=== game_tick_sched_flat ===
$ cat src/rtl/game_ctrl_pkg.sv
// Shared state encodings and defaults for the game tick scheduler and its debug display.
package game_ctrl_pkg;
  localparam int STATE_W    = 3;
  localparam int GOAL_Y_DEF = 3360;

  typedef enum logic [STATE_W-1:0] {
    ST_IDLE  = 3'd0,
    ST_RUN   = 3'd1,
    ST_PAUSE = 3'd2,
    ST_STEP  = 3'd3,
    ST_WIN   = 3'd4
  } state_t;
endpackage

$ cat src/rtl/game_tick_sched_if.sv
// Tick, video-timing, button and debug signals between fq_div, the scheduler and tb_character.
interface game_tick_sched_if #(
  parameter int PHY_WIDTH  = 16,
  parameter int SEQ_LEN    = 20,
  parameter int DROP_WIDTH = 8
);
  import game_ctrl_pkg::*;

  logic                          tick_in;
  logic                          vblank;
  logic                          start_btn;
  logic                          pause_btn;
  logic                          step_btn;
  logic signed [PHY_WIDTH:0]     char_pos_y;
  logic                          char_tick;
  logic [STATE_W-1:0]            state;
  logic [SEQ_LEN-1:0]            run_ticks;
  logic [DROP_WIDTH-1:0]         drop_cnt;
  logic                          game_restart;

  modport master (
    output tick_in, vblank, start_btn, pause_btn, step_btn, char_pos_y,
    input  char_tick, state, run_ticks, drop_cnt, game_restart
  );

  modport slave (
    input  tick_in, vblank, start_btn, pause_btn, step_btn, char_pos_y,
    output char_tick, state, run_ticks, drop_cnt, game_restart
  );
endinterface

$ cat src/rtl/sat_counter.sv
// Saturating up-counter: holds at all-ones, synchronous clear, async active-low reset.
module sat_counter #(
  parameter int WIDTH = 8
) (
  input  logic             clk,
  input  logic             rst_n,
  input  logic             inc,
  input  logic             clear,
  output logic [WIDTH-1:0] value
);
  always_ff @(posedge clk or negedge rst_n) begin
    if (!rst_n) begin
      value <= '0;
    end else if (clear) begin
      value <= '0;
    end else if (inc && (value != '1)) begin
      value <= value + WIDTH'(1);
    end
  end
endmodule

$ cat src/rtl/game_tick_sched.sv
// Gates fq_div ticks by game state and re-times granted ticks into vertical blanking.
module game_tick_sched
  import game_ctrl_pkg::*;
#(
  parameter int PHY_WIDTH  = 16,
  parameter int GOAL_Y     = GOAL_Y_DEF,
  parameter int SEQ_LEN    = 20,
  parameter int DROP_WIDTH = 8
) (
  input logic              sys_clk,
  input logic              sys_rst_n,
  game_tick_sched_if.slave bus
);
  localparam logic signed [PHY_WIDTH:0] GOAL_S = (PHY_WIDTH+1)'(GOAL_Y);

  state_t                st;
  logic                  pending;
  logic                  char_tick_q;
  logic                  game_restart_q;
  logic [SEQ_LEN-1:0]    run_ticks_q;
  logic [DROP_WIDTH-1:0] drop_q;
  logic                  at_goal;
  logic                  issue;
  logic                  overrun;

  assign at_goal = (bus.char_pos_y >= GOAL_S);

  // A pending tick is withheld on the cycle RUN hands over to WIN.
  always_comb begin
    issue   = 1'b0;
    overrun = 1'b0;
    if (bus.vblank && !char_tick_q) begin
      case (st)
        ST_RUN:  issue = pending && !at_goal;
        ST_STEP: issue = 1'b1;
        default: issue = 1'b0;
      endcase
    end
    overrun = (st == ST_RUN) && bus.tick_in && pending && !issue;
  end

  always_ff @(posedge sys_clk or negedge sys_rst_n) begin
    if (!sys_rst_n) begin
      st             <= ST_IDLE;
      pending        <= 1'b0;
      char_tick_q    <= 1'b0;
      game_restart_q <= 1'b0;
      run_ticks_q    <= '0;
    end else begin
      char_tick_q    <= issue;
      game_restart_q <= 1'b0;
      if (char_tick_q) begin
        run_ticks_q <= run_ticks_q + SEQ_LEN'(1);
      end
      if (st == ST_RUN) begin
        pending <= (pending && !issue) || bus.tick_in;
      end else begin
        pending <= 1'b0;
      end
      case (st)
        ST_IDLE: begin
          if (bus.start_btn) st <= ST_RUN;
        end
        ST_RUN: begin
          if (at_goal)            st <= ST_WIN;
          else if (bus.pause_btn) st <= ST_PAUSE;
        end
        ST_PAUSE: begin
          if (bus.pause_btn)     st <= ST_RUN;
          else if (bus.step_btn) st <= ST_STEP;
        end
        ST_STEP: begin
          if (issue) st <= ST_PAUSE;
        end
        ST_WIN: begin
          if (bus.start_btn) begin
            st             <= ST_IDLE;
            game_restart_q <= 1'b1;
          end
        end
        default: st <= ST_IDLE;
      endcase
    end
  end

  sat_counter #(.WIDTH(DROP_WIDTH)) u_drop_cnt (
    .clk   (sys_clk),
    .rst_n (sys_rst_n),
    .inc   (overrun),
    .clear (1'b0),
    .value (drop_q)
  );

  assign bus.char_tick    = char_tick_q;
  assign bus.state        = st;
  assign bus.run_ticks    = run_ticks_q;
  assign bus.drop_cnt     = drop_q;
  assign bus.game_restart = game_restart_q;
endmodule
$ cat src/flat_wrapper.sv
// flat-port wrapper written by rule: the top's interface ports become plain ports
module game_tick_sched_flat import game_ctrl_pkg::*;
#(
  parameter int PHY_WIDTH  = 16,
  parameter int GOAL_Y     = GOAL_Y_DEF,
  parameter int SEQ_LEN    = 20,
  parameter int DROP_WIDTH = 8
)
  (sys_clk, sys_rst_n, bus_tick_in, bus_vblank, bus_start_btn, bus_pause_btn, bus_step_btn, bus_char_pos_y, bus_char_tick, bus_state, bus_run_ticks, bus_drop_cnt, bus_game_restart);
  game_tick_sched_if #(.PHY_WIDTH(PHY_WIDTH), .SEQ_LEN(SEQ_LEN), .DROP_WIDTH(DROP_WIDTH)) bus_i ();
  input logic sys_clk;
  input logic sys_rst_n;
  input wire logic [$bits(bus_i.tick_in)-1:0] bus_tick_in;
  input wire logic [$bits(bus_i.vblank)-1:0] bus_vblank;
  input wire logic [$bits(bus_i.start_btn)-1:0] bus_start_btn;
  input wire logic [$bits(bus_i.pause_btn)-1:0] bus_pause_btn;
  input wire logic [$bits(bus_i.step_btn)-1:0] bus_step_btn;
  input wire logic [$bits(bus_i.char_pos_y)-1:0] bus_char_pos_y;
  output wire logic [$bits(bus_i.char_tick)-1:0] bus_char_tick;
  output wire logic [$bits(bus_i.state)-1:0] bus_state;
  output wire logic [$bits(bus_i.run_ticks)-1:0] bus_run_ticks;
  output wire logic [$bits(bus_i.drop_cnt)-1:0] bus_drop_cnt;
  output wire logic [$bits(bus_i.game_restart)-1:0] bus_game_restart;
  assign bus_i.tick_in = bus_tick_in;
  assign bus_i.vblank = bus_vblank;
  assign bus_i.start_btn = bus_start_btn;
  assign bus_i.pause_btn = bus_pause_btn;
  assign bus_i.step_btn = bus_step_btn;
  assign bus_i.char_pos_y = bus_char_pos_y;
  assign bus_char_tick = bus_i.char_tick;
  assign bus_state = bus_i.state;
  assign bus_run_ticks = bus_i.run_ticks;
  assign bus_drop_cnt = bus_i.drop_cnt;
  assign bus_game_restart = bus_i.game_restart;
  game_tick_sched #(.PHY_WIDTH(PHY_WIDTH), .GOAL_Y(GOAL_Y), .SEQ_LEN(SEQ_LEN), .DROP_WIDTH(DROP_WIDTH)) u_core (.sys_clk(sys_clk), .sys_rst_n(sys_rst_n), .bus(bus_i));
endmodule
$ cat config.mk
export PLATFORM = sky130hd
export DESIGN_NAME = game_tick_sched_flat
export DESIGN_NICKNAME = d
export VERILOG_FILES = /design/src/rtl/game_ctrl_pkg.sv /design/src/rtl/game_tick_sched_if.sv /design/src/rtl/sat_counter.sv /design/src/rtl/game_tick_sched.sv /design/src/flat_wrapper.sv
export SDC_FILE = /design/constraint.sdc
export NUM_CORES = 1
export LEC_CHECK = 0
export CORE_MARGIN = 5
export CORE_UTILIZATION = 44
export DETAILED_ROUTE_END_ITERATION = 10
export GPL_TIMING_DRIVEN = 0
export PLACE_DENSITY_LB_ADDON = 0.2
export RECOVER_POWER = 50
export SYNTH_ARGS = -nofsm -noshare
export SYNTH_HDL_FRONTEND = slang
export SYNTH_SLANG_ARGS = --single-unit
export TNS_END_PERCENT = 20
$ cat constraint.sdc
create_clock -name sys_clk -period 1.9 [get_ports sys_clk]
set_input_delay 0.38 -clock sys_clk [delete_from_list [all_inputs] [get_ports sys_clk]]
set_output_delay 0.38 -clock sys_clk [all_outputs]
set_load 0.005 [all_outputs]
=== maze_renderer ===
--- src/rtl/maze_renderer.sv ---
// maze_renderer: walks the tile map in raster order, fetches one wall flag per
// tile from a synchronous map RAM and streams the 256 pixels of each tile to the
// frame-buffer writer over a valid/ready port. Screen coordinates are formed by
// concatenating tile and tile-local counters, so no adders are needed there.
module maze_renderer #(
    parameter int          TILES_X = 40,
    parameter int          TILES_Y = 30,
    parameter logic [23:0] BG_RGB  = 24'h000000
) (
    input  logic        clk,
    input  logic        reset,
    input  logic        start,
    output logic        busy,
    output logic        done,
    output logic [10:0] map_addr,
    input  logic        map_data,
    output logic [3:0]  rom_x,
    output logic [3:0]  rom_y,
    input  logic [7:0]  rom_r,
    input  logic [7:0]  rom_g,
    input  logic [7:0]  rom_b,
    output logic        wr_valid,
    input  logic        wr_ready,
    output logic [9:0]  wr_x,
    output logic [8:0]  wr_y,
    output logic [7:0]  wr_r,
    output logic [7:0]  wr_g,
    output logic [7:0]  wr_b
);

    typedef enum logic [2:0] {
        S_IDLE     = 3'd0,
        S_MAP_RD   = 3'd1,
        S_MAP_WAIT = 3'd2,
        S_PIX      = 3'd3,
        S_DONE     = 3'd4
    } state_t;

    localparam logic [5:0]  TX_LAST   = 6'(TILES_X - 1);
    localparam logic [4:0]  TY_LAST   = 5'(TILES_Y - 1);
    localparam logic [10:0] TX_STRIDE = 11'(TILES_X);

    state_t     state_r, state_s;
    logic [5:0] tx_r, tx_s;
    logic [4:0] ty_r, ty_s;
    logic [3:0] px_r, px_s;
    logic [3:0] py_r, py_s;
    logic       wall_r, wall_s;
    logic       busy_r, done_r, wr_valid_r;
    logic       tile_end_s, last_tile_s;

    // Next-state, counter and wall-flag logic for the tile/pixel walk.
    always_comb begin
        state_s     = state_r;
        tx_s        = tx_r;
        ty_s        = ty_r;
        px_s        = px_r;
        py_s        = py_r;
        wall_s      = wall_r;
        tile_end_s  = (px_r == 4'd15) && (py_r == 4'd15);
        last_tile_s = (tx_r == TX_LAST) && (ty_r == TY_LAST);
        case (state_r)
            S_IDLE: begin
                if (start) begin
                    state_s = S_MAP_RD;
                    tx_s    = 6'd0;
                    ty_s    = 5'd0;
                    px_s    = 4'd0;
                    py_s    = 4'd0;
                end else begin
                    state_s = S_IDLE;
                end
            end
            S_MAP_RD: begin
                state_s = S_MAP_WAIT;
            end
            S_MAP_WAIT: begin
                wall_s  = map_data;
                state_s = S_PIX;
            end
            S_PIX: begin
                if (wr_valid_r && wr_ready) begin
                    px_s = px_r + 4'd1;
                    if (px_r == 4'd15) begin
                        py_s = py_r + 4'd1;
                    end else begin
                        py_s = py_r;
                    end
                    if (tile_end_s) begin
                        if (last_tile_s) begin
                            // Leave counters at zero so an idle engine addresses tile 0.
                            state_s = S_DONE;
                            tx_s    = 6'd0;
                            ty_s    = 5'd0;
                        end else begin
                            state_s = S_MAP_RD;
                            if (tx_r == TX_LAST) begin
                                tx_s = 6'd0;
                                ty_s = ty_r + 5'd1;
                            end else begin
                                tx_s = tx_r + 6'd1;
                                ty_s = ty_r;
                            end
                        end
                    end else begin
                        state_s = S_PIX;
                    end
                end else begin
                    state_s = S_PIX;
                end
            end
            S_DONE: begin
                state_s = S_IDLE;
            end
            default: begin
                state_s = S_IDLE;
            end
        endcase
    end

    // State, counters and registered status flags; reset abandons any frame.
    always_ff @(posedge clk or negedge reset) begin
        if (!reset) begin
            state_r    <= S_IDLE;
            tx_r       <= 6'd0;
            ty_r       <= 5'd0;
            px_r       <= 4'd0;
            py_r       <= 4'd0;
            wall_r     <= 1'b0;
            busy_r     <= 1'b0;
            done_r     <= 1'b0;
            wr_valid_r <= 1'b0;
        end else begin
            state_r    <= state_s;
            tx_r       <= tx_s;
            ty_r       <= ty_s;
            px_r       <= px_s;
            py_r       <= py_s;
            wall_r     <= wall_s;
            busy_r     <= (state_s != S_IDLE);
            done_r     <= (state_s == S_DONE);
            wr_valid_r <= (state_s == S_PIX);
        end
    end

    // Tile index: multiply by a constant stride, folds into shifts and adds.
    assign map_addr = ({6'd0, ty_r} * TX_STRIDE) + {5'd0, tx_r};

    assign busy     = busy_r;
    assign done     = done_r;
    assign wr_valid = wr_valid_r;
    assign rom_x    = px_r;
    assign rom_y    = py_r;
    assign wr_x     = {tx_r, px_r};
    assign wr_y     = {ty_r, py_r};
    assign wr_r     = wall_r ? rom_r : BG_RGB[23:16];
    assign wr_g     = wall_r ? rom_g : BG_RGB[15:8];
    assign wr_b     = wall_r ? rom_b : BG_RGB[7:0];

endmodule
--- config.mk ---
export PLATFORM = sky130hd
export DESIGN_NAME = maze_renderer
export DESIGN_NICKNAME = d
export VERILOG_FILES = /design/src/rtl/maze_renderer.sv
export SDC_FILE = /design/constraint.sdc
export NUM_CORES = 1
export LEC_CHECK = 0
export CORE_MARGIN = 2
export CORE_UTILIZATION = 44
export DETAILED_ROUTE_END_ITERATION = 6
export GPL_ROUTABILITY_DRIVEN = 0
export HOLD_SLACK_MARGIN = 0.06
export PLACE_DENSITY = 0.95
export SYNTH_ARGS = -nofsm -noshare
export SYNTH_HDL_FRONTEND = slang
export SYNTH_SLANG_ARGS = --single-unit
--- constraint.sdc ---
create_clock -name clk -period 7.6 [get_ports clk]
set_clock_uncertainty 0.05 [all_clocks]
set_input_delay 1.9 -clock clk [delete_from_list [all_inputs] [get_ports clk]]
set_output_delay 1.9 -clock clk [all_outputs]
set_load 0.05 [all_outputs]
=== jedro_1_lsu ===
[src/rtl/jedro_1_defines.sv]
// Shared definitions for the jedro_1 core: data/register widths and the
// load-store unit's control encoding, FSM states and lane helpers.
package jedro_1_defines;

    localparam int DATA_WIDTH     = 32;
    localparam int REG_ADDR_WIDTH = 5;
    localparam int LSU_CTRL_WIDTH = 4;

    // Access size field of the LSU control word.
    localparam logic [1:0] LSU_SIZE_BYTE = 2'b00;
    localparam logic [1:0] LSU_SIZE_HALF = 2'b01;
    localparam logic [1:0] LSU_SIZE_WORD = 2'b10;
    localparam logic [1:0] LSU_SIZE_ILL  = 2'b11;

    typedef enum logic [1:0] {
        LSU_IDLE,
        LSU_REQ,
        LSU_WAIT_RVALID
    } lsu_state_t;

    // Field view of lsu_ctrl_i: [3]=we, [2]=unsigned load, [1:0]=size.
    typedef struct packed {
        logic       we;
        logic       is_unsigned;
        logic [1:0] size;
    } lsu_ctrl_t;

    // Byte enables for an access of the given size at a lane offset.
    function automatic logic [3:0] lsu_byte_en(input logic [1:0] size,
                                               input logic [1:0] off);
        case (size)
            LSU_SIZE_BYTE: return 4'b0001 << off;
            LSU_SIZE_HALF: return 4'b0011 << off;
            default:       return 4'b1111;
        endcase
    endfunction

    // Replicate right-aligned store data into every lane it could land in,
    // so the byte enables alone select the written bytes.
    function automatic logic [DATA_WIDTH-1:0] lsu_store_data(
        input logic [1:0]            size,
        input logic [DATA_WIDTH-1:0] wdata
    );
        case (size)
            LSU_SIZE_BYTE: return {4{wdata[7:0]}};
            LSU_SIZE_HALF: return {2{wdata[15:0]}};
            default:       return wdata;
        endcase
    endfunction

endpackage

[src/rtl/jedro_1_lsu_rdata_ext.sv]
// Load data extraction for jedro_1_lsu: selects the addressed lane of a raw
// memory word and sign- or zero-extends byte/half results. Purely combinational.
module jedro_1_lsu_rdata_ext #(
    parameter int DATA_WIDTH = jedro_1_defines::DATA_WIDTH
) (
    input  logic [DATA_WIDTH-1:0] raw_i,
    input  logic [1:0]            off_i,
    input  logic [1:0]            size_i,
    input  logic                  unsigned_i,
    output logic [DATA_WIDTH-1:0] ext_o
);
    import jedro_1_defines::*;

    // Only the low half of the shifted word can ever be a byte/half result.
    logic [15:0] lane;
    logic        sign_b;
    logic        sign_h;

    assign lane   = 16'(raw_i >> {off_i, 3'b000});
    assign sign_b = !unsigned_i && lane[7];
    assign sign_h = !unsigned_i && lane[15];

    // Extend the selected lane according to access size; words pass through.
    always_comb begin
        case (size_i)
            LSU_SIZE_BYTE: ext_o = {{(DATA_WIDTH-8){sign_b}}, lane[7:0]};
            LSU_SIZE_HALF: ext_o = {{(DATA_WIDTH-16){sign_h}}, lane[15:0]};
            default:       ext_o = raw_i;
        endcase
    end

endmodule

[src/rtl/jedro_1_lsu.sv]
// jedro_1 load-store unit. Accepts one memory instruction at a time, runs a
// req/gnt/rvalid transaction on the data port, aligns store data and hands
// extended load results to register writeback.
// Build option: define JEDRO_1_LSU_MISALIGN_CHECK_EN to detect and reject
// misaligned accesses; without it offsets are forced aligned and size 11 is
// treated as a word.
module jedro_1_lsu #(
    parameter int DATA_WIDTH     = jedro_1_defines::DATA_WIDTH,
    parameter int REG_ADDR_WIDTH = jedro_1_defines::REG_ADDR_WIDTH
) (
    input  logic                      clk_i,
    input  logic                      rstn_i,

    input  logic                      lsu_valid_i,
    input  logic [3:0]                lsu_ctrl_i,
    input  logic [DATA_WIDTH-1:0]     addr_i,
    input  logic [DATA_WIDTH-1:0]     wdata_i,
    input  logic [REG_ADDR_WIDTH-1:0] reg_dest_addr_i,
    output logic                      stall_o,

    output logic [DATA_WIDTH-1:0]     rdata_o,
    output logic [REG_ADDR_WIDTH-1:0] reg_dest_addr_o,
    output logic                      reg_wb_o,
    output logic                      misaligned_o,

    output logic                      data_req_o,
    input  logic                      data_gnt_i,
    output logic [DATA_WIDTH-1:0]     data_addr_o,
    output logic                      data_we_o,
    output logic [3:0]                data_be_o,
    output logic [DATA_WIDTH-1:0]     data_wdata_o,
    input  logic                      data_rvalid_i,
    input  logic [DATA_WIDTH-1:0]     data_rdata_i
);
    import jedro_1_defines::*;

    // ------------------------------------------------------------------
    // Request decode
    // ------------------------------------------------------------------
    lsu_ctrl_t  req_ctrl;
    logic [1:0] req_size;
    logic [1:0] req_off;
    logic       req_ok;
`ifdef JEDRO_1_LSU_MISALIGN_CHECK_EN
    logic       req_misaligned;
`endif

    // Decode the incoming request into an effective size/offset and decide
    // whether it may be issued.
    always_comb begin
        req_ctrl = lsu_ctrl_t'(lsu_ctrl_i);
        req_size = req_ctrl.size;
        req_off  = addr_i[1:0];
`ifdef JEDRO_1_LSU_MISALIGN_CHECK_EN
        req_misaligned = (req_size == LSU_SIZE_ILL)
                      || ((req_size == LSU_SIZE_HALF) && req_off[0])
                      || ((req_size == LSU_SIZE_WORD) && (req_off != 2'b00));
        req_ok = !req_misaligned;
`else
        // Without the check, drop the low offset bits the size cannot use.
        if (req_size == LSU_SIZE_HALF) begin
            req_off = {addr_i[1], 1'b0};
        end else if (req_size != LSU_SIZE_BYTE) begin
            req_off  = 2'b00;
            req_size = LSU_SIZE_WORD;
        end
        req_ok = 1'b1;
`endif
    end

    // ------------------------------------------------------------------
    // State
    // ------------------------------------------------------------------
    lsu_state_t                state_q, state_d;
    logic                      data_req_q, data_req_d;
    logic [DATA_WIDTH-1:0]     data_addr_q, data_addr_d;
    logic                      data_we_q, data_we_d;
    logic [3:0]                data_be_q, data_be_d;
    logic [DATA_WIDTH-1:0]     data_wdata_q, data_wdata_d;
    logic [1:0]                size_q, size_d;
    logic                      uns_q, uns_d;
    logic [1:0]                off_q, off_d;
    logic [REG_ADDR_WIDTH-1:0] reg_dest_q, reg_dest_d;
    logic [DATA_WIDTH-1:0]     rdata_q, rdata_d;
    logic                      reg_wb_q, reg_wb_d;
`ifdef JEDRO_1_LSU_MISALIGN_CHECK_EN
    logic                      misaligned_q, misaligned_d;
`endif

    logic [DATA_WIDTH-1:0]     load_ext;

    jedro_1_lsu_rdata_ext #(
        .DATA_WIDTH (DATA_WIDTH)
    ) u_rdata_ext (
        .raw_i      (data_rdata_i),
        .off_i      (off_q),
        .size_i     (size_q),
        .unsigned_i (uns_q),
        .ext_o      (load_ext)
    );

    // Next-state and next-output logic of the transaction FSM.
    always_comb begin
        // NOTE: every _d starts at its flop value (pulses at 0) so no path
        // through the case statement can infer a latch.
        state_d      = state_q;
        data_req_d   = data_req_q;
        data_addr_d  = data_addr_q;
        data_we_d    = data_we_q;
        data_be_d    = data_be_q;
        data_wdata_d = data_wdata_q;
        size_d       = size_q;
        uns_d        = uns_q;
        off_d        = off_q;
        reg_dest_d   = reg_dest_q;
        rdata_d      = rdata_q;
        reg_wb_d     = 1'b0;
`ifdef JEDRO_1_LSU_MISALIGN_CHECK_EN
        misaligned_d = 1'b0;
`endif

        case (state_q)
            LSU_IDLE: begin
                if (lsu_valid_i && req_ok) begin
                    state_d      = LSU_REQ;
                    data_req_d   = 1'b1;
                    data_addr_d  = {addr_i[DATA_WIDTH-1:2], 2'b00};
                    data_we_d    = req_ctrl.we;
                    data_be_d    = lsu_byte_en(req_size, req_off);
                    data_wdata_d = lsu_store_data(req_size, wdata_i);
                    size_d       = req_size;
                    uns_d        = req_ctrl.is_unsigned;
                    off_d        = req_off;
                    reg_dest_d   = reg_dest_addr_i;
                end
`ifdef JEDRO_1_LSU_MISALIGN_CHECK_EN
                misaligned_d = lsu_valid_i && !req_ok;
`endif
            end

            LSU_REQ: begin
                // Address and data stay put until memory grants.
                if (data_gnt_i) begin
                    data_req_d = 1'b0;
                    state_d    = data_we_q ? LSU_IDLE : LSU_WAIT_RVALID;
                end
            end

            LSU_WAIT_RVALID: begin
                if (data_rvalid_i) begin
                    rdata_d  = load_ext;
                    reg_wb_d = 1'b1;
                    state_d  = LSU_IDLE;
                end
            end

            default: begin
                state_d    = LSU_IDLE;
                data_req_d = 1'b0;
            end
        endcase
    end

    // Transaction FSM register bank with synchronous active-low reset.
    always_ff @(posedge clk_i) begin
        // NOTE: non-blocking assignments so every flop samples pre-edge
        // values regardless of statement order.
        if (!rstn_i) begin
            state_q      <= LSU_IDLE;
            data_req_q   <= 1'b0;
            data_addr_q  <= '0;
            data_we_q    <= 1'b0;
            data_be_q    <= '0;
            data_wdata_q <= '0;
            size_q       <= '0;
            uns_q        <= 1'b0;
            off_q        <= '0;
            reg_dest_q   <= '0;
            rdata_q      <= '0;
            reg_wb_q     <= 1'b0;
`ifdef JEDRO_1_LSU_MISALIGN_CHECK_EN
            misaligned_q <= 1'b0;
`endif
        end else begin
            state_q      <= state_d;
            data_req_q   <= data_req_d;
            data_addr_q  <= data_addr_d;
            data_we_q    <= data_we_d;
            data_be_q    <= data_be_d;
            data_wdata_q <= data_wdata_d;
            size_q       <= size_d;
            uns_q        <= uns_d;
            off_q        <= off_d;
            reg_dest_q   <= reg_dest_d;
            rdata_q      <= rdata_d;
            reg_wb_q     <= reg_wb_d;
`ifdef JEDRO_1_LSU_MISALIGN_CHECK_EN
            misaligned_q <= misaligned_d;
`endif
        end
    end

    // ------------------------------------------------------------------
    // Outputs
    // ------------------------------------------------------------------
    // Stall while busy, and in the accept cycle of any request that will be
    // issued; held low during reset so the pipeline is released at once.
    assign stall_o = rstn_i && ((state_q != LSU_IDLE) || (lsu_valid_i && req_ok));

    assign data_req_o      = data_req_q;
    assign data_addr_o     = data_addr_q;
    assign data_we_o       = data_we_q;
    assign data_be_o       = data_be_q;
    assign data_wdata_o    = data_wdata_q;
    assign rdata_o         = rdata_q;
    assign reg_dest_addr_o = reg_dest_q;
    assign reg_wb_o        = reg_wb_q;
`ifdef JEDRO_1_LSU_MISALIGN_CHECK_EN
    assign misaligned_o    = misaligned_q;
`else
    assign misaligned_o    = 1'b0;
`endif

endmodule
[config.mk]
export PLATFORM = sky130hd
export DESIGN_NAME = jedro_1_lsu
export DESIGN_NICKNAME = d
export VERILOG_FILES = /design/src/rtl/jedro_1_defines.sv /design/src/rtl/jedro_1_lsu_rdata_ext.sv /design/src/rtl/jedro_1_lsu.sv
export SDC_FILE = /design/constraint.sdc
export NUM_CORES = 1
export LEC_CHECK = 0
export CAP_MARGIN = 5
export CORE_MARGIN = 2
export CORE_UTILIZATION = 46
export CTS_CLUSTER_SIZE = 30
export DETAILED_ROUTE_END_ITERATION = 12
export MAX_ROUTING_LAYER = met4
export PLACE_DENSITY = 0.95
export SETUP_SLACK_MARGIN = 0.02
export SYNTH_ARGS = -nofsm -noshare
export SYNTH_HDL_FRONTEND = slang
export SYNTH_SLANG_ARGS = --single-unit
[constraint.sdc]
create_clock -name clk_i -period 2.8 [get_ports clk_i]
set_clock_uncertainty 0.05 [all_clocks]
set_input_delay 0.7 -clock clk_i [delete_from_list [all_inputs] [get_ports clk_i]]
set_output_delay 0.7 -clock clk_i [all_outputs]
set_load 0.02 [all_outputs]
Fig. 1: jedro_1_lsu, wiring by layer
Bar = 20 µm. Only two layers are drawn.
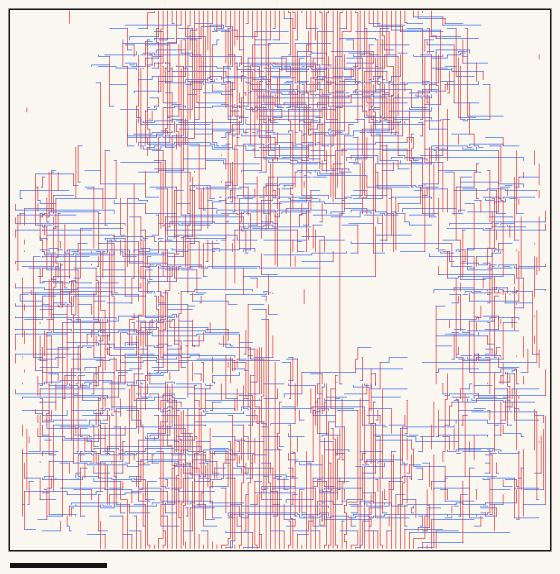
red -> metal 2  # wire length 7700 µm
blue -> metal 1  # wire length 6290 µm
drt total wl: 15.3 mm
overall routing resource usage: 25.4%
count of vias placed by the detailed router: 5152
post-DR wirelength/cell: 15.9 µm

Fig. 2: jedro_1_lsu, PDN straps and rails
Bar = 20 µm. Pins as bars on the die edge. Tap cells in gray.
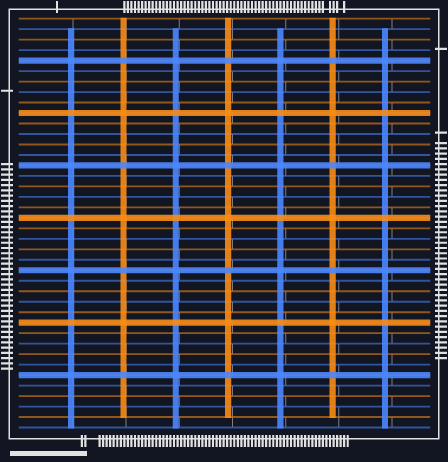
blue -> VSS
orange -> VDD
signal pins = 220
met4 straps = 7
met1 rails = 40
horizontal die dimension: 111 µm
Core ar.: 0.0113 mm²
worst supply voltage drop on vdd: 0.544 mV

==> metrics.log, jedro_1_lsu <==
[metrics] run summary
INFO  metric cts.path.max_buffers = 2
INFO  metric fp_util = 46.6%
INFO  metric area_dominant_class = multi-input combinational cells
INFO  metric holdCritStartpoint = data_wdata_o[5]
INFO  metric p_comb = 0.000921 W
INFO  metric synth.yosys.num_cells = 613
INFO  metric critPathMaxFanout = 4
INFO  metric final_non_filler_cells = 963
INFO  metric setup-violations-final = 0
INFO  metric crit_required = 2050 ps
INFO  metric area.growth.synth_to_final = 53.5%
INFO  metric power_density = 616 mW/mm²
INFO  metric worstRegToRegCells = 6
INFO  metric fill_cells = 813
INFO  metric status = complete, no violations
INFO  metric holdPathStages = 2
INFO  metric pre_cts_ws = 109 ps
INFO  metric grt.met3_usage = 5.80%
INFO  metric final_cell_area = 0.00809 mm²
Fig. 3: game_tick_sched_flat, wiring by layer
Bar = 20 µm. Only two layers are drawn.
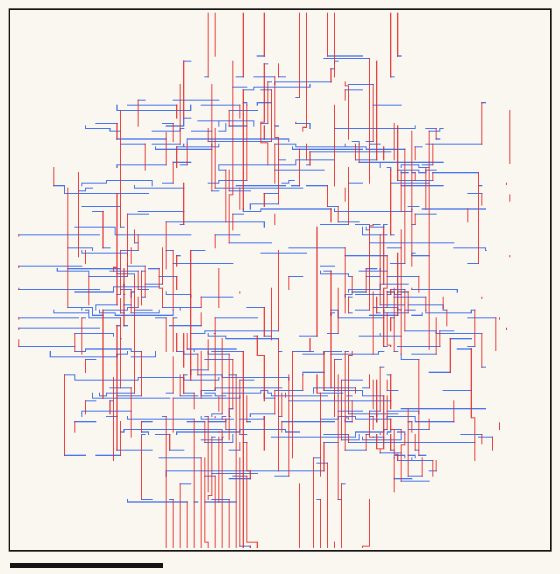
blue -> metal 1  # wire length 1460 µm
red -> metal 2  # wire length 1630 µm
drt total wl: 3.36 mm
overall routing resource usage: 15.1%
post-DR wirelength/cell: 13.7 µm
count of vias placed by the detailed router: 1259

==> metrics.log, game_tick_sched_flat <==
[metrics] run summary
INFO  metric status = complete, no violations
INFO  metric critical_path.top_delay_family = AND-OR/OR-AND gates
INFO  metric ys_sh_adder = 1.54%
INFO  metric final_critical_path_setup_slack = 158 ps
INFO  metric cts.path.max_buffers = 2
INFO  metric leakage = 0.955 nW
INFO  metric pg_seq = 0.00103 W
INFO  metric route.met2.wl = 1.63 mm
INFO  metric postPlaceCellArea = 0.00219 mm²
INFO  metric dr.max_layer_used = met4
INFO  metric area_dominant_class = registers
INFO  metric cap_viol_max_count = 0
INFO  metric floorplan.nets = 164
INFO  metric synth-compound-area-share = 6.15%
INFO  metric grt.met3_usage = 5.26%
Fig. 4: maze_renderer, PDN straps and rails
Bar = 20 µm. Pins as bars on the die edge. Tap cells in gray.
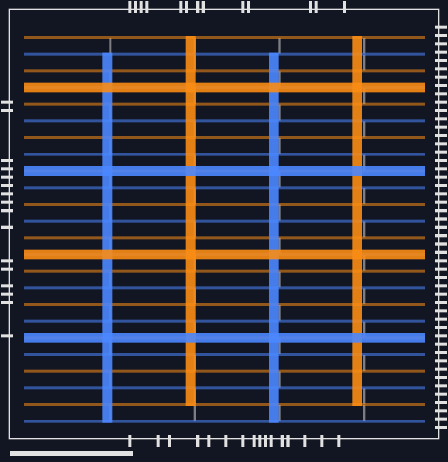
orange -> VDD
blue -> VSS
met5 straps = 4
met4 straps = 4
met1 rails = 24

==> metrics.log, maze_renderer <==
[metrics] run summary
INFO  metric combAreaFraction = 39.4%
INFO  metric yosys.cell_count.top_type = sky130_fd_sc_hd__dfrtp_1
INFO  metric status = complete, no violations
INFO  metric area_dominant_class = multi-input combinational cells
INFO  metric endpoint_kind = output pin
INFO  metric regToRegEndpoint = tx_r[5]
INFO  metric cap_viol_max_count = 0
INFO  metric grt_antenna_before_repair = 0
INFO  metric route.met2.wl = 2.55 mm
INFO  metric setup.worst_path.end = wr_r[7]
INFO  metric timing.hold.worst_endpoint = tx_r[5]
INFO  metric detailroute.wirelength.met3 = 415 µm
INFO  metric cts_tree = yes
INFO  metric detail_route.iter0.violations = 35
INFO  metric mostFrequentLayoutCell = sky130_fd_sc_hd__clkdlybuf4s50_1
INFO  metric core = 0.00409 mm²

==> layout pictures side by side <==
Clock wires, drivers and flops.
shot_01.png
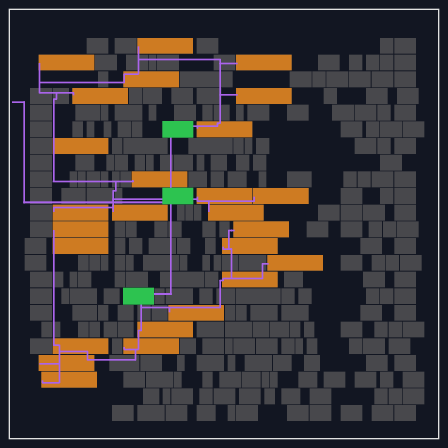
shot_02.png
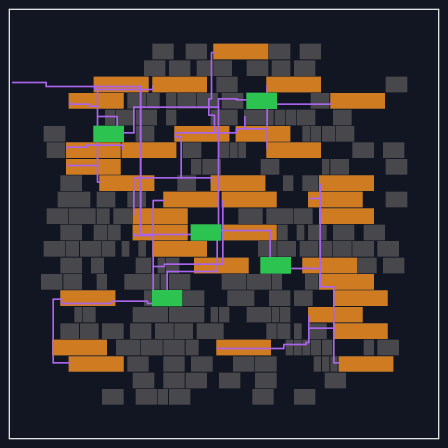
shot_03.png
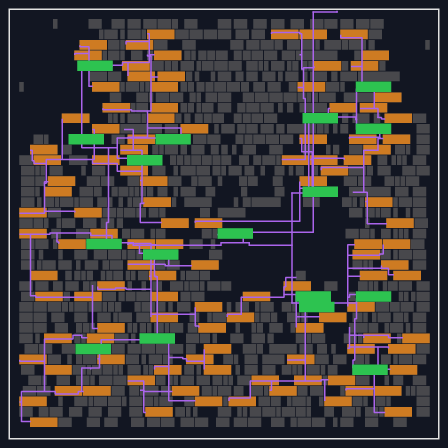
game_tick_sched_flat is shot_02.png.
maze_renderer is shot_01.png.
jedro_1_lsu is shot_03.png.
Of these, fewest sequential cells: shot_01.png

Key to shot_03.png:
orange -> flip-flops  # count 113
purple -> clock wires  # length 1400 µm
green -> clock drivers  # count 17
flops lie = widely spread


=== register_file_mp ===
$ cat config.mk
export PLATFORM = sky130hd
export DESIGN_NAME = register_file_mp
export DESIGN_NICKNAME = d
export VERILOG_FILES = /design/src/rtl/register_file_mp.sv
export SDC_FILE = /design/constraint.sdc
export NUM_CORES = 1
export LEC_CHECK = 0
export CAP_MARGIN = 20
export CORE_ASPECT_RATIO = 2
export CORE_UTILIZATION = 58
export DETAILED_ROUTE_END_ITERATION = 7
export PLACE_DENSITY = 0.8
export SLEW_MARGIN = 20
export SYNTH_ARGS = -nofsm -noshare
export SYNTH_HDL_FRONTEND = slang
export SYNTH_SLANG_ARGS = --single-unit
$ cat constraint.sdc
create_clock -name clock -period 2.8 [get_ports clock]
set_input_delay 0.56 -clock clock [delete_from_list [all_inputs] [get_ports clock]]
set_output_delay 0.56 -clock clock [all_outputs]
set_load 0.01 [all_outputs]
$ cat src/rtl/register_file_mp.sv
// rtl/register_file_mp.sv - two-read/one-write register file with valid tracking, bypass and clear sweep
module register_file_mp #(
    parameter int                 WIDTH       = 8,
    parameter int                 DEPTH       = 8,
    parameter bit                 BYPASS      = 1'b1,
    parameter logic [WIDTH-1:0]   CLEAR_VALUE = '0,
    localparam int                AW          = $clog2(DEPTH)
) (
    input  logic             clock,
    input  logic             reset,
    input  logic             we,
    input  logic [AW-1:0]    wa,
    input  logic [WIDTH-1:0] wd,
    input  logic [AW-1:0]    a1,
    input  logic [AW-1:0]    a2,
    output logic [WIDTH-1:0] rd1,
    output logic [WIDTH-1:0] rd2,
    output logic             valid1,
    output logic             valid2,
    input  logic             clr,
    output logic             busy
);

    // Addresses are compared one bit wider so that DEPTH itself is representable
    // when DEPTH is a power of two.
    localparam logic [AW:0]   DEPTH_W  = (AW+1)'(DEPTH);
    localparam logic [AW-1:0] LAST_IDX = AW'(DEPTH - 1);

    typedef enum logic {
        IDLE  = 1'b0,
        SWEEP = 1'b1
    } state_t;

    state_t           state_q, state_d;
    logic [AW-1:0]    idx_q, idx_d;

    logic [WIDTH-1:0] mem_q [DEPTH];
    logic [DEPTH-1:0] valid_q;

    logic             sweeping;
    logic             wa_in_range;
    logic             a1_in_range;
    logic             a2_in_range;
    logic             wr_en;

    assign sweeping    = (state_q == SWEEP);
    assign wa_in_range = ({1'b0, wa} < DEPTH_W);
    assign a1_in_range = ({1'b0, a1} < DEPTH_W);
    assign a2_in_range = ({1'b0, a2} < DEPTH_W);

    // A write only lands while the clear engine is idle and the address exists.
    assign wr_en = we && !sweeping && wa_in_range;

    assign busy = sweeping;

    // Clear FSM state and sweep index registers.
    always_ff @(posedge clock or posedge reset) begin
        if (reset) begin
            state_q <= IDLE;
            idx_q   <= '0;
        end else begin
            state_q <= state_d;
            idx_q   <= idx_d;
        end
    end

    // Clear FSM next state: a clr in IDLE starts a sweep; the sweep ends after the last entry.
    always_comb begin
        state_d = state_q;
        idx_d   = idx_q;
        case (state_q)
            IDLE: begin
                if (clr) begin
                    state_d = SWEEP;
                    idx_d   = '0;
                end
            end
            SWEEP: begin
                if (idx_q == LAST_IDX) begin
                    state_d = IDLE;
                    idx_d   = '0;
                end else begin
                    idx_d = idx_q + AW'(1);
                end
            end
            default: begin
                state_d = IDLE;
                idx_d   = '0;
            end
        endcase
    end

    // Storage array: reset and sweep load CLEAR_VALUE, otherwise accept the write port.
    always_ff @(posedge clock or posedge reset) begin
        if (reset) begin
            for (int i = 0; i < DEPTH; i++) begin
                mem_q[i] <= CLEAR_VALUE;
            end
            valid_q <= '0;
        end else if (sweeping) begin
            mem_q[idx_q]   <= CLEAR_VALUE;
            valid_q[idx_q] <= 1'b0;
        end else if (wr_en) begin
            mem_q[wa]   <= wd;
            valid_q[wa] <= 1'b1;
        end
    end

    // Read port 1: out-of-range reads return zero, bypass forwards the in-flight write.
    always_comb begin
        rd1    = '0;
        valid1 = 1'b0;
        if (a1_in_range) begin
            rd1    = mem_q[a1];
            valid1 = valid_q[a1];
            if (BYPASS && wr_en && (a1 == wa)) begin
                rd1    = wd;
                valid1 = 1'b1;
            end
        end
    end

    // Read port 2: identical to port 1 and fully independent of it.
    always_comb begin
        rd2    = '0;
        valid2 = 1'b0;
        if (a2_in_range) begin
            rd2    = mem_q[a2];
            valid2 = valid_q[a2];
            if (BYPASS && wr_en && (a2 == wa)) begin
                rd2    = wd;
                valid2 = 1'b1;
            end
        end
    end

endmodule

=== stage_if ===
### src/rtl/stage_if.sv
// Instruction fetch stage: single-outstanding fetch FSM with delayed-branch
// redirect, exception redirect, ack timeout and a one-entry stall buffer.
`ifndef EXC_CODE_WIDTH
`define EXC_CODE_WIDTH 5
`endif
`ifndef EC_NONE
`define EC_NONE 5'h1F
`endif
`ifndef EC_TLBL
`define EC_TLBL 5'h02
`endif
`ifndef EC_ADEL
`define EC_ADEL 5'h04
`endif
`ifndef EC_IBE
`define EC_IBE 5'h06
`endif

module stage_if #(
  parameter logic [31:0] RESET_PC    = 32'hBFC00000,
  parameter int          ACK_TIMEOUT = 255
) (
  input  logic                       clk,
  input  logic                       rst,
  input  logic                       stall,
  input  logic                       branch_valid,
  input  logic [31:0]                branch_dest,
  input  logic                       exc_jump,
  input  logic [31:0]                exc_jump_addr,
  output logic                       mem_req,
  output logic [31:0]                mem_addr,
  input  logic                       mem_ack,
  input  logic [31:0]                mem_rdata,
  input  logic [`EXC_CODE_WIDTH-1:0] mem_exc,
  output logic [31:0]                instr,
  output logic [31:0]                next_pc,
  output logic [`EXC_CODE_WIDTH-1:0] exc_code,
  output logic [31:0]                exc_addr,
  output logic                       in_delay_slot
);

  typedef enum logic [1:0] {ISSUE, WAIT, HOLD} state_t;

  typedef struct packed {
    logic [31:0]                instr;
    logic [31:0]                npc;
    logic [`EXC_CODE_WIDTH-1:0] exc;
    logic [31:0]                addr;
    logic                       ds;
  } fetch_t;

  state_t      state, state_n;
  logic [31:0] pc, pc_n;
  logic [7:0]  cnt, cnt_n;
  // 2: the fetch in flight completes normally, then the delay slot follows
  // 1: the next completed fetch is the delay slot; redirect after it
  logic [1:0]  pend_cnt, pend_cnt_n, pend_eff;
  logic [31:0] pend_tgt, pend_tgt_n, tgt_eff;
  logic        discard, discard_n;
  fetch_t      hold_buf, hold_buf_n, out_r, out_n, res;
  logic        done, loaded, aligned, timeout, br;

  assign aligned  = (pc[1:0] == 2'b00);
  assign timeout  = (cnt == 8'(ACK_TIMEOUT - 1));
  assign br       = branch_valid && !exc_jump;
  assign pend_eff = br ? ((state == WAIT) ? 2'd2 : 2'd1) : pend_cnt;
  assign tgt_eff  = br ? branch_dest : pend_tgt;

  // Bus request is issued straight from ISSUE; a redirect in the same cycle cancels it.
  assign mem_req  = !rst && (state == ISSUE) && aligned && !exc_jump;
  assign mem_addr = mem_req ? pc : 32'h0;

  assign instr         = out_r.instr;
  assign next_pc       = out_r.npc;
  assign exc_code      = out_r.exc;
  assign exc_addr      = out_r.addr;
  assign in_delay_slot = out_r.ds;

  // Next-state, pc sequencing and output/buffer loading.
  always_comb begin
    state_n    = state;
    pc_n       = pc;
    cnt_n      = cnt;
    pend_cnt_n = pend_eff;
    pend_tgt_n = tgt_eff;
    discard_n  = discard;
    hold_buf_n = hold_buf;
    out_n      = out_r;
    done       = 1'b0;
    loaded     = 1'b0;
    res.instr  = 32'h0;
    res.npc    = pc + 32'd4;
    res.exc    = `EC_NONE;
    res.addr   = pc;
    res.ds     = (pend_eff == 2'd1);

    if (exc_jump) begin
      pc_n       = exc_jump_addr;
      pend_cnt_n = 2'd0;
      if (state == WAIT) begin
        // keep waiting for the outstanding ack, but throw its data away
        discard_n = 1'b1;
        if (mem_ack || timeout) state_n = ISSUE;
        else                    cnt_n   = cnt + 8'd1;
      end else begin
        state_n = ISSUE;
      end
    end else begin
      case (state)
        ISSUE: begin
          if (!aligned) begin
            res.exc = `EC_ADEL;
            done    = 1'b1;
          end else begin
            state_n   = WAIT;
            cnt_n     = 8'd0;
            discard_n = 1'b0;
          end
        end
        WAIT: begin
          if (mem_ack || timeout) begin
            if (discard) begin
              state_n = ISSUE;
            end else begin
              res.instr = mem_ack ? mem_rdata : 32'h0;
              res.exc   = mem_ack ? mem_exc : `EC_IBE;
              done      = 1'b1;
            end
          end else begin
            cnt_n = cnt + 8'd1;
          end
        end
        HOLD: begin
          if (!stall) begin
            out_n   = hold_buf;
            loaded  = 1'b1;
            state_n = ISSUE;
          end
        end
        default: state_n = ISSUE;
      endcase
    end

    if (done) begin
      if (pend_eff == 2'd1) begin
        pc_n       = tgt_eff;
        pend_cnt_n = 2'd0;
      end else begin
        pc_n = pc + 32'd4;
        if (pend_eff == 2'd2) pend_cnt_n = 2'd1;
      end
      if (stall) begin
        hold_buf_n = res;
        state_n    = HOLD;
      end else begin
        out_n   = res;
        loaded  = 1'b1;
        state_n = ISSUE;
      end
    end

    // decode took the previous word and nothing new is ready: present a NOP
    if (!stall && !loaded) begin
      out_n.instr = 32'h0;
      out_n.exc   = `EC_NONE;
      out_n.ds    = 1'b0;
    end
  end

  // State and output registers with synchronous reset.
  always_ff @(posedge clk) begin
    if (rst) begin
      state     <= ISSUE;
      pc        <= RESET_PC;
      cnt       <= 8'd0;
      pend_cnt  <= 2'd0;
      pend_tgt  <= 32'h0;
      discard   <= 1'b0;
      hold_buf  <= '0;
      out_r.instr <= 32'h0;
      out_r.npc   <= RESET_PC;
      out_r.exc   <= `EC_NONE;
      out_r.addr  <= 32'h0;
      out_r.ds    <= 1'b0;
    end else begin
      state    <= state_n;
      pc       <= pc_n;
      cnt      <= cnt_n;
      pend_cnt <= pend_cnt_n;
      pend_tgt <= pend_tgt_n;
      discard  <= discard_n;
      hold_buf <= hold_buf_n;
      out_r    <= out_n;
    end
  end

endmodule

### config.mk
export PLATFORM = sky130hd
export DESIGN_NAME = stage_if
export DESIGN_NICKNAME = d
export VERILOG_FILES = /design/src/rtl/stage_if.sv
export SDC_FILE = /design/constraint.sdc
export NUM_CORES = 1
export LEC_CHECK = 0
export CORE_MARGIN = 1
export CORE_UTILIZATION = 33
export DETAILED_ROUTE_END_ITERATION = 10
export GPL_ROUTABILITY_DRIVEN = 0
export GPL_TIMING_DRIVEN = 0
export HOLD_SLACK_MARGIN = 0.12
export PLACE_DENSITY = 0.55
export SYNTH_ARGS = -nofsm -noshare
export SYNTH_HDL_FRONTEND = slang
export SYNTH_SLANG_ARGS = --single-unit
### constraint.sdc
create_clock -name clk -period 2.15 [get_ports clk]
set_input_delay 0.43 -clock clk [delete_from_list [all_inputs] [get_ports clk]]
set_output_delay 0.43 -clock clk [all_outputs]
set_load 0.03 [all_outputs]
Fig. 5: stage_if, PDN straps and rails
Bar = 50 µm. Pins as bars on the die edge. Tap cells in gray.
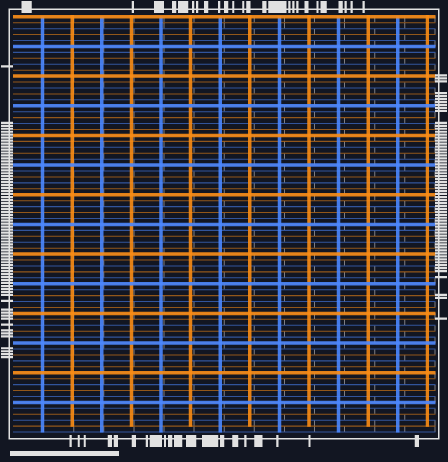
orange -> VDD
blue -> VSS
rows = 70
met5 straps = 14
tap cells = 504
met1 rails = 71
met4 straps = 14
Chip Height: 196 µm
worst supply voltage drop on vdd: 0.567 mV
horizontal die dimension: 196 µm
Core ar.: 0.0369 mm²

==> metrics.log, stage_if <==
[metrics] run summary
INFO  metric netlist_top_cells_area = sky130_fd_sc_hd__dfxtp_1 (45%), sky130_fd_sc_hd__nand2_1 (10%), sky130_fd_sc_hd__a21oi_1 (6.2%)
INFO  metric cellInternalPower = 0.00966 W
INFO  metric fin_worst_skew = 9.68 ps
INFO  metric clk_root_buf = sky130_fd_sc_hd__clkbuf_16
INFO  metric post_cts_clock_slew_at_the_launch_and_capture_registers_of_the_worst_setup_and_hold_paths = 60 ps
INFO  metric utilization = 52.6%
INFO  metric setup.worst_path.end = mem_addr[12]
INFO  metric crit_path_start_kind = register
INFO  metric detail_route.iter0.violations = 1037
INFO  metric worstPathArrival = 2090 ps
INFO  metric finalWorstPathRequiredPeriod = 2520 ps
INFO  metric max_ffs_per_register = 100
INFO  metric setup-violations-final = 188
INFO  metric final_non_filler_cells = 2433
INFO  metric fill_cells = 3425
INFO  metric maximum_number_of_pins_on_one_net_before_global_route_repair = 15
INFO  metric most-common-layout-cells = sky130_fd_sc_hd__nand2_1 (331), sky130_fd_sc_hd__dfxtp_1 (261), sky130_fd_sc_hd__clkdlybuf4s50_1 (202)
INFO  metric slew_violations = 0
INFO  metric critical_path.top_delay_family = simple AND/OR/NAND/NOR gates
INFO  metric max_slew.worst_pin.slew = 970 ps
INFO  metric cts-hold-fix-buffers = 0
INFO  metric final_critical_path_setup_slack = -367 ps
INFO  metric power_density = 706 mW/mm²
INFO  metric violated_checks = negative setup slack
INFO  metric max_flop_register = hold_buf
INFO  metric detailroute.wirelength.met3 = 3.86 mm
INFO  metric final_global_route_overflow_total = 0
INFO  metric critPathMaxStageDelay = 370 ps
INFO  metric status = finished with violations
Fig. 6: register_file_mp, placed cells, one color a class
Bar = 20 µm.
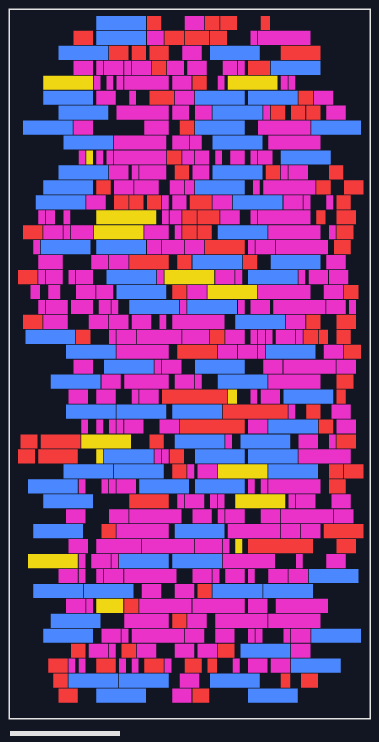
magenta -> combinational and other logic  # cells 264
blue -> sequential cells  # cells 76
red -> remaining buffers and delay cells  # cells 98
yellow -> clock drivers and dummy loads  # cells 15

==> metrics.log, register_file_mp <==
[metrics] run summary
INFO  metric cap_viol_max_count = 0
INFO  metric max_slew.worst_pin.slew = 775 ps
INFO  metric timing.critical_path.slowest_stage_cell = sky130_fd_sc_hd__mux4_1
INFO  metric layout-drive-gt1-share = 20.1%
INFO  metric die_h = 129 µm
INFO  metric synth-compound-area-share = 1.05%
INFO  metric signal_buffers = 98
INFO  metric p_seq_share = 39.6%
INFO  metric status = complete, no violations
INFO  metric layout_worst_path_cycle_share = 98.3%
INFO  metric grt_pass1_wl = 20.5 mm
INFO  metric switchingPower = 0.00166 W
INFO  metric globalplace.congestion = 0.940
INFO  metric synthArstFlopShare = 100%
INFO  metric pg_seq = 0.00188 W
INFO  metric clock.latency.late_pin = 340 ps
INFO  metric hp-class = reg -> reg
INFO  metric synthesis.instances = 369
INFO  metric simple_gate_share = 10.3%
INFO  metric holdCritStartpoint = valid_q[5]
INFO  metric power_density = 806 mW/mm²

=== pc_redirect_ctrl ===
`src/rtl/pipe_pkg.sv`:
```
// Shared ISA constants for the ID-stage fetch-control block.
// Holds opcodes, PCsrc encodings, field positions, decode bundle.
package pipe_pkg;

  localparam logic [3:0] OP_LW   = 4'h5;
  localparam logic [3:0] OP_BEQ  = 4'h8;
  localparam logic [3:0] OP_BNE  = 4'h9;
  localparam logic [3:0] OP_J    = 4'hC;
  localparam logic [3:0] OP_CALL = 4'hD;
  localparam logic [3:0] OP_RET  = 4'hE;

  localparam logic [1:0] PCSRC_SEQ    = 2'd0;
  localparam logic [1:0] PCSRC_JUMP   = 2'd1;
  localparam logic [1:0] PCSRC_BRANCH = 2'd2;
  localparam logic [1:0] PCSRC_RET    = 2'd3;

  localparam int OP_HI    = 15;
  localparam int OP_LO    = 12;
  localparam int RS_HI    = 11;
  localparam int RS_LO    = 9;
  localparam int RT_HI    = 8;
  localparam int RT_LO    = 6;
  localparam int IMM6_HI  = 5;
  localparam int IMM12_HI = 11;

  typedef struct packed {
    logic j;
    logic call;
    logic ret;
    logic beq;
    logic bne;
    logic rd_rs;
    logic rd_rt;
  } dec_t;

endpackage

```
`src/rtl/return_address_stack.sv`:
```
// Circular return-address stack: push/pop, top, full/empty, sticky flags.
// Ports: clk, rst_n, push, pop, data -> top, full, empty, overflow, underflow.
module return_address_stack #(
  parameter int RAS_DEPTH = 8
) (
  input  logic        clk,
  input  logic        rst_n,
  input  logic        push,
  input  logic        pop,
  input  logic [15:0] data,
  output logic [15:0] top,
  output logic        full,
  output logic        empty,
  output logic        overflow,
  output logic        underflow
);

  localparam int RAS_PTR_W = $clog2(RAS_DEPTH);
  localparam logic [RAS_PTR_W:0] DEPTH_C =
    (RAS_PTR_W+1)'(RAS_DEPTH);

  logic [15:0]          ent [RAS_DEPTH];
  logic [RAS_PTR_W-1:0] ptr;
  logic [RAS_PTR_W-1:0] top_idx;
  logic [RAS_PTR_W:0]   cnt;

  assign top_idx = ptr - 1'b1;
  assign empty   = (cnt == '0);
  assign full    = (cnt == DEPTH_C);
  assign top     = empty ? 16'h0000 : ent[top_idx];

  always_ff @(posedge clk or negedge rst_n) begin
    if (!rst_n) begin
      ptr       <= '0;
      cnt       <= '0;
      overflow  <= 1'b0;
      underflow <= 1'b0;
      for (int i = 0; i < RAS_DEPTH; i++)
        ent[i] <= '0;
    end else if (push) begin
      // full stack wraps: the slot at ptr is the oldest entry
      ent[ptr] <= data;
      ptr      <= ptr + 1'b1;
      if (full) overflow <= 1'b1;
      else      cnt      <= cnt + 1'b1;
    end else if (pop) begin
      if (empty) begin
        underflow <= 1'b1;
      end else begin
        ptr <= top_idx;
        cnt <= cnt - 1'b1;
      end
    end
  end

endmodule

```
`src/rtl/pc_redirect_ctrl.sv`:
```
// ID-stage fetch control: decode, targets, RAS, hazard stall FSM.
// Ports: clk, rst_n, id_valid, inst_ID, npc_ID, rs_eq_rt, EX/MEM hazard
// inputs -> stall, kill, PCsrc, I/J targets, ReturnAddress, RAS flags.
// PC_REDIRECT_STATS_EN adds redirect_cnt / stall_cnt outputs.
module pc_redirect_ctrl
  import pipe_pkg::*;
#(
  parameter int RAS_DEPTH = 8
) (
  input  logic        clk,
  input  logic        rst_n,
  input  logic        id_valid,
  input  logic [15:0] inst_ID,
  input  logic [15:0] npc_ID,
  input  logic        rs_eq_rt,
  input  logic        ex_reg_write,
  input  logic        ex_is_load,
  input  logic [2:0]  ex_rd,
  input  logic        mem_is_load,
  input  logic [2:0]  mem_rd,
  output logic        stall,
  output logic        kill,
  output logic [1:0]  PCsrc,
  output logic [15:0] I_TypeImmediate,
  output logic [15:0] J_TypeImmediate,
  output logic [15:0] ReturnAddress,
`ifdef PC_REDIRECT_STATS_EN
  output logic [15:0] redirect_cnt,
  output logic [15:0] stall_cnt,
`endif
  output logic        ras_overflow,
  output logic        ras_underflow
);

  localparam logic [0:0] ST_RUN  = 1'b0;
  localparam logic [0:0] ST_HOLD = 1'b1;

  logic [0:0]  state;
  logic [1:0]  hold_cnt;
  logic [1:0]  need;
  logic [3:0]  op;
  logic [2:0]  rs, rt;
  logic        hit_ex, hit_mem;
  logic        stall_i;
  logic [1:0]  pcsrc_i;
  logic        push, pop;
  logic [15:0] ras_top;
  logic        ras_full, ras_empty;
  logic        unused_ras;
  logic [15:0] jt, it;
  dec_t        dec;

  assign op = inst_ID[OP_HI:OP_LO];
  assign rs = inst_ID[RS_HI:RS_LO];
  assign rt = inst_ID[RT_HI:RT_LO];

  assign jt = npc_ID +
    {{3{inst_ID[IMM12_HI]}}, inst_ID[IMM12_HI:0], 1'b0};
  assign it = npc_ID +
    {{9{inst_ID[IMM6_HI]}}, inst_ID[IMM6_HI:0], 1'b0};

  always_comb begin
    dec = '0;
    if (id_valid) begin
      unique case (1'b1)
        op == OP_J:    dec.j = 1'b1;
        op == OP_CALL: dec.call = 1'b1;
        op == OP_RET:  dec.ret = 1'b1;
        op == OP_BEQ: begin
          dec.beq   = 1'b1;
          dec.rd_rs = 1'b1;
          dec.rd_rt = 1'b1;
        end
        op == OP_BNE: begin
          dec.bne   = 1'b1;
          dec.rd_rs = 1'b1;
          dec.rd_rt = 1'b1;
        end
        // rt of a load is its destination
        op == OP_LW:   dec.rd_rs = 1'b1;
        default: begin
          dec.rd_rs = 1'b1;
          dec.rd_rt = 1'b1;
        end
      endcase
    end
  end

  assign hit_ex = (ex_rd != 3'd0) &&
    ((dec.rd_rs && rs == ex_rd) || (dec.rd_rt && rt == ex_rd));
  assign hit_mem = (mem_rd != 3'd0) &&
    ((dec.rd_rs && rs == mem_rd) || (dec.rd_rt && rt == mem_rd));

  // branches resolve in ID, so they wait for forwarded results too
  always_comb begin
    need = 2'd0;
    if (dec.beq || dec.bne) begin
      if (ex_is_load && hit_ex)
        need = 2'd2;
      else if ((ex_reg_write && hit_ex) ||
               (mem_is_load && hit_mem))
        need = 2'd1;
    end else if (ex_is_load && hit_ex) begin
      need = 2'd1;
    end
  end

  assign stall_i = (state == ST_HOLD) || (need != 2'd0);

  always_comb begin
    pcsrc_i = PCSRC_SEQ;
    if (!stall_i) begin
      unique case (1'b1)
        dec.j || dec.call:    pcsrc_i = PCSRC_JUMP;
        dec.ret:              pcsrc_i = PCSRC_RET;
        dec.beq && rs_eq_rt:  pcsrc_i = PCSRC_BRANCH;
        dec.bne && !rs_eq_rt: pcsrc_i = PCSRC_BRANCH;
        default:              pcsrc_i = PCSRC_SEQ;
      endcase
    end
  end

  assign push = !stall_i && dec.call;
  assign pop  = !stall_i && dec.ret;

  always_ff @(posedge clk or negedge rst_n) begin
    if (!rst_n) begin
      state    <= ST_RUN;
      hold_cnt <= 2'd0;
    end else if (state == ST_RUN) begin
      if (need == 2'd2) begin
        state    <= ST_HOLD;
        hold_cnt <= need - 2'd1;
      end
    end else begin
      hold_cnt <= hold_cnt - 2'd1;
      if (hold_cnt <= 2'd1) state <= ST_RUN;
    end
  end

  return_address_stack #(
    .RAS_DEPTH (RAS_DEPTH)
  ) u_ras (
    .clk       (clk),
    .rst_n     (rst_n),
    .push      (push),
    .pop       (pop),
    .data      (npc_ID),
    .top       (ras_top),
    .full      (ras_full),
    .empty     (ras_empty),
    .overflow  (ras_overflow),
    .underflow (ras_underflow)
  );

  assign unused_ras = ras_full;

  // outputs are forced low while reset is held
  assign stall           = rst_n && stall_i;
  assign PCsrc           = rst_n ? pcsrc_i : PCSRC_SEQ;
  assign kill            = rst_n && (pcsrc_i != PCSRC_SEQ);
  assign I_TypeImmediate = rst_n ? it : 16'h0000;
  assign J_TypeImmediate = rst_n ? jt : 16'h0000;
  assign ReturnAddress   =
    (rst_n && !ras_empty) ? ras_top : 16'h0000;

`ifdef PC_REDIRECT_STATS_EN
  always_ff @(posedge clk or negedge rst_n) begin
    if (!rst_n) begin
      redirect_cnt <= 16'h0000;
      stall_cnt    <= 16'h0000;
    end else begin
      if (kill && redirect_cnt != 16'hFFFF)
        redirect_cnt <= redirect_cnt + 16'h0001;
      if (stall && stall_cnt != 16'hFFFF)
        stall_cnt <= stall_cnt + 16'h0001;
    end
  end
`endif

endmodule

```
`config.mk`:
```
export PLATFORM = sky130hd
export DESIGN_NAME = pc_redirect_ctrl
export DESIGN_NICKNAME = d
export VERILOG_FILES = /design/src/rtl/pipe_pkg.sv /design/src/rtl/return_address_stack.sv /design/src/rtl/pc_redirect_ctrl.sv
export SDC_FILE = /design/constraint.sdc
export NUM_CORES = 1
export LEC_CHECK = 0
export CAP_MARGIN = 20
export CORE_MARGIN = 4
export CORE_UTILIZATION = 25
export DETAILED_ROUTE_END_ITERATION = 7
export HOLD_SLACK_MARGIN = 0.1
export PLACE_DENSITY_LB_ADDON = 0.15
export SKIP_LAST_GASP = 1
export SLEW_MARGIN = 25
export SYNTH_ARGS = -nofsm -noshare
export SYNTH_HDL_FRONTEND = slang
export SYNTH_SLANG_ARGS = --single-unit
```
`constraint.sdc`:
```
create_clock -name clk -period 10.4 [get_ports clk]
set_input_delay 3.12 -clock clk [delete_from_list [all_inputs] [get_ports clk]]
set_output_delay 3.12 -clock clk [all_outputs]
set_load 0.05 [all_outputs]
```
=== pulse_decoder ===
$ cat src/rtl/pulse_decoder.sv
// Sequential 4-to-16 decoder: turns a handshaked 4-bit code into a one-hot strobe held
// PULSE_LEN cycles, then enforces GAP_LEN idle cycles before the next code is accepted.
module pulse_decoder #(
  parameter int PULSE_LEN = 4,
  parameter int GAP_LEN   = 2
) (
  input  logic        clk,
  input  logic        reset,
  input  logic        enable,
  input  logic [3:0]  code_in,
  input  logic        code_valid,
  output logic        code_ready,
  output logic [15:0] dec_out,
  output logic        busy,
  output logic        done
);

  localparam logic [1:0] ST_IDLE  = 2'd0;
  localparam logic [1:0] ST_PULSE = 2'd1;
  localparam logic [1:0] ST_GAP   = 2'd2;

  localparam logic [7:0] PULSE_CNT = 8'(PULSE_LEN - 1);
  localparam logic [7:0] GAP_CNT   = (GAP_LEN > 0) ? 8'(GAP_LEN - 1) : 8'd0;

  logic [1:0] state;
  logic [7:0] cnt;

  // Ready is held low during reset so upstream never sees an accept it cannot get.
  assign code_ready = enable && !reset && (state == ST_IDLE);
  assign busy       = (state != ST_IDLE);

  always_ff @(posedge clk) begin
    if (reset) begin
      state   <= ST_IDLE;
      cnt     <= 8'd0;
      dec_out <= 16'h0000;
      done    <= 1'b0;
    end else begin
      done <= 1'b0;
      if (!enable) begin
        // Abort: drop the strobe immediately and suppress the completion strobe.
        state   <= ST_IDLE;
        cnt     <= 8'd0;
        dec_out <= 16'h0000;
      end else begin
        case (state)
          ST_IDLE: begin
            if (code_valid) begin
              dec_out <= 16'b1 << code_in;
              cnt     <= PULSE_CNT;
              state   <= ST_PULSE;
            end
          end
          ST_PULSE: begin
            if (cnt != 8'd0) begin
              cnt <= cnt - 8'd1;
            end else begin
              dec_out <= 16'h0000;
              done    <= 1'b1;
              if (GAP_LEN > 0) begin
                state <= ST_GAP;
                cnt   <= GAP_CNT;
              end else begin
                state <= ST_IDLE;
              end
            end
          end
          ST_GAP: begin
            if (cnt != 8'd0) begin
              cnt <= cnt - 8'd1;
            end else begin
              state <= ST_IDLE;
            end
          end
          default: begin
            state   <= ST_IDLE;
            cnt     <= 8'd0;
            dec_out <= 16'h0000;
          end
        endcase
      end
    end
  end

endmodule

$ cat config.mk
export PLATFORM = sky130hd
export DESIGN_NAME = pulse_decoder
export DESIGN_NICKNAME = d
export VERILOG_FILES = /design/src/rtl/pulse_decoder.sv
export SDC_FILE = /design/constraint.sdc
export NUM_CORES = 1
export LEC_CHECK = 0
export CAP_MARGIN = 20
export CORE_ASPECT_RATIO = 1.1
export CORE_MARGIN = 8
export CORE_UTILIZATION = 52
export CTS_BUF_LIST = sky130_fd_sc_hd__clkbuf_4
export CTS_CLUSTER_SIZE = 25
export DETAILED_ROUTE_END_ITERATION = 16
export GPL_TIMING_DRIVEN = 0
export MAX_ROUTING_LAYER = met4
export PLACE_DENSITY = 0.81
export SETUP_SLACK_MARGIN = 0.2
export SLEW_MARGIN = 20
export SYNTH_ARGS = -nofsm -noshare
export SYNTH_HDL_FRONTEND = slang
export SYNTH_SLANG_ARGS = --single-unit
$ cat constraint.sdc
create_clock -name clk -period 2.6 [get_ports clk]
set_clock_uncertainty 0.05 [all_clocks]
set_input_delay 0.26 -clock clk [delete_from_list [all_inputs] [get_ports clk]]
set_output_delay 0.26 -clock clk [all_outputs]
set_load 0.05 [all_outputs]
=== tile_game_sequencer_flat ===
## src/rtl/piano_pkg.sv

```systemverilog
// Shared scan codes, game-state encoding and key helpers for the piano-tiles game.
package piano_pkg;

  typedef logic [7:0] scan_t;

  localparam scan_t SC_SPACE = 8'h29;
  localparam scan_t SC_A     = 8'h1C;
  localparam scan_t SC_S     = 8'h1B;
  localparam scan_t SC_D     = 8'h23;
  localparam scan_t SC_F     = 8'h2B;
  localparam scan_t SC_EMPTY = 8'h05;
  localparam scan_t SC_BREAK = 8'hF0;
  localparam scan_t SC_EXT   = 8'hE0;

  localparam logic [2:0] GS_IDLE      = 3'd0;
  localparam logic [2:0] GS_COUNTDOWN = 3'd1;
  localparam logic [2:0] GS_PLAY      = 3'd2;
  localparam logic [2:0] GS_PAUSE     = 3'd3;
  localparam logic [2:0] GS_LOSE      = 3'd4;
  localparam logic [2:0] GS_WIN       = 3'd5;

  function automatic logic is_note(input scan_t code);
    return (code == SC_A) || (code == SC_S) || (code == SC_D) || (code == SC_F);
  endfunction

endpackage

```

## src/rtl/tile_game_sequencer_if.sv

```systemverilog
// Bundle of keyboard, chart-shifter and status signals around the game sequencer.
interface tile_game_sequencer_if;
  import piano_pkg::*;

  scan_t       received_data;
  logic        received_data_en;
  scan_t       chart_key;
  logic        chart_done;
  logic        chart_load;
  logic        chart_step;
  scan_t       expected;
  logic [9:0]  score;
  logic [1:0]  lives;
  logic [2:0]  game_state;

  modport master (
    input  received_data, received_data_en, chart_key, chart_done,
    output chart_load, chart_step, expected, score, lives, game_state
  );

  modport slave (
    output received_data, received_data_en, chart_key, chart_done,
    input  chart_load, chart_step, expected, score, lives, game_state
  );

endinterface

```

## src/rtl/ps2_make_filter.sv

```systemverilog
// Strips PS/2 break sequences (F0 xx) and extended prefixes (E0), passing make codes through.
module ps2_make_filter
  import piano_pkg::*;
(
  input  logic  clk,
  input  logic  rst_n,
  input  logic  data_en,
  input  scan_t data,
  output logic  mk_valid,
  output scan_t mk_code
);

  logic break_q, break_d;

  // The byte after F0 is the released key and is swallowed; E0 never touches the flag.
  always_comb begin
    break_d  = break_q;
    mk_valid = 1'b0;
    mk_code  = data;
    if (data_en) begin
      if (data == SC_BREAK) begin
        break_d = 1'b1;
      end else if (data != SC_EXT) begin
        if (break_q) break_d  = 1'b0;
        else         mk_valid = 1'b1;
      end
    end
  end

  always_ff @(posedge clk or negedge rst_n) begin
    if (!rst_n) break_q <= 1'b0;
    else        break_q <= break_d;
  end

endmodule

```

## src/rtl/tile_game_sequencer.sv

```systemverilog
// Piano-tiles game controller: FSM, chart step timer, key judging, score/lives and speed-up.
module tile_game_sequencer
  import piano_pkg::*;
#(
  parameter int unsigned STEP_CYCLES   = 12_500_000,
  parameter int unsigned MIN_STEP      = 2_500_000,
  parameter int unsigned SPEEDUP_HITS  = 8,
  parameter int unsigned SPEEDUP_DELTA = 500_000,
  parameter int unsigned COUNT_STEPS   = 4,
  parameter int unsigned LIVES         = 3
) (
  input  logic                  CLOCK_50,
  input  logic                  reset,
  tile_game_sequencer_if.master bus
);

  localparam logic [23:0] STEP_P  = 24'(STEP_CYCLES);
  localparam logic [23:0] MIN_P   = 24'(MIN_STEP);
  localparam logic [23:0] DELTA_P = 24'(SPEEDUP_DELTA);
  localparam logic [7:0]  CD_LAST = 8'(COUNT_STEPS - 1);
  localparam logic [7:0]  HIT_LAST = 8'(SPEEDUP_HITS - 1);
  localparam logic [1:0]  LIVES_P = 2'(LIVES);
  localparam logic [9:0]  SCORE_MAX = 10'd999;

  logic        mk_valid;
  scan_t       mk_code;

  logic [2:0]  state_q, state_d;
  logic [9:0]  score_q, score_d;
  logic [1:0]  lives_q, lives_d;
  scan_t       expected_q, expected_d;
  logic        pending_q, pending_d;
  logic        load_q, load_d;
  logic        step_q, step_d;
  logic [23:0] period_q, period_d;
  logic [23:0] period_nxt_q, period_nxt_d;
  logic [23:0] cnt_q, cnt_d;
  logic [7:0]  cd_q, cd_d;
  logic [7:0]  hit_cnt_q, hit_cnt_d;

  logic        tick, start, space, pend, hit, miss;

  ps2_make_filter u_filter (
    .clk      (CLOCK_50),
    .rst_n    (reset),
    .data_en  (bus.received_data_en),
    .data     (bus.received_data),
    .mk_valid (mk_valid),
    .mk_code  (mk_code)
  );

  // Shortened period, clamped at the floor without wrapping below zero.
  function automatic logic [23:0] sped_up(input logic [23:0] p);
    if ({1'b0, p} >= ({1'b0, MIN_P} + {1'b0, DELTA_P})) return p - DELTA_P;
    else                                                 return MIN_P;
  endfunction

  assign space = mk_valid && (mk_code == SC_SPACE);
  assign tick  = ((state_q == GS_COUNTDOWN) || (state_q == GS_PLAY)) &&
                 (cnt_q == period_q - 24'd1);

  always_comb begin
    state_d      = state_q;
    score_d      = score_q;
    lives_d      = lives_q;
    expected_d   = expected_q;
    pending_d    = pending_q;
    load_d       = 1'b0;
    step_d       = 1'b0;
    period_d     = period_q;
    period_nxt_d = period_nxt_q;
    cnt_d        = cnt_q;
    cd_d         = cd_q;
    hit_cnt_d    = hit_cnt_q;
    start        = 1'b0;
    pend         = pending_q;
    hit          = 1'b0;
    miss         = 1'b0;

    case (state_q)
      GS_IDLE: start = space;

      GS_COUNTDOWN: begin
        if (tick) begin
          cnt_d = 24'd0;
          if (cd_q == CD_LAST) begin
            state_d = GS_PLAY;
            cd_d    = 8'd0;
          end else begin
            cd_d = cd_q + 8'd1;
          end
        end else begin
          cnt_d = cnt_q + 24'd1;
        end
      end

      GS_PLAY: begin
        if (space) begin
          state_d = GS_PAUSE;
        end else begin
          // Key is judged against the tile on screen before the tick replaces it.
          if (mk_valid && is_note(mk_code)) begin
            if (pend && (mk_code == expected_q)) begin
              hit  = 1'b1;
              pend = 1'b0;
            end else begin
              miss = 1'b1;
            end
          end
          if (tick) begin
            cnt_d    = 24'd0;
            period_d = period_nxt_q;
            if (pend) miss = 1'b1;
          end else begin
            cnt_d = cnt_q + 24'd1;
          end
          pending_d = pend;

          if (hit) begin
            if (score_q != SCORE_MAX) score_d = score_q + 10'd1;
            if (hit_cnt_q == HIT_LAST) begin
              hit_cnt_d    = 8'd0;
              period_nxt_d = sped_up(period_nxt_q);
            end else begin
              hit_cnt_d = hit_cnt_q + 8'd1;
            end
          end

          if (miss) lives_d = lives_q - 2'd1;

          if (miss && (lives_q == 2'd1)) begin
            state_d    = GS_LOSE;
            expected_d = SC_EMPTY;
            pending_d  = 1'b0;
          end else if (tick) begin
            if (bus.chart_done && !pend) begin
              state_d    = GS_WIN;
              expected_d = SC_EMPTY;
            end else begin
              step_d     = 1'b1;
              expected_d = bus.chart_key;
              pending_d  = (bus.chart_key != SC_EMPTY);
            end
          end
        end
      end

      GS_PAUSE: if (space) state_d = GS_PLAY;

      GS_LOSE, GS_WIN: start = space;

      default: state_d = GS_IDLE;
    endcase

    if (start) begin
      state_d      = GS_COUNTDOWN;
      load_d       = 1'b1;
      score_d      = 10'd0;
      lives_d      = LIVES_P;
      period_d     = STEP_P;
      period_nxt_d = STEP_P;
      cnt_d        = 24'd0;
      cd_d         = 8'd0;
      hit_cnt_d    = 8'd0;
      expected_d   = SC_EMPTY;
      pending_d    = 1'b0;
    end
  end

  always_ff @(posedge CLOCK_50 or negedge reset) begin
    if (!reset) begin
      state_q      <= GS_IDLE;
      score_q      <= 10'd0;
      lives_q      <= LIVES_P;
      expected_q   <= SC_EMPTY;
      pending_q    <= 1'b0;
      load_q       <= 1'b0;
      step_q       <= 1'b0;
      period_q     <= STEP_P;
      period_nxt_q <= STEP_P;
      cnt_q        <= 24'd0;
      cd_q         <= 8'd0;
      hit_cnt_q    <= 8'd0;
    end else begin
      state_q      <= state_d;
      score_q      <= score_d;
      lives_q      <= lives_d;
      expected_q   <= expected_d;
      pending_q    <= pending_d;
      load_q       <= load_d;
      step_q       <= step_d;
      period_q     <= period_d;
      period_nxt_q <= period_nxt_d;
      cnt_q        <= cnt_d;
      cd_q         <= cd_d;
      hit_cnt_q    <= hit_cnt_d;
    end
  end

  assign bus.chart_load = load_q;
  assign bus.chart_step = step_q;
  assign bus.expected   = expected_q;
  assign bus.score      = score_q;
  assign bus.lives      = lives_q;
  assign bus.game_state = state_q;

endmodule

```

## src/flat_wrapper.sv

```systemverilog
// flat-port wrapper written by rule: the top's interface ports become plain ports
module tile_game_sequencer_flat import piano_pkg::*;
#(
  parameter int unsigned STEP_CYCLES   = 12_500_000,
  parameter int unsigned MIN_STEP      = 2_500_000,
  parameter int unsigned SPEEDUP_HITS  = 8,
  parameter int unsigned SPEEDUP_DELTA = 500_000,
  parameter int unsigned COUNT_STEPS   = 4,
  parameter int unsigned LIVES         = 3
)
  (CLOCK_50, reset, bus_received_data, bus_received_data_en, bus_chart_key, bus_chart_done, bus_chart_load, bus_chart_step, bus_expected, bus_score, bus_lives, bus_game_state);
  tile_game_sequencer_if bus_i ();
  input  logic CLOCK_50;
  input  logic reset;
  input wire logic [$bits(bus_i.received_data)-1:0] bus_received_data;
  input wire logic [$bits(bus_i.received_data_en)-1:0] bus_received_data_en;
  input wire logic [$bits(bus_i.chart_key)-1:0] bus_chart_key;
  input wire logic [$bits(bus_i.chart_done)-1:0] bus_chart_done;
  output wire logic [$bits(bus_i.chart_load)-1:0] bus_chart_load;
  output wire logic [$bits(bus_i.chart_step)-1:0] bus_chart_step;
  output wire logic [$bits(bus_i.expected)-1:0] bus_expected;
  output wire logic [$bits(bus_i.score)-1:0] bus_score;
  output wire logic [$bits(bus_i.lives)-1:0] bus_lives;
  output wire logic [$bits(bus_i.game_state)-1:0] bus_game_state;
  assign bus_i.received_data = bus_received_data;
  assign bus_i.received_data_en = bus_received_data_en;
  assign bus_i.chart_key = bus_chart_key;
  assign bus_i.chart_done = bus_chart_done;
  assign bus_chart_load = bus_i.chart_load;
  assign bus_chart_step = bus_i.chart_step;
  assign bus_expected = bus_i.expected;
  assign bus_score = bus_i.score;
  assign bus_lives = bus_i.lives;
  assign bus_game_state = bus_i.game_state;
  tile_game_sequencer #(.STEP_CYCLES(STEP_CYCLES), .MIN_STEP(MIN_STEP), .SPEEDUP_HITS(SPEEDUP_HITS), .SPEEDUP_DELTA(SPEEDUP_DELTA), .COUNT_STEPS(COUNT_STEPS), .LIVES(LIVES)) u_core (.CLOCK_50(CLOCK_50), .reset(reset), .bus(bus_i));
endmodule
```

## config.mk

```make
export PLATFORM = sky130hd
export DESIGN_NAME = tile_game_sequencer_flat
export DESIGN_NICKNAME = d
export VERILOG_FILES = /design/src/rtl/piano_pkg.sv /design/src/rtl/tile_game_sequencer_if.sv /design/src/rtl/ps2_make_filter.sv /design/src/rtl/tile_game_sequencer.sv /design/src/flat_wrapper.sv
export SDC_FILE = /design/constraint.sdc
export NUM_CORES = 1
export LEC_CHECK = 0
export ABC_CLOCK_PERIOD_IN_PS = 4800
export CAP_MARGIN = 40
export CORE_ASPECT_RATIO = 0.7
export CORE_UTILIZATION = 38
export DETAILED_ROUTE_END_ITERATION = 8
export DONT_BUFFER_PORTS = 1
export PLACE_DENSITY_LB_ADDON = 0.1
export SYNTH_ARGS = -nofsm -noshare
export SYNTH_HDL_FRONTEND = slang
export SYNTH_HIERARCHICAL = 1
export SYNTH_SLANG_ARGS = --single-unit
```

## constraint.sdc

```tcl
create_clock -name CLOCK_50 -period 4.8 [get_ports CLOCK_50]
set_input_delay 1.44 -clock CLOCK_50 [delete_from_list [all_inputs] [get_ports CLOCK_50]]
set_output_delay 1.44 -clock CLOCK_50 [all_outputs]
set_load 0.01 [all_outputs]
```


==> gallery <==
Wiring by layer.
picture 1
Bar = 50 µm. Only two layers are drawn.
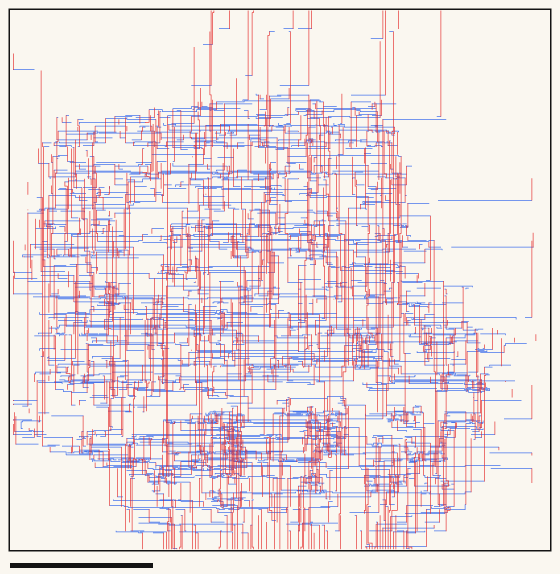
picture 2
Bar = 20 µm. Only two layers are drawn.
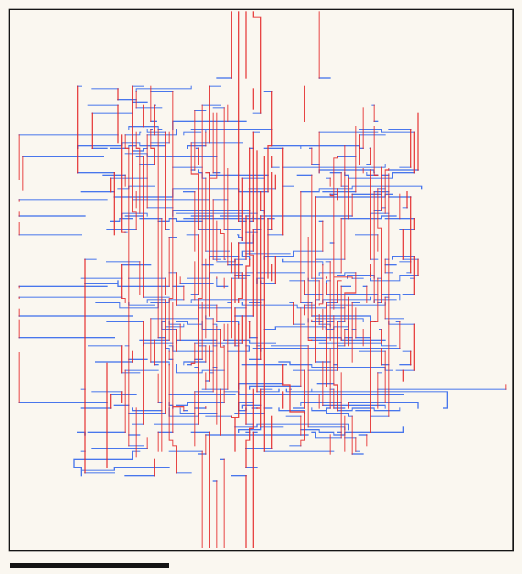
picture 3
Bar = 50 µm. Only two layers are drawn.
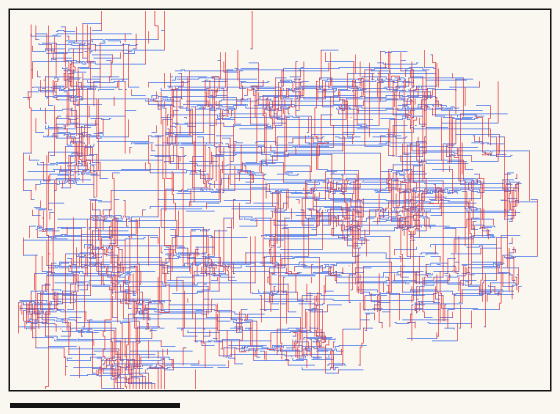
picture 3 -> tile_game_sequencer_flat
picture 1 -> pc_redirect_ctrl
picture 2 -> pulse_decoder
- least wire: picture 2

Fig. 7: pulse_decoder, cell outlines without signal wires
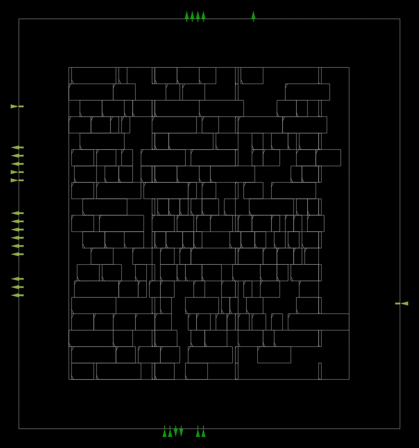
number of inserted filler cells in the final layout: 210
Final Non-Filler Cells: 196
Core ar.: 0.00240 mm²
number of well-tap cells placed: 31

==> metrics.log, pulse_decoder <==
[metrics] run summary
INFO  metric holdCritStartpoint = dec_out[8]
INFO  metric floorplan.nets = 145
INFO  metric setup.worst_path.end = code_ready
INFO  metric register_area = 541 µm²
INFO  metric critical_path_depth = 3
INFO  metric achievable-frequency = 444 MHz
INFO  metric cellInternalPower = 0.000550 W
INFO  metric vias = 1166
INFO  metric edf_count = 0
INFO  metric synth.cell_area = 0.00127 mm²
INFO  metric timing.critical_path.slowest_stage_cell = sky130_fd_sc_hd__dlygate4sd2_1
INFO  metric buffer_ports.inserted = 26
INFO  metric die_width = 63.2 µm
INFO  metric status = complete, no violations
INFO  metric grt.met3_usage = 3.44%
INFO  metric number_of_clock_buffers_in_the_layout = 3
INFO  metric max_ffs_per_register = 16
INFO  metric simple_gate_share = 22.0%
INFO  metric route.met2.wl = 1.66 mm
INFO  metric maxPowerGroup = sequential cells
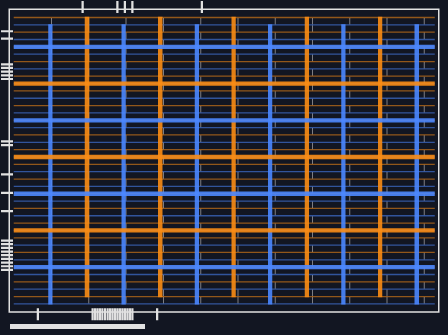
Fig. 8. PDN straps and rails (tile_game_sequencer_flat).
Bar = 50 µm. Pins as bars on the die edge. Tap cells in gray.
blue -> VSS
orange -> VDD
met4 straps = 11
met5 straps = 7
rows = 39
tap cells = 225
met1 rails = 40

==> metrics.log, tile_game_sequencer_flat <==
[metrics] run summary
INFO  metric top_cell_type_by_total_area_after_synthesis = sky130_fd_sc_hd__dfrtp_1
INFO  metric finalWorstPathRequiredPeriod = 4040 ps
INFO  metric final_cell_area = 0.00698 mm²
INFO  metric status = complete, no violations
INFO  metric hp-class = reg -> reg
INFO  metric globalplace.congestion = 0.866
INFO  metric syn-mean-instance-area = 9.01 µm²
INFO  metric final_critical_path_setup_slack = 757 ps
INFO  metric most_used_standard_cells_in_the_synthesized_netlist = sky130_fd_sc_hd__dfrtp_1 (78), sky130_fd_sc_hd__nand2_1 (76), sky130_fd_sc_hd__nor2_1 (72)
INFO  metric clockPowerShare = 34.3%
INFO  metric synth.cell_area = 0.00652 mm²
INFO  metric area.growth.synth_to_final = 7.16%
INFO  metric fp_util = 39.4%
INFO  metric setup.worst_path.class = in -> reg
INFO  metric holdPathStages = 1
INFO  metric maximum_number_of_pins_on_one_net_before_global_route_repair = 107
INFO  metric synth.ff_latch_count = 106
INFO  metric yosys.stat.chipArea = 0.00652 mm²
INFO  metric ff_type = sky130_fd_sc_hd__dfrtp_1
INFO  metric wirelength_met1 = 8.48 mm
Fig. 9: pc_redirect_ctrl, PDN straps and rails
Bar = 50 µm. Pins as bars on the die edge. Tap cells in gray.
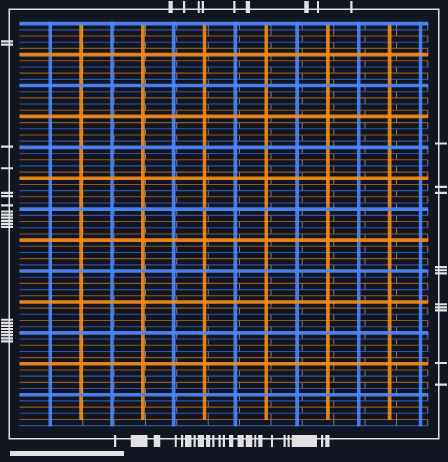
orange -> VDD
blue -> VSS
tap cells = 435
met4 straps = 13
signal pins = 99
rows = 65
Core ar.: 0.0318 mm²
Chip Height: 188 µm

==> metrics.log, pc_redirect_ctrl <==
[metrics] run summary
INFO  metric switchingPower = 0.000819 W
INFO  metric reg_top3 = u_ras.ent x128, u_ras.cnt x4, u_ras.ptr x3
INFO  metric fp_util = 25.5%
INFO  metric post_cts.repair.setup_buffers = 0
INFO  metric clockPowerShare = 27.3%
INFO  metric layout_worst_path_cycle_share = 94.1%
INFO  metric maximum_number_of_pins_on_one_net_before_global_route_repair = 52
INFO  metric drcViolationCount = 0
INFO  metric die_width = 188 µm
INFO  metric power.switching_fraction = 36.8%
INFO  metric globalRouteMet1Util = 19.3%
INFO  metric synth.yosys.num_cells = 681
INFO  metric slew_violations = 0
INFO  metric max_slew.worst_pin.slew = 943 ps
INFO  metric routed_wire_length_per_instance = 19.2 µm
INFO  metric rr_startpoint = state
INFO  metric simple_gate_share = 10.5%
INFO  metric synth-compound-area-share = 7.32%
INFO  metric htree_levels = 4
INFO  metric cts.sinks = 140
INFO  metric maxPowerGroup = combinational cells
INFO  metric crit_required = 7280 ps
INFO  metric yosys_warnings = 0
INFO  metric status = complete, no violations
INFO  metric tns = 0 ps
INFO  metric crit_path_start_kind = primary input
INFO  metric floorplan.io_pins = 99
INFO  metric post_cts_clock_slew_at_the_launch_and_capture_registers_of_the_worst_setup_and_hold_paths = 60 ps
INFO  metric placed_cells = 1200
INFO  metric ant_nets = 0

=== macro_sel_ctrl ===
Fig. 10: macro_sel_ctrl, cell outlines without signal wires
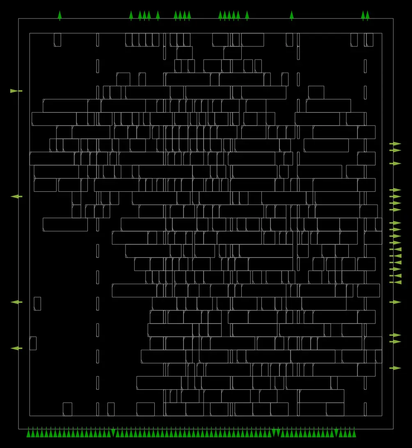

$ cat config.mk
export PLATFORM = sky130hd
export DESIGN_NAME = macro_sel_ctrl
export DESIGN_NICKNAME = d
export VERILOG_FILES = /design/src/rtl/macro_sel_ctrl.sv
export SDC_FILE = /design/constraint.sdc
export NUM_CORES = 1
export LEC_CHECK = 0
export ABC_AREA = 1
export CAP_MARGIN = 20
export CORE_ASPECT_RATIO = 1.1
export CORE_MARGIN = 2
export CORE_UTILIZATION = 41
export CTS_CLUSTER_DIAMETER = 30
export DETAILED_ROUTE_END_ITERATION = 16
export PLACE_DENSITY = 0.77
export SLEW_MARGIN = 25
export SYNTH_ARGS = -nofsm -noshare
export SYNTH_HDL_FRONTEND = slang
export SYNTH_SLANG_ARGS = --single-unit
export TNS_END_PERCENT = 5
$ cat constraint.sdc
create_clock -name wb_clk_i -period 2 [get_ports wb_clk_i]
set_input_delay 0.4 -clock wb_clk_i [delete_from_list [all_inputs] [get_ports wb_clk_i]]
set_output_delay 0.4 -clock wb_clk_i [all_outputs]
set_load 0.01 [all_outputs]
$ cat src/rtl/macro_sel_ctrl.sv
// User-macro slot controller: picks one of N_MACROS macros and switches between
// them break-before-make (isolate, disable, guard, enable, guard, release).
module macro_sel_ctrl #(
    parameter int N_MACROS     = 4,
    parameter int SEL_W        = 2,
    parameter int GUARD_CYCLES = 8
) (
    input  logic                wb_clk_i,
    input  logic                wb_rst_ni,
    input  logic                wbs_stb_i,
    input  logic                wbs_cyc_i,
    input  logic                wbs_we_i,
    input  logic [3:0]          wbs_sel_i,
    input  logic [31:0]         wbs_dat_i,
    input  logic [31:0]         wbs_adr_i,
    output logic                wbs_ack_o,
    output logic [31:0]         wbs_dat_o,
    input  logic                la_req_i,
    input  logic [SEL_W-1:0]    la_sel_i,
    output logic [N_MACROS-1:0] macro_en_o,
    output logic [SEL_W-1:0]    macro_sel_o,
    output logic                io_isolate_o,
    output logic                busy_o,
    output logic                irq_o
);
    typedef enum logic [2:0] {
        IDLE    = 3'd0,
        ISOLATE = 3'd1,
        DISABLE = 3'd2,
        ENABLE  = 3'd3,
        ACTIVE  = 3'd4
    } state_t;

    typedef struct packed {
        logic             en;
        logic [SEL_W-1:0] sel;
    } req_t;

    localparam logic [7:0] GUARD_LD = 8'(GUARD_CYCLES - 1);
    localparam logic [7:0] N_LIM    = 8'(N_MACROS);

    state_t           state_q, state_d;
    logic [7:0]       gcnt_q, gcnt_d;
    logic             en_q, en_d;
    logic [SEL_W-1:0] cur_sel_q, cur_sel_d;
    req_t             tgt_q, tgt_d, pend_q, eff, new_req;
    logic             pend_v_q, eff_v;
    logic             done_q, err_q, ack_q, la_q;
    logic [31:0]      dat_q, rdata;
    logic [8:0]       ctrl_q;

    logic       wb_acc, wb_ctrl_wr, wb_flag_wr, la_edge;
    logic       req_v, req_en, req_bad, req_ok;
    logic [7:0] req_sel8;
    logic       busy, done_set;
    logic       unused_ok;

    assign unused_ok  = ^{wbs_sel_i, wbs_adr_i[31:4], wbs_adr_i[1:0], wbs_dat_i[31:9]};

    assign wb_acc     = wbs_stb_i & wbs_cyc_i & ~ack_q;
    assign wb_ctrl_wr = wb_acc & wbs_we_i & (wbs_adr_i[3:2] == 2'd0);
    assign wb_flag_wr = wb_acc & wbs_we_i & (wbs_adr_i[3:2] == 2'd2);
    assign la_edge    = la_req_i & ~la_q;
    assign busy       = (state_q == ISOLATE) || (state_q == DISABLE) || (state_q == ENABLE);

    // A CTRL write in the same cycle as an LA edge shadows the LA request.
    always_comb begin
        req_v    = wb_ctrl_wr | la_edge;
        req_en   = wb_ctrl_wr ? wbs_dat_i[8]   : 1'b1;
        req_sel8 = wb_ctrl_wr ? wbs_dat_i[7:0] : 8'(la_sel_i);
        req_bad  = req_v & req_en & (req_sel8 >= N_LIM);
        req_ok   = req_v & ~req_bad;
        new_req  = '{en: req_en, sel: req_sel8[SEL_W-1:0]};
        eff_v    = req_ok | pend_v_q;
        eff      = req_ok ? new_req : pend_q;
    end

    always_comb begin
        state_d   = state_q;
        gcnt_d    = gcnt_q;
        en_d      = en_q;
        cur_sel_d = cur_sel_q;
        tgt_d     = tgt_q;
        done_set  = 1'b0;
        case (state_q)
            IDLE: if (eff_v && eff.en) begin
                tgt_d   = eff;
                state_d = ISOLATE;
            end
            ACTIVE: if (eff_v && (eff != {1'b1, cur_sel_q})) begin
                tgt_d   = eff;
                state_d = ISOLATE;
            end
            ISOLATE: begin
                state_d = DISABLE;
                en_d    = 1'b0;
                gcnt_d  = GUARD_LD;
            end
            DISABLE: if (gcnt_q == 8'd0) begin
                if (tgt_q.en) begin
                    state_d   = ENABLE;
                    cur_sel_d = tgt_q.sel;
                    en_d      = 1'b1;
                    gcnt_d    = GUARD_LD;
                end else begin
                    state_d  = IDLE;
                    done_set = 1'b1;
                end
            end else begin
                gcnt_d = gcnt_q - 8'd1;
            end
            ENABLE: if (gcnt_q == 8'd0) begin
                state_d  = ACTIVE;
                done_set = 1'b1;
            end else begin
                gcnt_d = gcnt_q - 8'd1;
            end
            default: state_d = IDLE;
        endcase
    end

    always_comb begin
        rdata = '0;
        case (wbs_adr_i[3:2])
            2'd0: rdata[8:0] = ctrl_q;
            2'd1: begin
                rdata[SEL_W-1:0] = cur_sel_q;
                rdata[8]         = en_q;
                rdata[9]         = busy;
                rdata[12:10]     = state_q;
                rdata[13]        = pend_v_q;
            end
            2'd2: rdata[1:0] = {err_q, done_q};
            default: rdata = '0;
        endcase
    end

    always_ff @(posedge wb_clk_i or negedge wb_rst_ni) begin
        if (!wb_rst_ni) begin
            state_q   <= IDLE;
            gcnt_q    <= '0;
            en_q      <= 1'b0;
            cur_sel_q <= '0;
            tgt_q     <= '0;
            pend_q    <= '0;
            pend_v_q  <= 1'b0;
            done_q    <= 1'b0;
            err_q     <= 1'b0;
            ack_q     <= 1'b0;
            dat_q     <= '0;
            ctrl_q    <= '0;
            la_q      <= 1'b0;
        end else begin
            state_q   <= state_d;
            gcnt_q    <= gcnt_d;
            en_q      <= en_d;
            cur_sel_q <= cur_sel_d;
            tgt_q     <= tgt_d;
            la_q      <= la_req_i;
            ack_q     <= wb_acc;
            dat_q     <= (wb_acc && !wbs_we_i) ? rdata : '0;
            if (wb_ctrl_wr) ctrl_q <= wbs_dat_i[8:0];
            // Single-deep pending slot; drained whenever the FSM is at rest.
            if (busy && req_ok) begin
                pend_q   <= new_req;
                pend_v_q <= 1'b1;
            end else if (!busy) begin
                pend_v_q <= 1'b0;
            end
            done_q <= done_set | (done_q & ~(wb_flag_wr & wbs_dat_i[0]));
            err_q  <= req_bad  | (err_q  & ~(wb_flag_wr & wbs_dat_i[1]));
        end
    end

    always_comb begin
        macro_en_o = '0;
        if (en_q) macro_en_o = {{(N_MACROS-1){1'b0}}, 1'b1} << cur_sel_q;
    end

    assign macro_sel_o  = cur_sel_q;
    assign io_isolate_o = (state_q != ACTIVE);
    assign busy_o       = busy;
    assign irq_o        = done_q | err_q;
    assign wbs_ack_o    = ack_q;
    assign wbs_dat_o    = dat_q;
endmodule

=== sbio_receiver ===
[src/rtl/sbio_receiver.sv]
// sbio_receiver - deserializer stage downstream of the serial-bus IO monitor.
//
// Assembles IO_BITS-per-cycle data (LSB-first) into a MSG_BITS word. The
// message framing comes from the monitor's start/active/counter outputs.
// The completed word is handed to the core through a single-entry
// valid/ready buffer.
//
// Optional feature macro: SBIO_RX_PARITY_EN
//   When defined, each message has one extra cycle (counter == NUM_CYCLES).
//   pins[0] in that cycle is an even-parity bit over the payload, and
//   parity_err is registered with rx_data. When undefined, parity_err is 0.
//
// Ports:
//   clk        in   clock
//   reset      in   synchronous active-high reset
//   pins       in   serial bus pins (IO_BITS), same signal that feeds the monitor
//   start      in   monitor start strobe (start-bit cycle)
//   active     in   monitor active flag
//   counter    in   monitor cycle counter (COUNTER_BITS)
//   done       out  to monitor; high during the last cycle of a message
//   rx_data    out  last completed message word (MSG_BITS)
//   rx_valid   out  rx_data holds an unconsumed word
//   rx_ready   in   consumer accepts rx_data when rx_valid && rx_ready
//   overflow   out  sticky: a completed message was dropped
//   parity_err out  parity error flag for rx_data
module sbio_receiver #(
  parameter int IO_BITS                = 2,
  parameter int SENS_BITS              = 2,
  parameter int COUNTER_BITS           = 5,
  parameter int INACTIVE_COUNTER_VALUE = 31,
  parameter int MSG_BITS               = 16
) (
  input  logic                    clk,
  input  logic                    reset,
  input  logic [IO_BITS-1:0]      pins,
  input  logic                    start,
  input  logic                    active,
  input  logic [COUNTER_BITS-1:0] counter,
  output logic                    done,
  output logic [MSG_BITS-1:0]     rx_data,
  output logic                    rx_valid,
  input  logic                    rx_ready,
  output logic                    overflow,
  output logic                    parity_err
);

  localparam int NUM_CYCLES = MSG_BITS / IO_BITS;
`ifdef SBIO_RX_PARITY_EN
  localparam int LAST = NUM_CYCLES;
`else
  localparam int LAST = NUM_CYCLES - 1;
`endif
  localparam logic [COUNTER_BITS-1:0] LAST_CNT = COUNTER_BITS'(LAST);

  // Elaboration-time sanity checks on the monitor pairing.
  if (INACTIVE_COUNTER_VALUE != (2 ** COUNTER_BITS) - 1) begin : g_bad_idle
    $error("INACTIVE_COUNTER_VALUE must equal 2^COUNTER_BITS-1");
  end
  if ((MSG_BITS % IO_BITS) != 0 || NUM_CYCLES >= INACTIVE_COUNTER_VALUE) begin : g_bad_len
    $error("MSG_BITS must be a multiple of IO_BITS with NUM_CYCLES below the idle value");
  end
  if (SENS_BITS > IO_BITS) begin : g_bad_sens
    $error("SENS_BITS must not exceed IO_BITS");
  end

  logic [MSG_BITS-1:0] shift_q, shift_d;
  logic [MSG_BITS-1:0] word_d;
  logic [MSG_BITS-1:0] rx_data_q;
  logic                rx_valid_q;
  logic                overflow_q;
  logic                parity_err_q;
  logic                parity_err_d;

  // word_d is the shift register with the current cycle's pins merged in, so
  // the commit on the done edge includes the last data cycle.
  always_comb begin
    word_d = shift_q;
    if (active) begin
      for (int unsigned k = 0; k < NUM_CYCLES; k++) begin
        if (counter == COUNTER_BITS'(k)) begin
          word_d[IO_BITS*k +: IO_BITS] = pins;
        end
      end
    end
    shift_d = start ? '0 : word_d;
  end

  always_comb begin
    done = active && (counter == LAST_CNT) && !reset;
  end

`ifdef SBIO_RX_PARITY_EN
  always_comb begin
    parity_err_d = (^word_d) ^ pins[0];
  end
`else
  always_comb begin
    parity_err_d = 1'b0;
  end
`endif

  always_ff @(posedge clk) begin
    if (reset) begin
      shift_q      <= '0;
      rx_data_q    <= '0;
      rx_valid_q   <= 1'b0;
      overflow_q   <= 1'b0;
      parity_err_q <= 1'b0;
    end else begin
      shift_q <= shift_d;
      if (done) begin
        // A consume in the same cycle frees the buffer for the new word.
        if (!rx_valid_q || rx_ready) begin
          rx_data_q    <= word_d;
          rx_valid_q   <= 1'b1;
          parity_err_q <= parity_err_d;
        end else begin
          overflow_q <= 1'b1;
        end
      end else if (rx_valid_q && rx_ready) begin
        rx_valid_q <= 1'b0;
      end
    end
  end

  assign rx_data    = rx_data_q;
  assign rx_valid   = rx_valid_q;
  assign overflow   = overflow_q;
  assign parity_err = parity_err_q;

endmodule

[config.mk]
export PLATFORM = sky130hd
export DESIGN_NAME = sbio_receiver
export DESIGN_NICKNAME = d
export VERILOG_FILES = /design/src/rtl/sbio_receiver.sv
export SDC_FILE = /design/constraint.sdc
export NUM_CORES = 1
export LEC_CHECK = 0
export CAP_MARGIN = 20
export CORE_ASPECT_RATIO = 1.75
export CORE_MARGIN = 5
export CORE_UTILIZATION = 45
export CTS_BUF_LIST = sky130_fd_sc_hd__clkbuf_8
export DETAILED_ROUTE_END_ITERATION = 10
export GPL_ROUTABILITY_DRIVEN = 1
export GPL_TIMING_DRIVEN = 0
export PLACE_DENSITY = 0.73
export SYNTH_ARGS = -nofsm -noshare
export SYNTH_HDL_FRONTEND = slang
export SYNTH_SLANG_ARGS = --single-unit
[constraint.sdc]
create_clock -name clk -period 1.5 [get_ports clk]
set_clock_uncertainty 0.15 [all_clocks]
set_input_delay 0.15 -clock clk [delete_from_list [all_inputs] [get_ports clk]]
set_output_delay 0.15 -clock clk [all_outputs]
set_load 0.05 [all_outputs]

==> gallery <==
Clock wires, drivers and flops.
Plate I
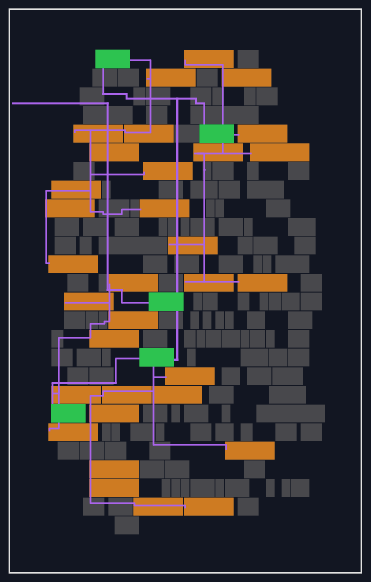
Plate II
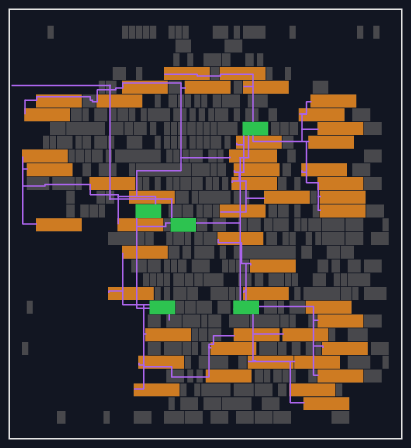
| from | picture |
|---|---|
| macro_sel_ctrl | Plate II |
| sbio_receiver | Plate I |
The one with the most sequential cells is Plate II.

Fig. 11: macro_sel_ctrl, placed cells, one color a class
Bar = 20 µm.
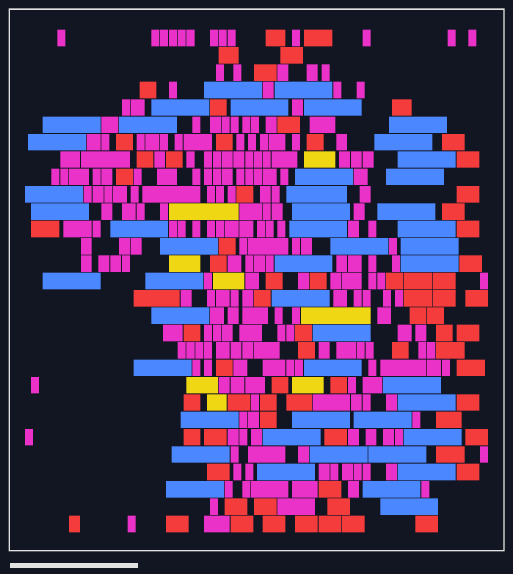
magenta -> combinational and other logic  # cells 234
blue -> sequential cells  # cells 48
red -> remaining buffers and delay cells  # cells 74
yellow -> clock drivers and dummy loads  # cells 8

About Fig. 10:
final core area utilization: 58.8%
Final Non-Filler Cells: 441
Core ar.: 0.00573 mm²
number of well-tap cells placed: 77
num sequential: 48

==> metrics.log, macro_sel_ctrl <==
[metrics] run summary
INFO  metric status = finished with violations
INFO  metric violated_checks = negative setup slack
INFO  metric final_critical_path_setup_slack = -16.2 ps
INFO  metric clkCellAreaFrac = 4.08%
INFO  metric cellInternalPower = 0.00218 W
INFO  metric power.switching_fraction = 34.7%
INFO  metric cts.sinks = 48
INFO  metric detailed_place_hpwl = 3.90 mm
INFO  metric critPathMaxFanout = 5
INFO  metric synthArstFlopShare = 100%
INFO  metric first_global_vias = 1911
INFO  metric critical_path.top_delay_family = simple AND/OR/NAND/NOR gates
INFO  metric setup.worst_path.end = tgt_q[2]
INFO  metric max-slew-margin-rel = 63.5%
INFO  metric p_seq_share = 40.9%
INFO  metric cts_inserted_buffers = 5
INFO  metric synth.cell_area = 0.00242 mm²
INFO  metric cts.path.max_buffers = 2
INFO  metric synthesis.instances = 286
INFO  metric endpoint_kind = register
INFO  metric setup-violations-final = 3
Fig. 12: sbio_receiver, PDN straps and rails
Bar = 20 µm. Pins as bars on the die edge. Tap cells in gray.
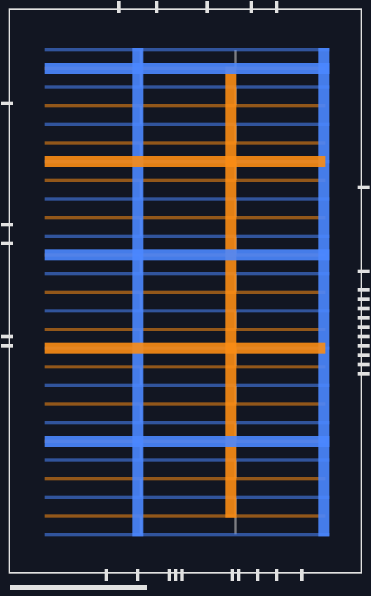
orange -> VDD
blue -> VSS
met4 straps = 3
met1 rails = 27

Fig. 13: sbio_receiver, placed cells, one color a class
Bar = 20 µm.
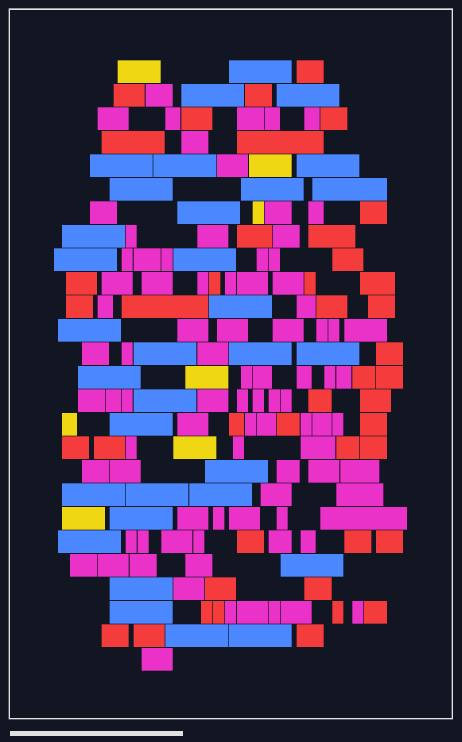
magenta -> combinational and other logic  # cells 87
blue -> sequential cells  # cells 32
red -> remaining buffers and delay cells  # cells 43
yellow -> clock drivers and dummy loads  # cells 7

==> metrics.log, sbio_receiver <==
[metrics] run summary
INFO  metric status = finished with violations
INFO  metric violated_checks = negative setup slack
INFO  metric slew_violations = 0
INFO  metric hp-class = in -> reg
INFO  metric pg_seq = 0.000851 W
INFO  metric die_h = 82.0 µm
INFO  metric p_seq_share = 55.2%
INFO  metric signal_buffers = 43
INFO  metric yosys.cell_count.top_type = sky130_fd_sc_hd__dfxtp_1
INFO  metric final_critical_path_setup_slack = -76.4 ps
INFO  metric clockPowerShare = 38.4%
INFO  metric maxPowerGroup = sequential cells
INFO  metric drcViolationCount = 0
INFO  metric synth_seq_share = 48.1%
INFO  metric dr.max_layer_used = met4
INFO  metric first_global_vias = 1072
INFO  metric setup.worst_path.class = reg -> reg
INFO  metric utilization = 62.2%
INFO  metric area_dominant_class = registers
INFO  metric crit_required = 1570 ps
INFO  metric setup-violations-final = 13
INFO  metric grt_util_met2 = 30.4%

=== lsm_sequencer ===
Fig. 14: lsm_sequencer, PDN straps and rails
Bar = 20 µm. Pins as bars on the die edge. Tap cells in gray.
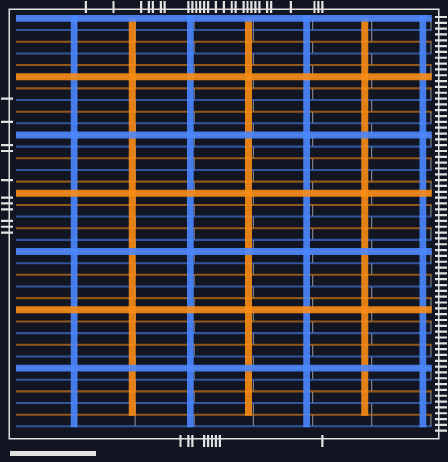

--- src/rtl/lsm_pkg.sv ---
// Shared types and default dimensions for the load/store-multiple sequencer.
package lsm_pkg;

   typedef enum logic [1:0] {
      IDLE = 2'd0,
      XFER = 2'd1,
      DONE = 2'd2
   } lsm_state_e;

   localparam int LSM_NUM_REGS = 8;
   localparam int LSM_DATA_W   = 16;
   localparam int LSM_ADDR_W   = 16;

   // Bits needed to count 0..n selected registers inclusive.
   function automatic int cnt_width(input int n);
      return $clog2(n + 1);
   endfunction

endpackage

--- src/rtl/lsm_prio_enc.sv ---
// Lowest-set-bit priority encoder; any flags a non-zero input vector.
module lsm_prio_enc #(
   parameter  int NUM_REGS = 8,
   localparam int IDX_W    = $clog2(NUM_REGS)
) (
   input  logic [NUM_REGS-1:0] vec,
   output logic [IDX_W-1:0]    idx,
   output logic                any
);

   // Scan downward so the lowest set bit is the last one to win.
   always_comb begin
      idx = {IDX_W{1'b0}};
      any = 1'b0;
      for (int i = NUM_REGS - 1; i >= 0; i--) begin
         idx = vec[i] ? IDX_W'(i) : idx;
         any = any | vec[i];
      end
   end

endmodule

--- src/rtl/lsm_sequencer.sv ---
// Load/store-multiple sequencer: one memory beat per selected register, lowest index first.
// Optional base-register writeback ports are enabled by defining LSM_WRITEBACK_EN.
module lsm_sequencer
   import lsm_pkg::*;
#(
   parameter  int NUM_REGS = LSM_NUM_REGS,
   parameter  int DATA_W   = LSM_DATA_W,
   parameter  int ADDR_W   = LSM_ADDR_W,
   localparam int IDX_W    = $clog2(NUM_REGS)
) (
   input  logic                clock,
   input  logic                reset_n,
   input  logic                start,
   input  logic                is_store,
   input  logic [NUM_REGS-1:0] mask,
   input  logic [ADDR_W-1:0]   base_addr,
   output logic                busy,
   output logic                done,
   output logic                mem_req,
   output logic                mem_we,
   output logic [ADDR_W-1:0]   mem_addr,
   output logic [DATA_W-1:0]   mem_wdata,
   input  logic                mem_ready,
   input  logic [DATA_W-1:0]   mem_rdata,
   output logic [IDX_W-1:0]    rf_raddr,
   input  logic [DATA_W-1:0]   rf_rdata,
   output logic                rf_we,
   output logic [IDX_W-1:0]    rf_waddr,
   output logic [DATA_W-1:0]   rf_wdata
`ifdef LSM_WRITEBACK_EN
   ,
   output logic                wb_we,
   output logic [ADDR_W-1:0]   wb_addr
`endif
);

   localparam int CNT_W = cnt_width(NUM_REGS);

   lsm_state_e          state_r;
   lsm_state_e          next_s;
   logic [NUM_REGS-1:0] rem_mask_r;
   logic [NUM_REGS-1:0] clr_mask_s;
   logic [CNT_W-1:0]    count_r;
   logic [ADDR_W-1:0]   base_r;
   logic                is_store_r;
   logic [IDX_W-1:0]    idx_s;
   logic                any_s;

   lsm_prio_enc #(.NUM_REGS(NUM_REGS)) u_prio_enc (
      .vec (rem_mask_r),
      .idx (idx_s),
      .any (any_s)
   );

   // Remaining mask once the current beat's register is retired.
   always_comb begin
      clr_mask_s        = rem_mask_r;
      clr_mask_s[idx_s] = 1'b0;
   end

   // State register.
   always_ff @(posedge clock or negedge reset_n) begin
      if (!reset_n) begin
         state_r <= IDLE;
      end else begin
         state_r <= next_s;
      end
   end

   // Operation context: latched on an accepted start, advanced on each accepted beat.
   always_ff @(posedge clock or negedge reset_n) begin
      if (!reset_n) begin
         rem_mask_r <= {NUM_REGS{1'b0}};
         count_r    <= {CNT_W{1'b0}};
         base_r     <= {ADDR_W{1'b0}};
         is_store_r <= 1'b0;
      end else if ((state_r == IDLE) && start) begin
         rem_mask_r <= mask;
         count_r    <= {CNT_W{1'b0}};
         base_r     <= base_addr;
         is_store_r <= is_store;
      end else if ((state_r == XFER) && mem_ready) begin
         rem_mask_r <= clr_mask_s;
         count_r    <= count_r + CNT_W'(1);
      end else begin
         rem_mask_r <= rem_mask_r;
         count_r    <= count_r;
         base_r     <= base_r;
         is_store_r <= is_store_r;
      end
   end

   // Next-state logic; an empty mask skips straight to DONE.
   always_comb begin
      next_s = state_r;
      case (state_r)
         IDLE: begin
            if (start) begin
               if (mask == {NUM_REGS{1'b0}}) begin
                  next_s = DONE;
               end else begin
                  next_s = XFER;
               end
            end else begin
               next_s = IDLE;
            end
         end
         XFER: begin
            if (!any_s) begin
               next_s = DONE;
            end else if (mem_ready && (clr_mask_s == {NUM_REGS{1'b0}})) begin
               next_s = DONE;
            end else begin
               next_s = XFER;
            end
         end
         DONE:    next_s = IDLE;
         default: next_s = IDLE;
      endcase
   end

   // Outputs decode from the state so reset clears them immediately.
   always_comb begin
      busy      = 1'b0;
      done      = 1'b0;
      mem_req   = 1'b0;
      mem_we    = 1'b0;
      mem_addr  = {ADDR_W{1'b0}};
      mem_wdata = {DATA_W{1'b0}};
      rf_raddr  = {IDX_W{1'b0}};
      rf_we     = 1'b0;
      rf_waddr  = {IDX_W{1'b0}};
      rf_wdata  = {DATA_W{1'b0}};
`ifdef LSM_WRITEBACK_EN
      wb_we     = 1'b0;
      wb_addr   = {ADDR_W{1'b0}};
`endif
      case (state_r)
         IDLE: begin
            busy = 1'b0;
         end
         XFER: begin
            busy     = 1'b1;
            mem_req  = 1'b1;
            mem_we   = is_store_r;
            mem_addr = base_r + ADDR_W'(count_r);
            if (is_store_r) begin
               rf_raddr  = idx_s;
               mem_wdata = rf_rdata;
            end else begin
               rf_we    = mem_ready;
               rf_waddr = idx_s;
               rf_wdata = mem_rdata;
            end
         end
         DONE: begin
            busy = 1'b1;
            done = 1'b1;
`ifdef LSM_WRITEBACK_EN
            wb_we   = 1'b1;
            wb_addr = base_r + ADDR_W'(count_r);
`endif
         end
         default: begin
            busy = 1'b0;
         end
      endcase
   end

endmodule

--- config.mk ---
export PLATFORM = sky130hd
export DESIGN_NAME = lsm_sequencer
export DESIGN_NICKNAME = d
export VERILOG_FILES = /design/src/rtl/lsm_pkg.sv /design/src/rtl/lsm_prio_enc.sv /design/src/rtl/lsm_sequencer.sv
export SDC_FILE = /design/constraint.sdc
export NUM_CORES = 1
export LEC_CHECK = 0
export ABC_AREA = 1
export CELL_PAD_IN_SITES_DETAIL_PLACEMENT = 1
export CELL_PAD_IN_SITES_GLOBAL_PLACEMENT = 1
export CORE_MARGIN = 1
export CORE_UTILIZATION = 24
export CTS_BUF_LIST = sky130_fd_sc_hd__clkbuf_8
export DETAILED_ROUTE_END_ITERATION = 7
export MAX_ROUTING_LAYER = met4
export PLACE_DENSITY = 0.78
export SLEW_MARGIN = 20
export SYNTH_ARGS = -nofsm -noshare
export SYNTH_HDL_FRONTEND = slang
export SYNTH_SLANG_ARGS = --single-unit
--- constraint.sdc ---
create_clock -name clock -period 2 [get_ports clock]
set_input_delay 0.4 -clock clock [delete_from_list [all_inputs] [get_ports clock]]
set_output_delay 0.4 -clock clock [all_outputs]
set_load 0.02 [all_outputs]
=== tx_scheduler ===
### config.mk
export PLATFORM = sky130hd
export DESIGN_NAME = tx_scheduler
export DESIGN_NICKNAME = d
export VERILOG_FILES = /design/src/rtl/tx_sched_pkg.sv /design/src/rtl/tx_scheduler_sig_sync.sv /design/src/rtl/tx_scheduler.sv
export SDC_FILE = /design/constraint.sdc
export NUM_CORES = 1
export LEC_CHECK = 0
export CAP_MARGIN = 20
export CORE_MARGIN = 2
export CORE_UTILIZATION = 53
export DETAILED_ROUTE_END_ITERATION = 10
export PLACE_DENSITY_LB_ADDON = 0.3
export SLEW_MARGIN = 20
export SYNTH_ARGS = -nofsm -noshare
export SYNTH_HDL_FRONTEND = slang
export SYNTH_SLANG_ARGS = --single-unit
### constraint.sdc
create_clock -name clock -period 6.8 [get_ports clock]
set_clock_uncertainty 0.2 [all_clocks]
set_input_delay 1.36 -clock clock [delete_from_list [all_inputs] [get_ports clock]]
set_output_delay 1.36 -clock clock [all_outputs]
set_load 0.02 [all_outputs]
### src/rtl/tx_sched_pkg.sv
// Shared types and default timing for the backscatter MAC transmit scheduler.
//   state_t      : scheduler FSM states
//   DELAY_CYC    : default settling delay, excitation detect to header start
//   HEAD_CYC     : default header phase length
//   GAP_CYC      : default inter-packet gap
//   CTR_W        : width of the shared phase down-counter
package tx_sched_pkg;

    typedef enum logic [2:0] {
        IDLE  = 3'd0,
        DELAY = 3'd1,
        HEAD  = 3'd2,
        DATA  = 3'd3,
        GAP   = 3'd4
    } state_t;

    localparam int DELAY_CYC = 40;
    localparam int HEAD_CYC  = 1920;
    localparam int GAP_CYC   = 500;
    localparam int CTR_W     = 12;

endpackage

### src/rtl/tx_scheduler_sig_sync.sv
// Two-flop synchronizer with a history flop for rising-edge detection.
// Reusable for any asynchronous level input.
//   clock    in  : destination clock
//   reset    in  : asynchronous active-low reset, clears all flops
//   async_in in  : asynchronous level input
//   sync_out out : synchronized level (second flop)
//   rise     out : one-cycle pulse when the synchronized level goes 0 -> 1
module sig_sync (
    input  logic clock,
    input  logic reset,
    input  logic async_in,
    output logic sync_out,
    output logic rise
);

    logic s1_q, s2_q, s3_q;
    logic s1_d, s2_d, s3_d;

    always_comb begin
        s1_d = async_in;
        s2_d = s1_q;
        s3_d = s2_q;
    end

    always_ff @(posedge clock or negedge reset) begin
        if (!reset) begin
            s1_q <= 1'b0;
            s2_q <= 1'b0;
            s3_q <= 1'b0;
        end else begin
            s1_q <= s1_d;
            s2_q <= s2_d;
            s3_q <= s3_d;
        end
    end

    assign sync_out = s2_q;
    assign rise     = s2_q & ~s3_q;

endmodule

### src/rtl/tx_scheduler.sv
// Packet-level sequencer for the backscatter MAC transmitter. Waits a
// settling delay after excitation appears, then commands the MAC through
// header and data phases, enforces an inter-packet gap and counts
// completed and aborted packets.
//   clock      in  : system clock (10 MHz)
//   reset      in  : asynchronous active-low reset
//   insig      in  : excitation present, asynchronous
//   enable     in  : scheduler enable, only looked at in IDLE
//   pkt_len    in  : data phase length in cycles, captured on HEAD entry
//   mac_start  out : one-cycle pulse on the first HEAD cycle
//   sending    out : HEAD or DATA
//   head       out : HEAD phase command
//   datacmd    out : DATA phase command
//   busy       out : not IDLE
//   abort      out : one-cycle pulse when excitation is lost in HEAD/DATA
//   pkt_cnt    out : completed packets, wrapping
//   abort_cnt  out : aborted packets, wrapping
//
// state | meaning
// ------+---------------------------------------------------------------
// IDLE  | waiting for a fresh excitation rise with enable set
// DELAY | excitation settling; loss of excitation returns to IDLE quietly
// HEAD  | preamble/PLCP header; loss of excitation aborts
// DATA  | payload for the latched length; loss of excitation aborts
// GAP   | mandatory inter-packet gap, rises ignored
module tx_scheduler #(
    parameter int DELAY_CYC = tx_sched_pkg::DELAY_CYC,
    parameter int HEAD_CYC  = tx_sched_pkg::HEAD_CYC,
    parameter int GAP_CYC   = tx_sched_pkg::GAP_CYC,
    parameter int LEN_W     = 12,
    parameter int CNT_W     = 16
) (
    input  logic             clock,
    input  logic             reset,
    input  logic             insig,
    input  logic             enable,
    input  logic [LEN_W-1:0] pkt_len,
    output logic             mac_start,
    output logic             sending,
    output logic             head,
    output logic             datacmd,
    output logic             busy,
    output logic             abort,
    output logic [CNT_W-1:0] pkt_cnt,
    output logic [CNT_W-1:0] abort_cnt
);

    import tx_sched_pkg::*;

    localparam logic [CTR_W-1:0] DELAY_LOAD = CTR_W'(DELAY_CYC - 1);
    localparam logic [CTR_W-1:0] HEAD_LOAD  = CTR_W'(HEAD_CYC - 1);
    localparam logic [CTR_W-1:0] GAP_LOAD   = CTR_W'(GAP_CYC - 1);

    logic ins;
    logic rise;

    sig_sync u_sync (
        .clock    (clock),
        .reset    (reset),
        .async_in (insig),
        .sync_out (ins),
        .rise     (rise)
    );

    state_t             state_q, state_d;
    logic [CTR_W-1:0]   ctr_q, ctr_d;
    logic [LEN_W-1:0]   len_q, len_d;
    logic [CNT_W-1:0]   pkt_cnt_q, pkt_cnt_d;
    logic [CNT_W-1:0]   abort_cnt_q, abort_cnt_d;
    logic               abort_q, abort_d;
    logic               mac_start_q, mac_start_d;
    logic               sending_q, sending_d;
    logic               head_q, head_d;
    logic               datacmd_q, datacmd_d;
    logic               busy_q, busy_d;

    always_comb begin
        state_d     = state_q;
        ctr_d       = ctr_q;
        len_d       = len_q;
        pkt_cnt_d   = pkt_cnt_q;
        abort_cnt_d = abort_cnt_q;
        abort_d     = 1'b0;

        case (state_q)
            IDLE: begin
                // Only an edge starts a packet, so a held-high excitation
                // cannot retrigger after the gap.
                if (rise && enable) begin
                    state_d = DELAY;
                    ctr_d   = DELAY_LOAD;
                end
            end
            DELAY: begin
                if (!ins) begin
                    state_d = IDLE;
                end else if (ctr_q == '0) begin
                    state_d = HEAD;
                    ctr_d   = HEAD_LOAD;
                    len_d   = pkt_len;
                end else begin
                    ctr_d = ctr_q - CTR_W'(1);
                end
            end
            HEAD: begin
                // Loss of excitation wins over a coincident phase end.
                if (!ins) begin
                    state_d     = GAP;
                    ctr_d       = GAP_LOAD;
                    abort_d     = 1'b1;
                    abort_cnt_d = abort_cnt_q + CNT_W'(1);
                end else if (ctr_q == '0) begin
                    if (len_q != '0) begin
                        state_d = DATA;
                        ctr_d   = CTR_W'(len_q - LEN_W'(1));
                    end else begin
                        state_d   = GAP;
                        ctr_d     = GAP_LOAD;
                        pkt_cnt_d = pkt_cnt_q + CNT_W'(1);
                    end
                end else begin
                    ctr_d = ctr_q - CTR_W'(1);
                end
            end
            DATA: begin
                if (!ins) begin
                    state_d     = GAP;
                    ctr_d       = GAP_LOAD;
                    abort_d     = 1'b1;
                    abort_cnt_d = abort_cnt_q + CNT_W'(1);
                end else if (ctr_q == '0) begin
                    state_d   = GAP;
                    ctr_d     = GAP_LOAD;
                    pkt_cnt_d = pkt_cnt_q + CNT_W'(1);
                end else begin
                    ctr_d = ctr_q - CTR_W'(1);
                end
            end
            GAP: begin
                if (ctr_q == '0) begin
                    state_d = IDLE;
                end else begin
                    ctr_d = ctr_q - CTR_W'(1);
                end
            end
            default: begin
                state_d = IDLE;
                ctr_d   = '0;
            end
        endcase

        // Phase outputs are registered copies decoded from the next state,
        // so they line up exactly with the state register.
        mac_start_d = (state_d == HEAD) && (state_q != HEAD);
        head_d      = (state_d == HEAD);
        datacmd_d   = (state_d == DATA);
        sending_d   = (state_d == HEAD) || (state_d == DATA);
        busy_d      = (state_d != IDLE);
    end

    always_ff @(posedge clock or negedge reset) begin
        if (!reset) begin
            state_q     <= IDLE;
            ctr_q       <= '0;
            len_q       <= '0;
            pkt_cnt_q   <= '0;
            abort_cnt_q <= '0;
            abort_q     <= 1'b0;
            mac_start_q <= 1'b0;
            sending_q   <= 1'b0;
            head_q      <= 1'b0;
            datacmd_q   <= 1'b0;
            busy_q      <= 1'b0;
        end else begin
            state_q     <= state_d;
            ctr_q       <= ctr_d;
            len_q       <= len_d;
            pkt_cnt_q   <= pkt_cnt_d;
            abort_cnt_q <= abort_cnt_d;
            abort_q     <= abort_d;
            mac_start_q <= mac_start_d;
            sending_q   <= sending_d;
            head_q      <= head_d;
            datacmd_q   <= datacmd_d;
            busy_q      <= busy_d;
        end
    end

    assign mac_start = mac_start_q;
    assign sending   = sending_q;
    assign head      = head_q;
    assign datacmd   = datacmd_q;
    assign busy      = busy_q;
    assign abort     = abort_q;
    assign pkt_cnt   = pkt_cnt_q;
    assign abort_cnt = abort_cnt_q;

endmodule

=== msg_receiver ===
**src/rtl/os_msg_pkg.sv**
```systemverilog
// Shared definitions for the kernel message channel: display FSM states,
// FIFO entry width and the message codes emitted by the environment-variables block.
package os_msg_pkg;

    typedef enum logic [1:0] {
        IDLE = 2'b00,
        SHOW = 2'b01,
        GAP  = 2'b10
    } state_t;

    localparam int unsigned MSG_ENTRY_W = 10;

    localparam logic [4:0] MSG_NONE    = 5'd0;
    localparam logic [4:0] MSG_ENV_SET = 5'd1;
    localparam logic [4:0] MSG_ENV_GET = 5'd2;
    localparam logic [4:0] MSG_ENV_DEL = 5'd3;
    localparam logic [4:0] MSG_ENV_ERR = 5'd31;

    // Entry layout: PID in the upper five bits, message code in the lower five.
    function automatic logic [MSG_ENTRY_W-1:0] pack_entry(input logic [4:0] pid,
                                                          input logic [4:0] code);
        return {pid, code};
    endfunction

endpackage

```
**src/rtl/msg_fifo.sv**
```systemverilog
// Synchronous single-write/single-read FIFO with full, empty and occupancy count.
// A read on a full FIFO frees the slot, so a write in the same cycle is accepted.
module msg_fifo #(
    parameter int unsigned DEPTH = 8,
    parameter int unsigned WIDTH = 10
) (
    input  logic                     clk,
    input  logic                     reset,
    input  logic                     wr_en,
    input  logic [WIDTH-1:0]         wr_data,
    input  logic                     rd_en,
    output logic [WIDTH-1:0]         rd_data,
    output logic                     full,
    output logic                     empty,
    output logic [$clog2(DEPTH):0]   count
);

    localparam int unsigned AW = $clog2(DEPTH);
    localparam logic [AW:0] FULL_CNT = (AW+1)'(DEPTH);

    logic [WIDTH-1:0] mem [DEPTH];
    logic [AW-1:0]    wr_ptr;
    logic [AW-1:0]    rd_ptr;
    logic             do_wr;
    logic             do_rd;

    assign empty   = (count == '0);
    assign full    = (count == FULL_CNT);
    assign do_rd   = rd_en & ~empty;
    assign do_wr   = wr_en & (~full | do_rd);
    assign rd_data = mem[rd_ptr];

    always_ff @(posedge clk) begin
        if (do_wr) mem[wr_ptr] <= wr_data;
    end

    always_ff @(posedge clk or negedge reset) begin
        if (!reset) begin
            wr_ptr <= '0;
            rd_ptr <= '0;
            count  <= '0;
        end else begin
            if (do_wr) wr_ptr <= wr_ptr + AW'(1);
            if (do_rd) rd_ptr <= rd_ptr + AW'(1);
            case ({do_wr, do_rd})
                2'b10:   count <= count + (AW+1)'(1);
                2'b01:   count <= count - (AW+1)'(1);
                default: count <= count;
            endcase
        end
    end

endmodule

```
**src/rtl/msg_receiver.sv**
```systemverilog
// Message channel consumer: edge-captures msg_sign, queues {pid, code} and shows each entry
// for HOLD_CYCLES followed by a GAP_CYCLES blank. MSG_RECEIVER_DUP_FILTER_EN drops repeats.
module msg_receiver
    import os_msg_pkg::*;
#(
    parameter int unsigned DEPTH       = 8,
    parameter int unsigned HOLD_CYCLES = 50000000,
    parameter int unsigned GAP_CYCLES  = 5000000,
    parameter int unsigned CNT_W       = 26
) (
    input  logic                    clk,
    input  logic                    reset,
    input  logic                    msg_sign,
    input  logic [4:0]              msg_out,
    input  logic [4:0]              pid_in,
    input  logic                    skip,
    output logic                    disp_valid,
    output logic [4:0]              disp_code,
    output logic [4:0]              disp_pid,
    output logic [$clog2(DEPTH):0]  pending,
    output logic                    overflow
);

    localparam int unsigned AW = $clog2(DEPTH);
    localparam logic [CNT_W-1:0] HOLD_LD   = CNT_W'(HOLD_CYCLES);
    localparam logic [CNT_W-1:0] GAP_LD    = CNT_W'(GAP_CYCLES);
    localparam logic [CNT_W-1:0] CNT_ONE   = CNT_W'(1);
    localparam logic [AW:0]      ONE_ENTRY = (AW+1)'(1);

    state_t                 state;
    logic [CNT_W-1:0]       cnt;
    logic                   msg_sign_q;
    logic [MSG_ENTRY_W-1:0] entry;
    logic [MSG_ENTRY_W-1:0] head;
    logic                   accept;
    logic                   dup;
    logic                   push;
    logic                   pop;
    logic                   wr_ok;
    logic                   full;
    logic                   empty;

    assign entry  = pack_entry(pid_in, msg_out);
    assign accept = msg_sign & ~msg_sign_q;
    assign pop    = (state == IDLE) & ~empty;
    assign push   = accept & ~dup;
    assign wr_ok  = push & (~full | pop);

`ifdef MSG_RECEIVER_DUP_FILTER_EN
    logic [MSG_ENTRY_W-1:0] last_entry;
    logic                   last_queued;

    // The newest entry leaves the FIFO only when it is the sole occupant being popped.
    assign dup = last_queued & (entry == last_entry) & ~(pop & (pending == ONE_ENTRY));

    always_ff @(posedge clk or negedge reset) begin
        if (!reset) begin
            last_entry  <= '0;
            last_queued <= 1'b0;
        end else if (wr_ok) begin
            last_entry  <= entry;
            last_queued <= 1'b1;
        end else if (pop && pending == ONE_ENTRY) begin
            last_queued <= 1'b0;
        end
    end
`else
    assign dup = 1'b0;
`endif

    always_ff @(posedge clk or negedge reset) begin
        if (!reset) begin
            msg_sign_q <= 1'b0;
            overflow   <= 1'b0;
        end else begin
            msg_sign_q <= msg_sign;
            if (push && !wr_ok) overflow <= 1'b1;
        end
    end

    always_ff @(posedge clk or negedge reset) begin
        if (!reset) begin
            state      <= IDLE;
            cnt        <= '0;
            disp_valid <= 1'b0;
            disp_code  <= '0;
            disp_pid   <= '0;
        end else begin
            case (state)
                IDLE: if (pop) begin
                    disp_valid <= 1'b1;
                    disp_code  <= head[4:0];
                    disp_pid   <= head[MSG_ENTRY_W-1:5];
                    cnt        <= HOLD_LD;
                    state      <= SHOW;
                end
                SHOW: if (skip || cnt == CNT_ONE) begin
                    disp_valid <= 1'b0;
                    disp_code  <= '0;
                    disp_pid   <= '0;
                    cnt        <= GAP_LD;
                    state      <= GAP;
                end else begin
                    cnt <= cnt - CNT_ONE;
                end
                GAP: if (cnt == CNT_ONE) begin
                    cnt   <= '0;
                    state <= IDLE;
                end else begin
                    cnt <= cnt - CNT_ONE;
                end
                default: state <= IDLE;
            endcase
        end
    end

    msg_fifo #(
        .DEPTH (DEPTH),
        .WIDTH (MSG_ENTRY_W)
    ) u_fifo (
        .clk     (clk),
        .reset   (reset),
        .wr_en   (push),
        .wr_data (entry),
        .rd_en   (pop),
        .rd_data (head),
        .full    (full),
        .empty   (empty),
        .count   (pending)
    );

endmodule

```
**config.mk**
```make
export PLATFORM = sky130hd
export DESIGN_NAME = msg_receiver
export DESIGN_NICKNAME = d
export VERILOG_FILES = /design/src/rtl/os_msg_pkg.sv /design/src/rtl/msg_fifo.sv /design/src/rtl/msg_receiver.sv
export SDC_FILE = /design/constraint.sdc
export NUM_CORES = 1
export LEC_CHECK = 0
export CORE_AREA = 2 2 122 100
export DETAILED_ROUTE_END_ITERATION = 10
export DIE_AREA = 0 0 124 102
export PLACE_DENSITY = 0.78
export SYNTH_ARGS = -nofsm -noshare
export SYNTH_HDL_FRONTEND = slang
export SYNTH_HIERARCHICAL = 1
export SYNTH_SLANG_ARGS = --single-unit
export TNS_END_PERCENT = 1
```
**constraint.sdc**
```tcl
create_clock -name clk -period 2.8 [get_ports clk]
set_input_delay 0.56 -clock clk [delete_from_list [all_inputs] [get_ports clk]]
set_output_delay 0.56 -clock clk [all_outputs]
set_load 0.1 [all_outputs]
```
=== inst_prefetch_buffer ===
### src/rtl/inst_prefetch_buffer.sv
// Instruction prefetch buffer: fetches words over a req/ack memory handshake,
// holds up to DEPTH {pc, word} entries and presents the head to the core.
// A redirect flushes the buffer and restarts fetch at the new PC. A request
// that is still outstanding is kept asserted until its ack, and that ack's
// data is thrown away.
module inst_prefetch_buffer #(
  parameter int          DEPTH    = 4,
  parameter logic [31:0] RESET_PC = 32'h0000_0000
) (
  input  logic                     clk,
  input  logic                     reset,
  input  logic                     redirect,
  input  logic [31:0]              redirect_pc,
  output logic                     mem_req,
  output logic [31:0]              mem_addr,
  input  logic                     mem_ack,
  input  logic [31:0]              mem_rdata,
  output logic                     inst_valid,
  output logic [31:0]              inst_out,
  output logic [31:0]              inst_pc,
  input  logic                     inst_take,
  output logic [$clog2(DEPTH):0]   fill_level
);

  localparam int PW = $clog2(DEPTH);
  localparam int CW = PW + 1;

  localparam logic [1:0] ST_IDLE = 2'd0;
  localparam logic [1:0] ST_REQ  = 2'd1;
  localparam logic [1:0] ST_DROP = 2'd2;

  logic [1:0]    state;
  logic [1:0]    state_next;
  logic [31:0]   fetch_pc;
  logic [31:0]   drop_addr;
  logic [31:0]   pc_mem   [DEPTH];
  logic [31:0]   word_mem [DEPTH];
  logic [PW-1:0] rd_ptr;
  logic [PW-1:0] wr_ptr;
  logic [CW-1:0] count;
  logic [CW-1:0] count_next;
  logic          push;
  logic          pop;
  logic [31:0]   redirect_pc_aligned;

  // A redirect overrides everything: no push of the returning word and no pop
  assign push                = (state == ST_REQ) && mem_ack && !redirect;
  assign pop                 = inst_take && (count != '0) && !redirect;
  assign count_next          = count + CW'(push) - CW'(pop);
  assign redirect_pc_aligned = {redirect_pc[31:2], 2'b00};

  assign mem_req    = (state != ST_IDLE);
  assign mem_addr   = (state == ST_DROP) ? drop_addr : fetch_pc;
  assign inst_valid = (count != '0);
  assign inst_out   = word_mem[rd_ptr];
  assign inst_pc    = pc_mem[rd_ptr];
  assign fill_level = count;

  // Next-state selection for the fetch sequencer
  always_comb begin
    state_next = state;
    if (redirect) begin
      case (state)
        ST_IDLE: state_next = ST_REQ;
        // An ack landing together with the redirect finishes the old
        // handshake, so fetch at the new PC can start straight away
        ST_REQ:  state_next = mem_ack ? ST_REQ : ST_DROP;
        ST_DROP: state_next = mem_ack ? ST_REQ : ST_DROP;
        default: state_next = ST_REQ;
      endcase
    end else begin
      case (state)
        ST_IDLE: if (count < CW'(DEPTH)) state_next = ST_REQ;
        ST_REQ:  if (mem_ack) state_next = (count_next < CW'(DEPTH)) ? ST_REQ : ST_IDLE;
        ST_DROP: if (mem_ack) state_next = ST_REQ;
        default: state_next = ST_IDLE;
      endcase
    end
  end

  // Sequencer state register
  always_ff @(posedge clk or posedge reset) begin
    if (reset) state <= ST_IDLE;
    else       state <= state_next;
  end

  // Fetch address: jumps on redirect, otherwise advances per accepted word
  always_ff @(posedge clk or posedge reset) begin
    if (reset)         fetch_pc <= RESET_PC;
    else if (redirect) fetch_pc <= redirect_pc_aligned;
    else if (push)     fetch_pc <= fetch_pc + 32'd4;
  end

  // Remember the address of a request abandoned mid-handshake so it stays stable
  always_ff @(posedge clk or posedge reset) begin
    if (reset)                                          drop_addr <= RESET_PC;
    else if ((state == ST_REQ) && redirect && !mem_ack) drop_addr <= fetch_pc;
  end

  // FIFO storage, pointers and occupancy
  always_ff @(posedge clk or posedge reset) begin
    if (reset) begin
      for (int i = 0; i < DEPTH; i++) begin
        pc_mem[i]   <= '0;
        word_mem[i] <= '0;
      end
      rd_ptr <= '0;
      wr_ptr <= '0;
      count  <= '0;
    end else if (redirect) begin
      rd_ptr <= '0;
      wr_ptr <= '0;
      count  <= '0;
    end else begin
      if (push) begin
        pc_mem[wr_ptr]   <= fetch_pc;
        word_mem[wr_ptr] <= mem_rdata;
        wr_ptr           <= wr_ptr + PW'(1);
      end
      if (pop) rd_ptr <= rd_ptr + PW'(1);
      count <= count_next;
    end
  end

endmodule

### config.mk
export PLATFORM = sky130hd
export DESIGN_NAME = inst_prefetch_buffer
export DESIGN_NICKNAME = d
export VERILOG_FILES = /design/src/rtl/inst_prefetch_buffer.sv
export SDC_FILE = /design/constraint.sdc
export NUM_CORES = 1
export LEC_CHECK = 0
export ABC_AREA = 1
export CORE_UTILIZATION = 46
export DETAILED_ROUTE_END_ITERATION = 8
export PLACE_DENSITY_LB_ADDON = 0.3
export REMOVE_ABC_BUFFERS = 1
export SLEW_MARGIN = 15
export SYNTH_ARGS = -nofsm -noshare
export SYNTH_HDL_FRONTEND = slang
export SYNTH_SLANG_ARGS = --single-unit
### constraint.sdc
create_clock -name clk -period 11.8 [get_ports clk]
set_input_delay 1.77 -clock clk [delete_from_list [all_inputs] [get_ports clk]]
set_output_delay 1.77 -clock clk [all_outputs]
set_load 0.05 [all_outputs]
Fig. 15: tx_scheduler, wiring by layer
Bar = 20 µm. Only two layers are drawn.
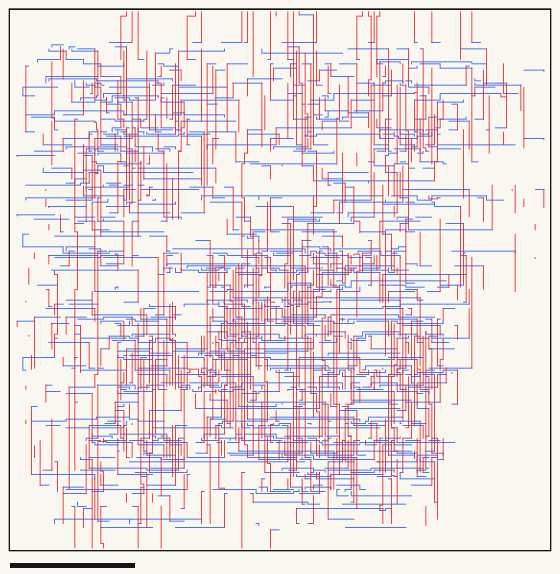
blue -> metal 1  # wire length 3730 µm
red -> metal 2  # wire length 3780 µm

==> metrics.log, tx_scheduler <==
[metrics] run summary
INFO  metric combAreaFraction = 40.8%
INFO  metric crit_required = 6830 ps
INFO  metric worstPathArrival = 3230 ps
INFO  metric topCombFamilyByArea = simple AND/OR/NAND/NOR gates
INFO  metric yosys_warnings = 0
INFO  metric synth_seq_share = 47.4%
INFO  metric detail_route.iter0.violations = 271
INFO  metric status = complete, no violations
INFO  metric clkCellAreaFrac = 5.04%
INFO  metric ant_nets = 0
INFO  metric cts-hold-fix-buffers = 0
INFO  metric leakage = 1.93 nW
INFO  metric holdCritStartpoint = u_sync.s1_q
INFO  metric finalWorstPathRequiredPeriod = 3190 ps
INFO  metric timing.critical_path.cells = inv_1, ha_1, nor4b_1, and4bb_1, nor4_1, a211o_1, nor3_4, inv_2, a32o_1
INFO  metric placed_cells = 488
INFO  metric number_of_logged_tool_warnings = 27
INFO  metric cap_viol_max_count = 0
INFO  metric floorplan.io_pins = 54
INFO  metric layout-drive-gt1-share = 9.60%
INFO  metric netlist_top_cells_area = sky130_fd_sc_hd__dfrtp_1 (47%), sky130_fd_sc_hd__xnor2_1 (6.6%), sky130_fd_sc_hd__mux2_2 (4.4%)
INFO  metric routed_wire_length_per_instance = 16.0 µm
INFO  metric buffer_ports.inserted = 53
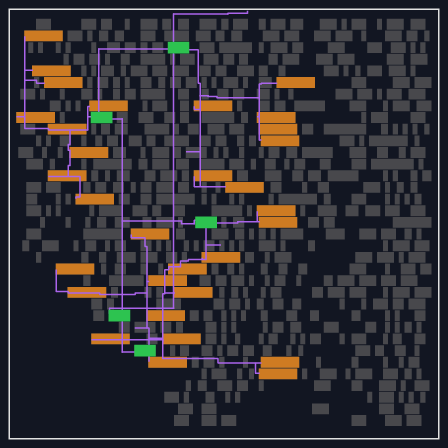
Fig. 16. Clock wires, drivers and flops (lsm_sequencer).
green -> clock drivers  # count 5
purple -> clock wires  # length 561 µm
orange -> flip-flops  # count 31
routed clock nets = 6
worst skew pair latency: 300 ps
skew final: 10.8 ps
clock network power consumption: 0.000561 W

Notes on Fig. 14 above:
blue -> VSS
orange -> VDD
signal pins = 120
met1 rails = 36
met5 straps = 7
tap cells = 129
met4 straps = 7

==> metrics.log, lsm_sequencer <==
[metrics] run summary
INFO  metric status = finished with violations
INFO  metric violated_checks = negative setup slack
INFO  metric power.switching_fraction = 48.6%
INFO  metric most_used_standard_cells_in_the_synthesized_netlist = sky130_fd_sc_hd__nand2_1 (86), sky130_fd_sc_hd__inv_1 (63), sky130_fd_sc_hd__nor2_1 (54)
INFO  metric routed_wirelength = 11.1 mm
INFO  metric detailroute.wirelength.met3 = 699 µm
INFO  metric register_area = 776 µm²
INFO  metric hp-class = in -> async
INFO  metric synth.cellmix.xorXnorShare = 0.762%
INFO  metric critical_path.top_delay_family = simple AND/OR/NAND/NOR gates
INFO  metric synthDominantCellAreaShare = 33.7%
INFO  metric grt_antenna_before_repair = 0
INFO  metric layout-drive-gt1-share = 44.2%
INFO  metric pg_seq = 0.00117 W
INFO  metric critPathMaxStageDelay = 400 ps
INFO  metric clkCellAreaFrac = 2.08%
INFO  metric final_critical_path_setup_slack = -621 ps
INFO  metric setup-violations-final = 35
INFO  metric buf_share = 39.1%
INFO  metric detailed_place_hpwl = 7.11 mm
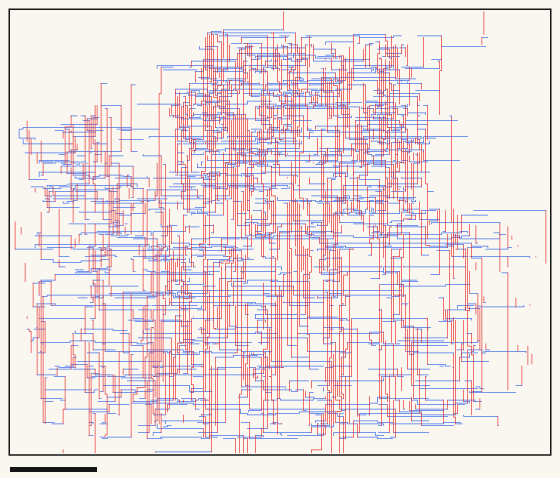
Fig. 17. Wiring by layer (msg_receiver).
Bar = 20 µm. Only two layers are drawn.
blue -> metal 1  # wire length 5630 µm
red -> metal 2  # wire length 6300 µm

==> metrics.log, msg_receiver <==
[metrics] run summary
INFO  metric max_slew.worst_pin.slew = 1130 ps
INFO  metric detail_route.iter0.violations = 426
INFO  metric buffer_ports.inserted = 29
INFO  metric final_non_filler_cells = 653
INFO  metric p_comb = 0.000818 W
INFO  metric register_area = 0.00369 mm²
INFO  metric critPathMaxFanout = 4
INFO  metric cts-hold-fix-buffers = 0
INFO  metric top_cell_type_by_total_area_after_synthesis = sky130_fd_sc_hd__edfxtp_1
INFO  metric tns = 0 ps
INFO  metric p_seq_share = 44.7%
INFO  metric timing.critical_path.cells = or3_4, nor2_4, nand2b_4, inv_2, o21ai_4, or2_4, inv_1, ha_1, or2_2, nand3_1, mux2_2, nand3b_1
INFO  metric vias_per_cell = 6.04
INFO  metric path_buffers = 2
INFO  metric grt_antenna_before_repair = 0
INFO  metric floorplan.nets = 463
INFO  metric setup.worst_path.class = reg -> reg
INFO  metric cap_viol_max_count = 0
INFO  metric status = complete, no violations
INFO  metric htree_levels = 4
INFO  metric yosys.stat.chipArea = 0.00607 mm²
INFO  metric route.met2.wl = 6.30 mm
INFO  metric synth_seq_share = 60.6%
INFO  metric placementRows = 35
INFO  metric synthDominantCellAreaShare = 39.6%
INFO  metric core = 0.0114 mm²
INFO  metric setup.worst_path.end = u_fifo/count[3]
INFO  metric pg_seq = 0.00233 W
Fig. 18: inst_prefetch_buffer, placed cells, one color a class
Bar = 50 µm.
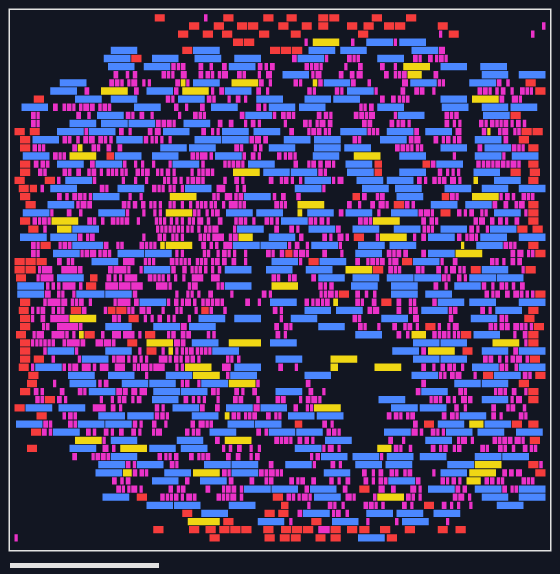
blue -> sequential cells  # cells 317
magenta -> combinational and other logic  # cells 1351
yellow -> clock drivers and dummy loads  # cells 60
red -> remaining buffers and delay cells  # cells 176
final core area utilization: 55.6%
Core ar.: 0.0315 mm²
Post-Layout Inst Area: 0.0175 mm²
Seq/total area: 45.4%
number of rows in the core area: 65

Fig. 19: inst_prefetch_buffer, clock wires, drivers and flops
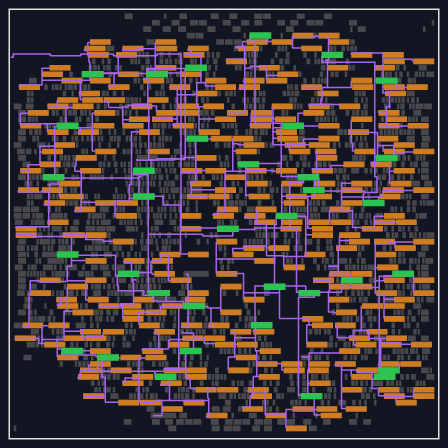
green -> clock drivers  # count 35
orange -> flip-flops  # count 317
purple -> clock wires  # length 3990 µm
flops lie = widely spread
worst skew pair latency: 520 ps
clock network power consumption: 0.00109 W

==> metrics.log, inst_prefetch_buffer <==
[metrics] run summary
INFO  metric status = complete, no violations
INFO  metric holdPathStages = 2
INFO  metric post_cts_clock_slew_at_the_launch_and_capture_registers_of_the_worst_setup_and_hold_paths = 60 ps
INFO  metric register_area = 0.00794 mm²
INFO  metric maxPowerGroup = combinational cells
INFO  metric synth.cellmix.xorXnorShare = 0.357%
INFO  metric fin_worst_skew = 12.2 ps
INFO  metric layout.non_clock_inverters = 100
INFO  metric ant_nets = 0
INFO  metric r2r_setup_slack = 8880 ps
INFO  metric critPathMaxFanout = 90
INFO  metric globalplace.congestion = 0.896
INFO  metric worst_supply_voltage_drop_on_vdd = 0.171 mV
INFO  metric detailroute.wirelength.met3 = 2.30 mm
INFO  metric floorplan.io_pins = 170
INFO  metric nWellTaps = 402
INFO  metric synth.cell_area = 0.0147 mm²
INFO  metric buf_share = 9.89%
INFO  metric path_buffers = 3
INFO  metric final_critical_path_setup_slack = 6290 ps
INFO  metric cts.sinks = 317
INFO  metric synth_seq_share = 53.9%
INFO  metric simple_gate_share = 18.7%
INFO  metric max_flop_register = word_mem

==> notes/layouts.md <==
Pictures saved along the way, in no particular order.

PDN straps and rails.
image #1
Bar = 20 µm. Pins as bars on the die edge. Tap cells in gray.
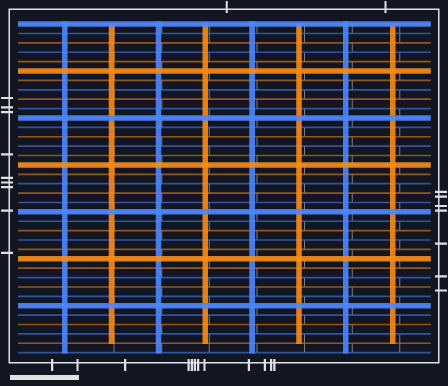
image #2
Bar = 50 µm. Pins as bars on the die edge. Tap cells in gray.
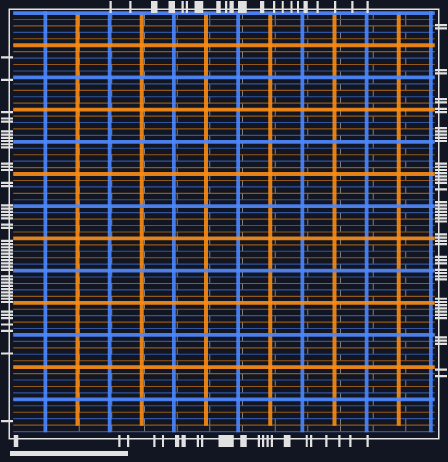
image #3
Bar = 20 µm. Pins as bars on the die edge. Tap cells in gray.
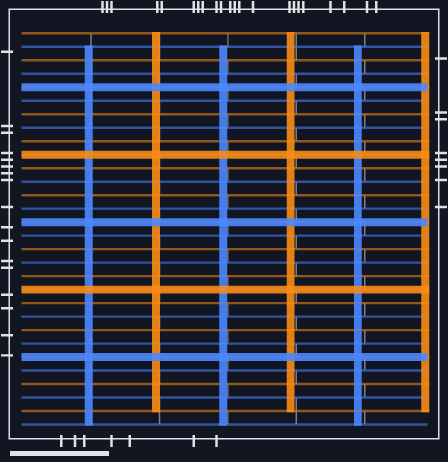
| picture | from |
|---|---|
| image #2 | inst_prefetch_buffer |
| image #1 | msg_receiver |
| image #3 | tx_scheduler |
The one with the fewest pins is image #1.
The one with the smallest die is image #3.


=== utf16_byte_encoder ===
Fig. 20: utf16_byte_encoder, PDN straps and rails
Bar = 20 µm. Pins as bars on the die edge. Tap cells in gray.
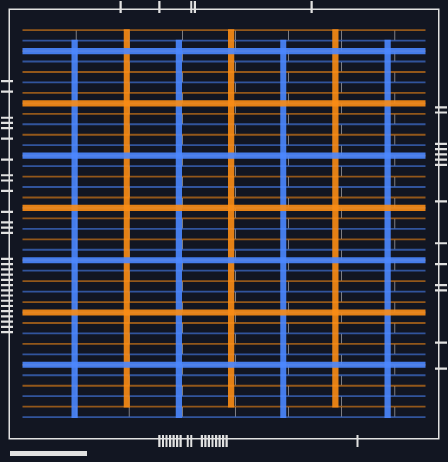

==> config.mk <==
export PLATFORM = sky130hd
export DESIGN_NAME = utf16_byte_encoder
export DESIGN_NICKNAME = d
export VERILOG_FILES = /design/src/rtl/utf16_byte_encoder.sv
export SDC_FILE = /design/constraint.sdc
export NUM_CORES = 1
export LEC_CHECK = 0
export CELL_PAD_IN_SITES_DETAIL_PLACEMENT = 0
export CELL_PAD_IN_SITES_GLOBAL_PLACEMENT = 2
export CORE_MARGIN = 3
export CORE_UTILIZATION = 30
export CTS_CLUSTER_DIAMETER = 200
export DETAILED_ROUTE_END_ITERATION = 8
export GPL_ROUTABILITY_DRIVEN = 0
export PLACE_DENSITY = 0.82
export SLEW_MARGIN = 15
export SYNTH_ARGS = -nofsm -noshare
export SYNTH_HDL_FRONTEND = slang
export SYNTH_SLANG_ARGS = --single-unit
export TNS_END_PERCENT = 20
==> constraint.sdc <==
create_clock -name clk -period 3 [get_ports clk]
set_clock_uncertainty 0.05 [all_clocks]
set_input_delay 0.75 -clock clk [delete_from_list [all_inputs] [get_ports clk]]
set_output_delay 0.75 -clock clk [all_outputs]
set_load 0.03 [all_outputs]
==> src/rtl/utf16_byte_encoder.sv <==
// utf16_byte_encoder: code points to a UTF-16 byte stream (BE/LE) with a saturating replacement count.
// Define UTF16_BOM_EN to emit a byte-order mark once after each reset.
module utf16_byte_encoder #(
    parameter int CNT_W = 16,
    parameter logic [15:0] REPL = 16'hFFFD
) (
    input  logic             clk,
    input  logic             rst,
    input  logic [31:0]      cp_in,
    input  logic             cp_err,
    input  logic             cp_valid,
    output logic             cp_ready,
    input  logic             cbe,
    output logic [7:0]       dout,
    output logic             dout_valid,
    input  logic             dout_ready,
    output logic             dout_last,
    output logic             busy,
    output logic [CNT_W-1:0] sub_cnt
);
    logic [3:0][7:0] r_b;
    logic [2:0]      r_n;
    logic [1:0]      r_i;
    logic            r_valid;
    logic            r_last;
    logic [7:0]      r_dout;
    logic            w_bom_pend;
    logic            w_load;
    logic            w_out;
    logic            w_bad;
    logic            w_pair;
    logic [19:0]     w_v;
    logic [15:0]     w_u0;
    logic [15:0]     w_u1;
    logic [3:0][7:0] w_b;
    logic [1:0]      w_inext;

`ifdef UTF16_BOM_EN
    logic r_bom_req;
    logic r_bom_act;
    assign w_bom_pend = r_bom_req | r_bom_act;
`else
    assign w_bom_pend = 1'b0;
`endif

    assign cp_ready   = (~r_valid | (dout_ready & r_last)) & ~w_bom_pend;
    assign w_load     = cp_valid & cp_ready;
    assign w_out      = r_valid & dout_ready;
    assign dout       = r_dout;
    assign dout_valid = r_valid;
    assign dout_last  = r_last;
    assign busy       = r_valid | w_bom_pend;
    assign w_inext    = r_i + 2'd1;

    always_comb begin
        w_bad  = cp_err | (cp_in >= 32'h110000) | (cp_in >= 32'hD800 && cp_in <= 32'hDFFF);
        w_pair = ~w_bad & (cp_in >= 32'h10000);
        w_v    = 20'(cp_in - 32'h10000);
        w_u0   = w_bad ? REPL : w_pair ? (16'hD800 | {6'd0, w_v[19:10]}) : cp_in[15:0];
        w_u1   = 16'hDC00 | {6'd0, w_v[9:0]};
        w_b[0] = cbe ? w_u0[15:8] : w_u0[7:0];
        w_b[1] = cbe ? w_u0[7:0]  : w_u0[15:8];
        w_b[2] = cbe ? w_u1[15:8] : w_u1[7:0];
        w_b[3] = cbe ? w_u1[7:0]  : w_u1[15:8];
    end

    always_ff @(posedge clk) begin
        if (rst) begin
            r_b     <= '0;
            r_n     <= '0;
            r_i     <= '0;
            r_valid <= 1'b0;
            r_last  <= 1'b0;
            r_dout  <= '0;
            sub_cnt <= '0;
`ifdef UTF16_BOM_EN
            r_bom_req <= 1'b1;
            r_bom_act <= 1'b0;
`endif
        end
`ifdef UTF16_BOM_EN
        else if (r_bom_req) begin
            r_bom_req <= 1'b0;
            r_bom_act <= 1'b1;
            r_b[0]    <= cbe ? 8'hFE : 8'hFF;
            r_b[1]    <= cbe ? 8'hFF : 8'hFE;
            r_n       <= 3'd2;
            r_i       <= '0;
            r_valid   <= 1'b1;
            r_last    <= 1'b0;
            r_dout    <= cbe ? 8'hFE : 8'hFF;
        end
`endif
        else if (w_load) begin
            r_b     <= w_b;
            r_n     <= w_pair ? 3'd4 : 3'd2;
            r_i     <= '0;
            r_valid <= 1'b1;
            r_last  <= 1'b0;
            r_dout  <= w_b[0];
            if (w_bad && !(&sub_cnt))
                sub_cnt <= sub_cnt + 1'b1;
        end else if (w_out) begin
            if (r_last) begin
                r_valid <= 1'b0;
                r_last  <= 1'b0;
                r_dout  <= '0;
                r_i     <= '0;
`ifdef UTF16_BOM_EN
                r_bom_act <= 1'b0;
`endif
            end else begin
                r_i    <= w_inext;
                r_dout <= r_b[w_inext];
                r_last <= ({1'b0, w_inext} == r_n - 3'd1);
            end
        end
    end
endmodule

=== mem_arbiter ===
[src/rtl/mem_arb_pkg.sv]
// Shared types and default widths for the two-port memory arbiter.
// Imported by the arbiter top and its round-robin picker.
package mem_arb_pkg;

    localparam int DATA_W_DEF = 32;
    localparam int ADDR_W_DEF = 32;

    typedef enum logic [1:0] {
        IDLE = 2'd0,
        ACC0 = 2'd1,
        ACC1 = 2'd2
    } arb_state_e;

endpackage

[src/rtl/rr_pick.sv]
// Two-way round-robin grant: with a single eligible request it wins outright;
// with both eligible, the requester named by prio_i wins.
module rr_pick (
    input  logic elig0_i,
    input  logic elig1_i,
    input  logic prio_i,
    output logic grant0_o,
    output logic grant1_o
);

    assign grant0_o = elig0_i & (~elig1_i | ~prio_i);
    assign grant1_o = elig1_i & (~elig0_i |  prio_i);

endmodule

[src/rtl/mem_arbiter.sv]
// Arbitrates a single-port RAM between a CPU (port 0) and a loader/DMA (port 1).
// Each access takes one IDLE arbitration cycle plus one RAM cycle; ack follows.
module mem_arbiter
    import mem_arb_pkg::*;
#(
    parameter int DATA_W = DATA_W_DEF,
    parameter int ADDR_W = ADDR_W_DEF
) (
    input  logic              clk,
    input  logic              reset,
    input  logic              req0,
    input  logic              req1,
    input  logic              we0,
    input  logic              we1,
    input  logic [ADDR_W-1:0] addr0,
    input  logic [ADDR_W-1:0] addr1,
    input  logic [DATA_W-1:0] wd0,
    input  logic [DATA_W-1:0] wd1,
    output logic              ack0,
    output logic              ack1,
    output logic [DATA_W-1:0] rdata0,
    output logic [DATA_W-1:0] rdata1,
    output logic              mem_we,
    output logic [ADDR_W-1:0] mem_addr,
    output logic [DATA_W-1:0] mem_wd,
    input  logic [DATA_W-1:0] mem_rd
);

    arb_state_e        state_q, state_d;
    logic              prio_q, prio_d;
    logic              ack0_q, ack0_d;
    logic              ack1_q, ack1_d;
    logic              weLat_q, weLat_d;
    logic [ADDR_W-1:0] addrLat_q, addrLat_d;
    logic [DATA_W-1:0] wdLat_q, wdLat_d;
    logic [DATA_W-1:0] rdata0_q, rdata0_d;
    logic [DATA_W-1:0] rdata1_q, rdata1_d;

    logic elig0, elig1;
    logic grant0, grant1;

    // A requester being acked this cycle still holds req high; masking it
    // here prevents a second grant for the same request.
    assign elig0 = req0 & ~ack0_q;
    assign elig1 = req1 & ~ack1_q;

    rr_pick u_rr_pick (
        .elig0_i  (elig0),
        .elig1_i  (elig1),
        .prio_i   (prio_q),
        .grant0_o (grant0),
        .grant1_o (grant1)
    );

    always_comb begin
        state_d   = state_q;
        prio_d    = prio_q;
        ack0_d    = 1'b0;
        ack1_d    = 1'b0;
        weLat_d   = weLat_q;
        addrLat_d = addrLat_q;
        wdLat_d   = wdLat_q;
        rdata0_d  = rdata0_q;
        rdata1_d  = rdata1_q;

        unique case (state_q)
            IDLE: begin
                if (grant0) begin
                    state_d   = ACC0;
                    prio_d    = 1'b1;
                    weLat_d   = we0;
                    addrLat_d = addr0;
                    wdLat_d   = wd0;
                end else if (grant1) begin
                    state_d   = ACC1;
                    prio_d    = 1'b0;
                    weLat_d   = we1;
                    addrLat_d = addr1;
                    wdLat_d   = wd1;
                end
            end
            ACC0: begin
                state_d  = IDLE;
                rdata0_d = mem_rd;
                ack0_d   = 1'b1;
            end
            ACC1: begin
                state_d  = IDLE;
                rdata1_d = mem_rd;
                ack1_d   = 1'b1;
            end
            default: state_d = IDLE;
        endcase
    end

    always_ff @(posedge clk) begin
        if (reset) begin
            state_q   <= IDLE;
            prio_q    <= 1'b0;
            ack0_q    <= 1'b0;
            ack1_q    <= 1'b0;
            weLat_q   <= 1'b0;
            addrLat_q <= '0;
            wdLat_q   <= '0;
            rdata0_q  <= '0;
            rdata1_q  <= '0;
        end else begin
            state_q   <= state_d;
            prio_q    <= prio_d;
            ack0_q    <= ack0_d;
            ack1_q    <= ack1_d;
            weLat_q   <= weLat_d;
            addrLat_q <= addrLat_d;
            wdLat_q   <= wdLat_d;
            rdata0_q  <= rdata0_d;
            rdata1_q  <= rdata1_d;
        end
    end

    // The RAM address and data stay parked on the last latched access so the
    // RAM sees no spurious toggles between accesses.
    assign mem_we   = weLat_q & ((state_q == ACC0) | (state_q == ACC1));
    assign mem_addr = addrLat_q;
    assign mem_wd   = wdLat_q;
    assign ack0     = ack0_q;
    assign ack1     = ack1_q;
    assign rdata0   = rdata0_q;
    assign rdata1   = rdata1_q;

endmodule
[config.mk]
export PLATFORM = sky130hd
export DESIGN_NAME = mem_arbiter
export DESIGN_NICKNAME = d
export VERILOG_FILES = /design/src/rtl/mem_arb_pkg.sv /design/src/rtl/rr_pick.sv /design/src/rtl/mem_arbiter.sv
export SDC_FILE = /design/constraint.sdc
export NUM_CORES = 1
export LEC_CHECK = 0
export CORE_UTILIZATION = 40
export DETAILED_ROUTE_END_ITERATION = 12
export PLACE_DENSITY_LB_ADDON = 0.2
export SLEW_MARGIN = 20
export SYNTH_ARGS = -nofsm -noshare
export SYNTH_HDL_FRONTEND = slang
export SYNTH_SLANG_ARGS = --single-unit
[constraint.sdc]
create_clock -name clk -period 1.5 [get_ports clk]
set_input_delay 0.3 -clock clk [delete_from_list [all_inputs] [get_ports clk]]
set_output_delay 0.3 -clock clk [all_outputs]
set_load 0.03 [all_outputs]
=== clock_set_ctrl_flat ===
### config.mk
export PLATFORM = sky130hd
export DESIGN_NAME = clock_set_ctrl_flat
export DESIGN_NICKNAME = d
export VERILOG_FILES = /design/src/rtl/clock_set_ctrl_if.sv /design/src/rtl/clock_set_ctrl.sv /design/src/flat_wrapper.sv
export SDC_FILE = /design/constraint.sdc
export NUM_CORES = 1
export LEC_CHECK = 0
export ABC_AREA = 1
export CAP_MARGIN = 30
export CORE_MARGIN = 2
export CORE_UTILIZATION = 64
export CTS_CLUSTER_SIZE = 25
export DETAILED_ROUTE_END_ITERATION = 7
export HOLD_SLACK_MARGIN = 0.05
export PLACE_DENSITY = 0.94
export REMOVE_ABC_BUFFERS = 1
export SLEW_MARGIN = 25
export SYNTH_ARGS = -nofsm -noshare
export SYNTH_HDL_FRONTEND = slang
export SYNTH_SLANG_ARGS = --single-unit
### constraint.sdc
create_clock -name clk -period 3.8 [get_ports clk]
set_input_delay 0.38 -clock clk [delete_from_list [all_inputs] [get_ports clk]]
set_output_delay 0.38 -clock clk [all_outputs]
set_load 0.02 [all_outputs]
### src/rtl/clock_set_ctrl_if.sv
// Front-panel bus of the clock set controller: raw buttons in, counter/display controls out.
// The controller uses the slave view; the panel/counter side uses the master view.
interface clock_set_ctrl_if;
  logic       btn_mode;
  logic       btn_inc;
  logic       run_en;
  logic       hr_set_H;
  logic       hr_set_L;
  logic       min_set_H;
  logic       min_set_L;
  logic       sec_clr;
  logic [1:0] digit_sel;
  logic       blink_on;

  modport master (
    output btn_mode, btn_inc,
    input  run_en, hr_set_H, hr_set_L, min_set_H, min_set_L, sec_clr, digit_sel, blink_on
  );

  modport slave (
    input  btn_mode, btn_inc,
    output run_en, hr_set_H, hr_set_L, min_set_H, min_set_L, sec_clr, digit_sel, blink_on
  );
endinterface

### src/rtl/clock_set_ctrl.sv
// Set-mode controller for the BCD time-of-day counters: debounces MODE/INC, walks the
// digit-edit state machine, and issues increment pulses, blink and inactivity timeout.
module clock_set_ctrl #(
  parameter int DB_CYCLES    = 16,
  parameter int REPEAT_DELAY = 500,
  parameter int REPEAT_RATE  = 100,
  parameter int BLINK_HALF   = 250,
  parameter int TIMEOUT      = 5000
) (
  input logic             clk,
  input logic             clr,
  clock_set_ctrl_if.slave bus
);

  localparam int DBW   = $clog2(DB_CYCLES + 1);
  localparam int RPMAX = (REPEAT_DELAY > REPEAT_RATE) ? REPEAT_DELAY : REPEAT_RATE;
  localparam int RPW   = $clog2(RPMAX + 1);
  localparam int BLW   = $clog2(BLINK_HALF + 1);
  localparam int TOW   = $clog2(TIMEOUT + 1);

  typedef enum logic [2:0] {RUN, SET_HH, SET_HL, SET_MH, SET_ML} state_t;

  state_t           state;
  state_t           next_state;
  state_t           target;

  logic [1:0]       raw;
  logic [1:0]       sync1;
  logic [1:0]       sync2;
  logic [1:0]       db;
  logic [1:0]       db_q;
  logic [DBW-1:0]   db_cnt [2];

  logic             mode_press;
  logic             inc_press;
  logic             inc_held;
  logic             in_set;
  logic             rep_due;
  logic             fire;
  logic             time_up;
  logic             change;

  logic             rep_armed;
  logic             rep_first;
  logic [RPW-1:0]   rep_cnt;
  logic [BLW-1:0]   blink_cnt;
  logic [TOW-1:0]   to_cnt;

  function automatic logic [1:0] digit_of(input state_t s);
    case (s)
      SET_HL:  return 2'd1;
      SET_MH:  return 2'd2;
      SET_ML:  return 2'd3;
      default: return 2'd0;
    endcase
  endfunction

  assign raw = {bus.btn_inc, bus.btn_mode};

  // Bit 0 is MODE, bit 1 is INC; a level only moves after DB_CYCLES unbroken disagreeing samples.
  always_ff @(posedge clk or posedge clr) begin
    if (clr) begin
      sync1 <= '0;
      sync2 <= '0;
      db    <= '0;
      db_q  <= '0;
      for (int i = 0; i < 2; i++) db_cnt[i] <= '0;
    end else begin
      sync1 <= raw;
      sync2 <= sync1;
      db_q  <= db;
      for (int i = 0; i < 2; i++) begin
        if (sync2[i] != db[i]) begin
          if (db_cnt[i] == DBW'(DB_CYCLES - 1)) begin
            db[i]     <= sync2[i];
            db_cnt[i] <= '0;
          end else begin
            db_cnt[i] <= db_cnt[i] + DBW'(1);
          end
        end else begin
          db_cnt[i] <= '0;
        end
      end
    end
  end

  assign mode_press = db[0] & ~db_q[0];
  assign inc_press  = db[1] & ~db_q[1];
  assign inc_held   = db[1];

  always_comb begin
    next_state = RUN;
    case (state)
      RUN:     next_state = SET_HH;
      SET_HH:  next_state = SET_HL;
      SET_HL:  next_state = SET_MH;
      SET_MH:  next_state = SET_ML;
      default: next_state = RUN;
    endcase
  end

  // MODE beats INC; a set pulse (press or repeat) counts as activity and so beats the timeout.
  assign in_set  = (state != RUN);
  assign rep_due = rep_armed && inc_held &&
                   (rep_cnt == (rep_first ? RPW'(REPEAT_DELAY - 1) : RPW'(REPEAT_RATE - 1)));
  assign fire    = in_set && !mode_press && (inc_press || rep_due);
  assign time_up = in_set && !mode_press && !fire && (to_cnt == TOW'(TIMEOUT - 1));
  assign change  = mode_press || time_up;
  assign target  = time_up ? RUN : next_state;

  always_ff @(posedge clk or posedge clr) begin
    if (clr) begin
      state         <= RUN;
      bus.run_en    <= 1'b1;
      bus.hr_set_H  <= 1'b0;
      bus.hr_set_L  <= 1'b0;
      bus.min_set_H <= 1'b0;
      bus.min_set_L <= 1'b0;
      bus.sec_clr   <= 1'b0;
      bus.digit_sel <= 2'd0;
      bus.blink_on  <= 1'b1;
      rep_armed     <= 1'b0;
      rep_first     <= 1'b0;
      rep_cnt       <= '0;
      blink_cnt     <= '0;
      to_cnt        <= '0;
    end else begin
      bus.hr_set_H  <= 1'b0;
      bus.hr_set_L  <= 1'b0;
      bus.min_set_H <= 1'b0;
      bus.min_set_L <= 1'b0;
      bus.sec_clr   <= 1'b0;
      if (change) begin
        state         <= target;
        bus.run_en    <= (target == RUN);
        bus.sec_clr   <= (target == RUN);
        bus.digit_sel <= digit_of(target);
        bus.blink_on  <= 1'b1;
        blink_cnt     <= '0;
        to_cnt        <= '0;
        rep_armed     <= 1'b0;
        rep_cnt       <= '0;
      end else if (fire) begin
        bus.hr_set_H  <= (state == SET_HH);
        bus.hr_set_L  <= (state == SET_HL);
        bus.min_set_H <= (state == SET_MH);
        bus.min_set_L <= (state == SET_ML);
        rep_armed     <= 1'b1;
        rep_first     <= inc_press;
        rep_cnt       <= '0;
        to_cnt        <= '0;
        bus.blink_on  <= 1'b1;
        blink_cnt     <= '0;
      end else if (in_set) begin
        to_cnt <= to_cnt + TOW'(1);
        if (blink_cnt == BLW'(BLINK_HALF - 1)) begin
          bus.blink_on <= ~bus.blink_on;
          blink_cnt    <= '0;
        end else begin
          blink_cnt <= blink_cnt + BLW'(1);
        end
        // Repeat only survives while INC stays held since the press that armed it.
        if (rep_armed && inc_held) begin
          rep_cnt <= rep_cnt + RPW'(1);
        end else begin
          rep_armed <= 1'b0;
          rep_cnt   <= '0;
        end
      end
    end
  end

endmodule

### src/flat_wrapper.sv
// flat-port wrapper written by rule: the top's interface ports become plain ports
module clock_set_ctrl_flat 
#(
  parameter int DB_CYCLES    = 16,
  parameter int REPEAT_DELAY = 500,
  parameter int REPEAT_RATE  = 100,
  parameter int BLINK_HALF   = 250,
  parameter int TIMEOUT      = 5000
)
  (clk, clr, bus_btn_mode, bus_btn_inc, bus_run_en, bus_hr_set_H, bus_hr_set_L, bus_min_set_H, bus_min_set_L, bus_sec_clr, bus_digit_sel, bus_blink_on);
  clock_set_ctrl_if bus_i ();
  input logic clk;
  input logic clr;
  input wire logic [$bits(bus_i.btn_mode)-1:0] bus_btn_mode;
  input wire logic [$bits(bus_i.btn_inc)-1:0] bus_btn_inc;
  output wire logic [$bits(bus_i.run_en)-1:0] bus_run_en;
  output wire logic [$bits(bus_i.hr_set_H)-1:0] bus_hr_set_H;
  output wire logic [$bits(bus_i.hr_set_L)-1:0] bus_hr_set_L;
  output wire logic [$bits(bus_i.min_set_H)-1:0] bus_min_set_H;
  output wire logic [$bits(bus_i.min_set_L)-1:0] bus_min_set_L;
  output wire logic [$bits(bus_i.sec_clr)-1:0] bus_sec_clr;
  output wire logic [$bits(bus_i.digit_sel)-1:0] bus_digit_sel;
  output wire logic [$bits(bus_i.blink_on)-1:0] bus_blink_on;
  assign bus_i.btn_mode = bus_btn_mode;
  assign bus_i.btn_inc = bus_btn_inc;
  assign bus_run_en = bus_i.run_en;
  assign bus_hr_set_H = bus_i.hr_set_H;
  assign bus_hr_set_L = bus_i.hr_set_L;
  assign bus_min_set_H = bus_i.min_set_H;
  assign bus_min_set_L = bus_i.min_set_L;
  assign bus_sec_clr = bus_i.sec_clr;
  assign bus_digit_sel = bus_i.digit_sel;
  assign bus_blink_on = bus_i.blink_on;
  clock_set_ctrl #(.DB_CYCLES(DB_CYCLES), .REPEAT_DELAY(REPEAT_DELAY), .REPEAT_RATE(REPEAT_RATE), .BLINK_HALF(BLINK_HALF), .TIMEOUT(TIMEOUT)) u_core (.clk(clk), .clr(clr), .bus(bus_i));
endmodule
=== sram_multi_queue_ctrl_flat ===
### config.mk
export PLATFORM = sky130hd
export DESIGN_NAME = sram_multi_queue_ctrl_flat
export DESIGN_NICKNAME = d
export VERILOG_FILES = /design/src/rtl/sram_multi_queue_ctrl_if.sv /design/src/rtl/sram_multi_queue_ctrl.sv /design/src/flat_wrapper.sv
export SDC_FILE = /design/constraint.sdc
export NUM_CORES = 2
export LEC_CHECK = 0
export CAP_MARGIN = 5
export CORE_AREA = 2 2 536 538
export DETAILED_ROUTE_END_ITERATION = 10
export DIE_AREA = 0 0 538 540
export PLACE_DENSITY_LB_ADDON = 0.2
export SYNTH_ARGS = -nofsm -noshare
export SYNTH_HDL_FRONTEND = slang
export SYNTH_SLANG_ARGS = --single-unit
### constraint.sdc
create_clock -name clk -period 11.5 [get_ports clk]
set_input_delay 2.3 -clock clk [delete_from_list [all_inputs] [get_ports clk]]
set_output_delay 2.3 -clock clk [all_outputs]
set_load 0.05 [all_outputs]
### src/rtl/sram_multi_queue_ctrl_if.sv
// Push/pop, SRAM command and read-return signals of the multi-queue SRAM controller.
// The master modport is the surrounding logic (arbiter plus SRAM block); the slave modport is the controller.
interface sram_multi_queue_ctrl_if #(
    parameter int QUEUE_ID_WIDTH = 3,
    parameter int DATA_WIDTH     = 266,
    parameter int MEM_ADDR_WIDTH = 19
);
    logic                      wr_valid;
    logic [QUEUE_ID_WIDTH-1:0] wr_queue_id;
    logic [DATA_WIDTH-1:0]     wr_data;
    logic                      wr_ready;
    logic                      rd_req;
    logic [QUEUE_ID_WIDTH-1:0] rd_queue_id;
    logic                      rd_ack;
    logic                      sram_write_full;
    logic                      sram_read_full;
    logic                      sram_wr_en;
    logic [MEM_ADDR_WIDTH-1:0] sram_wr_addr;
    logic [DATA_WIDTH-1:0]     sram_wr_data;
    logic                      sram_rd_en;
    logic [MEM_ADDR_WIDTH-1:0] sram_rd_addr;
    logic                      sram_rd_valid;
    logic [DATA_WIDTH-1:0]     sram_rd_data;
    logic                      rd_data_valid;
    logic [DATA_WIDTH-1:0]     rd_data;
    logic [QUEUE_ID_WIDTH-1:0] rd_data_queue_id;

    modport master (
        output wr_valid, wr_queue_id, wr_data, rd_req, rd_queue_id,
               sram_write_full, sram_read_full, sram_rd_valid, sram_rd_data,
        input  wr_ready, rd_ack, sram_wr_en, sram_wr_addr, sram_wr_data,
               sram_rd_en, sram_rd_addr, rd_data_valid, rd_data, rd_data_queue_id
    );

    modport slave (
        input  wr_valid, wr_queue_id, wr_data, rd_req, rd_queue_id,
               sram_write_full, sram_read_full, sram_rd_valid, sram_rd_data,
        output wr_ready, rd_ack, sram_wr_en, sram_wr_addr, sram_wr_data,
               sram_rd_en, sram_rd_addr, rd_data_valid, rd_data, rd_data_queue_id
    );
endinterface

### src/rtl/sram_multi_queue_ctrl.sv
// Pointer/occupancy manager for NUM_QUEUES circular queues sharing one SRAM address space.
// Pushes and pops become SRAM write/read commands; read returns are tagged with their queue id.
module sram_multi_queue_ctrl #(
    parameter int NUM_QUEUES      = 5,
    parameter int QUEUE_ID_WIDTH  = 3,
    parameter int DATA_WIDTH      = 266,
    parameter int MEM_ADDR_WIDTH  = 19,
    parameter int MAX_OUTSTANDING = 8
) (
    input  logic                                 clk,
    input  logic                                 reset,
    input  logic [NUM_QUEUES*MEM_ADDR_WIDTH-1:0] q_addr_low,
    input  logic [NUM_QUEUES*MEM_ADDR_WIDTH-1:0] q_addr_high,
    input  logic [NUM_QUEUES-1:0]                q_enable,
    sram_multi_queue_ctrl_if.slave               bus,
    output logic [NUM_QUEUES-1:0]                q_empty,
    output logic [NUM_QUEUES-1:0]                q_full,
    output logic [31:0]                          drop_count,
    output logic                                 err_unexpected_rd
);
    localparam int AW = MEM_ADDR_WIDTH;
    localparam int CW = MEM_ADDR_WIDTH + 1;
    localparam int QW = QUEUE_ID_WIDTH;
    localparam int TW = $clog2(MAX_OUTSTANDING);

    logic [AW-1:0] lo_r [NUM_QUEUES];
    logic [AW-1:0] hi_r [NUM_QUEUES];
    logic [AW-1:0] wr_ptr [NUM_QUEUES];
    logic [AW-1:0] rd_ptr [NUM_QUEUES];
    logic [CW-1:0] count [NUM_QUEUES];
    logic [CW-1:0] size [NUM_QUEUES];
    logic [CW-1:0] cnt_next [NUM_QUEUES];

    logic [QW-1:0] tag_mem [MAX_OUTSTANDING];
    logic [TW-1:0] tag_head, tag_tail;
    logic [TW:0]   tag_fill;

    logic          wr_in_range, rd_in_range;
    logic          wr_q_en, wr_q_full, rd_q_en, rd_q_nonempty;
    logic [AW-1:0] wr_sel_ptr, wr_sel_adv, rd_sel_ptr, rd_sel_adv;
    logic          wr_ok, push_fire, push_store, push_drop, ret_pop;

    function automatic logic [AW-1:0] adv(input logic [AW-1:0] ptr, input logic [AW-1:0] lo,
                                          input logic [AW-1:0] hi);
        return (ptr == hi) ? lo : ptr + 1'b1;
    endfunction

    // Per-queue lookups for the addressed push and pop queues; out-of-range ids select nothing.
    always_comb begin
        wr_q_en       = 1'b0;
        wr_q_full     = 1'b0;
        rd_q_en       = 1'b0;
        rd_q_nonempty = 1'b0;
        wr_sel_ptr    = '0;
        wr_sel_adv    = '0;
        rd_sel_ptr    = '0;
        rd_sel_adv    = '0;
        for (int i = 0; i < NUM_QUEUES; i++) begin
            size[i] = {1'b0, hi_r[i]} - {1'b0, lo_r[i]} + 1'b1;
            if (bus.wr_queue_id == QW'(i)) begin
                wr_q_en    = q_enable[i];
                wr_q_full  = (count[i] == size[i]);
                wr_sel_ptr = wr_ptr[i];
                wr_sel_adv = adv(wr_ptr[i], lo_r[i], hi_r[i]);
            end
            if (bus.rd_queue_id == QW'(i)) begin
                rd_q_en       = q_enable[i];
                rd_q_nonempty = (count[i] != '0);
                rd_sel_ptr    = rd_ptr[i];
                rd_sel_adv    = adv(rd_ptr[i], lo_r[i], hi_r[i]);
            end
        end
    end

    assign wr_in_range = int'(bus.wr_queue_id) < NUM_QUEUES;
    assign rd_in_range = int'(bus.rd_queue_id) < NUM_QUEUES;
    assign wr_ok       = wr_in_range & wr_q_en;

    // Push handshake: a word transfers on any cycle with wr_valid & wr_ready; wr_ready never
    // depends on wr_valid. Pops use rd_req/rd_ack where rd_ack is the same-cycle acceptance.
    assign bus.wr_ready = !bus.sram_write_full & !(wr_ok & wr_q_full);
    assign bus.rd_ack   = bus.rd_req & rd_in_range & rd_q_en & rd_q_nonempty & !bus.sram_read_full
                          & (tag_fill < (TW+1)'(MAX_OUTSTANDING));

    assign push_fire  = bus.wr_valid & bus.wr_ready;
    assign push_store = push_fire & wr_ok;
    assign push_drop  = push_fire & !wr_ok;
    assign ret_pop    = bus.sram_rd_valid & (tag_fill != '0);

    always_comb begin
        for (int i = 0; i < NUM_QUEUES; i++) begin
            cnt_next[i] = count[i]
                        + CW'(push_store & (bus.wr_queue_id == QW'(i)))
                        - CW'(bus.rd_ack & (bus.rd_queue_id == QW'(i)));
        end
    end

    always_ff @(posedge clk) begin
        if (!reset) begin
            for (int i = 0; i < NUM_QUEUES; i++) begin
                lo_r[i]   <= q_addr_low[i*AW +: AW];
                hi_r[i]   <= q_addr_high[i*AW +: AW];
                wr_ptr[i] <= q_addr_low[i*AW +: AW];
                rd_ptr[i] <= q_addr_low[i*AW +: AW];
                count[i]  <= '0;
            end
            q_empty              <= '1;
            q_full               <= '0;
            tag_head             <= '0;
            tag_tail             <= '0;
            tag_fill             <= '0;
            bus.sram_wr_en       <= 1'b0;
            bus.sram_wr_addr     <= '0;
            bus.sram_wr_data     <= '0;
            bus.sram_rd_en       <= 1'b0;
            bus.sram_rd_addr     <= '0;
            bus.rd_data_valid    <= 1'b0;
            bus.rd_data          <= '0;
            bus.rd_data_queue_id <= '0;
            drop_count           <= '0;
            err_unexpected_rd    <= 1'b0;
        end else begin
            bus.sram_wr_en    <= push_store;
            bus.sram_rd_en    <= bus.rd_ack;
            bus.rd_data_valid <= ret_pop;
            for (int i = 0; i < NUM_QUEUES; i++) begin
                count[i]   <= cnt_next[i];
                q_empty[i] <= (cnt_next[i] == '0);
                q_full[i]  <= (cnt_next[i] == size[i]);
                if (push_store && bus.wr_queue_id == QW'(i)) wr_ptr[i] <= wr_sel_adv;
                if (bus.rd_ack && bus.rd_queue_id == QW'(i)) rd_ptr[i] <= rd_sel_adv;
            end
            if (push_store) begin
                bus.sram_wr_addr <= wr_sel_ptr;
                bus.sram_wr_data <= bus.wr_data;
            end
            if (push_drop && drop_count != 32'hffff_ffff) drop_count <= drop_count + 1'b1;
            if (bus.rd_ack) begin
                bus.sram_rd_addr  <= rd_sel_ptr;
                tag_mem[tag_tail] <= bus.rd_queue_id;
                tag_tail          <= tag_tail + 1'b1;
            end
            if (ret_pop) begin
                bus.rd_data          <= bus.sram_rd_data;
                bus.rd_data_queue_id <= tag_mem[tag_head];
                tag_head             <= tag_head + 1'b1;
            end
            if (bus.sram_rd_valid && tag_fill == '0) err_unexpected_rd <= 1'b1;
            tag_fill <= tag_fill + (TW+1)'(bus.rd_ack) - (TW+1)'(ret_pop);
        end
    end
endmodule

### src/flat_wrapper.sv
// flat-port wrapper written by rule: the top's interface ports become plain ports
module sram_multi_queue_ctrl_flat 
#(
    parameter int NUM_QUEUES      = 5,
    parameter int QUEUE_ID_WIDTH  = 3,
    parameter int DATA_WIDTH      = 266,
    parameter int MEM_ADDR_WIDTH  = 19,
    parameter int MAX_OUTSTANDING = 8
)
  (clk, reset, q_addr_low, q_addr_high, q_enable, q_empty, q_full, drop_count, err_unexpected_rd, bus_wr_valid, bus_wr_queue_id, bus_wr_data, bus_rd_req, bus_rd_queue_id, bus_sram_write_full, bus_sram_read_full, bus_sram_rd_valid, bus_sram_rd_data, bus_wr_ready, bus_rd_ack, bus_sram_wr_en, bus_sram_wr_addr, bus_sram_wr_data, bus_sram_rd_en, bus_sram_rd_addr, bus_rd_data_valid, bus_rd_data, bus_rd_data_queue_id);
  sram_multi_queue_ctrl_if #(.QUEUE_ID_WIDTH(QUEUE_ID_WIDTH), .DATA_WIDTH(DATA_WIDTH), .MEM_ADDR_WIDTH(MEM_ADDR_WIDTH)) bus_i ();
  input  logic clk;
  input  logic reset;
  input  logic [NUM_QUEUES*MEM_ADDR_WIDTH-1:0] q_addr_low;
  input  logic [NUM_QUEUES*MEM_ADDR_WIDTH-1:0] q_addr_high;
  input  logic [NUM_QUEUES-1:0] q_enable;
  output logic [NUM_QUEUES-1:0] q_empty;
  output logic [NUM_QUEUES-1:0] q_full;
  output logic [31:0] drop_count;
  output logic err_unexpected_rd;
  input wire logic [$bits(bus_i.wr_valid)-1:0] bus_wr_valid;
  input wire logic [$bits(bus_i.wr_queue_id)-1:0] bus_wr_queue_id;
  input wire logic [$bits(bus_i.wr_data)-1:0] bus_wr_data;
  input wire logic [$bits(bus_i.rd_req)-1:0] bus_rd_req;
  input wire logic [$bits(bus_i.rd_queue_id)-1:0] bus_rd_queue_id;
  input wire logic [$bits(bus_i.sram_write_full)-1:0] bus_sram_write_full;
  input wire logic [$bits(bus_i.sram_read_full)-1:0] bus_sram_read_full;
  input wire logic [$bits(bus_i.sram_rd_valid)-1:0] bus_sram_rd_valid;
  input wire logic [$bits(bus_i.sram_rd_data)-1:0] bus_sram_rd_data;
  output wire logic [$bits(bus_i.wr_ready)-1:0] bus_wr_ready;
  output wire logic [$bits(bus_i.rd_ack)-1:0] bus_rd_ack;
  output wire logic [$bits(bus_i.sram_wr_en)-1:0] bus_sram_wr_en;
  output wire logic [$bits(bus_i.sram_wr_addr)-1:0] bus_sram_wr_addr;
  output wire logic [$bits(bus_i.sram_wr_data)-1:0] bus_sram_wr_data;
  output wire logic [$bits(bus_i.sram_rd_en)-1:0] bus_sram_rd_en;
  output wire logic [$bits(bus_i.sram_rd_addr)-1:0] bus_sram_rd_addr;
  output wire logic [$bits(bus_i.rd_data_valid)-1:0] bus_rd_data_valid;
  output wire logic [$bits(bus_i.rd_data)-1:0] bus_rd_data;
  output wire logic [$bits(bus_i.rd_data_queue_id)-1:0] bus_rd_data_queue_id;
  assign bus_i.wr_valid = bus_wr_valid;
  assign bus_i.wr_queue_id = bus_wr_queue_id;
  assign bus_i.wr_data = bus_wr_data;
  assign bus_i.rd_req = bus_rd_req;
  assign bus_i.rd_queue_id = bus_rd_queue_id;
  assign bus_i.sram_write_full = bus_sram_write_full;
  assign bus_i.sram_read_full = bus_sram_read_full;
  assign bus_i.sram_rd_valid = bus_sram_rd_valid;
  assign bus_i.sram_rd_data = bus_sram_rd_data;
  assign bus_wr_ready = bus_i.wr_ready;
  assign bus_rd_ack = bus_i.rd_ack;
  assign bus_sram_wr_en = bus_i.sram_wr_en;
  assign bus_sram_wr_addr = bus_i.sram_wr_addr;
  assign bus_sram_wr_data = bus_i.sram_wr_data;
  assign bus_sram_rd_en = bus_i.sram_rd_en;
  assign bus_sram_rd_addr = bus_i.sram_rd_addr;
  assign bus_rd_data_valid = bus_i.rd_data_valid;
  assign bus_rd_data = bus_i.rd_data;
  assign bus_rd_data_queue_id = bus_i.rd_data_queue_id;
  sram_multi_queue_ctrl #(.NUM_QUEUES(NUM_QUEUES), .QUEUE_ID_WIDTH(QUEUE_ID_WIDTH), .DATA_WIDTH(DATA_WIDTH), .MEM_ADDR_WIDTH(MEM_ADDR_WIDTH), .MAX_OUTSTANDING(MAX_OUTSTANDING)) u_core (.clk(clk), .reset(reset), .q_addr_low(q_addr_low), .q_addr_high(q_addr_high), .q_enable(q_enable), .bus(bus_i), .q_empty(q_empty), .q_full(q_full), .drop_count(drop_count), .err_unexpected_rd(err_unexpected_rd));
endmodule
Fig. 21: clock_set_ctrl_flat, cell outlines without signal wires
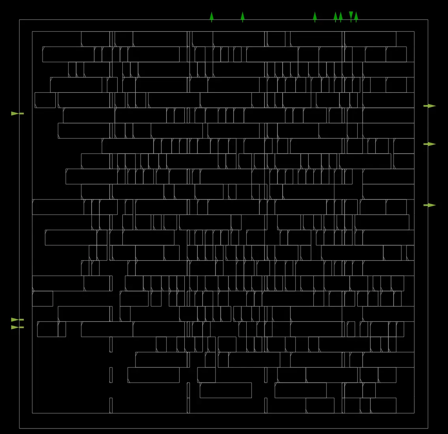
num sequential: 62
number of rows in the core area: 25
final core area utilization: 72.8%
Core ar.: 0.00463 mm²
number of well-tap cells placed: 54

==> metrics.log, clock_set_ctrl_flat <==
[metrics] run summary
INFO  metric status = complete, no violations
INFO  metric final_global_route_overflow_total = 0
INFO  metric simple_gate_share = 26.9%
INFO  metric grt.met3_usage = 6.08%
INFO  metric yosys_warnings = 0
INFO  metric timing.critical_path.slowest_stage_cell = sky130_fd_sc_hd__dfrtp_1
INFO  metric holdPathStages = 0
INFO  metric max_slew.worst_pin.slew = 597 ps
INFO  metric power.switching_fraction = 23.2%
INFO  metric finalWorstPathRequiredPeriod = 1940 ps
INFO  metric postPlaceCellArea = 0.00317 mm²
INFO  metric crit_path_start_kind = register
INFO  metric top_cell_type_by_total_area_after_synthesis = sky130_fd_sc_hd__dfrtp_1
INFO  metric synthArstFlopShare = 100%
INFO  metric area.growth.synth_to_final = 11.2%
INFO  metric setup.worst_path.end = u_core.to_cnt[11]
INFO  metric p_comb = 0.0000664 W
INFO  metric fp_util = 65.5%
INFO  metric drcViolationCount = 0
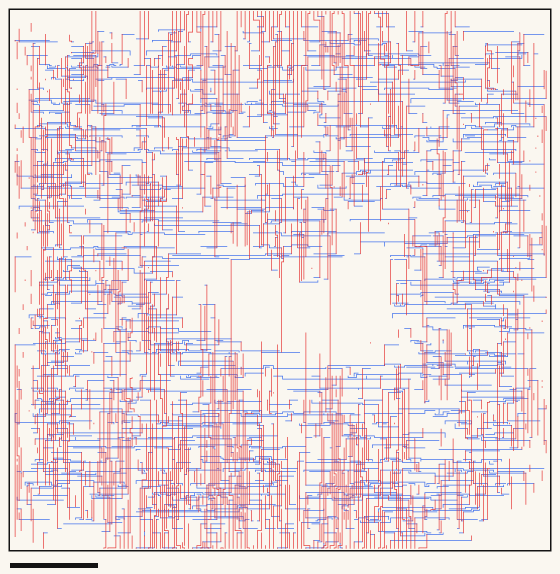
Fig. 22. Wiring by layer (mem_arbiter).
Bar = 20 µm. Only two layers are drawn.
red -> metal 2  # wire length 9420 µm
blue -> metal 1  # wire length 7210 µm

==> metrics.log, mem_arbiter <==
[metrics] run summary
INFO  metric die_width = 123 µm
INFO  metric register_area = 0.00269 mm²
INFO  metric top_cell_type_by_total_area_after_synthesis = sky130_fd_sc_hd__dfxtp_1
INFO  metric regToRegEndpoint = mem_addr[20]
INFO  metric status = finished with violations
INFO  metric routed_wire_length_per_instance = 16.5 µm
INFO  metric grtUsageTotal = 22.9%
INFO  metric final_critical_path_setup_slack = -112 ps
INFO  metric clkCellAreaFrac = 5.99%
INFO  metric placementRows = 43
INFO  metric yosys.stat.chipArea = 0.00586 mm²
INFO  metric violated_checks = negative setup slack
INFO  metric clock.latency.late_pin = 420 ps
INFO  metric holdPathStages = 2
INFO  metric buffer_ports.inserted = 296
INFO  metric routed_wirelength = 18.7 mm
INFO  metric setup-violations-final = 43
INFO  metric seq_share = 25.5%
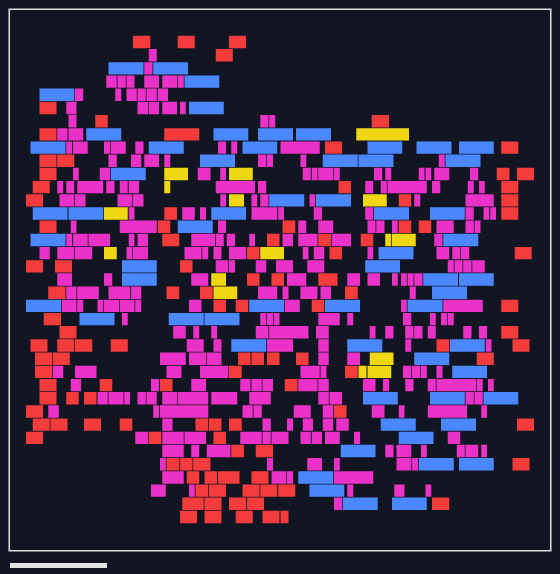
Fig. 23. Placed cells, one color a class (utf16_byte_encoder).
Bar = 20 µm.
blue -> sequential cells  # cells 62
yellow -> clock drivers and dummy loads  # cells 16
magenta -> combinational and other logic  # cells 290
red -> remaining buffers and delay cells  # cells 114

Notes on Fig. 20 above:
blue -> VSS
orange -> VDD
met4 straps = 7
rows = 37
signal pins = 66
met5 straps = 7
horizontal die dimension: 111 µm
Core ar.: 0.0106 mm²
worst supply voltage drop on vdd: 0.292 mV
Chip Height: 111 µm

==> metrics.log, utf16_byte_encoder <==
[metrics] run summary
INFO  metric final_nets = 519
INFO  metric achievable-frequency = 348 MHz
INFO  metric detailed_place_hpwl = 7.13 mm
INFO  metric synth.cellmix.xorXnorShare = 3.42%
INFO  metric status = complete, no violations
INFO  metric fp_util = 31.5%
INFO  metric power_density = 432 mW/mm²
INFO  metric clock.latency.late_pin = 330 ps
INFO  metric cp-startpoint = cp_in[13]
INFO  metric vias_per_cell = 5.19
INFO  metric pwr.group.clock = 0.000733 W
INFO  metric regToRegEndpoint = sub_cnt[8]
INFO  metric cts_resized = 0
INFO  metric topCombFamilyByArea = simple AND/OR/NAND/NOR gates
INFO  metric comb_area = 0.00198 mm²
Fig. 24: sram_multi_queue_ctrl_flat, clock wires, drivers and flops
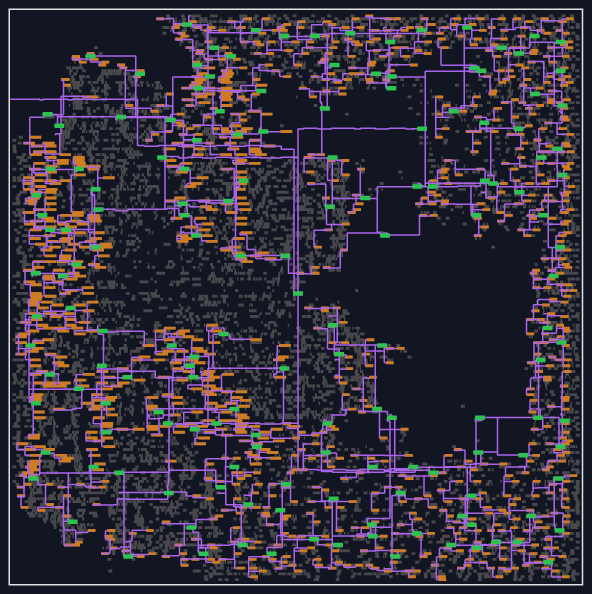
purple -> clock wires  # length 20.7 mm
orange -> flip-flops  # count 1133
green -> clock drivers  # count 158
flops lie = widely spread
routed clock nets = 159

==> metrics.log, sram_multi_queue_ctrl_flat <==
[metrics] run summary
INFO  metric topCombFamilyByArea = simple AND/OR/NAND/NOR gates
INFO  metric globalplace.congestion = 1.04
INFO  metric setup.worst_path.class = in -> reg
INFO  metric pg_seq = 0.00520 W
INFO  metric finalHoldViolCount = 0
INFO  metric finalWorstPathRequiredPeriod = 9170 ps
INFO  metric floorplan.io_pins = 1361
INFO  metric die_h = 540 µm
INFO  metric netlist_top_cells_area = sky130_fd_sc_hd__dfxtp_1 (23%), sky130_fd_sc_hd__edfxtp_1 (19%), sky130_fd_sc_hd__nand2_1 (8.0%)
INFO  metric clockPowerShare = 29.0%
INFO  metric status = complete, no violations
INFO  metric cts.sinks = 1133
INFO  metric final_nets = 9489
INFO  metric power_density = 201 mW/mm²
INFO  metric r2r_setup_slack = 2600 ps
INFO  metric worst_supply_voltage_drop_on_vdd = 0.114 mV
INFO  metric cp-startpoint = bus_wr_queue_id[2]
INFO  metric holdPathStages = 2
INFO  metric globalRouteMet1Util = 31.2%
INFO  metric vias_per_cell = 4.89
INFO  metric pre_cts_ws = 1510 ps
INFO  metric tns = 0 ps
INFO  metric signal_buffers = 1452
INFO  metric cap_viol_max_count = 0
INFO  metric leakage = 32.6 nW
INFO  metric clk_root_buf = sky130_fd_sc_hd__clkbuf_16

=== dcache_wt_controller_flat ===
Fig. 25: dcache_wt_controller_flat, wiring by layer
Bar = 20 µm. Only two layers are drawn.
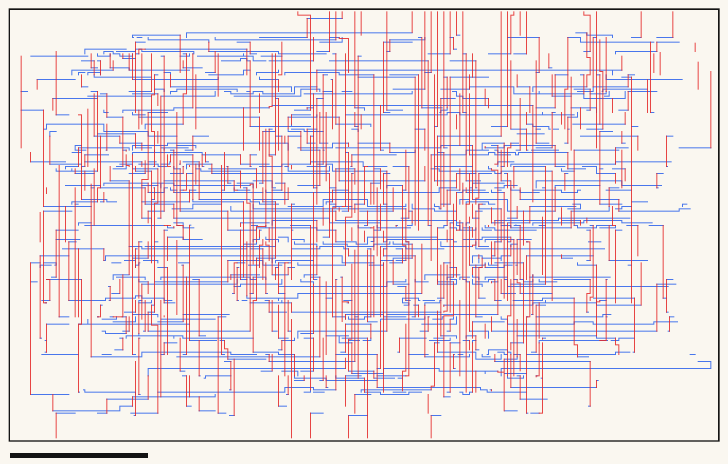

$ cat config.mk
export PLATFORM = sky130hd
export DESIGN_NAME = dcache_wt_controller_flat
export DESIGN_NICKNAME = d
export VERILOG_FILES = /design/src/rtl/dcache_wt_controller_pkg.sv /design/src/rtl/dcache_wt_controller_if.sv /design/src/rtl/dcache_wt_controller_tag_valid_array.sv /design/src/rtl/dcache_wt_controller.sv /design/src/flat_wrapper.sv
export SDC_FILE = /design/constraint.sdc
export NUM_CORES = 1
export LEC_CHECK = 0
export ABC_AREA = 1
export CAP_MARGIN = 20
export CORE_ASPECT_RATIO = 0.6
export CORE_UTILIZATION = 44
export CTS_CLUSTER_DIAMETER = 50
export DETAILED_ROUTE_END_ITERATION = 16
export PLACE_DENSITY_LB_ADDON = 0.08
export SLEW_MARGIN = 40
export SYNTH_ARGS = -nofsm -noshare
export SYNTH_HDL_FRONTEND = slang
export SYNTH_HIERARCHICAL = 1
export SYNTH_SLANG_ARGS = --single-unit
$ cat constraint.sdc
create_clock -name clk -period 1.9 [get_ports clk]
set_clock_uncertainty 0.15 [all_clocks]
set_input_delay 0.19 -clock clk [delete_from_list [all_inputs] [get_ports clk]]
set_output_delay 0.19 -clock clk [all_outputs]
set_load 0.05 [all_outputs]
$ cat src/rtl/dcache_wt_controller_pkg.sv
// Shared encodings for the write-through data cache: FSM states and store-size codes.
// The store-size codes match the control unit's store field.
package dcache_wt_controller_pkg;

    typedef enum logic [1:0] {
        S_IDLE    = 2'b00,
        S_RD_MISS = 2'b01,
        S_REFILL  = 2'b10,
        S_WR_MEM  = 2'b11
    } state_e;

    typedef enum logic [1:0] {
        ST_SW = 2'b00,
        ST_SH = 2'b01,
        ST_SB = 2'b10
    } store_size_e;

    // Code 11 falls into the default and behaves as a full-word store.
    // Bit 0 of the address is ignored for halfword stores.
    function automatic logic [3:0] store_byte_en(input logic [1:0] size, input logic [1:0] lane);
        logic [3:0] be;
        case (size)
            ST_SH:   be = lane[1] ? 4'b1100 : 4'b0011;
            ST_SB:   be = 4'b0001 << lane;
            default: be = 4'b1111;
        endcase
        return be;
    endfunction

endpackage

$ cat src/rtl/dcache_wt_controller_if.sv
// Control-unit / memory side bus of the data-cache controller.
// master = pipeline + memory environment, slave = the cache controller.
interface dcache_wt_controller_if #(parameter int ADDR_W = 10);
    logic              mem_read;
    logic              mem_write;
    logic [1:0]        store;
    logic [ADDR_W-1:0] addr;
    logic              stall;
    logic              hit;
    logic              cache_we;
    logic              cache_refill;
    logic [3:0]        byte_en;
    logic              mem_rd_req;
    logic              mem_wr_req;
    logic [ADDR_W-1:0] mem_addr;
    logic              mem_ready;

    modport master (
        output mem_read, mem_write, store, addr, mem_ready,
        input  stall, hit, cache_we, cache_refill, byte_en, mem_rd_req, mem_wr_req, mem_addr
    );

    modport slave (
        input  mem_read, mem_write, store, addr, mem_ready,
        output stall, hit, cache_we, cache_refill, byte_en, mem_rd_req, mem_wr_req, mem_addr
    );
endinterface

$ cat src/rtl/dcache_wt_controller_tag_valid_array.sv
// Direct-mapped tag/valid store: combinational read, single write port, valid bits async-cleared.
// Tags are left unreset; a line is only trusted once its valid bit is set.
module dcache_wt_controller_tag_valid_array #(
    parameter int INDEX_W = 4,
    parameter int TAG_W   = 2
) (
    input  logic               clk,
    input  logic               rst_n,
    input  logic [INDEX_W-1:0] rd_index,
    output logic [TAG_W-1:0]   rd_tag,
    output logic               rd_valid,
    input  logic               wr_en,
    input  logic [INDEX_W-1:0] wr_index,
    input  logic [TAG_W-1:0]   wr_tag
);
    localparam int LINES = 2 ** INDEX_W;

    logic [LINES-1:0] valid_q;
    logic [TAG_W-1:0] tag_q [LINES];

    always_ff @(posedge clk or negedge rst_n) begin
        if (!rst_n) begin
            valid_q <= '0;
        end else if (wr_en) begin
            valid_q[wr_index] <= 1'b1;
        end
    end

    always_ff @(posedge clk) begin
        if (wr_en) begin
            tag_q[wr_index] <= wr_tag;
        end
    end

    assign rd_tag   = tag_q[rd_index];
    assign rd_valid = valid_q[rd_index];
endmodule

$ cat src/rtl/dcache_wt_controller.sv
// Write-through, no-write-allocate data-cache controller: FSM, hit compare, byte-lane decode.
// Load hit is zero-latency; misses and all stores stall the pipeline until mem_ready.
module dcache_wt_controller
    import dcache_wt_controller_pkg::*;
#(
    parameter int ADDR_W    = 10,
    parameter int INDEX_W   = 4,
    parameter int WORDS_BLK = 4
) (
    input  logic                   clk,
    input  logic                   rst_n,
    dcache_wt_controller_if.slave  bus
);
    localparam int OFFSET_W = $clog2(WORDS_BLK) + 2;
    localparam int TAG_W    = ADDR_W - INDEX_W - OFFSET_W;

    state_e state_q, state_d;

    logic [TAG_W-1:0]   addr_tag;
    logic [INDEX_W-1:0] addr_index;
    logic [TAG_W-1:0]   line_tag;
    logic               line_valid;
    logic               lookup_hit;
    logic               tv_we;

    assign addr_tag   = bus.addr[ADDR_W-1 -: TAG_W];
    assign addr_index = bus.addr[OFFSET_W +: INDEX_W];
    assign lookup_hit = line_valid && (line_tag == addr_tag);

    dcache_wt_controller_tag_valid_array #(
        .INDEX_W (INDEX_W),
        .TAG_W   (TAG_W)
    ) u_tag_valid (
        .clk      (clk),
        .rst_n    (rst_n),
        .rd_index (addr_index),
        .rd_tag   (line_tag),
        .rd_valid (line_valid),
        .wr_en    (tv_we),
        .wr_index (addr_index),
        .wr_tag   (addr_tag)
    );

    always_ff @(posedge clk or negedge rst_n) begin
        if (!rst_n) begin
            state_q <= S_IDLE;
        end else begin
            state_q <= state_d;
        end
    end

    // Outputs are gated by rst_n so an in-flight request drops the moment reset asserts.
    always_comb begin
        state_d          = state_q;
        bus.stall        = 1'b0;
        bus.hit          = 1'b0;
        bus.cache_we     = 1'b0;
        bus.cache_refill = 1'b0;
        bus.byte_en      = 4'b0000;
        bus.mem_rd_req   = 1'b0;
        bus.mem_wr_req   = 1'b0;
        bus.mem_addr     = '0;
        tv_we            = 1'b0;
        if (rst_n) begin
            case (state_q)
                S_IDLE: begin
                    if (bus.mem_write) begin
                        bus.hit   = lookup_hit;
                        bus.stall = 1'b1;
                        state_d   = S_WR_MEM;
                    end else if (bus.mem_read) begin
                        bus.hit = lookup_hit;
                        if (!lookup_hit) begin
                            bus.stall = 1'b1;
                            state_d   = S_RD_MISS;
                        end
                    end
                end
                S_RD_MISS: begin
                    bus.hit        = lookup_hit;
                    bus.stall      = 1'b1;
                    bus.mem_rd_req = 1'b1;
                    bus.mem_addr   = {addr_tag, addr_index, {OFFSET_W{1'b0}}};
                    if (bus.mem_ready) begin
                        state_d = S_REFILL;
                    end
                end
                S_REFILL: begin
                    bus.hit          = lookup_hit;
                    bus.stall        = 1'b1;
                    bus.cache_refill = 1'b1;
                    tv_we            = 1'b1;
                    state_d          = S_IDLE;
                end
                S_WR_MEM: begin
                    bus.hit        = lookup_hit;
                    bus.mem_wr_req = 1'b1;
                    bus.mem_addr   = bus.addr;
                    bus.byte_en    = store_byte_en(bus.store, bus.addr[1:0]);
                    // Releasing stall in the ack cycle lets the store retire on this edge.
                    if (bus.mem_ready) begin
                        bus.cache_we = lookup_hit;
                        state_d      = S_IDLE;
                    end else begin
                        bus.stall = 1'b1;
                    end
                end
                default: state_d = S_IDLE;
            endcase
        end
    end
endmodule

$ cat src/flat_wrapper.sv
// flat-port wrapper written by rule: the top's interface ports become plain ports
module dcache_wt_controller_flat import dcache_wt_controller_pkg::*;
#(
    parameter int ADDR_W    = 10,
    parameter int INDEX_W   = 4,
    parameter int WORDS_BLK = 4
)
  (clk, rst_n, bus_mem_read, bus_mem_write, bus_store, bus_addr, bus_mem_ready, bus_stall, bus_hit, bus_cache_we, bus_cache_refill, bus_byte_en, bus_mem_rd_req, bus_mem_wr_req, bus_mem_addr);
  dcache_wt_controller_if #(.ADDR_W(ADDR_W)) bus_i ();
  input  logic clk;
  input  logic rst_n;
  input wire logic [$bits(bus_i.mem_read)-1:0] bus_mem_read;
  input wire logic [$bits(bus_i.mem_write)-1:0] bus_mem_write;
  input wire logic [$bits(bus_i.store)-1:0] bus_store;
  input wire logic [$bits(bus_i.addr)-1:0] bus_addr;
  input wire logic [$bits(bus_i.mem_ready)-1:0] bus_mem_ready;
  output wire logic [$bits(bus_i.stall)-1:0] bus_stall;
  output wire logic [$bits(bus_i.hit)-1:0] bus_hit;
  output wire logic [$bits(bus_i.cache_we)-1:0] bus_cache_we;
  output wire logic [$bits(bus_i.cache_refill)-1:0] bus_cache_refill;
  output wire logic [$bits(bus_i.byte_en)-1:0] bus_byte_en;
  output wire logic [$bits(bus_i.mem_rd_req)-1:0] bus_mem_rd_req;
  output wire logic [$bits(bus_i.mem_wr_req)-1:0] bus_mem_wr_req;
  output wire logic [$bits(bus_i.mem_addr)-1:0] bus_mem_addr;
  assign bus_i.mem_read = bus_mem_read;
  assign bus_i.mem_write = bus_mem_write;
  assign bus_i.store = bus_store;
  assign bus_i.addr = bus_addr;
  assign bus_i.mem_ready = bus_mem_ready;
  assign bus_stall = bus_i.stall;
  assign bus_hit = bus_i.hit;
  assign bus_cache_we = bus_i.cache_we;
  assign bus_cache_refill = bus_i.cache_refill;
  assign bus_byte_en = bus_i.byte_en;
  assign bus_mem_rd_req = bus_i.mem_rd_req;
  assign bus_mem_wr_req = bus_i.mem_wr_req;
  assign bus_mem_addr = bus_i.mem_addr;
  dcache_wt_controller #(.ADDR_W(ADDR_W), .INDEX_W(INDEX_W), .WORDS_BLK(WORDS_BLK)) u_core (.clk(clk), .rst_n(rst_n), .bus(bus_i));
endmodule
=== apb_master ===
`config.mk`:
```
export PLATFORM = sky130hd
export DESIGN_NAME = apb_master
export DESIGN_NICKNAME = d
export VERILOG_FILES = /design/src/rtl/apb_master.sv
export SDC_FILE = /design/constraint.sdc
export NUM_CORES = 1
export LEC_CHECK = 0
export CORE_AREA = 2 2 118 120
export CTS_BUF_LIST = sky130_fd_sc_hd__clkbuf_4
export DETAILED_ROUTE_END_ITERATION = 10
export DIE_AREA = 0 0 120 122
export HOLD_SLACK_MARGIN = 0.03
export PLACE_DENSITY = 0.83
export SYNTH_ARGS = -nofsm -noshare
export SYNTH_HDL_FRONTEND = slang
export SYNTH_SLANG_ARGS = --single-unit
export TNS_END_PERCENT = 10
```
`constraint.sdc`:
```
create_clock -name PCLK -period 3 [get_ports PCLK]
set_clock_uncertainty 0.05 [all_clocks]
set_input_delay 0.3 -clock PCLK [delete_from_list [all_inputs] [get_ports PCLK]]
set_output_delay 0.3 -clock PCLK [all_outputs]
set_load 0.01 [all_outputs]
```
`src/rtl/apb_master.sv`:
```
// CPU-to-APB3 bridge: takes one load/store from the CPU data port, runs it as a
// SETUP/ACCESS transfer to one of four slaves, and returns data, done and error.
module apb_master #(
    parameter logic [15:0] BASE_HI = 16'h1000,
    parameter int          TIMEOUT = 16
) (
    input  logic        PCLK,
    input  logic        PRESET,
    input  logic        transfer,
    input  logic        write,
    input  logic [31:0] addr,
    input  logic [31:0] wdata,
    output logic [31:0] rdata,
    output logic        ready,
    output logic        err,
    output logic        busy,
    output logic [31:0] PADDR,
    output logic        PWRITE,
    output logic [31:0] PWDATA,
    output logic        PENABLE,
    output logic [3:0]  PSEL,
    input  logic [31:0] PRDATA0,
    input  logic [31:0] PRDATA1,
    input  logic [31:0] PRDATA2,
    input  logic [31:0] PRDATA3,
    input  logic [3:0]  PREADY
);

    localparam int CNT_W = $clog2(TIMEOUT);

    typedef enum logic [1:0] {IDLE, SETUP, ACCESS} state_t;

    state_t           state, state_nxt;
    logic [CNT_W-1:0] cnt, cnt_nxt;
    logic [1:0]       sel, sel_nxt;
    logic             mapped, mapped_nxt;

    logic [31:0] rdata_nxt, paddr_nxt, pwdata_nxt;
    logic        ready_nxt, err_nxt, busy_nxt, pwrite_nxt, penable_nxt;
    logic [3:0]  psel_nxt;

    logic        sel_ready;
    logic [31:0] sel_rdata;
    logic        done, done_err;

    function automatic logic [3:0] onehot(input logic [1:0] idx);
        onehot = 4'b0001 << idx;
    endfunction

    // Route only the selected slave's PREADY/PRDATA back to the FSM.
    always_comb begin
        sel_ready = PREADY[sel];
        case (sel)
            2'd0:    sel_rdata = PRDATA0;
            2'd1:    sel_rdata = PRDATA1;
            2'd2:    sel_rdata = PRDATA2;
            default: sel_rdata = PRDATA3;
        endcase
    end

    // Next-state and next-output logic; every output is registered.
    always_comb begin
        state_nxt   = state;
        cnt_nxt     = cnt;
        sel_nxt     = sel;
        mapped_nxt  = mapped;
        rdata_nxt   = rdata;
        ready_nxt   = 1'b0;
        err_nxt     = 1'b0;
        busy_nxt    = busy;
        paddr_nxt   = PADDR;
        pwrite_nxt  = PWRITE;
        pwdata_nxt  = PWDATA;
        penable_nxt = PENABLE;
        psel_nxt    = PSEL;
        done        = 1'b0;
        done_err    = 1'b0;

        case (state)
            IDLE: begin
                busy_nxt    = 1'b0;
                psel_nxt    = 4'b0000;
                penable_nxt = 1'b0;
                if (transfer) begin
                    paddr_nxt  = addr;
                    pwrite_nxt = write;
                    pwdata_nxt = wdata;
                    sel_nxt    = addr[13:12];
                    mapped_nxt = (addr[31:16] == BASE_HI) && (addr[15:14] == 2'b00);
                    psel_nxt   = mapped_nxt ? onehot(addr[13:12]) : 4'b0000;
                    busy_nxt   = 1'b1;
                    state_nxt  = SETUP;
                end
            end
            SETUP: begin
                penable_nxt = 1'b1;
                cnt_nxt     = '0;
                state_nxt   = ACCESS;
            end
            ACCESS: begin
                // An unmapped address aborts after one ACCESS cycle with no PSEL.
                if (!mapped) begin
                    done     = 1'b1;
                    done_err = 1'b1;
                end else if (sel_ready) begin
                    done = 1'b1;
                end else if (cnt == CNT_W'(TIMEOUT - 1)) begin
                    done     = 1'b1;
                    done_err = 1'b1;
                end else begin
                    cnt_nxt = cnt + CNT_W'(1);
                end
            end
            default: state_nxt = IDLE;
        endcase

        if (done) begin
            state_nxt   = IDLE;
            psel_nxt    = 4'b0000;
            penable_nxt = 1'b0;
            busy_nxt    = 1'b0;
            ready_nxt   = 1'b1;
            err_nxt     = done_err;
            if (done_err)
                rdata_nxt = 32'h0;
            else if (!PWRITE)
                rdata_nxt = sel_rdata;
        end
    end

    // State and output registers; reset drops any transfer in flight.
    always_ff @(posedge PCLK or negedge PRESET) begin
        if (!PRESET) begin
            state   <= IDLE;
            cnt     <= '0;
            sel     <= 2'd0;
            mapped  <= 1'b0;
            rdata   <= 32'h0;
            ready   <= 1'b0;
            err     <= 1'b0;
            busy    <= 1'b0;
            PADDR   <= 32'h0;
            PWRITE  <= 1'b0;
            PWDATA  <= 32'h0;
            PENABLE <= 1'b0;
            PSEL    <= 4'b0000;
        end else begin
            state   <= state_nxt;
            cnt     <= cnt_nxt;
            sel     <= sel_nxt;
            mapped  <= mapped_nxt;
            rdata   <= rdata_nxt;
            ready   <= ready_nxt;
            err     <= err_nxt;
            busy    <= busy_nxt;
            PADDR   <= paddr_nxt;
            PWRITE  <= pwrite_nxt;
            PWDATA  <= pwdata_nxt;
            PENABLE <= penable_nxt;
            PSEL    <= psel_nxt;
        end
    end

endmodule

```
=== dvi_timing_gen ===
`config.mk`:
```
export PLATFORM = sky130hd
export DESIGN_NAME = dvi_timing_gen
export DESIGN_NICKNAME = d
export VERILOG_FILES = /design/src/rtl/dvi_pkg.sv /design/src/rtl/dvi_ctrl_delay.sv /design/src/rtl/dvi_timing_gen.sv
export SDC_FILE = /design/constraint.sdc
export NUM_CORES = 1
export LEC_CHECK = 0
export CAP_MARGIN = 25
export CORE_MARGIN = 4
export CORE_UTILIZATION = 25
export CTS_CLUSTER_DIAMETER = 120
export DETAILED_ROUTE_END_ITERATION = 12
export HOLD_SLACK_MARGIN = 0.12
export PLACE_DENSITY = 0.5
export SLEW_MARGIN = 30
export SYNTH_ARGS = -nofsm -noshare
export SYNTH_HDL_FRONTEND = slang
export SYNTH_SLANG_ARGS = --single-unit
```
`constraint.sdc`:
```
create_clock -name clk -period 3.2 [get_ports clk]
set_input_delay 0.48 -clock clk [delete_from_list [all_inputs] [get_ports clk]]
set_output_delay 0.48 -clock clk [all_outputs]
set_load 0.005 [all_outputs]
```
`src/rtl/dvi_pkg.sv`:
```
// rtl/dvi_pkg.sv - shared types, timing presets and phase helper for the DVI timing generator
package dvi_pkg;

    typedef enum logic [1:0] {
        ACTIVE = 2'd0,
        FP     = 2'd1,
        SYNC   = 2'd2,
        BP     = 2'd3
    } dvi_state_e;

    typedef logic [11:0] coord_t;

    typedef struct packed {
        int h_active;
        int h_fp;
        int h_sync;
        int h_bp;
        int v_active;
        int v_fp;
        int v_sync;
        int v_bp;
    } dvi_timing_t;

    localparam dvi_timing_t DVI_640X480_60 = '{
        h_active: 640, h_fp: 16, h_sync: 96,  h_bp: 48,
        v_active: 480, v_fp: 10, v_sync: 2,   v_bp: 33
    };

    localparam dvi_timing_t DVI_800X600_60 = '{
        h_active: 800, h_fp: 40, h_sync: 128, h_bp: 88,
        v_active: 600, v_fp: 1,  v_sync: 4,   v_bp: 23
    };

    // Phase stepping shared by the horizontal and vertical FSMs: leave a phase on its last count.
    function automatic dvi_state_e phase_next(
        input dvi_state_e cur,
        input coord_t     cnt,
        input coord_t     act_end,
        input coord_t     fp_end,
        input coord_t     sync_end,
        input coord_t     last
    );
        phase_next = cur;
        case (cur)
            ACTIVE: if (cnt == act_end)  phase_next = FP;
            FP:     if (cnt == fp_end)   phase_next = SYNC;
            SYNC:   if (cnt == sync_end) phase_next = BP;
            BP:     if (cnt == last)     phase_next = ACTIVE;
        endcase
    endfunction

endpackage

```
`src/rtl/dvi_ctrl_delay.sv`:
```
// rtl/dvi_ctrl_delay.sv - depth-N enabled 3-bit shift register; N=0 is a pass-through
module dvi_ctrl_delay #(
    parameter int         N       = 2,
    parameter logic [2:0] RST_VAL = 3'b000
) (
    input  logic       clk_i,
    input  logic       reset_i,
    input  logic       en_i,
    input  logic [2:0] d_i,
    output logic [2:0] q_o
);

    if (N == 0) begin : g_pass
        logic unused_ctrl;
        assign unused_ctrl = ^{clk_i, reset_i, en_i};
        assign q_o = d_i;
    end else begin : g_shift
        logic [2:0] stage_q [N];

        always_ff @(posedge clk_i or posedge reset_i) begin
            if (reset_i) begin
                for (int i = 0; i < N; i++) stage_q[i] <= RST_VAL;
            end else if (en_i) begin
                stage_q[0] <= d_i;
                for (int i = 1; i < N; i++) stage_q[i] <= stage_q[i-1];
            end
        end

        assign q_o = stage_q[N-1];
    end

endmodule

```
`src/rtl/dvi_timing_gen.sv`:
```
// rtl/dvi_timing_gen.sv - DVI raster timing generator (de/hsync/vsync, line/frame pulses)
// Define DVI_TIMING_COORD_EN to add the registered x/y coordinate outputs.
module dvi_timing_gen
    import dvi_pkg::*;
#(
    parameter int   H_ACTIVE   = 640,
    parameter int   H_FP       = 16,
    parameter int   H_SYNC     = 96,
    parameter int   H_BP       = 48,
    parameter int   V_ACTIVE   = 480,
    parameter int   V_FP       = 10,
    parameter int   V_SYNC     = 2,
    parameter int   V_BP       = 33,
    parameter logic HS_POL     = 1'b0,
    parameter logic VS_POL     = 1'b0,
    parameter int   CTRL_DELAY = 2
) (
    input  logic   clk,
    input  logic   reset,
    input  logic   en,
    output logic   de,
    output logic   hsync,
    output logic   vsync,
    output logic   frame_start,
    output logic   line_start
`ifdef DVI_TIMING_COORD_EN
    ,
    output coord_t x,
    output coord_t y
`endif
);

    localparam int H_TOTAL = H_ACTIVE + H_FP + H_SYNC + H_BP;
    localparam int V_TOTAL = V_ACTIVE + V_FP + V_SYNC + V_BP;

    localparam coord_t H_ACT_END  = coord_t'(H_ACTIVE - 1);
    localparam coord_t H_FP_END   = coord_t'(H_ACTIVE + H_FP - 1);
    localparam coord_t H_SYNC_END = coord_t'(H_ACTIVE + H_FP + H_SYNC - 1);
    localparam coord_t H_LAST     = coord_t'(H_TOTAL - 1);
    localparam coord_t V_ACT_END  = coord_t'(V_ACTIVE - 1);
    localparam coord_t V_FP_END   = coord_t'(V_ACTIVE + V_FP - 1);
    localparam coord_t V_SYNC_END = coord_t'(V_ACTIVE + V_FP + V_SYNC - 1);
    localparam coord_t V_LAST     = coord_t'(V_TOTAL - 1);

    localparam logic [2:0] CTRL_IDLE = {1'b0, ~HS_POL, ~VS_POL};

    if (H_TOTAL > 4096 || V_TOTAL > 4096) begin : g_total_check
        $error("dvi_timing_gen: H_TOTAL and V_TOTAL must not exceed 4096");
    end
    if (H_ACTIVE < 1 || H_FP < 1 || H_SYNC < 1 || H_BP < 1 ||
        V_ACTIVE < 1 || V_FP < 1 || V_SYNC < 1 || V_BP < 1) begin : g_phase_check
        $error("dvi_timing_gen: every timing phase must be at least one unit long");
    end
    if (CTRL_DELAY < 0 || CTRL_DELAY > 7) begin : g_delay_check
        $error("dvi_timing_gen: CTRL_DELAY must be in 0..7");
    end

    coord_t     h_cnt_q, h_cnt_d;
    coord_t     v_cnt_q, v_cnt_d;
    dvi_state_e hstate_q, hstate_d;
    dvi_state_e vstate_q, vstate_d;
    logic       h_wrap;
    logic       de_raw, hs_raw, vs_raw;
    logic       frame_start_q, line_start_q;
    logic [2:0] ctrl_q, ctrl_dly;

    assign h_wrap = (h_cnt_q == H_LAST);

    always_ff @(posedge clk or posedge reset) begin
        if (reset) begin
            h_cnt_q  <= '0;
            v_cnt_q  <= '0;
            hstate_q <= ACTIVE;
            vstate_q <= ACTIVE;
        end else begin
            h_cnt_q  <= h_cnt_d;
            v_cnt_q  <= v_cnt_d;
            hstate_q <= hstate_d;
            vstate_q <= vstate_d;
        end
    end

    always_comb begin
        h_cnt_d  = h_cnt_q;
        v_cnt_d  = v_cnt_q;
        hstate_d = hstate_q;
        vstate_d = vstate_q;
        if (en) begin
            h_cnt_d  = h_wrap ? '0 : h_cnt_q + 12'd1;
            hstate_d = phase_next(hstate_q, h_cnt_q, H_ACT_END, H_FP_END, H_SYNC_END, H_LAST);
            if (h_wrap) begin
                v_cnt_d  = (v_cnt_q == V_LAST) ? '0 : v_cnt_q + 12'd1;
                vstate_d = phase_next(vstate_q, v_cnt_q, V_ACT_END, V_FP_END, V_SYNC_END, V_LAST);
            end
        end
    end

    always_comb begin
        de_raw = (hstate_q == ACTIVE) && (vstate_q == ACTIVE);
        hs_raw = (hstate_q == SYNC) ? HS_POL : ~HS_POL;
        vs_raw = (vstate_q == SYNC) ? VS_POL : ~VS_POL;
    end

    // Pulses are cleared on idle cycles so each marks exactly one enabled pixel.
    always_ff @(posedge clk or posedge reset) begin
        if (reset) begin
            frame_start_q <= 1'b0;
            line_start_q  <= 1'b0;
            ctrl_q        <= CTRL_IDLE;
        end else begin
            frame_start_q <= en && (h_cnt_q == '0) && (v_cnt_q == '0);
            line_start_q  <= en && (h_cnt_q == '0);
            if (en) ctrl_q <= {de_raw, hs_raw, vs_raw};
        end
    end

`ifdef DVI_TIMING_COORD_EN
    coord_t x_q, y_q;

    always_ff @(posedge clk or posedge reset) begin
        if (reset) begin
            x_q <= '0;
            y_q <= '0;
        end else if (en) begin
            x_q <= h_cnt_q;
            y_q <= v_cnt_q;
        end
    end

    assign x = x_q;
    assign y = y_q;
`endif

    dvi_ctrl_delay #(
        .N       (CTRL_DELAY),
        .RST_VAL (CTRL_IDLE)
    ) u_ctrl_delay (
        .clk_i   (clk),
        .reset_i (reset),
        .en_i    (en),
        .d_i     (ctrl_q),
        .q_o     (ctrl_dly)
    );

    assign {de, hsync, vsync} = ctrl_dly;
    assign frame_start        = frame_start_q;
    assign line_start         = line_start_q;

endmodule

```
Fig. 26: apb_master, wiring by layer
Bar = 20 µm. Only two layers are drawn.
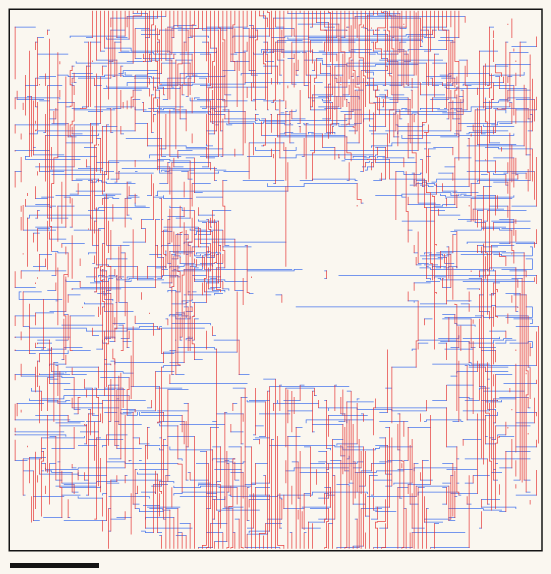
blue -> metal 1  # wire length 5730 µm
red -> metal 2  # wire length 8300 µm
overall routing resource usage: 21.0%
drt total wl: 15.7 mm
post-DR wirelength/cell: 18.1 µm
count of vias placed by the detailed router: 4322

==> metrics.log, apb_master <==
[metrics] run summary
INFO  metric die_area = 0.0146 mm²
INFO  metric grt_util_met2 = 37.5%
INFO  metric number_of_logged_tool_warnings = 26
INFO  metric topCombFamilyByArea = multiplexers
INFO  metric number_of_clock_buffers_in_the_layout = 9
INFO  metric post_cts_clock_slew_at_the_launch_and_capture_registers_of_the_worst_setup_and_hold_paths = 190 ps
INFO  metric cts.path.max_buffers = 2
INFO  metric final_non_filler_cells = 868
INFO  metric ys_sh_adder = 0.239%
INFO  metric register_area = 0.00280 mm²
INFO  metric reg_top3 = PADDR x32, PWDATA x32, rdata x32
INFO  metric switchingPower = 0.00132 W
INFO  metric status = complete, no violations
INFO  metric worstPathArrival = 2060 ps
INFO  metric utilization = 63.8%
INFO  metric core = 0.0135 mm²
INFO  metric design_power_total = 0.00444 W
INFO  metric max-slew-margin-rel = 53.7%
INFO  metric globalRouteMet1Util = 23.7%
INFO  metric leakage = 3.53 nW
INFO  metric critical_path_depth = 2
INFO  metric buffer_ports.inserted = 304
INFO  metric synthArstFlopShare = 100%
INFO  metric worst_supply_voltage_drop_on_vdd = 0.383 mV
INFO  metric layout-drive-gt1-share = 19.1%
Fig. 27: dvi_timing_gen, wiring by layer
Bar = 20 µm. Only two layers are drawn.
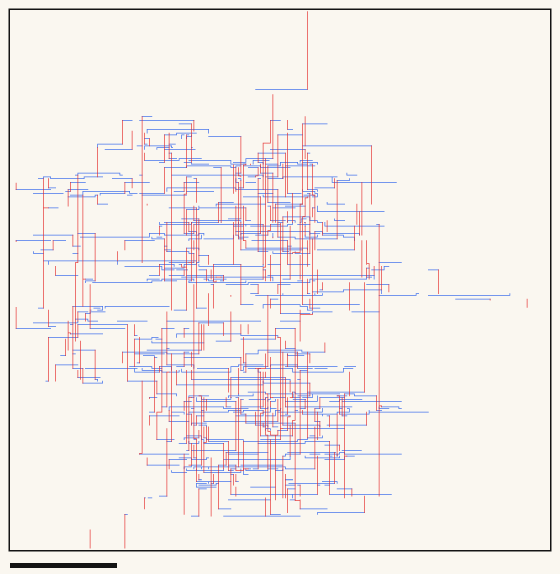
blue -> metal 1  # wire length 2220 µm
red -> metal 2  # wire length 1790 µm
overall routing resource usage: 9.57%
count of vias placed by the detailed router: 1488
drt total wl: 4.19 mm
post-DR wirelength/cell: 12.9 µm

==> metrics.log, dvi_timing_gen <==
[metrics] run summary
INFO  metric fin_worst_skew = 12.2 ps
INFO  metric number_of_clock_buffers_in_the_layout = 7
INFO  metric synth.cellmix.xorXnorShare = 5.72%
INFO  metric mux_share_of_post_synthesis_cell_area = 5.60%
INFO  metric path_buffers = 1
INFO  metric buf_share = 4.12%
INFO  metric maximum_number_of_pins_on_one_net_before_global_route_repair = 40
INFO  metric comb_area = 0.00107 mm²
INFO  metric clkCellAreaFrac = 3.76%
INFO  metric critPathMaxFanout = 15
INFO  metric timing.hold.worst_endpoint = ctrl_q[1]
INFO  metric area.growth.synth_to_final = 13.3%
INFO  metric n_multi_input_combinational_cell = 149
INFO  metric power_density = 437 mW/mm²
INFO  metric status = complete, no violations
INFO  metric pwr.group.clock = 0.000350 W
INFO  metric reg_top3 = h_cnt_q x12, v_cnt_q x12
INFO  metric synth-compound-area-share = 7.06%
INFO  metric grt_util_met2 = 13.2%
INFO  metric cap_viol_max_count = 0
INFO  metric yosys.stat.chipArea = 0.00214 mm²
INFO  metric combAreaFraction = 44.2%
INFO  metric core = 0.00830 mm²
INFO  metric synth.yosys.num_cells = 208
INFO  metric number_of_logged_tool_warnings = 38
INFO  metric nWellTaps = 105
INFO  metric most_used_standard_cells_in_the_synthesized_netlist = sky130_fd_sc_hd__dfrtp_1 (33), sky130_fd_sc_hd__ha_1 (16), sky130_fd_sc_hd__nor2_1 (14)
INFO  metric simple_gate_share = 22.4%
INFO  metric cts-hold-fix-buffers = 0
INFO  metric synth_unique_cells = 45
Fig. 28: dcache_wt_controller_flat, cell outlines without signal wires
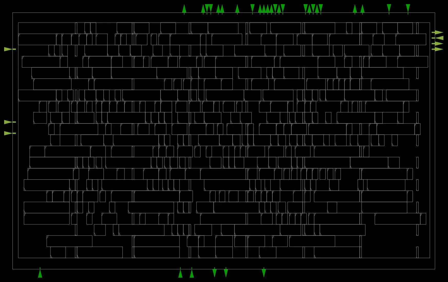
Seq/total area: 35.1%
Final Non-Filler Cells: 490

Fig. 29: dcache_wt_controller_flat, clock wires, drivers and flops
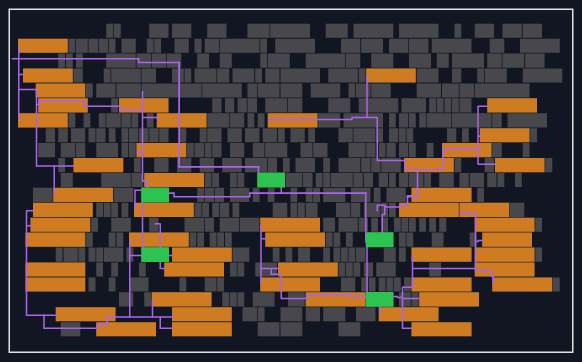
purple -> clock wires  # length 535 µm
green -> clock drivers  # count 5
orange -> flip-flops  # count 50
flops lie = widely spread
fraction of power consumed by the clock network: 22.2%
worst skew pair latency: 300 ps
clock network power consumption: 0.000743 W

About Fig. 25:
blue -> metal 1  # wire length 3440 µm
red -> metal 2  # wire length 3410 µm

==> metrics.log, dcache_wt_controller_flat <==
[metrics] run summary
INFO  metric status = finished with violations
INFO  metric violated_checks = negative setup slack
INFO  metric placementRows = 21
INFO  metric synthArstFlopShare = 36.0%
INFO  metric post_cts.repair.setup_buffers = 8
INFO  metric max-slew-margin-rel = 72.5%
INFO  metric drcViolationCount = 0
INFO  metric core = 0.00570 mm²
INFO  metric cts.sinks = 50
INFO  metric synth.yosys.num_cells = 323
INFO  metric most_used_standard_cells_in_the_synthesized_netlist = sky130_fd_sc_hd__nand2_1 (77), sky130_fd_sc_hd__inv_1 (70), sky130_fd_sc_hd__nand3_1 (46)
INFO  metric tns = -1590 ps
INFO  metric syn-mean-instance-area = 8.25 µm²
INFO  metric final_critical_path_setup_slack = -266 ps
INFO  metric p_comb = 0.00139 W
INFO  metric worstPathArrival = 1830 ps
INFO  metric signal_buffers = 86
INFO  metric htree_levels = 2
INFO  metric final_global_route_overflow_total = 0
INFO  metric setup.worst_path.end = bus_cache_we
INFO  metric holdWs = 247 ps
INFO  metric max_ffs_per_register = 32
INFO  metric setup-violations-final = 13
INFO  metric topCombFamilyByArea = simple AND/OR/NAND/NOR gates
INFO  metric die_h = 62.3 µm
INFO  metric simple_gate_share = 26.5%
INFO  metric synthDominantCellAreaShare = 36.1%
INFO  metric post_cts_clock_slew_at_the_launch_and_capture_registers_of_the_worst_setup_and_hold_paths = 90 ps

=== lifo_stack_arbiter ===
Fig. 30: lifo_stack_arbiter, clock wires, drivers and flops
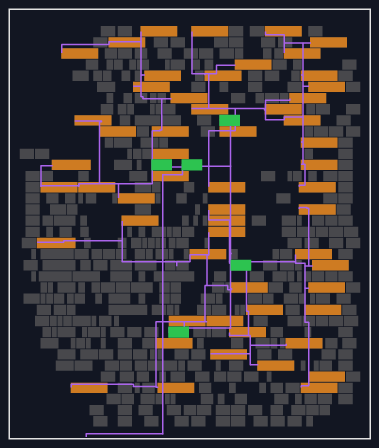

--- src/rtl/lifo_ctrl_pkg.sv ---
// rtl/lifo_ctrl_pkg.sv - opcodes, FSM states and widths shared by the LIFO stack arbiter
package lifo_ctrl_pkg;

  localparam logic [1:0] OP_PUSH = 2'b00;
  localparam logic [1:0] OP_POP  = 2'b01;
  localparam logic [1:0] OP_PEEK = 2'b10;
  localparam logic [1:0] OP_RSVD = 2'b11;

  localparam int ERR_CNT_WIDTH = 8;

  typedef enum logic [1:0] {
    ST_IDLE  = 2'd0,
    ST_ISSUE = 2'd1,
    ST_RESP  = 2'd2
  } state_e;

  // A command may reach the stack only if the flags say it cannot over/underflow
  function automatic logic cmd_legal(input logic [1:0] op, input logic full, input logic empty);
    case (op)
      OP_PUSH:         cmd_legal = !full;
      OP_POP, OP_PEEK: cmd_legal = !empty;
      default:         cmd_legal = 1'b0;
    endcase
  endfunction

endpackage

--- src/rtl/lifo_rr_arbiter.sv ---
// rtl/lifo_rr_arbiter.sv - combinational round-robin picker starting after the last grant
module lifo_rr_arbiter #(
  parameter int NUM_REQ = 4,
  parameter int ID_W    = $clog2(NUM_REQ)
) (
  input  logic [NUM_REQ-1:0] req_i,
  input  logic [ID_W-1:0]    last_grant_i,
  output logic [NUM_REQ-1:0] grant_o,
  output logic [ID_W-1:0]    id_o
);

  logic            found;
  logic [ID_W-1:0] cand;

  // Walk the requesters from last_grant+1 around to last_grant; first set bit wins
  always_comb begin
    grant_o = '0;
    id_o    = '0;
    found   = 1'b0;
    cand    = '0;
    for (int k = 1; k <= NUM_REQ; k++) begin
      cand = ID_W'((int'(last_grant_i) + k) % NUM_REQ);
      if (!found && req_i[cand]) begin
        found         = 1'b1;
        grant_o[cand] = 1'b1;
        id_o          = cand;
      end
    end
  end

endmodule

--- src/rtl/lifo_stack_arbiter.sv ---
// rtl/lifo_stack_arbiter.sv - shares one LIFO stack between NUM_REQ requesters, one command at a time
module lifo_stack_arbiter
  import lifo_ctrl_pkg::*;
#(
  parameter int NUM_REQ    = 4,
  parameter int DATA_WIDTH = 16
) (
  input  logic                          Clk_In,
  input  logic                          Reset_N_In,
  input  logic [NUM_REQ-1:0]            Req_Valid_In,
  input  logic [2*NUM_REQ-1:0]          Req_Op_In,
  input  logic [DATA_WIDTH*NUM_REQ-1:0] Req_Data_In,
  output logic [NUM_REQ-1:0]            Req_Ready_Out,
  output logic [NUM_REQ-1:0]            Rsp_Done_Out,
  output logic [DATA_WIDTH-1:0]         Rsp_Data_Out,
  output logic                          Rsp_Err_Out,
  output logic                          Stack_Push_Out,
  output logic                          Stack_Pop_Out,
  output logic                          Stack_Peek_Out,
  output logic [DATA_WIDTH-1:0]         Stack_Data_Out,
  input  logic [DATA_WIDTH-1:0]         Stack_Data_In,
  input  logic                          Stack_Empty_In,
  input  logic                          Stack_Full_In,
  output logic                          Busy_Out,
  output logic [ERR_CNT_WIDTH-1:0]      Err_Count_Out
);

  localparam int ID_W = $clog2(NUM_REQ);

  state_e                   state_q, state_d;
  logic [ID_W-1:0]          last_grant_q, id_q, win_id;
  logic [1:0]               op_q, win_op;
  logic [DATA_WIDTH-1:0]    data_q, win_data;
  logic [NUM_REQ-1:0]       grant;
  logic                     accept, legal;

  logic                     push_q, push_d, pop_q, pop_d, peek_q, peek_d;
  logic [DATA_WIDTH-1:0]    sdata_q, sdata_d, rdata_q, rdata_d;
  logic [NUM_REQ-1:0]       done_q, done_d;
  logic                     err_q, err_d;
  logic [ERR_CNT_WIDTH-1:0] errcnt_q, errcnt_d;

  lifo_rr_arbiter #(.NUM_REQ(NUM_REQ), .ID_W(ID_W)) u_arb (
    .req_i        (Req_Valid_In),
    .last_grant_i (last_grant_q),
    .grant_o      (grant),
    .id_o         (win_id)
  );

  // Select the winner's opcode and push data from the packed request buses
  always_comb begin
    win_op   = OP_PUSH;
    win_data = '0;
    for (int i = 0; i < NUM_REQ; i++) begin
      if (grant[i]) begin
        win_op   = Req_Op_In[2*i +: 2];
        win_data = Req_Data_In[DATA_WIDTH*i +: DATA_WIDTH];
      end
    end
  end

  assign accept = (state_q == ST_IDLE) && (|grant);
  assign legal  = cmd_legal(win_op, Stack_Full_In, Stack_Empty_In);

  // State register
  always_ff @(posedge Clk_In or negedge Reset_N_In) begin
    if (!Reset_N_In) state_q <= ST_IDLE;
    else             state_q <= state_d;
  end

  // Next state: illegal commands skip ISSUE so the stack is never touched
  always_comb begin
    state_d = state_q;
    case (state_q)
      ST_IDLE:  if (accept) state_d = legal ? ST_ISSUE : ST_RESP;
      ST_ISSUE: state_d = ST_RESP;
      ST_RESP:  state_d = ST_IDLE;
      default:  state_d = ST_IDLE;
    endcase
  end

  // Combinational outputs: grant is only offered while idle
  always_comb begin
    Req_Ready_Out = (state_q == ST_IDLE) ? grant : '0;
    Busy_Out      = (state_q != ST_IDLE);
  end

  // Command latch and round-robin pointer, updated on accept
  always_ff @(posedge Clk_In or negedge Reset_N_In) begin
    if (!Reset_N_In) begin
      last_grant_q <= ID_W'(NUM_REQ - 1);
      id_q         <= '0;
      op_q         <= OP_PUSH;
      data_q       <= '0;
    end else if (accept) begin
      last_grant_q <= win_id;
      id_q         <= win_id;
      op_q         <= win_op;
      data_q       <= win_data;
    end
  end

  // Next values of strobes, response and error counter
  always_comb begin
    push_d   = accept && legal && (win_op == OP_PUSH);
    pop_d    = accept && legal && (win_op == OP_POP);
    peek_d   = accept && legal && (win_op == OP_PEEK);
    sdata_d  = push_d ? win_data : '0;
    done_d   = '0;
    err_d    = 1'b0;
    rdata_d  = '0;
    errcnt_d = errcnt_q;
    if (accept && !legal) begin
      done_d = grant;
      err_d  = 1'b1;
      if (errcnt_q != '1) errcnt_d = errcnt_q + 1'b1;
    end else if (state_q == ST_ISSUE) begin
      done_d[id_q] = 1'b1;
      rdata_d      = (op_q == OP_PUSH) ? '0 : Stack_Data_In;
    end
  end

  // Registered strobes and response; reset drops them at once
  always_ff @(posedge Clk_In or negedge Reset_N_In) begin
    if (!Reset_N_In) begin
      push_q   <= 1'b0;
      pop_q    <= 1'b0;
      peek_q   <= 1'b0;
      sdata_q  <= '0;
      done_q   <= '0;
      err_q    <= 1'b0;
      rdata_q  <= '0;
      errcnt_q <= '0;
    end else begin
      push_q   <= push_d;
      pop_q    <= pop_d;
      peek_q   <= peek_d;
      sdata_q  <= sdata_d;
      done_q   <= done_d;
      err_q    <= err_d;
      rdata_q  <= rdata_d;
      errcnt_q <= errcnt_d;
    end
  end

  assign Stack_Push_Out = push_q;
  assign Stack_Pop_Out  = pop_q;
  assign Stack_Peek_Out = peek_q;
  assign Stack_Data_Out = sdata_q;
  assign Rsp_Done_Out   = done_q;
  assign Rsp_Err_Out    = err_q;
  assign Rsp_Data_Out   = rdata_q;
  assign Err_Count_Out  = errcnt_q;

endmodule

--- config.mk ---
export PLATFORM = sky130hd
export DESIGN_NAME = lifo_stack_arbiter
export DESIGN_NICKNAME = d
export VERILOG_FILES = /design/src/rtl/lifo_ctrl_pkg.sv /design/src/rtl/lifo_rr_arbiter.sv /design/src/rtl/lifo_stack_arbiter.sv
export SDC_FILE = /design/constraint.sdc
export NUM_CORES = 1
export LEC_CHECK = 0
export CORE_ASPECT_RATIO = 1.2
export CORE_MARGIN = 2
export CORE_UTILIZATION = 38
export DETAILED_ROUTE_END_ITERATION = 10
export PLACE_DENSITY = 0.78
export SKIP_CTS_REPAIR_TIMING = 1
export SLEW_MARGIN = 30
export SYNTH_ARGS = -nofsm -noshare
export SYNTH_HDL_FRONTEND = slang
export SYNTH_SLANG_ARGS = --single-unit
export TNS_END_PERCENT = 20
--- constraint.sdc ---
create_clock -name Clk_In -period 5 [get_ports Clk_In]
set_input_delay 0.5 -clock Clk_In [delete_from_list [all_inputs] [get_ports Clk_In]]
set_output_delay 0.5 -clock Clk_In [all_outputs]
set_load 0.005 [all_outputs]
=== io_pattern_sequencer ===
$ cat src/rtl/io_seq_pkg.sv
// io_seq_pkg: definitions shared by the io_pattern_sequencer files.
//   seq_mode_e - pattern mode encoding (CHASE, BOUNCE, BINARY, TOGGLE)
//   idx_width  - width of a counter/index that spans 0..n-1 (minimum 1)
package io_seq_pkg;

  typedef enum logic [1:0] {
    MODE_CHASE  = 2'd0,
    MODE_BOUNCE = 2'd1,
    MODE_BINARY = 2'd2,
    MODE_TOGGLE = 2'd3
  } seq_mode_e;

  function automatic int idx_width(input int n);
    return (n > 2) ? $clog2(n) : 1;
  endfunction

endpackage

$ cat src/rtl/step_tick_gen.sv
// step_tick_gen: step-rate divider for the pattern sequencer.
// Ports:
//   clk    in  system clock
//   nRst   in  asynchronous active-low reset
//   enable in  1 = count, 0 = hold the current count
//   tick   out high for the cycle in which the count sits at DIV-1 while enabled
module step_tick_gen
  import io_seq_pkg::*;
#(
  parameter int CLK_HZ  = 12_000_000,
  parameter int STEP_HZ = 5
) (
  input  logic clk,
  input  logic nRst,
  input  logic enable,
  output logic tick
);

  localparam int DIV = CLK_HZ / STEP_HZ;
  localparam int CW  = idx_width(DIV);
  localparam logic [CW-1:0] LAST = CW'(DIV - 1);

  logic [CW-1:0] count_reg;

  assign tick = enable && (count_reg == LAST);

  // Pausing holds the count so that a resume completes the partial period.
  always_ff @(posedge clk or negedge nRst) begin
    if (!nRst) begin
      count_reg <= '0;
    end else if (enable) begin
      count_reg <= (count_reg == LAST) ? '0 : count_reg + 1'b1;
    end
  end

endmodule

$ cat src/rtl/io_pattern_sequencer.sv
// io_pattern_sequencer: board-level output exerciser.
// Drives NUM_PINS header pins with a chase, bounce, binary-count or
// all-toggle pattern, advancing at STEP_HZ (or by single steps while
// paused), and cycles the active-low RGB and heartbeat LEDs once per step.
// Ports:
//   clk, nRst            clock, asynchronous active-low reset
//   enable               1 = free-run, 0 = paused
//   step_req             one step per cycle held high while paused
//   mode                 0 CHASE, 1 BOUNCE, 2 BINARY, 3 TOGGLE
//   pins                 pattern output, active-high
//   idx                  current position (0 in BINARY/TOGGLE)
//   wrap                 one-cycle pulse when a pattern period completes
//   nLED                 heartbeat, toggles every step
//   nLED_RED/GRN/BLU     active-low RGB
module io_pattern_sequencer
  import io_seq_pkg::*;
#(
  parameter int NUM_PINS = 20,
  parameter int CLK_HZ   = 12_000_000,
  parameter int STEP_HZ  = 5
) (
  input  logic                           clk,
  input  logic                           nRst,
  input  logic                           enable,
  input  logic                           step_req,
  input  logic [1:0]                     mode,
  output logic [NUM_PINS-1:0]            pins,
  output logic [idx_width(NUM_PINS)-1:0] idx,
  output logic                           wrap,
  output logic                           nLED,
  output logic                           nLED_RED,
  output logic                           nLED_GRN,
  output logic                           nLED_BLU
);

  localparam int IW = idx_width(NUM_PINS);
  localparam logic [IW-1:0] LAST_POS = IW'(NUM_PINS - 1);

  logic                tick;
  logic                step;
  seq_mode_e           mode_in;
  seq_mode_e           mode_reg;
  logic [IW-1:0]       pos_reg, pos_next;
  logic                dir_reg, dir_next;   // 1 = moving up
  logic [NUM_PINS-1:0] pins_reg, pins_next;
  logic                wrap_reg, wrap_next;
  logic [1:0]          rgb_reg, rgb_next;
  logic                nled_reg, red_reg, grn_reg, blu_reg;

  step_tick_gen #(
    .CLK_HZ (CLK_HZ),
    .STEP_HZ(STEP_HZ)
  ) u_tick (
    .clk   (clk),
    .nRst  (nRst),
    .enable(enable),
    .tick  (tick)
  );

  // While free-running only the divider steps; step_req is ignored.
  assign step     = enable ? tick : step_req;
  assign mode_in  = seq_mode_e'(mode);
  assign rgb_next = rgb_reg + 2'd1;

  function automatic logic [NUM_PINS-1:0] one_hot(input logic [IW-1:0] p);
    return NUM_PINS'(1) << p;
  endfunction

  // Next pattern state, applied only on a step.
  always_comb begin
    pos_next  = pos_reg;
    dir_next  = dir_reg;
    pins_next = pins_reg;
    wrap_next = 1'b0;
    if (mode_in != mode_reg) begin
      // A mode change lands on the new mode's start state rather than advancing.
      pos_next  = '0;
      dir_next  = 1'b1;
      pins_next = (mode_in == MODE_CHASE || mode_in == MODE_BOUNCE) ? NUM_PINS'(1) : '0;
    end else begin
      case (mode_reg)
        MODE_CHASE: begin
          pos_next  = (pos_reg == LAST_POS) ? '0 : pos_reg + 1'b1;
          pins_next = one_hot(pos_next);
          wrap_next = (pos_next == '0);
        end
        MODE_BOUNCE: begin
          // Reverse on leaving an endpoint so each end is shown for one step.
          if (dir_reg) begin
            if (pos_reg == LAST_POS) begin
              pos_next = pos_reg - 1'b1;
              dir_next = 1'b0;
            end else begin
              pos_next = pos_reg + 1'b1;
            end
          end else begin
            if (pos_reg == '0) begin
              pos_next = pos_reg + 1'b1;
              dir_next = 1'b1;
            end else begin
              pos_next = pos_reg - 1'b1;
            end
          end
          pins_next = one_hot(pos_next);
          wrap_next = (pos_next == '0);
        end
        MODE_BINARY: begin
          pins_next = pins_reg + 1'b1;
          wrap_next = &pins_reg;
        end
        MODE_TOGGLE: begin
          pins_next = ~pins_reg;
          wrap_next = &pins_reg;
        end
        default: ;
      endcase
    end
  end

  always_ff @(posedge clk or negedge nRst) begin
    if (!nRst) begin
      mode_reg <= MODE_CHASE;
      pos_reg  <= '0;
      dir_reg  <= 1'b1;
      pins_reg <= NUM_PINS'(1);
      wrap_reg <= 1'b0;
      rgb_reg  <= 2'd0;
      nled_reg <= 1'b1;
      red_reg  <= 1'b1;
      grn_reg  <= 1'b1;
      blu_reg  <= 1'b1;
    end else begin
      wrap_reg <= 1'b0;
      if (step) begin
        mode_reg <= mode_in;
        pos_reg  <= pos_next;
        dir_reg  <= dir_next;
        pins_reg <= pins_next;
        wrap_reg <= wrap_next;
        rgb_reg  <= rgb_next;
        nled_reg <= ~nled_reg;
        // LED drives are decoded from the incoming colour so they stay registered.
        red_reg  <= ~(rgb_next == 2'd1);
        grn_reg  <= ~(rgb_next == 2'd2);
        blu_reg  <= ~(rgb_next == 2'd3);
      end
    end
  end

  assign pins     = pins_reg;
  assign idx      = pos_reg;
  assign wrap     = wrap_reg;
  assign nLED     = nled_reg;
  assign nLED_RED = red_reg;
  assign nLED_GRN = grn_reg;
  assign nLED_BLU = blu_reg;

endmodule
$ cat config.mk
export PLATFORM = sky130hd
export DESIGN_NAME = io_pattern_sequencer
export DESIGN_NICKNAME = d
export VERILOG_FILES = /design/src/rtl/io_seq_pkg.sv /design/src/rtl/step_tick_gen.sv /design/src/rtl/io_pattern_sequencer.sv
export SDC_FILE = /design/constraint.sdc
export NUM_CORES = 1
export LEC_CHECK = 0
export CAP_MARGIN = 20
export CORE_MARGIN = 10
export CORE_UTILIZATION = 45
export DETAILED_ROUTE_END_ITERATION = 10
export PLACE_DENSITY = 0.66
export SETUP_SLACK_MARGIN = 0.1
export SLEW_MARGIN = 20
export SYNTH_ARGS = -nofsm -noshare
export SYNTH_HDL_FRONTEND = slang
export SYNTH_HIERARCHICAL = 1
export SYNTH_SLANG_ARGS = --single-unit
$ cat constraint.sdc
create_clock -name clk -period 3.9 [get_ports clk]
set_clock_uncertainty 0.1 [all_clocks]
set_input_delay 1.17 -clock clk [delete_from_list [all_inputs] [get_ports clk]]
set_output_delay 1.17 -clock clk [all_outputs]
set_load 0.02 [all_outputs]
=== imem_dmem_arbiter ===
===== src/rtl/imem_dmem_arbiter.sv =====
// imem_dmem_arbiter: shares one single-port memory between IF and LS with LS priority,
// bounded IF starvation, and tagged read-response routing after a fixed latency.
module imem_dmem_arbiter #(
    parameter int ADDR_W     = 32,
    parameter int RD_LATENCY = 1,
    parameter int MAX_LS_RUN = 3
) (
    input  logic              clk_i,
    input  logic              rst_ni,
    input  logic              if_req_i,
    input  logic [ADDR_W-1:0] if_addr_i,
    output logic              if_gnt_o,
    output logic              if_stall_o,
    output logic              if_rvalid_o,
    output logic [31:0]       if_rdata_o,
    input  logic              ls_req_i,
    input  logic              ls_we_i,
    input  logic [ADDR_W-1:0] ls_addr_i,
    input  logic [31:0]       ls_wdata_i,
    input  logic [3:0]        ls_bmask_i,
    output logic              ls_gnt_o,
    output logic              ls_stall_o,
    output logic              ls_rvalid_o,
    output logic [31:0]       ls_rdata_o,
    output logic              mem_req_o,
    output logic              mem_we_o,
    output logic [ADDR_W-1:0] mem_addr_o,
    output logic [31:0]       mem_wdata_o,
    output logic [3:0]        mem_bmask_o,
    input  logic [31:0]       mem_rdata_i
);
    logic [3:0]            run_cnt;
    logic [RD_LATENCY-1:0] tag_v;
    logic [RD_LATENCY-1:0] tag_ls;
    logic                  run_full;
    logic                  rd_push;
    logic                  rsp_if;
    logic                  rsp_ls;
    always_comb begin
        run_full    = run_cnt >= 4'(MAX_LS_RUN);
        ls_gnt_o    = ls_req_i & (~if_req_i | ~run_full);
        if_gnt_o    = if_req_i & ~ls_gnt_o;
        if_stall_o  = if_req_i & ~if_gnt_o;
        ls_stall_o  = ls_req_i & ~ls_gnt_o;
        mem_req_o   = if_gnt_o | ls_gnt_o;
        mem_we_o    = ls_gnt_o & ls_we_i;
        mem_addr_o  = ls_gnt_o ? ls_addr_i : (if_gnt_o ? if_addr_i : '0);
        mem_wdata_o = ls_gnt_o ? ls_wdata_i : '0;
        mem_bmask_o = mem_we_o ? ls_bmask_i : 4'b0000;
        rd_push     = if_gnt_o | (ls_gnt_o & ~ls_we_i);
        rsp_if      = tag_v[RD_LATENCY-1] & ~tag_ls[RD_LATENCY-1];
        rsp_ls      = tag_v[RD_LATENCY-1] & tag_ls[RD_LATENCY-1];
    end
    // Run counter only matters while IF is waiting; any IF grant or idle IF restarts it.
    always_ff @(posedge clk_i or negedge rst_ni) begin
        if (!rst_ni)
            run_cnt <= '0;
        else if (!if_req_i || if_gnt_o)
            run_cnt <= '0;
        else if (ls_gnt_o && !run_full)
            run_cnt <= run_cnt + 4'd1;
    end
    always_ff @(posedge clk_i or negedge rst_ni) begin
        if (!rst_ni) begin
            tag_v  <= '0;
            tag_ls <= '0;
        end else begin
            tag_v[0]  <= rd_push;
            tag_ls[0] <= ls_gnt_o;
            for (int i = 1; i < RD_LATENCY; i++) begin
                tag_v[i]  <= tag_v[i-1];
                tag_ls[i] <= tag_ls[i-1];
            end
        end
    end
    always_ff @(posedge clk_i or negedge rst_ni) begin
        if (!rst_ni) begin
            if_rvalid_o <= 1'b0;
            ls_rvalid_o <= 1'b0;
            if_rdata_o  <= '0;
            ls_rdata_o  <= '0;
        end else begin
            if_rvalid_o <= rsp_if;
            ls_rvalid_o <= rsp_ls;
            if (rsp_if)
                if_rdata_o <= mem_rdata_i;
            if (rsp_ls)
                ls_rdata_o <= mem_rdata_i;
        end
    end
endmodule


===== config.mk =====
export PLATFORM = sky130hd
export DESIGN_NAME = imem_dmem_arbiter
export DESIGN_NICKNAME = d
export VERILOG_FILES = /design/src/rtl/imem_dmem_arbiter.sv
export SDC_FILE = /design/constraint.sdc
export NUM_CORES = 1
export LEC_CHECK = 0
export CAP_MARGIN = 30
export CORE_AREA = 2 2 109 111
export CTS_BUF_LIST = sky130_fd_sc_hd__clkbuf_8
export DETAILED_ROUTE_END_ITERATION = 6
export DIE_AREA = 0 0 111 113
export GPL_TIMING_DRIVEN = 0
export PLACE_DENSITY_LB_ADDON = 0.2
export SLEW_MARGIN = 5
export SYNTH_ARGS = -nofsm -noshare
export SYNTH_HDL_FRONTEND = slang
export SYNTH_SLANG_ARGS = --single-unit

===== constraint.sdc =====
create_clock -name clk_i -period 2.1 [get_ports clk_i]
set_input_delay 0.21 -clock clk_i [delete_from_list [all_inputs] [get_ports clk_i]]
set_output_delay 0.21 -clock clk_i [all_outputs]
set_load 0.02 [all_outputs]

Fig. 31: imem_dmem_arbiter, wiring by layer
Bar = 20 µm. Only two layers are drawn.
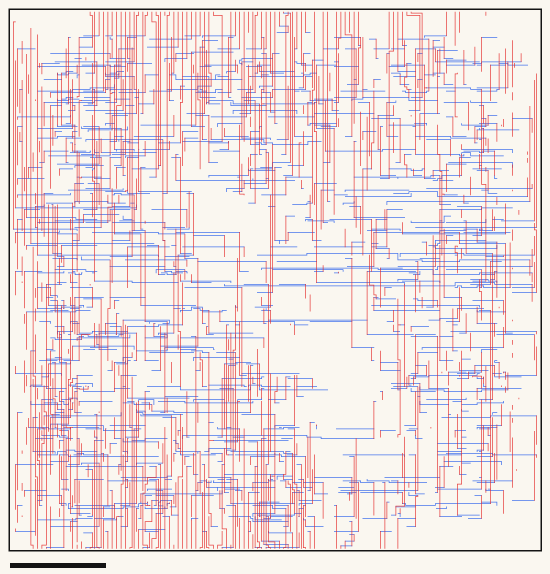
blue -> metal 1  # wire length 4960 µm
red -> metal 2  # wire length 7180 µm
count of vias placed by the detailed router: 3500
overall routing resource usage: 21.3%

==> metrics.log, imem_dmem_arbiter <==
[metrics] run summary
INFO  metric status = finished with violations
INFO  metric violated_checks = negative setup slack
INFO  metric synth-compound-area-share = 9.72%
INFO  metric grt_antenna_before_repair = 0
INFO  metric synthArstFlopShare = 100%
INFO  metric yosys.stat.chipArea = 0.00354 mm²
INFO  metric final_critical_path_setup_slack = -206 ps
INFO  metric htree_levels = 3
INFO  metric vias_per_cell = 4.84
INFO  metric setup-violations-final = 69
INFO  metric endpoint_kind = output pin
INFO  metric worstPathArrival = 2100 ps
INFO  metric synth.ff_latch_count = 72
INFO  metric seq_share = 25.8%
INFO  metric area.growth.synth_to_final = 97.3%
INFO  metric mux_share_of_post_synthesis_cell_area = 20.4%
INFO  metric placementRows = 39
INFO  metric yosys.cell_count.top_type = sky130_fd_sc_hd__dfrtp_1
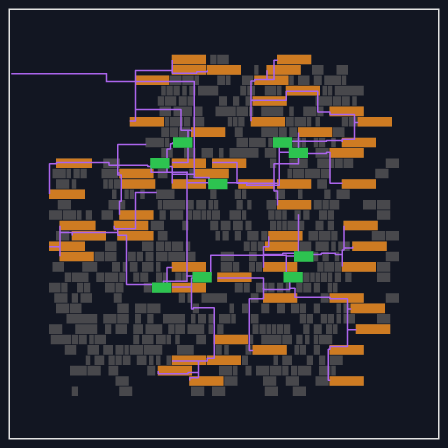
Fig. 32. Clock wires, drivers and flops (io_pattern_sequencer).
green -> clock drivers  # count 9
purple -> clock wires  # length 829 µm
orange -> flip-flops  # count 57
routed clock nets = 10

==> metrics.log, io_pattern_sequencer <==
[metrics] run summary
INFO  metric finalHoldViolCount = 0
INFO  metric yosys.cell_count.top_type = sky130_fd_sc_hd__dfrtp_1
INFO  metric num_sequential = 57
INFO  metric most_used_standard_cells_in_the_synthesized_netlist = sky130_fd_sc_hd__dfrtp_1 (51), sky130_fd_sc_hd__nand2_1 (43), sky130_fd_sc_hd__o21ai_0 (32)
INFO  metric layout.non_clock_inverters = 14
INFO  metric number_of_logged_tool_warnings = 30
INFO  metric critPathMaxStageDelay = 570 ps
INFO  metric status = complete, no violations
INFO  metric cts-hold-fix-buffers = 0
INFO  metric worstPathArrival = 3560 ps
INFO  metric achievable-frequency = 290 MHz
INFO  metric final_non_filler_cells = 574
INFO  metric pre_cts_ws = 88.3 ps
INFO  metric utilization = 54.2%
INFO  metric finalWorstPathRequiredPeriod = 3450 ps
INFO  metric placementRows = 33
INFO  metric area.growth.synth_to_final = 16.8%
INFO  metric postPlaceCellArea = 0.00428 mm²
INFO  metric power.switching_fraction = 34.1%
Fig. 33: lifo_stack_arbiter, PDN straps and rails
Bar = 20 µm. Pins as bars on the die edge. Tap cells in gray.
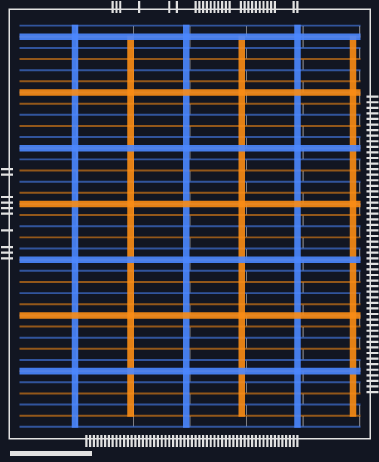
orange -> VDD
blue -> VSS
signal pins = 149
rows = 36
met1 rails = 37
met4 straps = 6
horizontal die dimension: 87.7 µm
worst supply voltage drop on vdd: 0.557 mV
Core ar.: 0.00815 mm²
Chip Height: 104 µm

## Picture notes: Fig. 30
purple -> clock wires  # length 750 µm
orange -> flip-flops  # count 56
green -> clock drivers  # count 5
routed clock nets = 6

==> metrics.log, lifo_stack_arbiter <==
[metrics] run summary
INFO  metric status = complete, no violations
INFO  metric final_nets = 558
INFO  metric slew_violations = 0
INFO  metric drcViolationCount = 0
INFO  metric r2r_setup_slack = 350 ps
INFO  metric synth_unique_cells = 53
INFO  metric cts.sinks = 56
INFO  metric globalRoute.busiestLayer = met2
INFO  metric cts_tree = yes
INFO  metric area_dominant_class = multi-input combinational cells
INFO  metric yosys_warnings = 0
INFO  metric grt.met3_usage = 3.17%
INFO  metric placementRows = 36
INFO  metric n_antenna_cell = 0
INFO  metric p_comb = 0.00244 W
INFO  metric top_cell_type_by_total_area_after_synthesis = sky130_fd_sc_hd__dfrtp_1

==> screenshots <==
Placed cells, one color a class.
Bar = 20 µm.
(a)
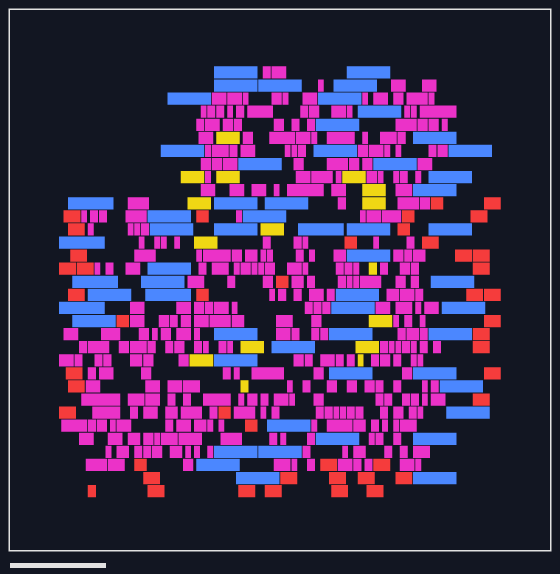
(b)
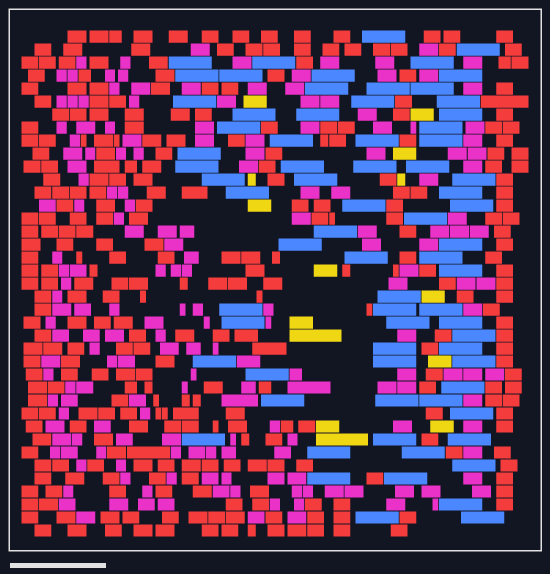
(c)
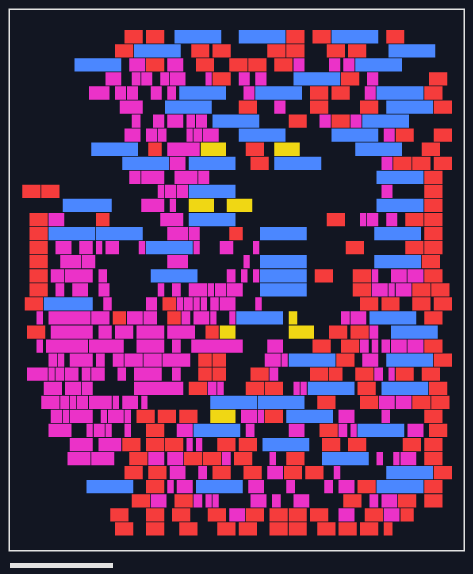
- (c) = lifo_stack_arbiter
- (b) = imem_dmem_arbiter
- (a) = io_pattern_sequencer
- most sequential cells: (b)
- most cells: (b)



==> layout pictures side by side <==
Cell outlines without signal wires.
panel A
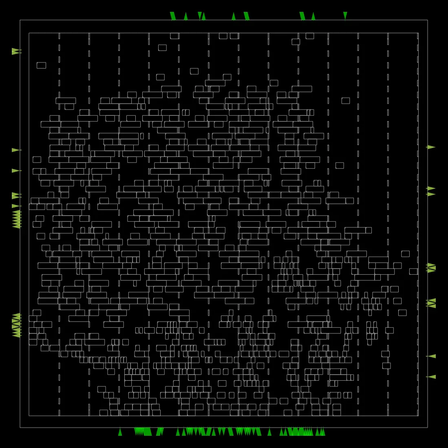
panel B
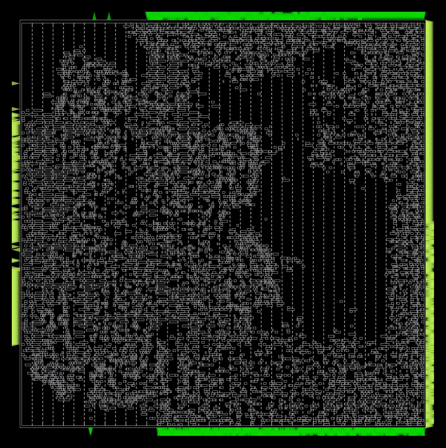
panel C
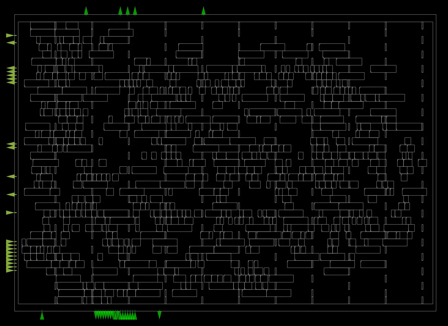
panel D
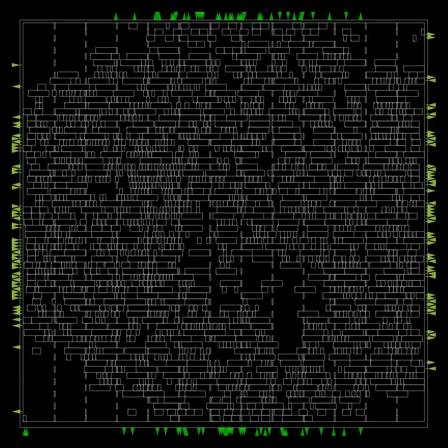
panel E
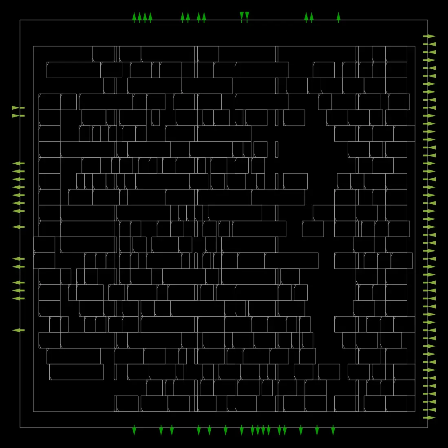
panel F
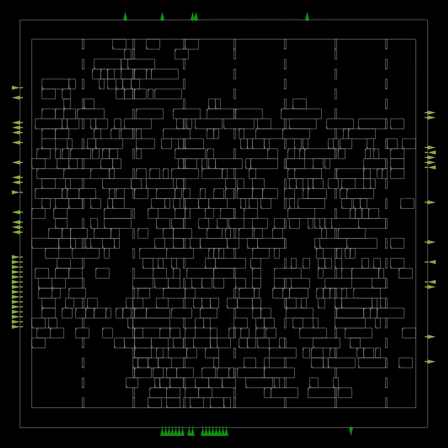
For inst_prefetch_buffer, see panel D.
For tile_game_sequencer_flat, see panel C.
For pc_redirect_ctrl, see panel A.
For sram_multi_queue_ctrl_flat, see panel B.
For maze_renderer, see panel E.
For utf16_byte_encoder, see panel F.
- most cells: panel B


==> gallery <==
Cell outlines without signal wires.
Plate I
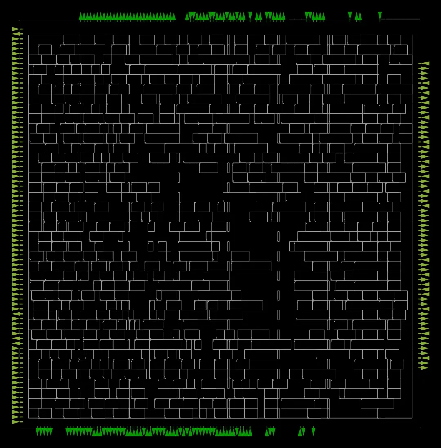
Plate II
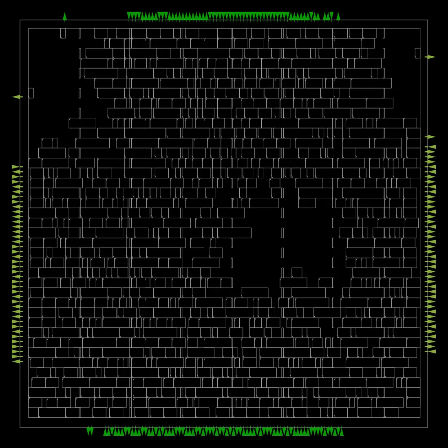
Plate III
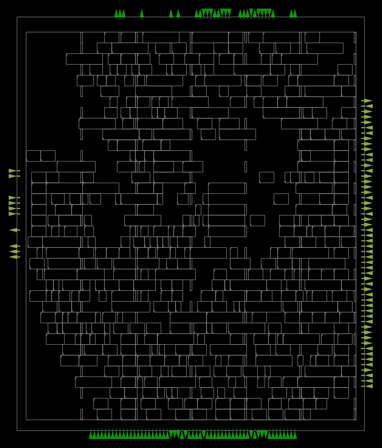
Plate IV
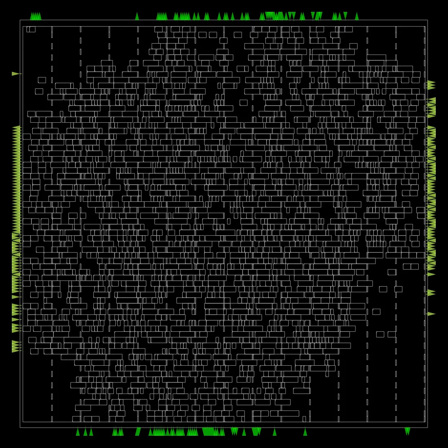
Plate V
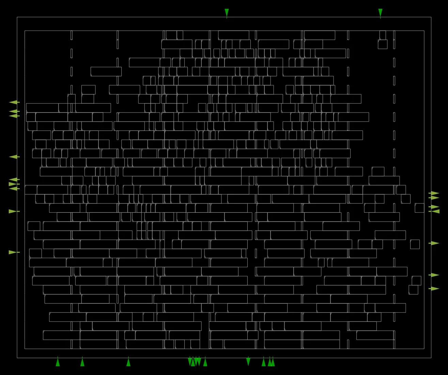
Plate VI
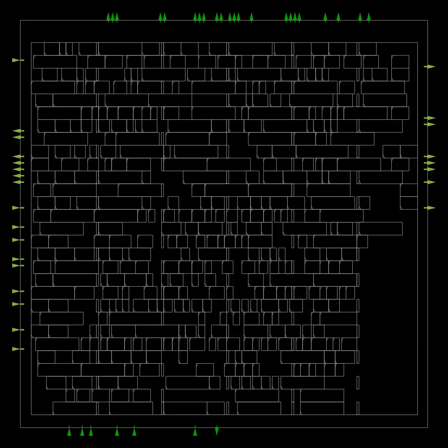
- lifo_stack_arbiter = Plate III
- imem_dmem_arbiter = Plate I
- jedro_1_lsu = Plate II
- tx_scheduler = Plate VI
- msg_receiver = Plate V
- stage_if = Plate IV
The one with the most cells is Plate IV.

Power and IR drop assume default switching activity.
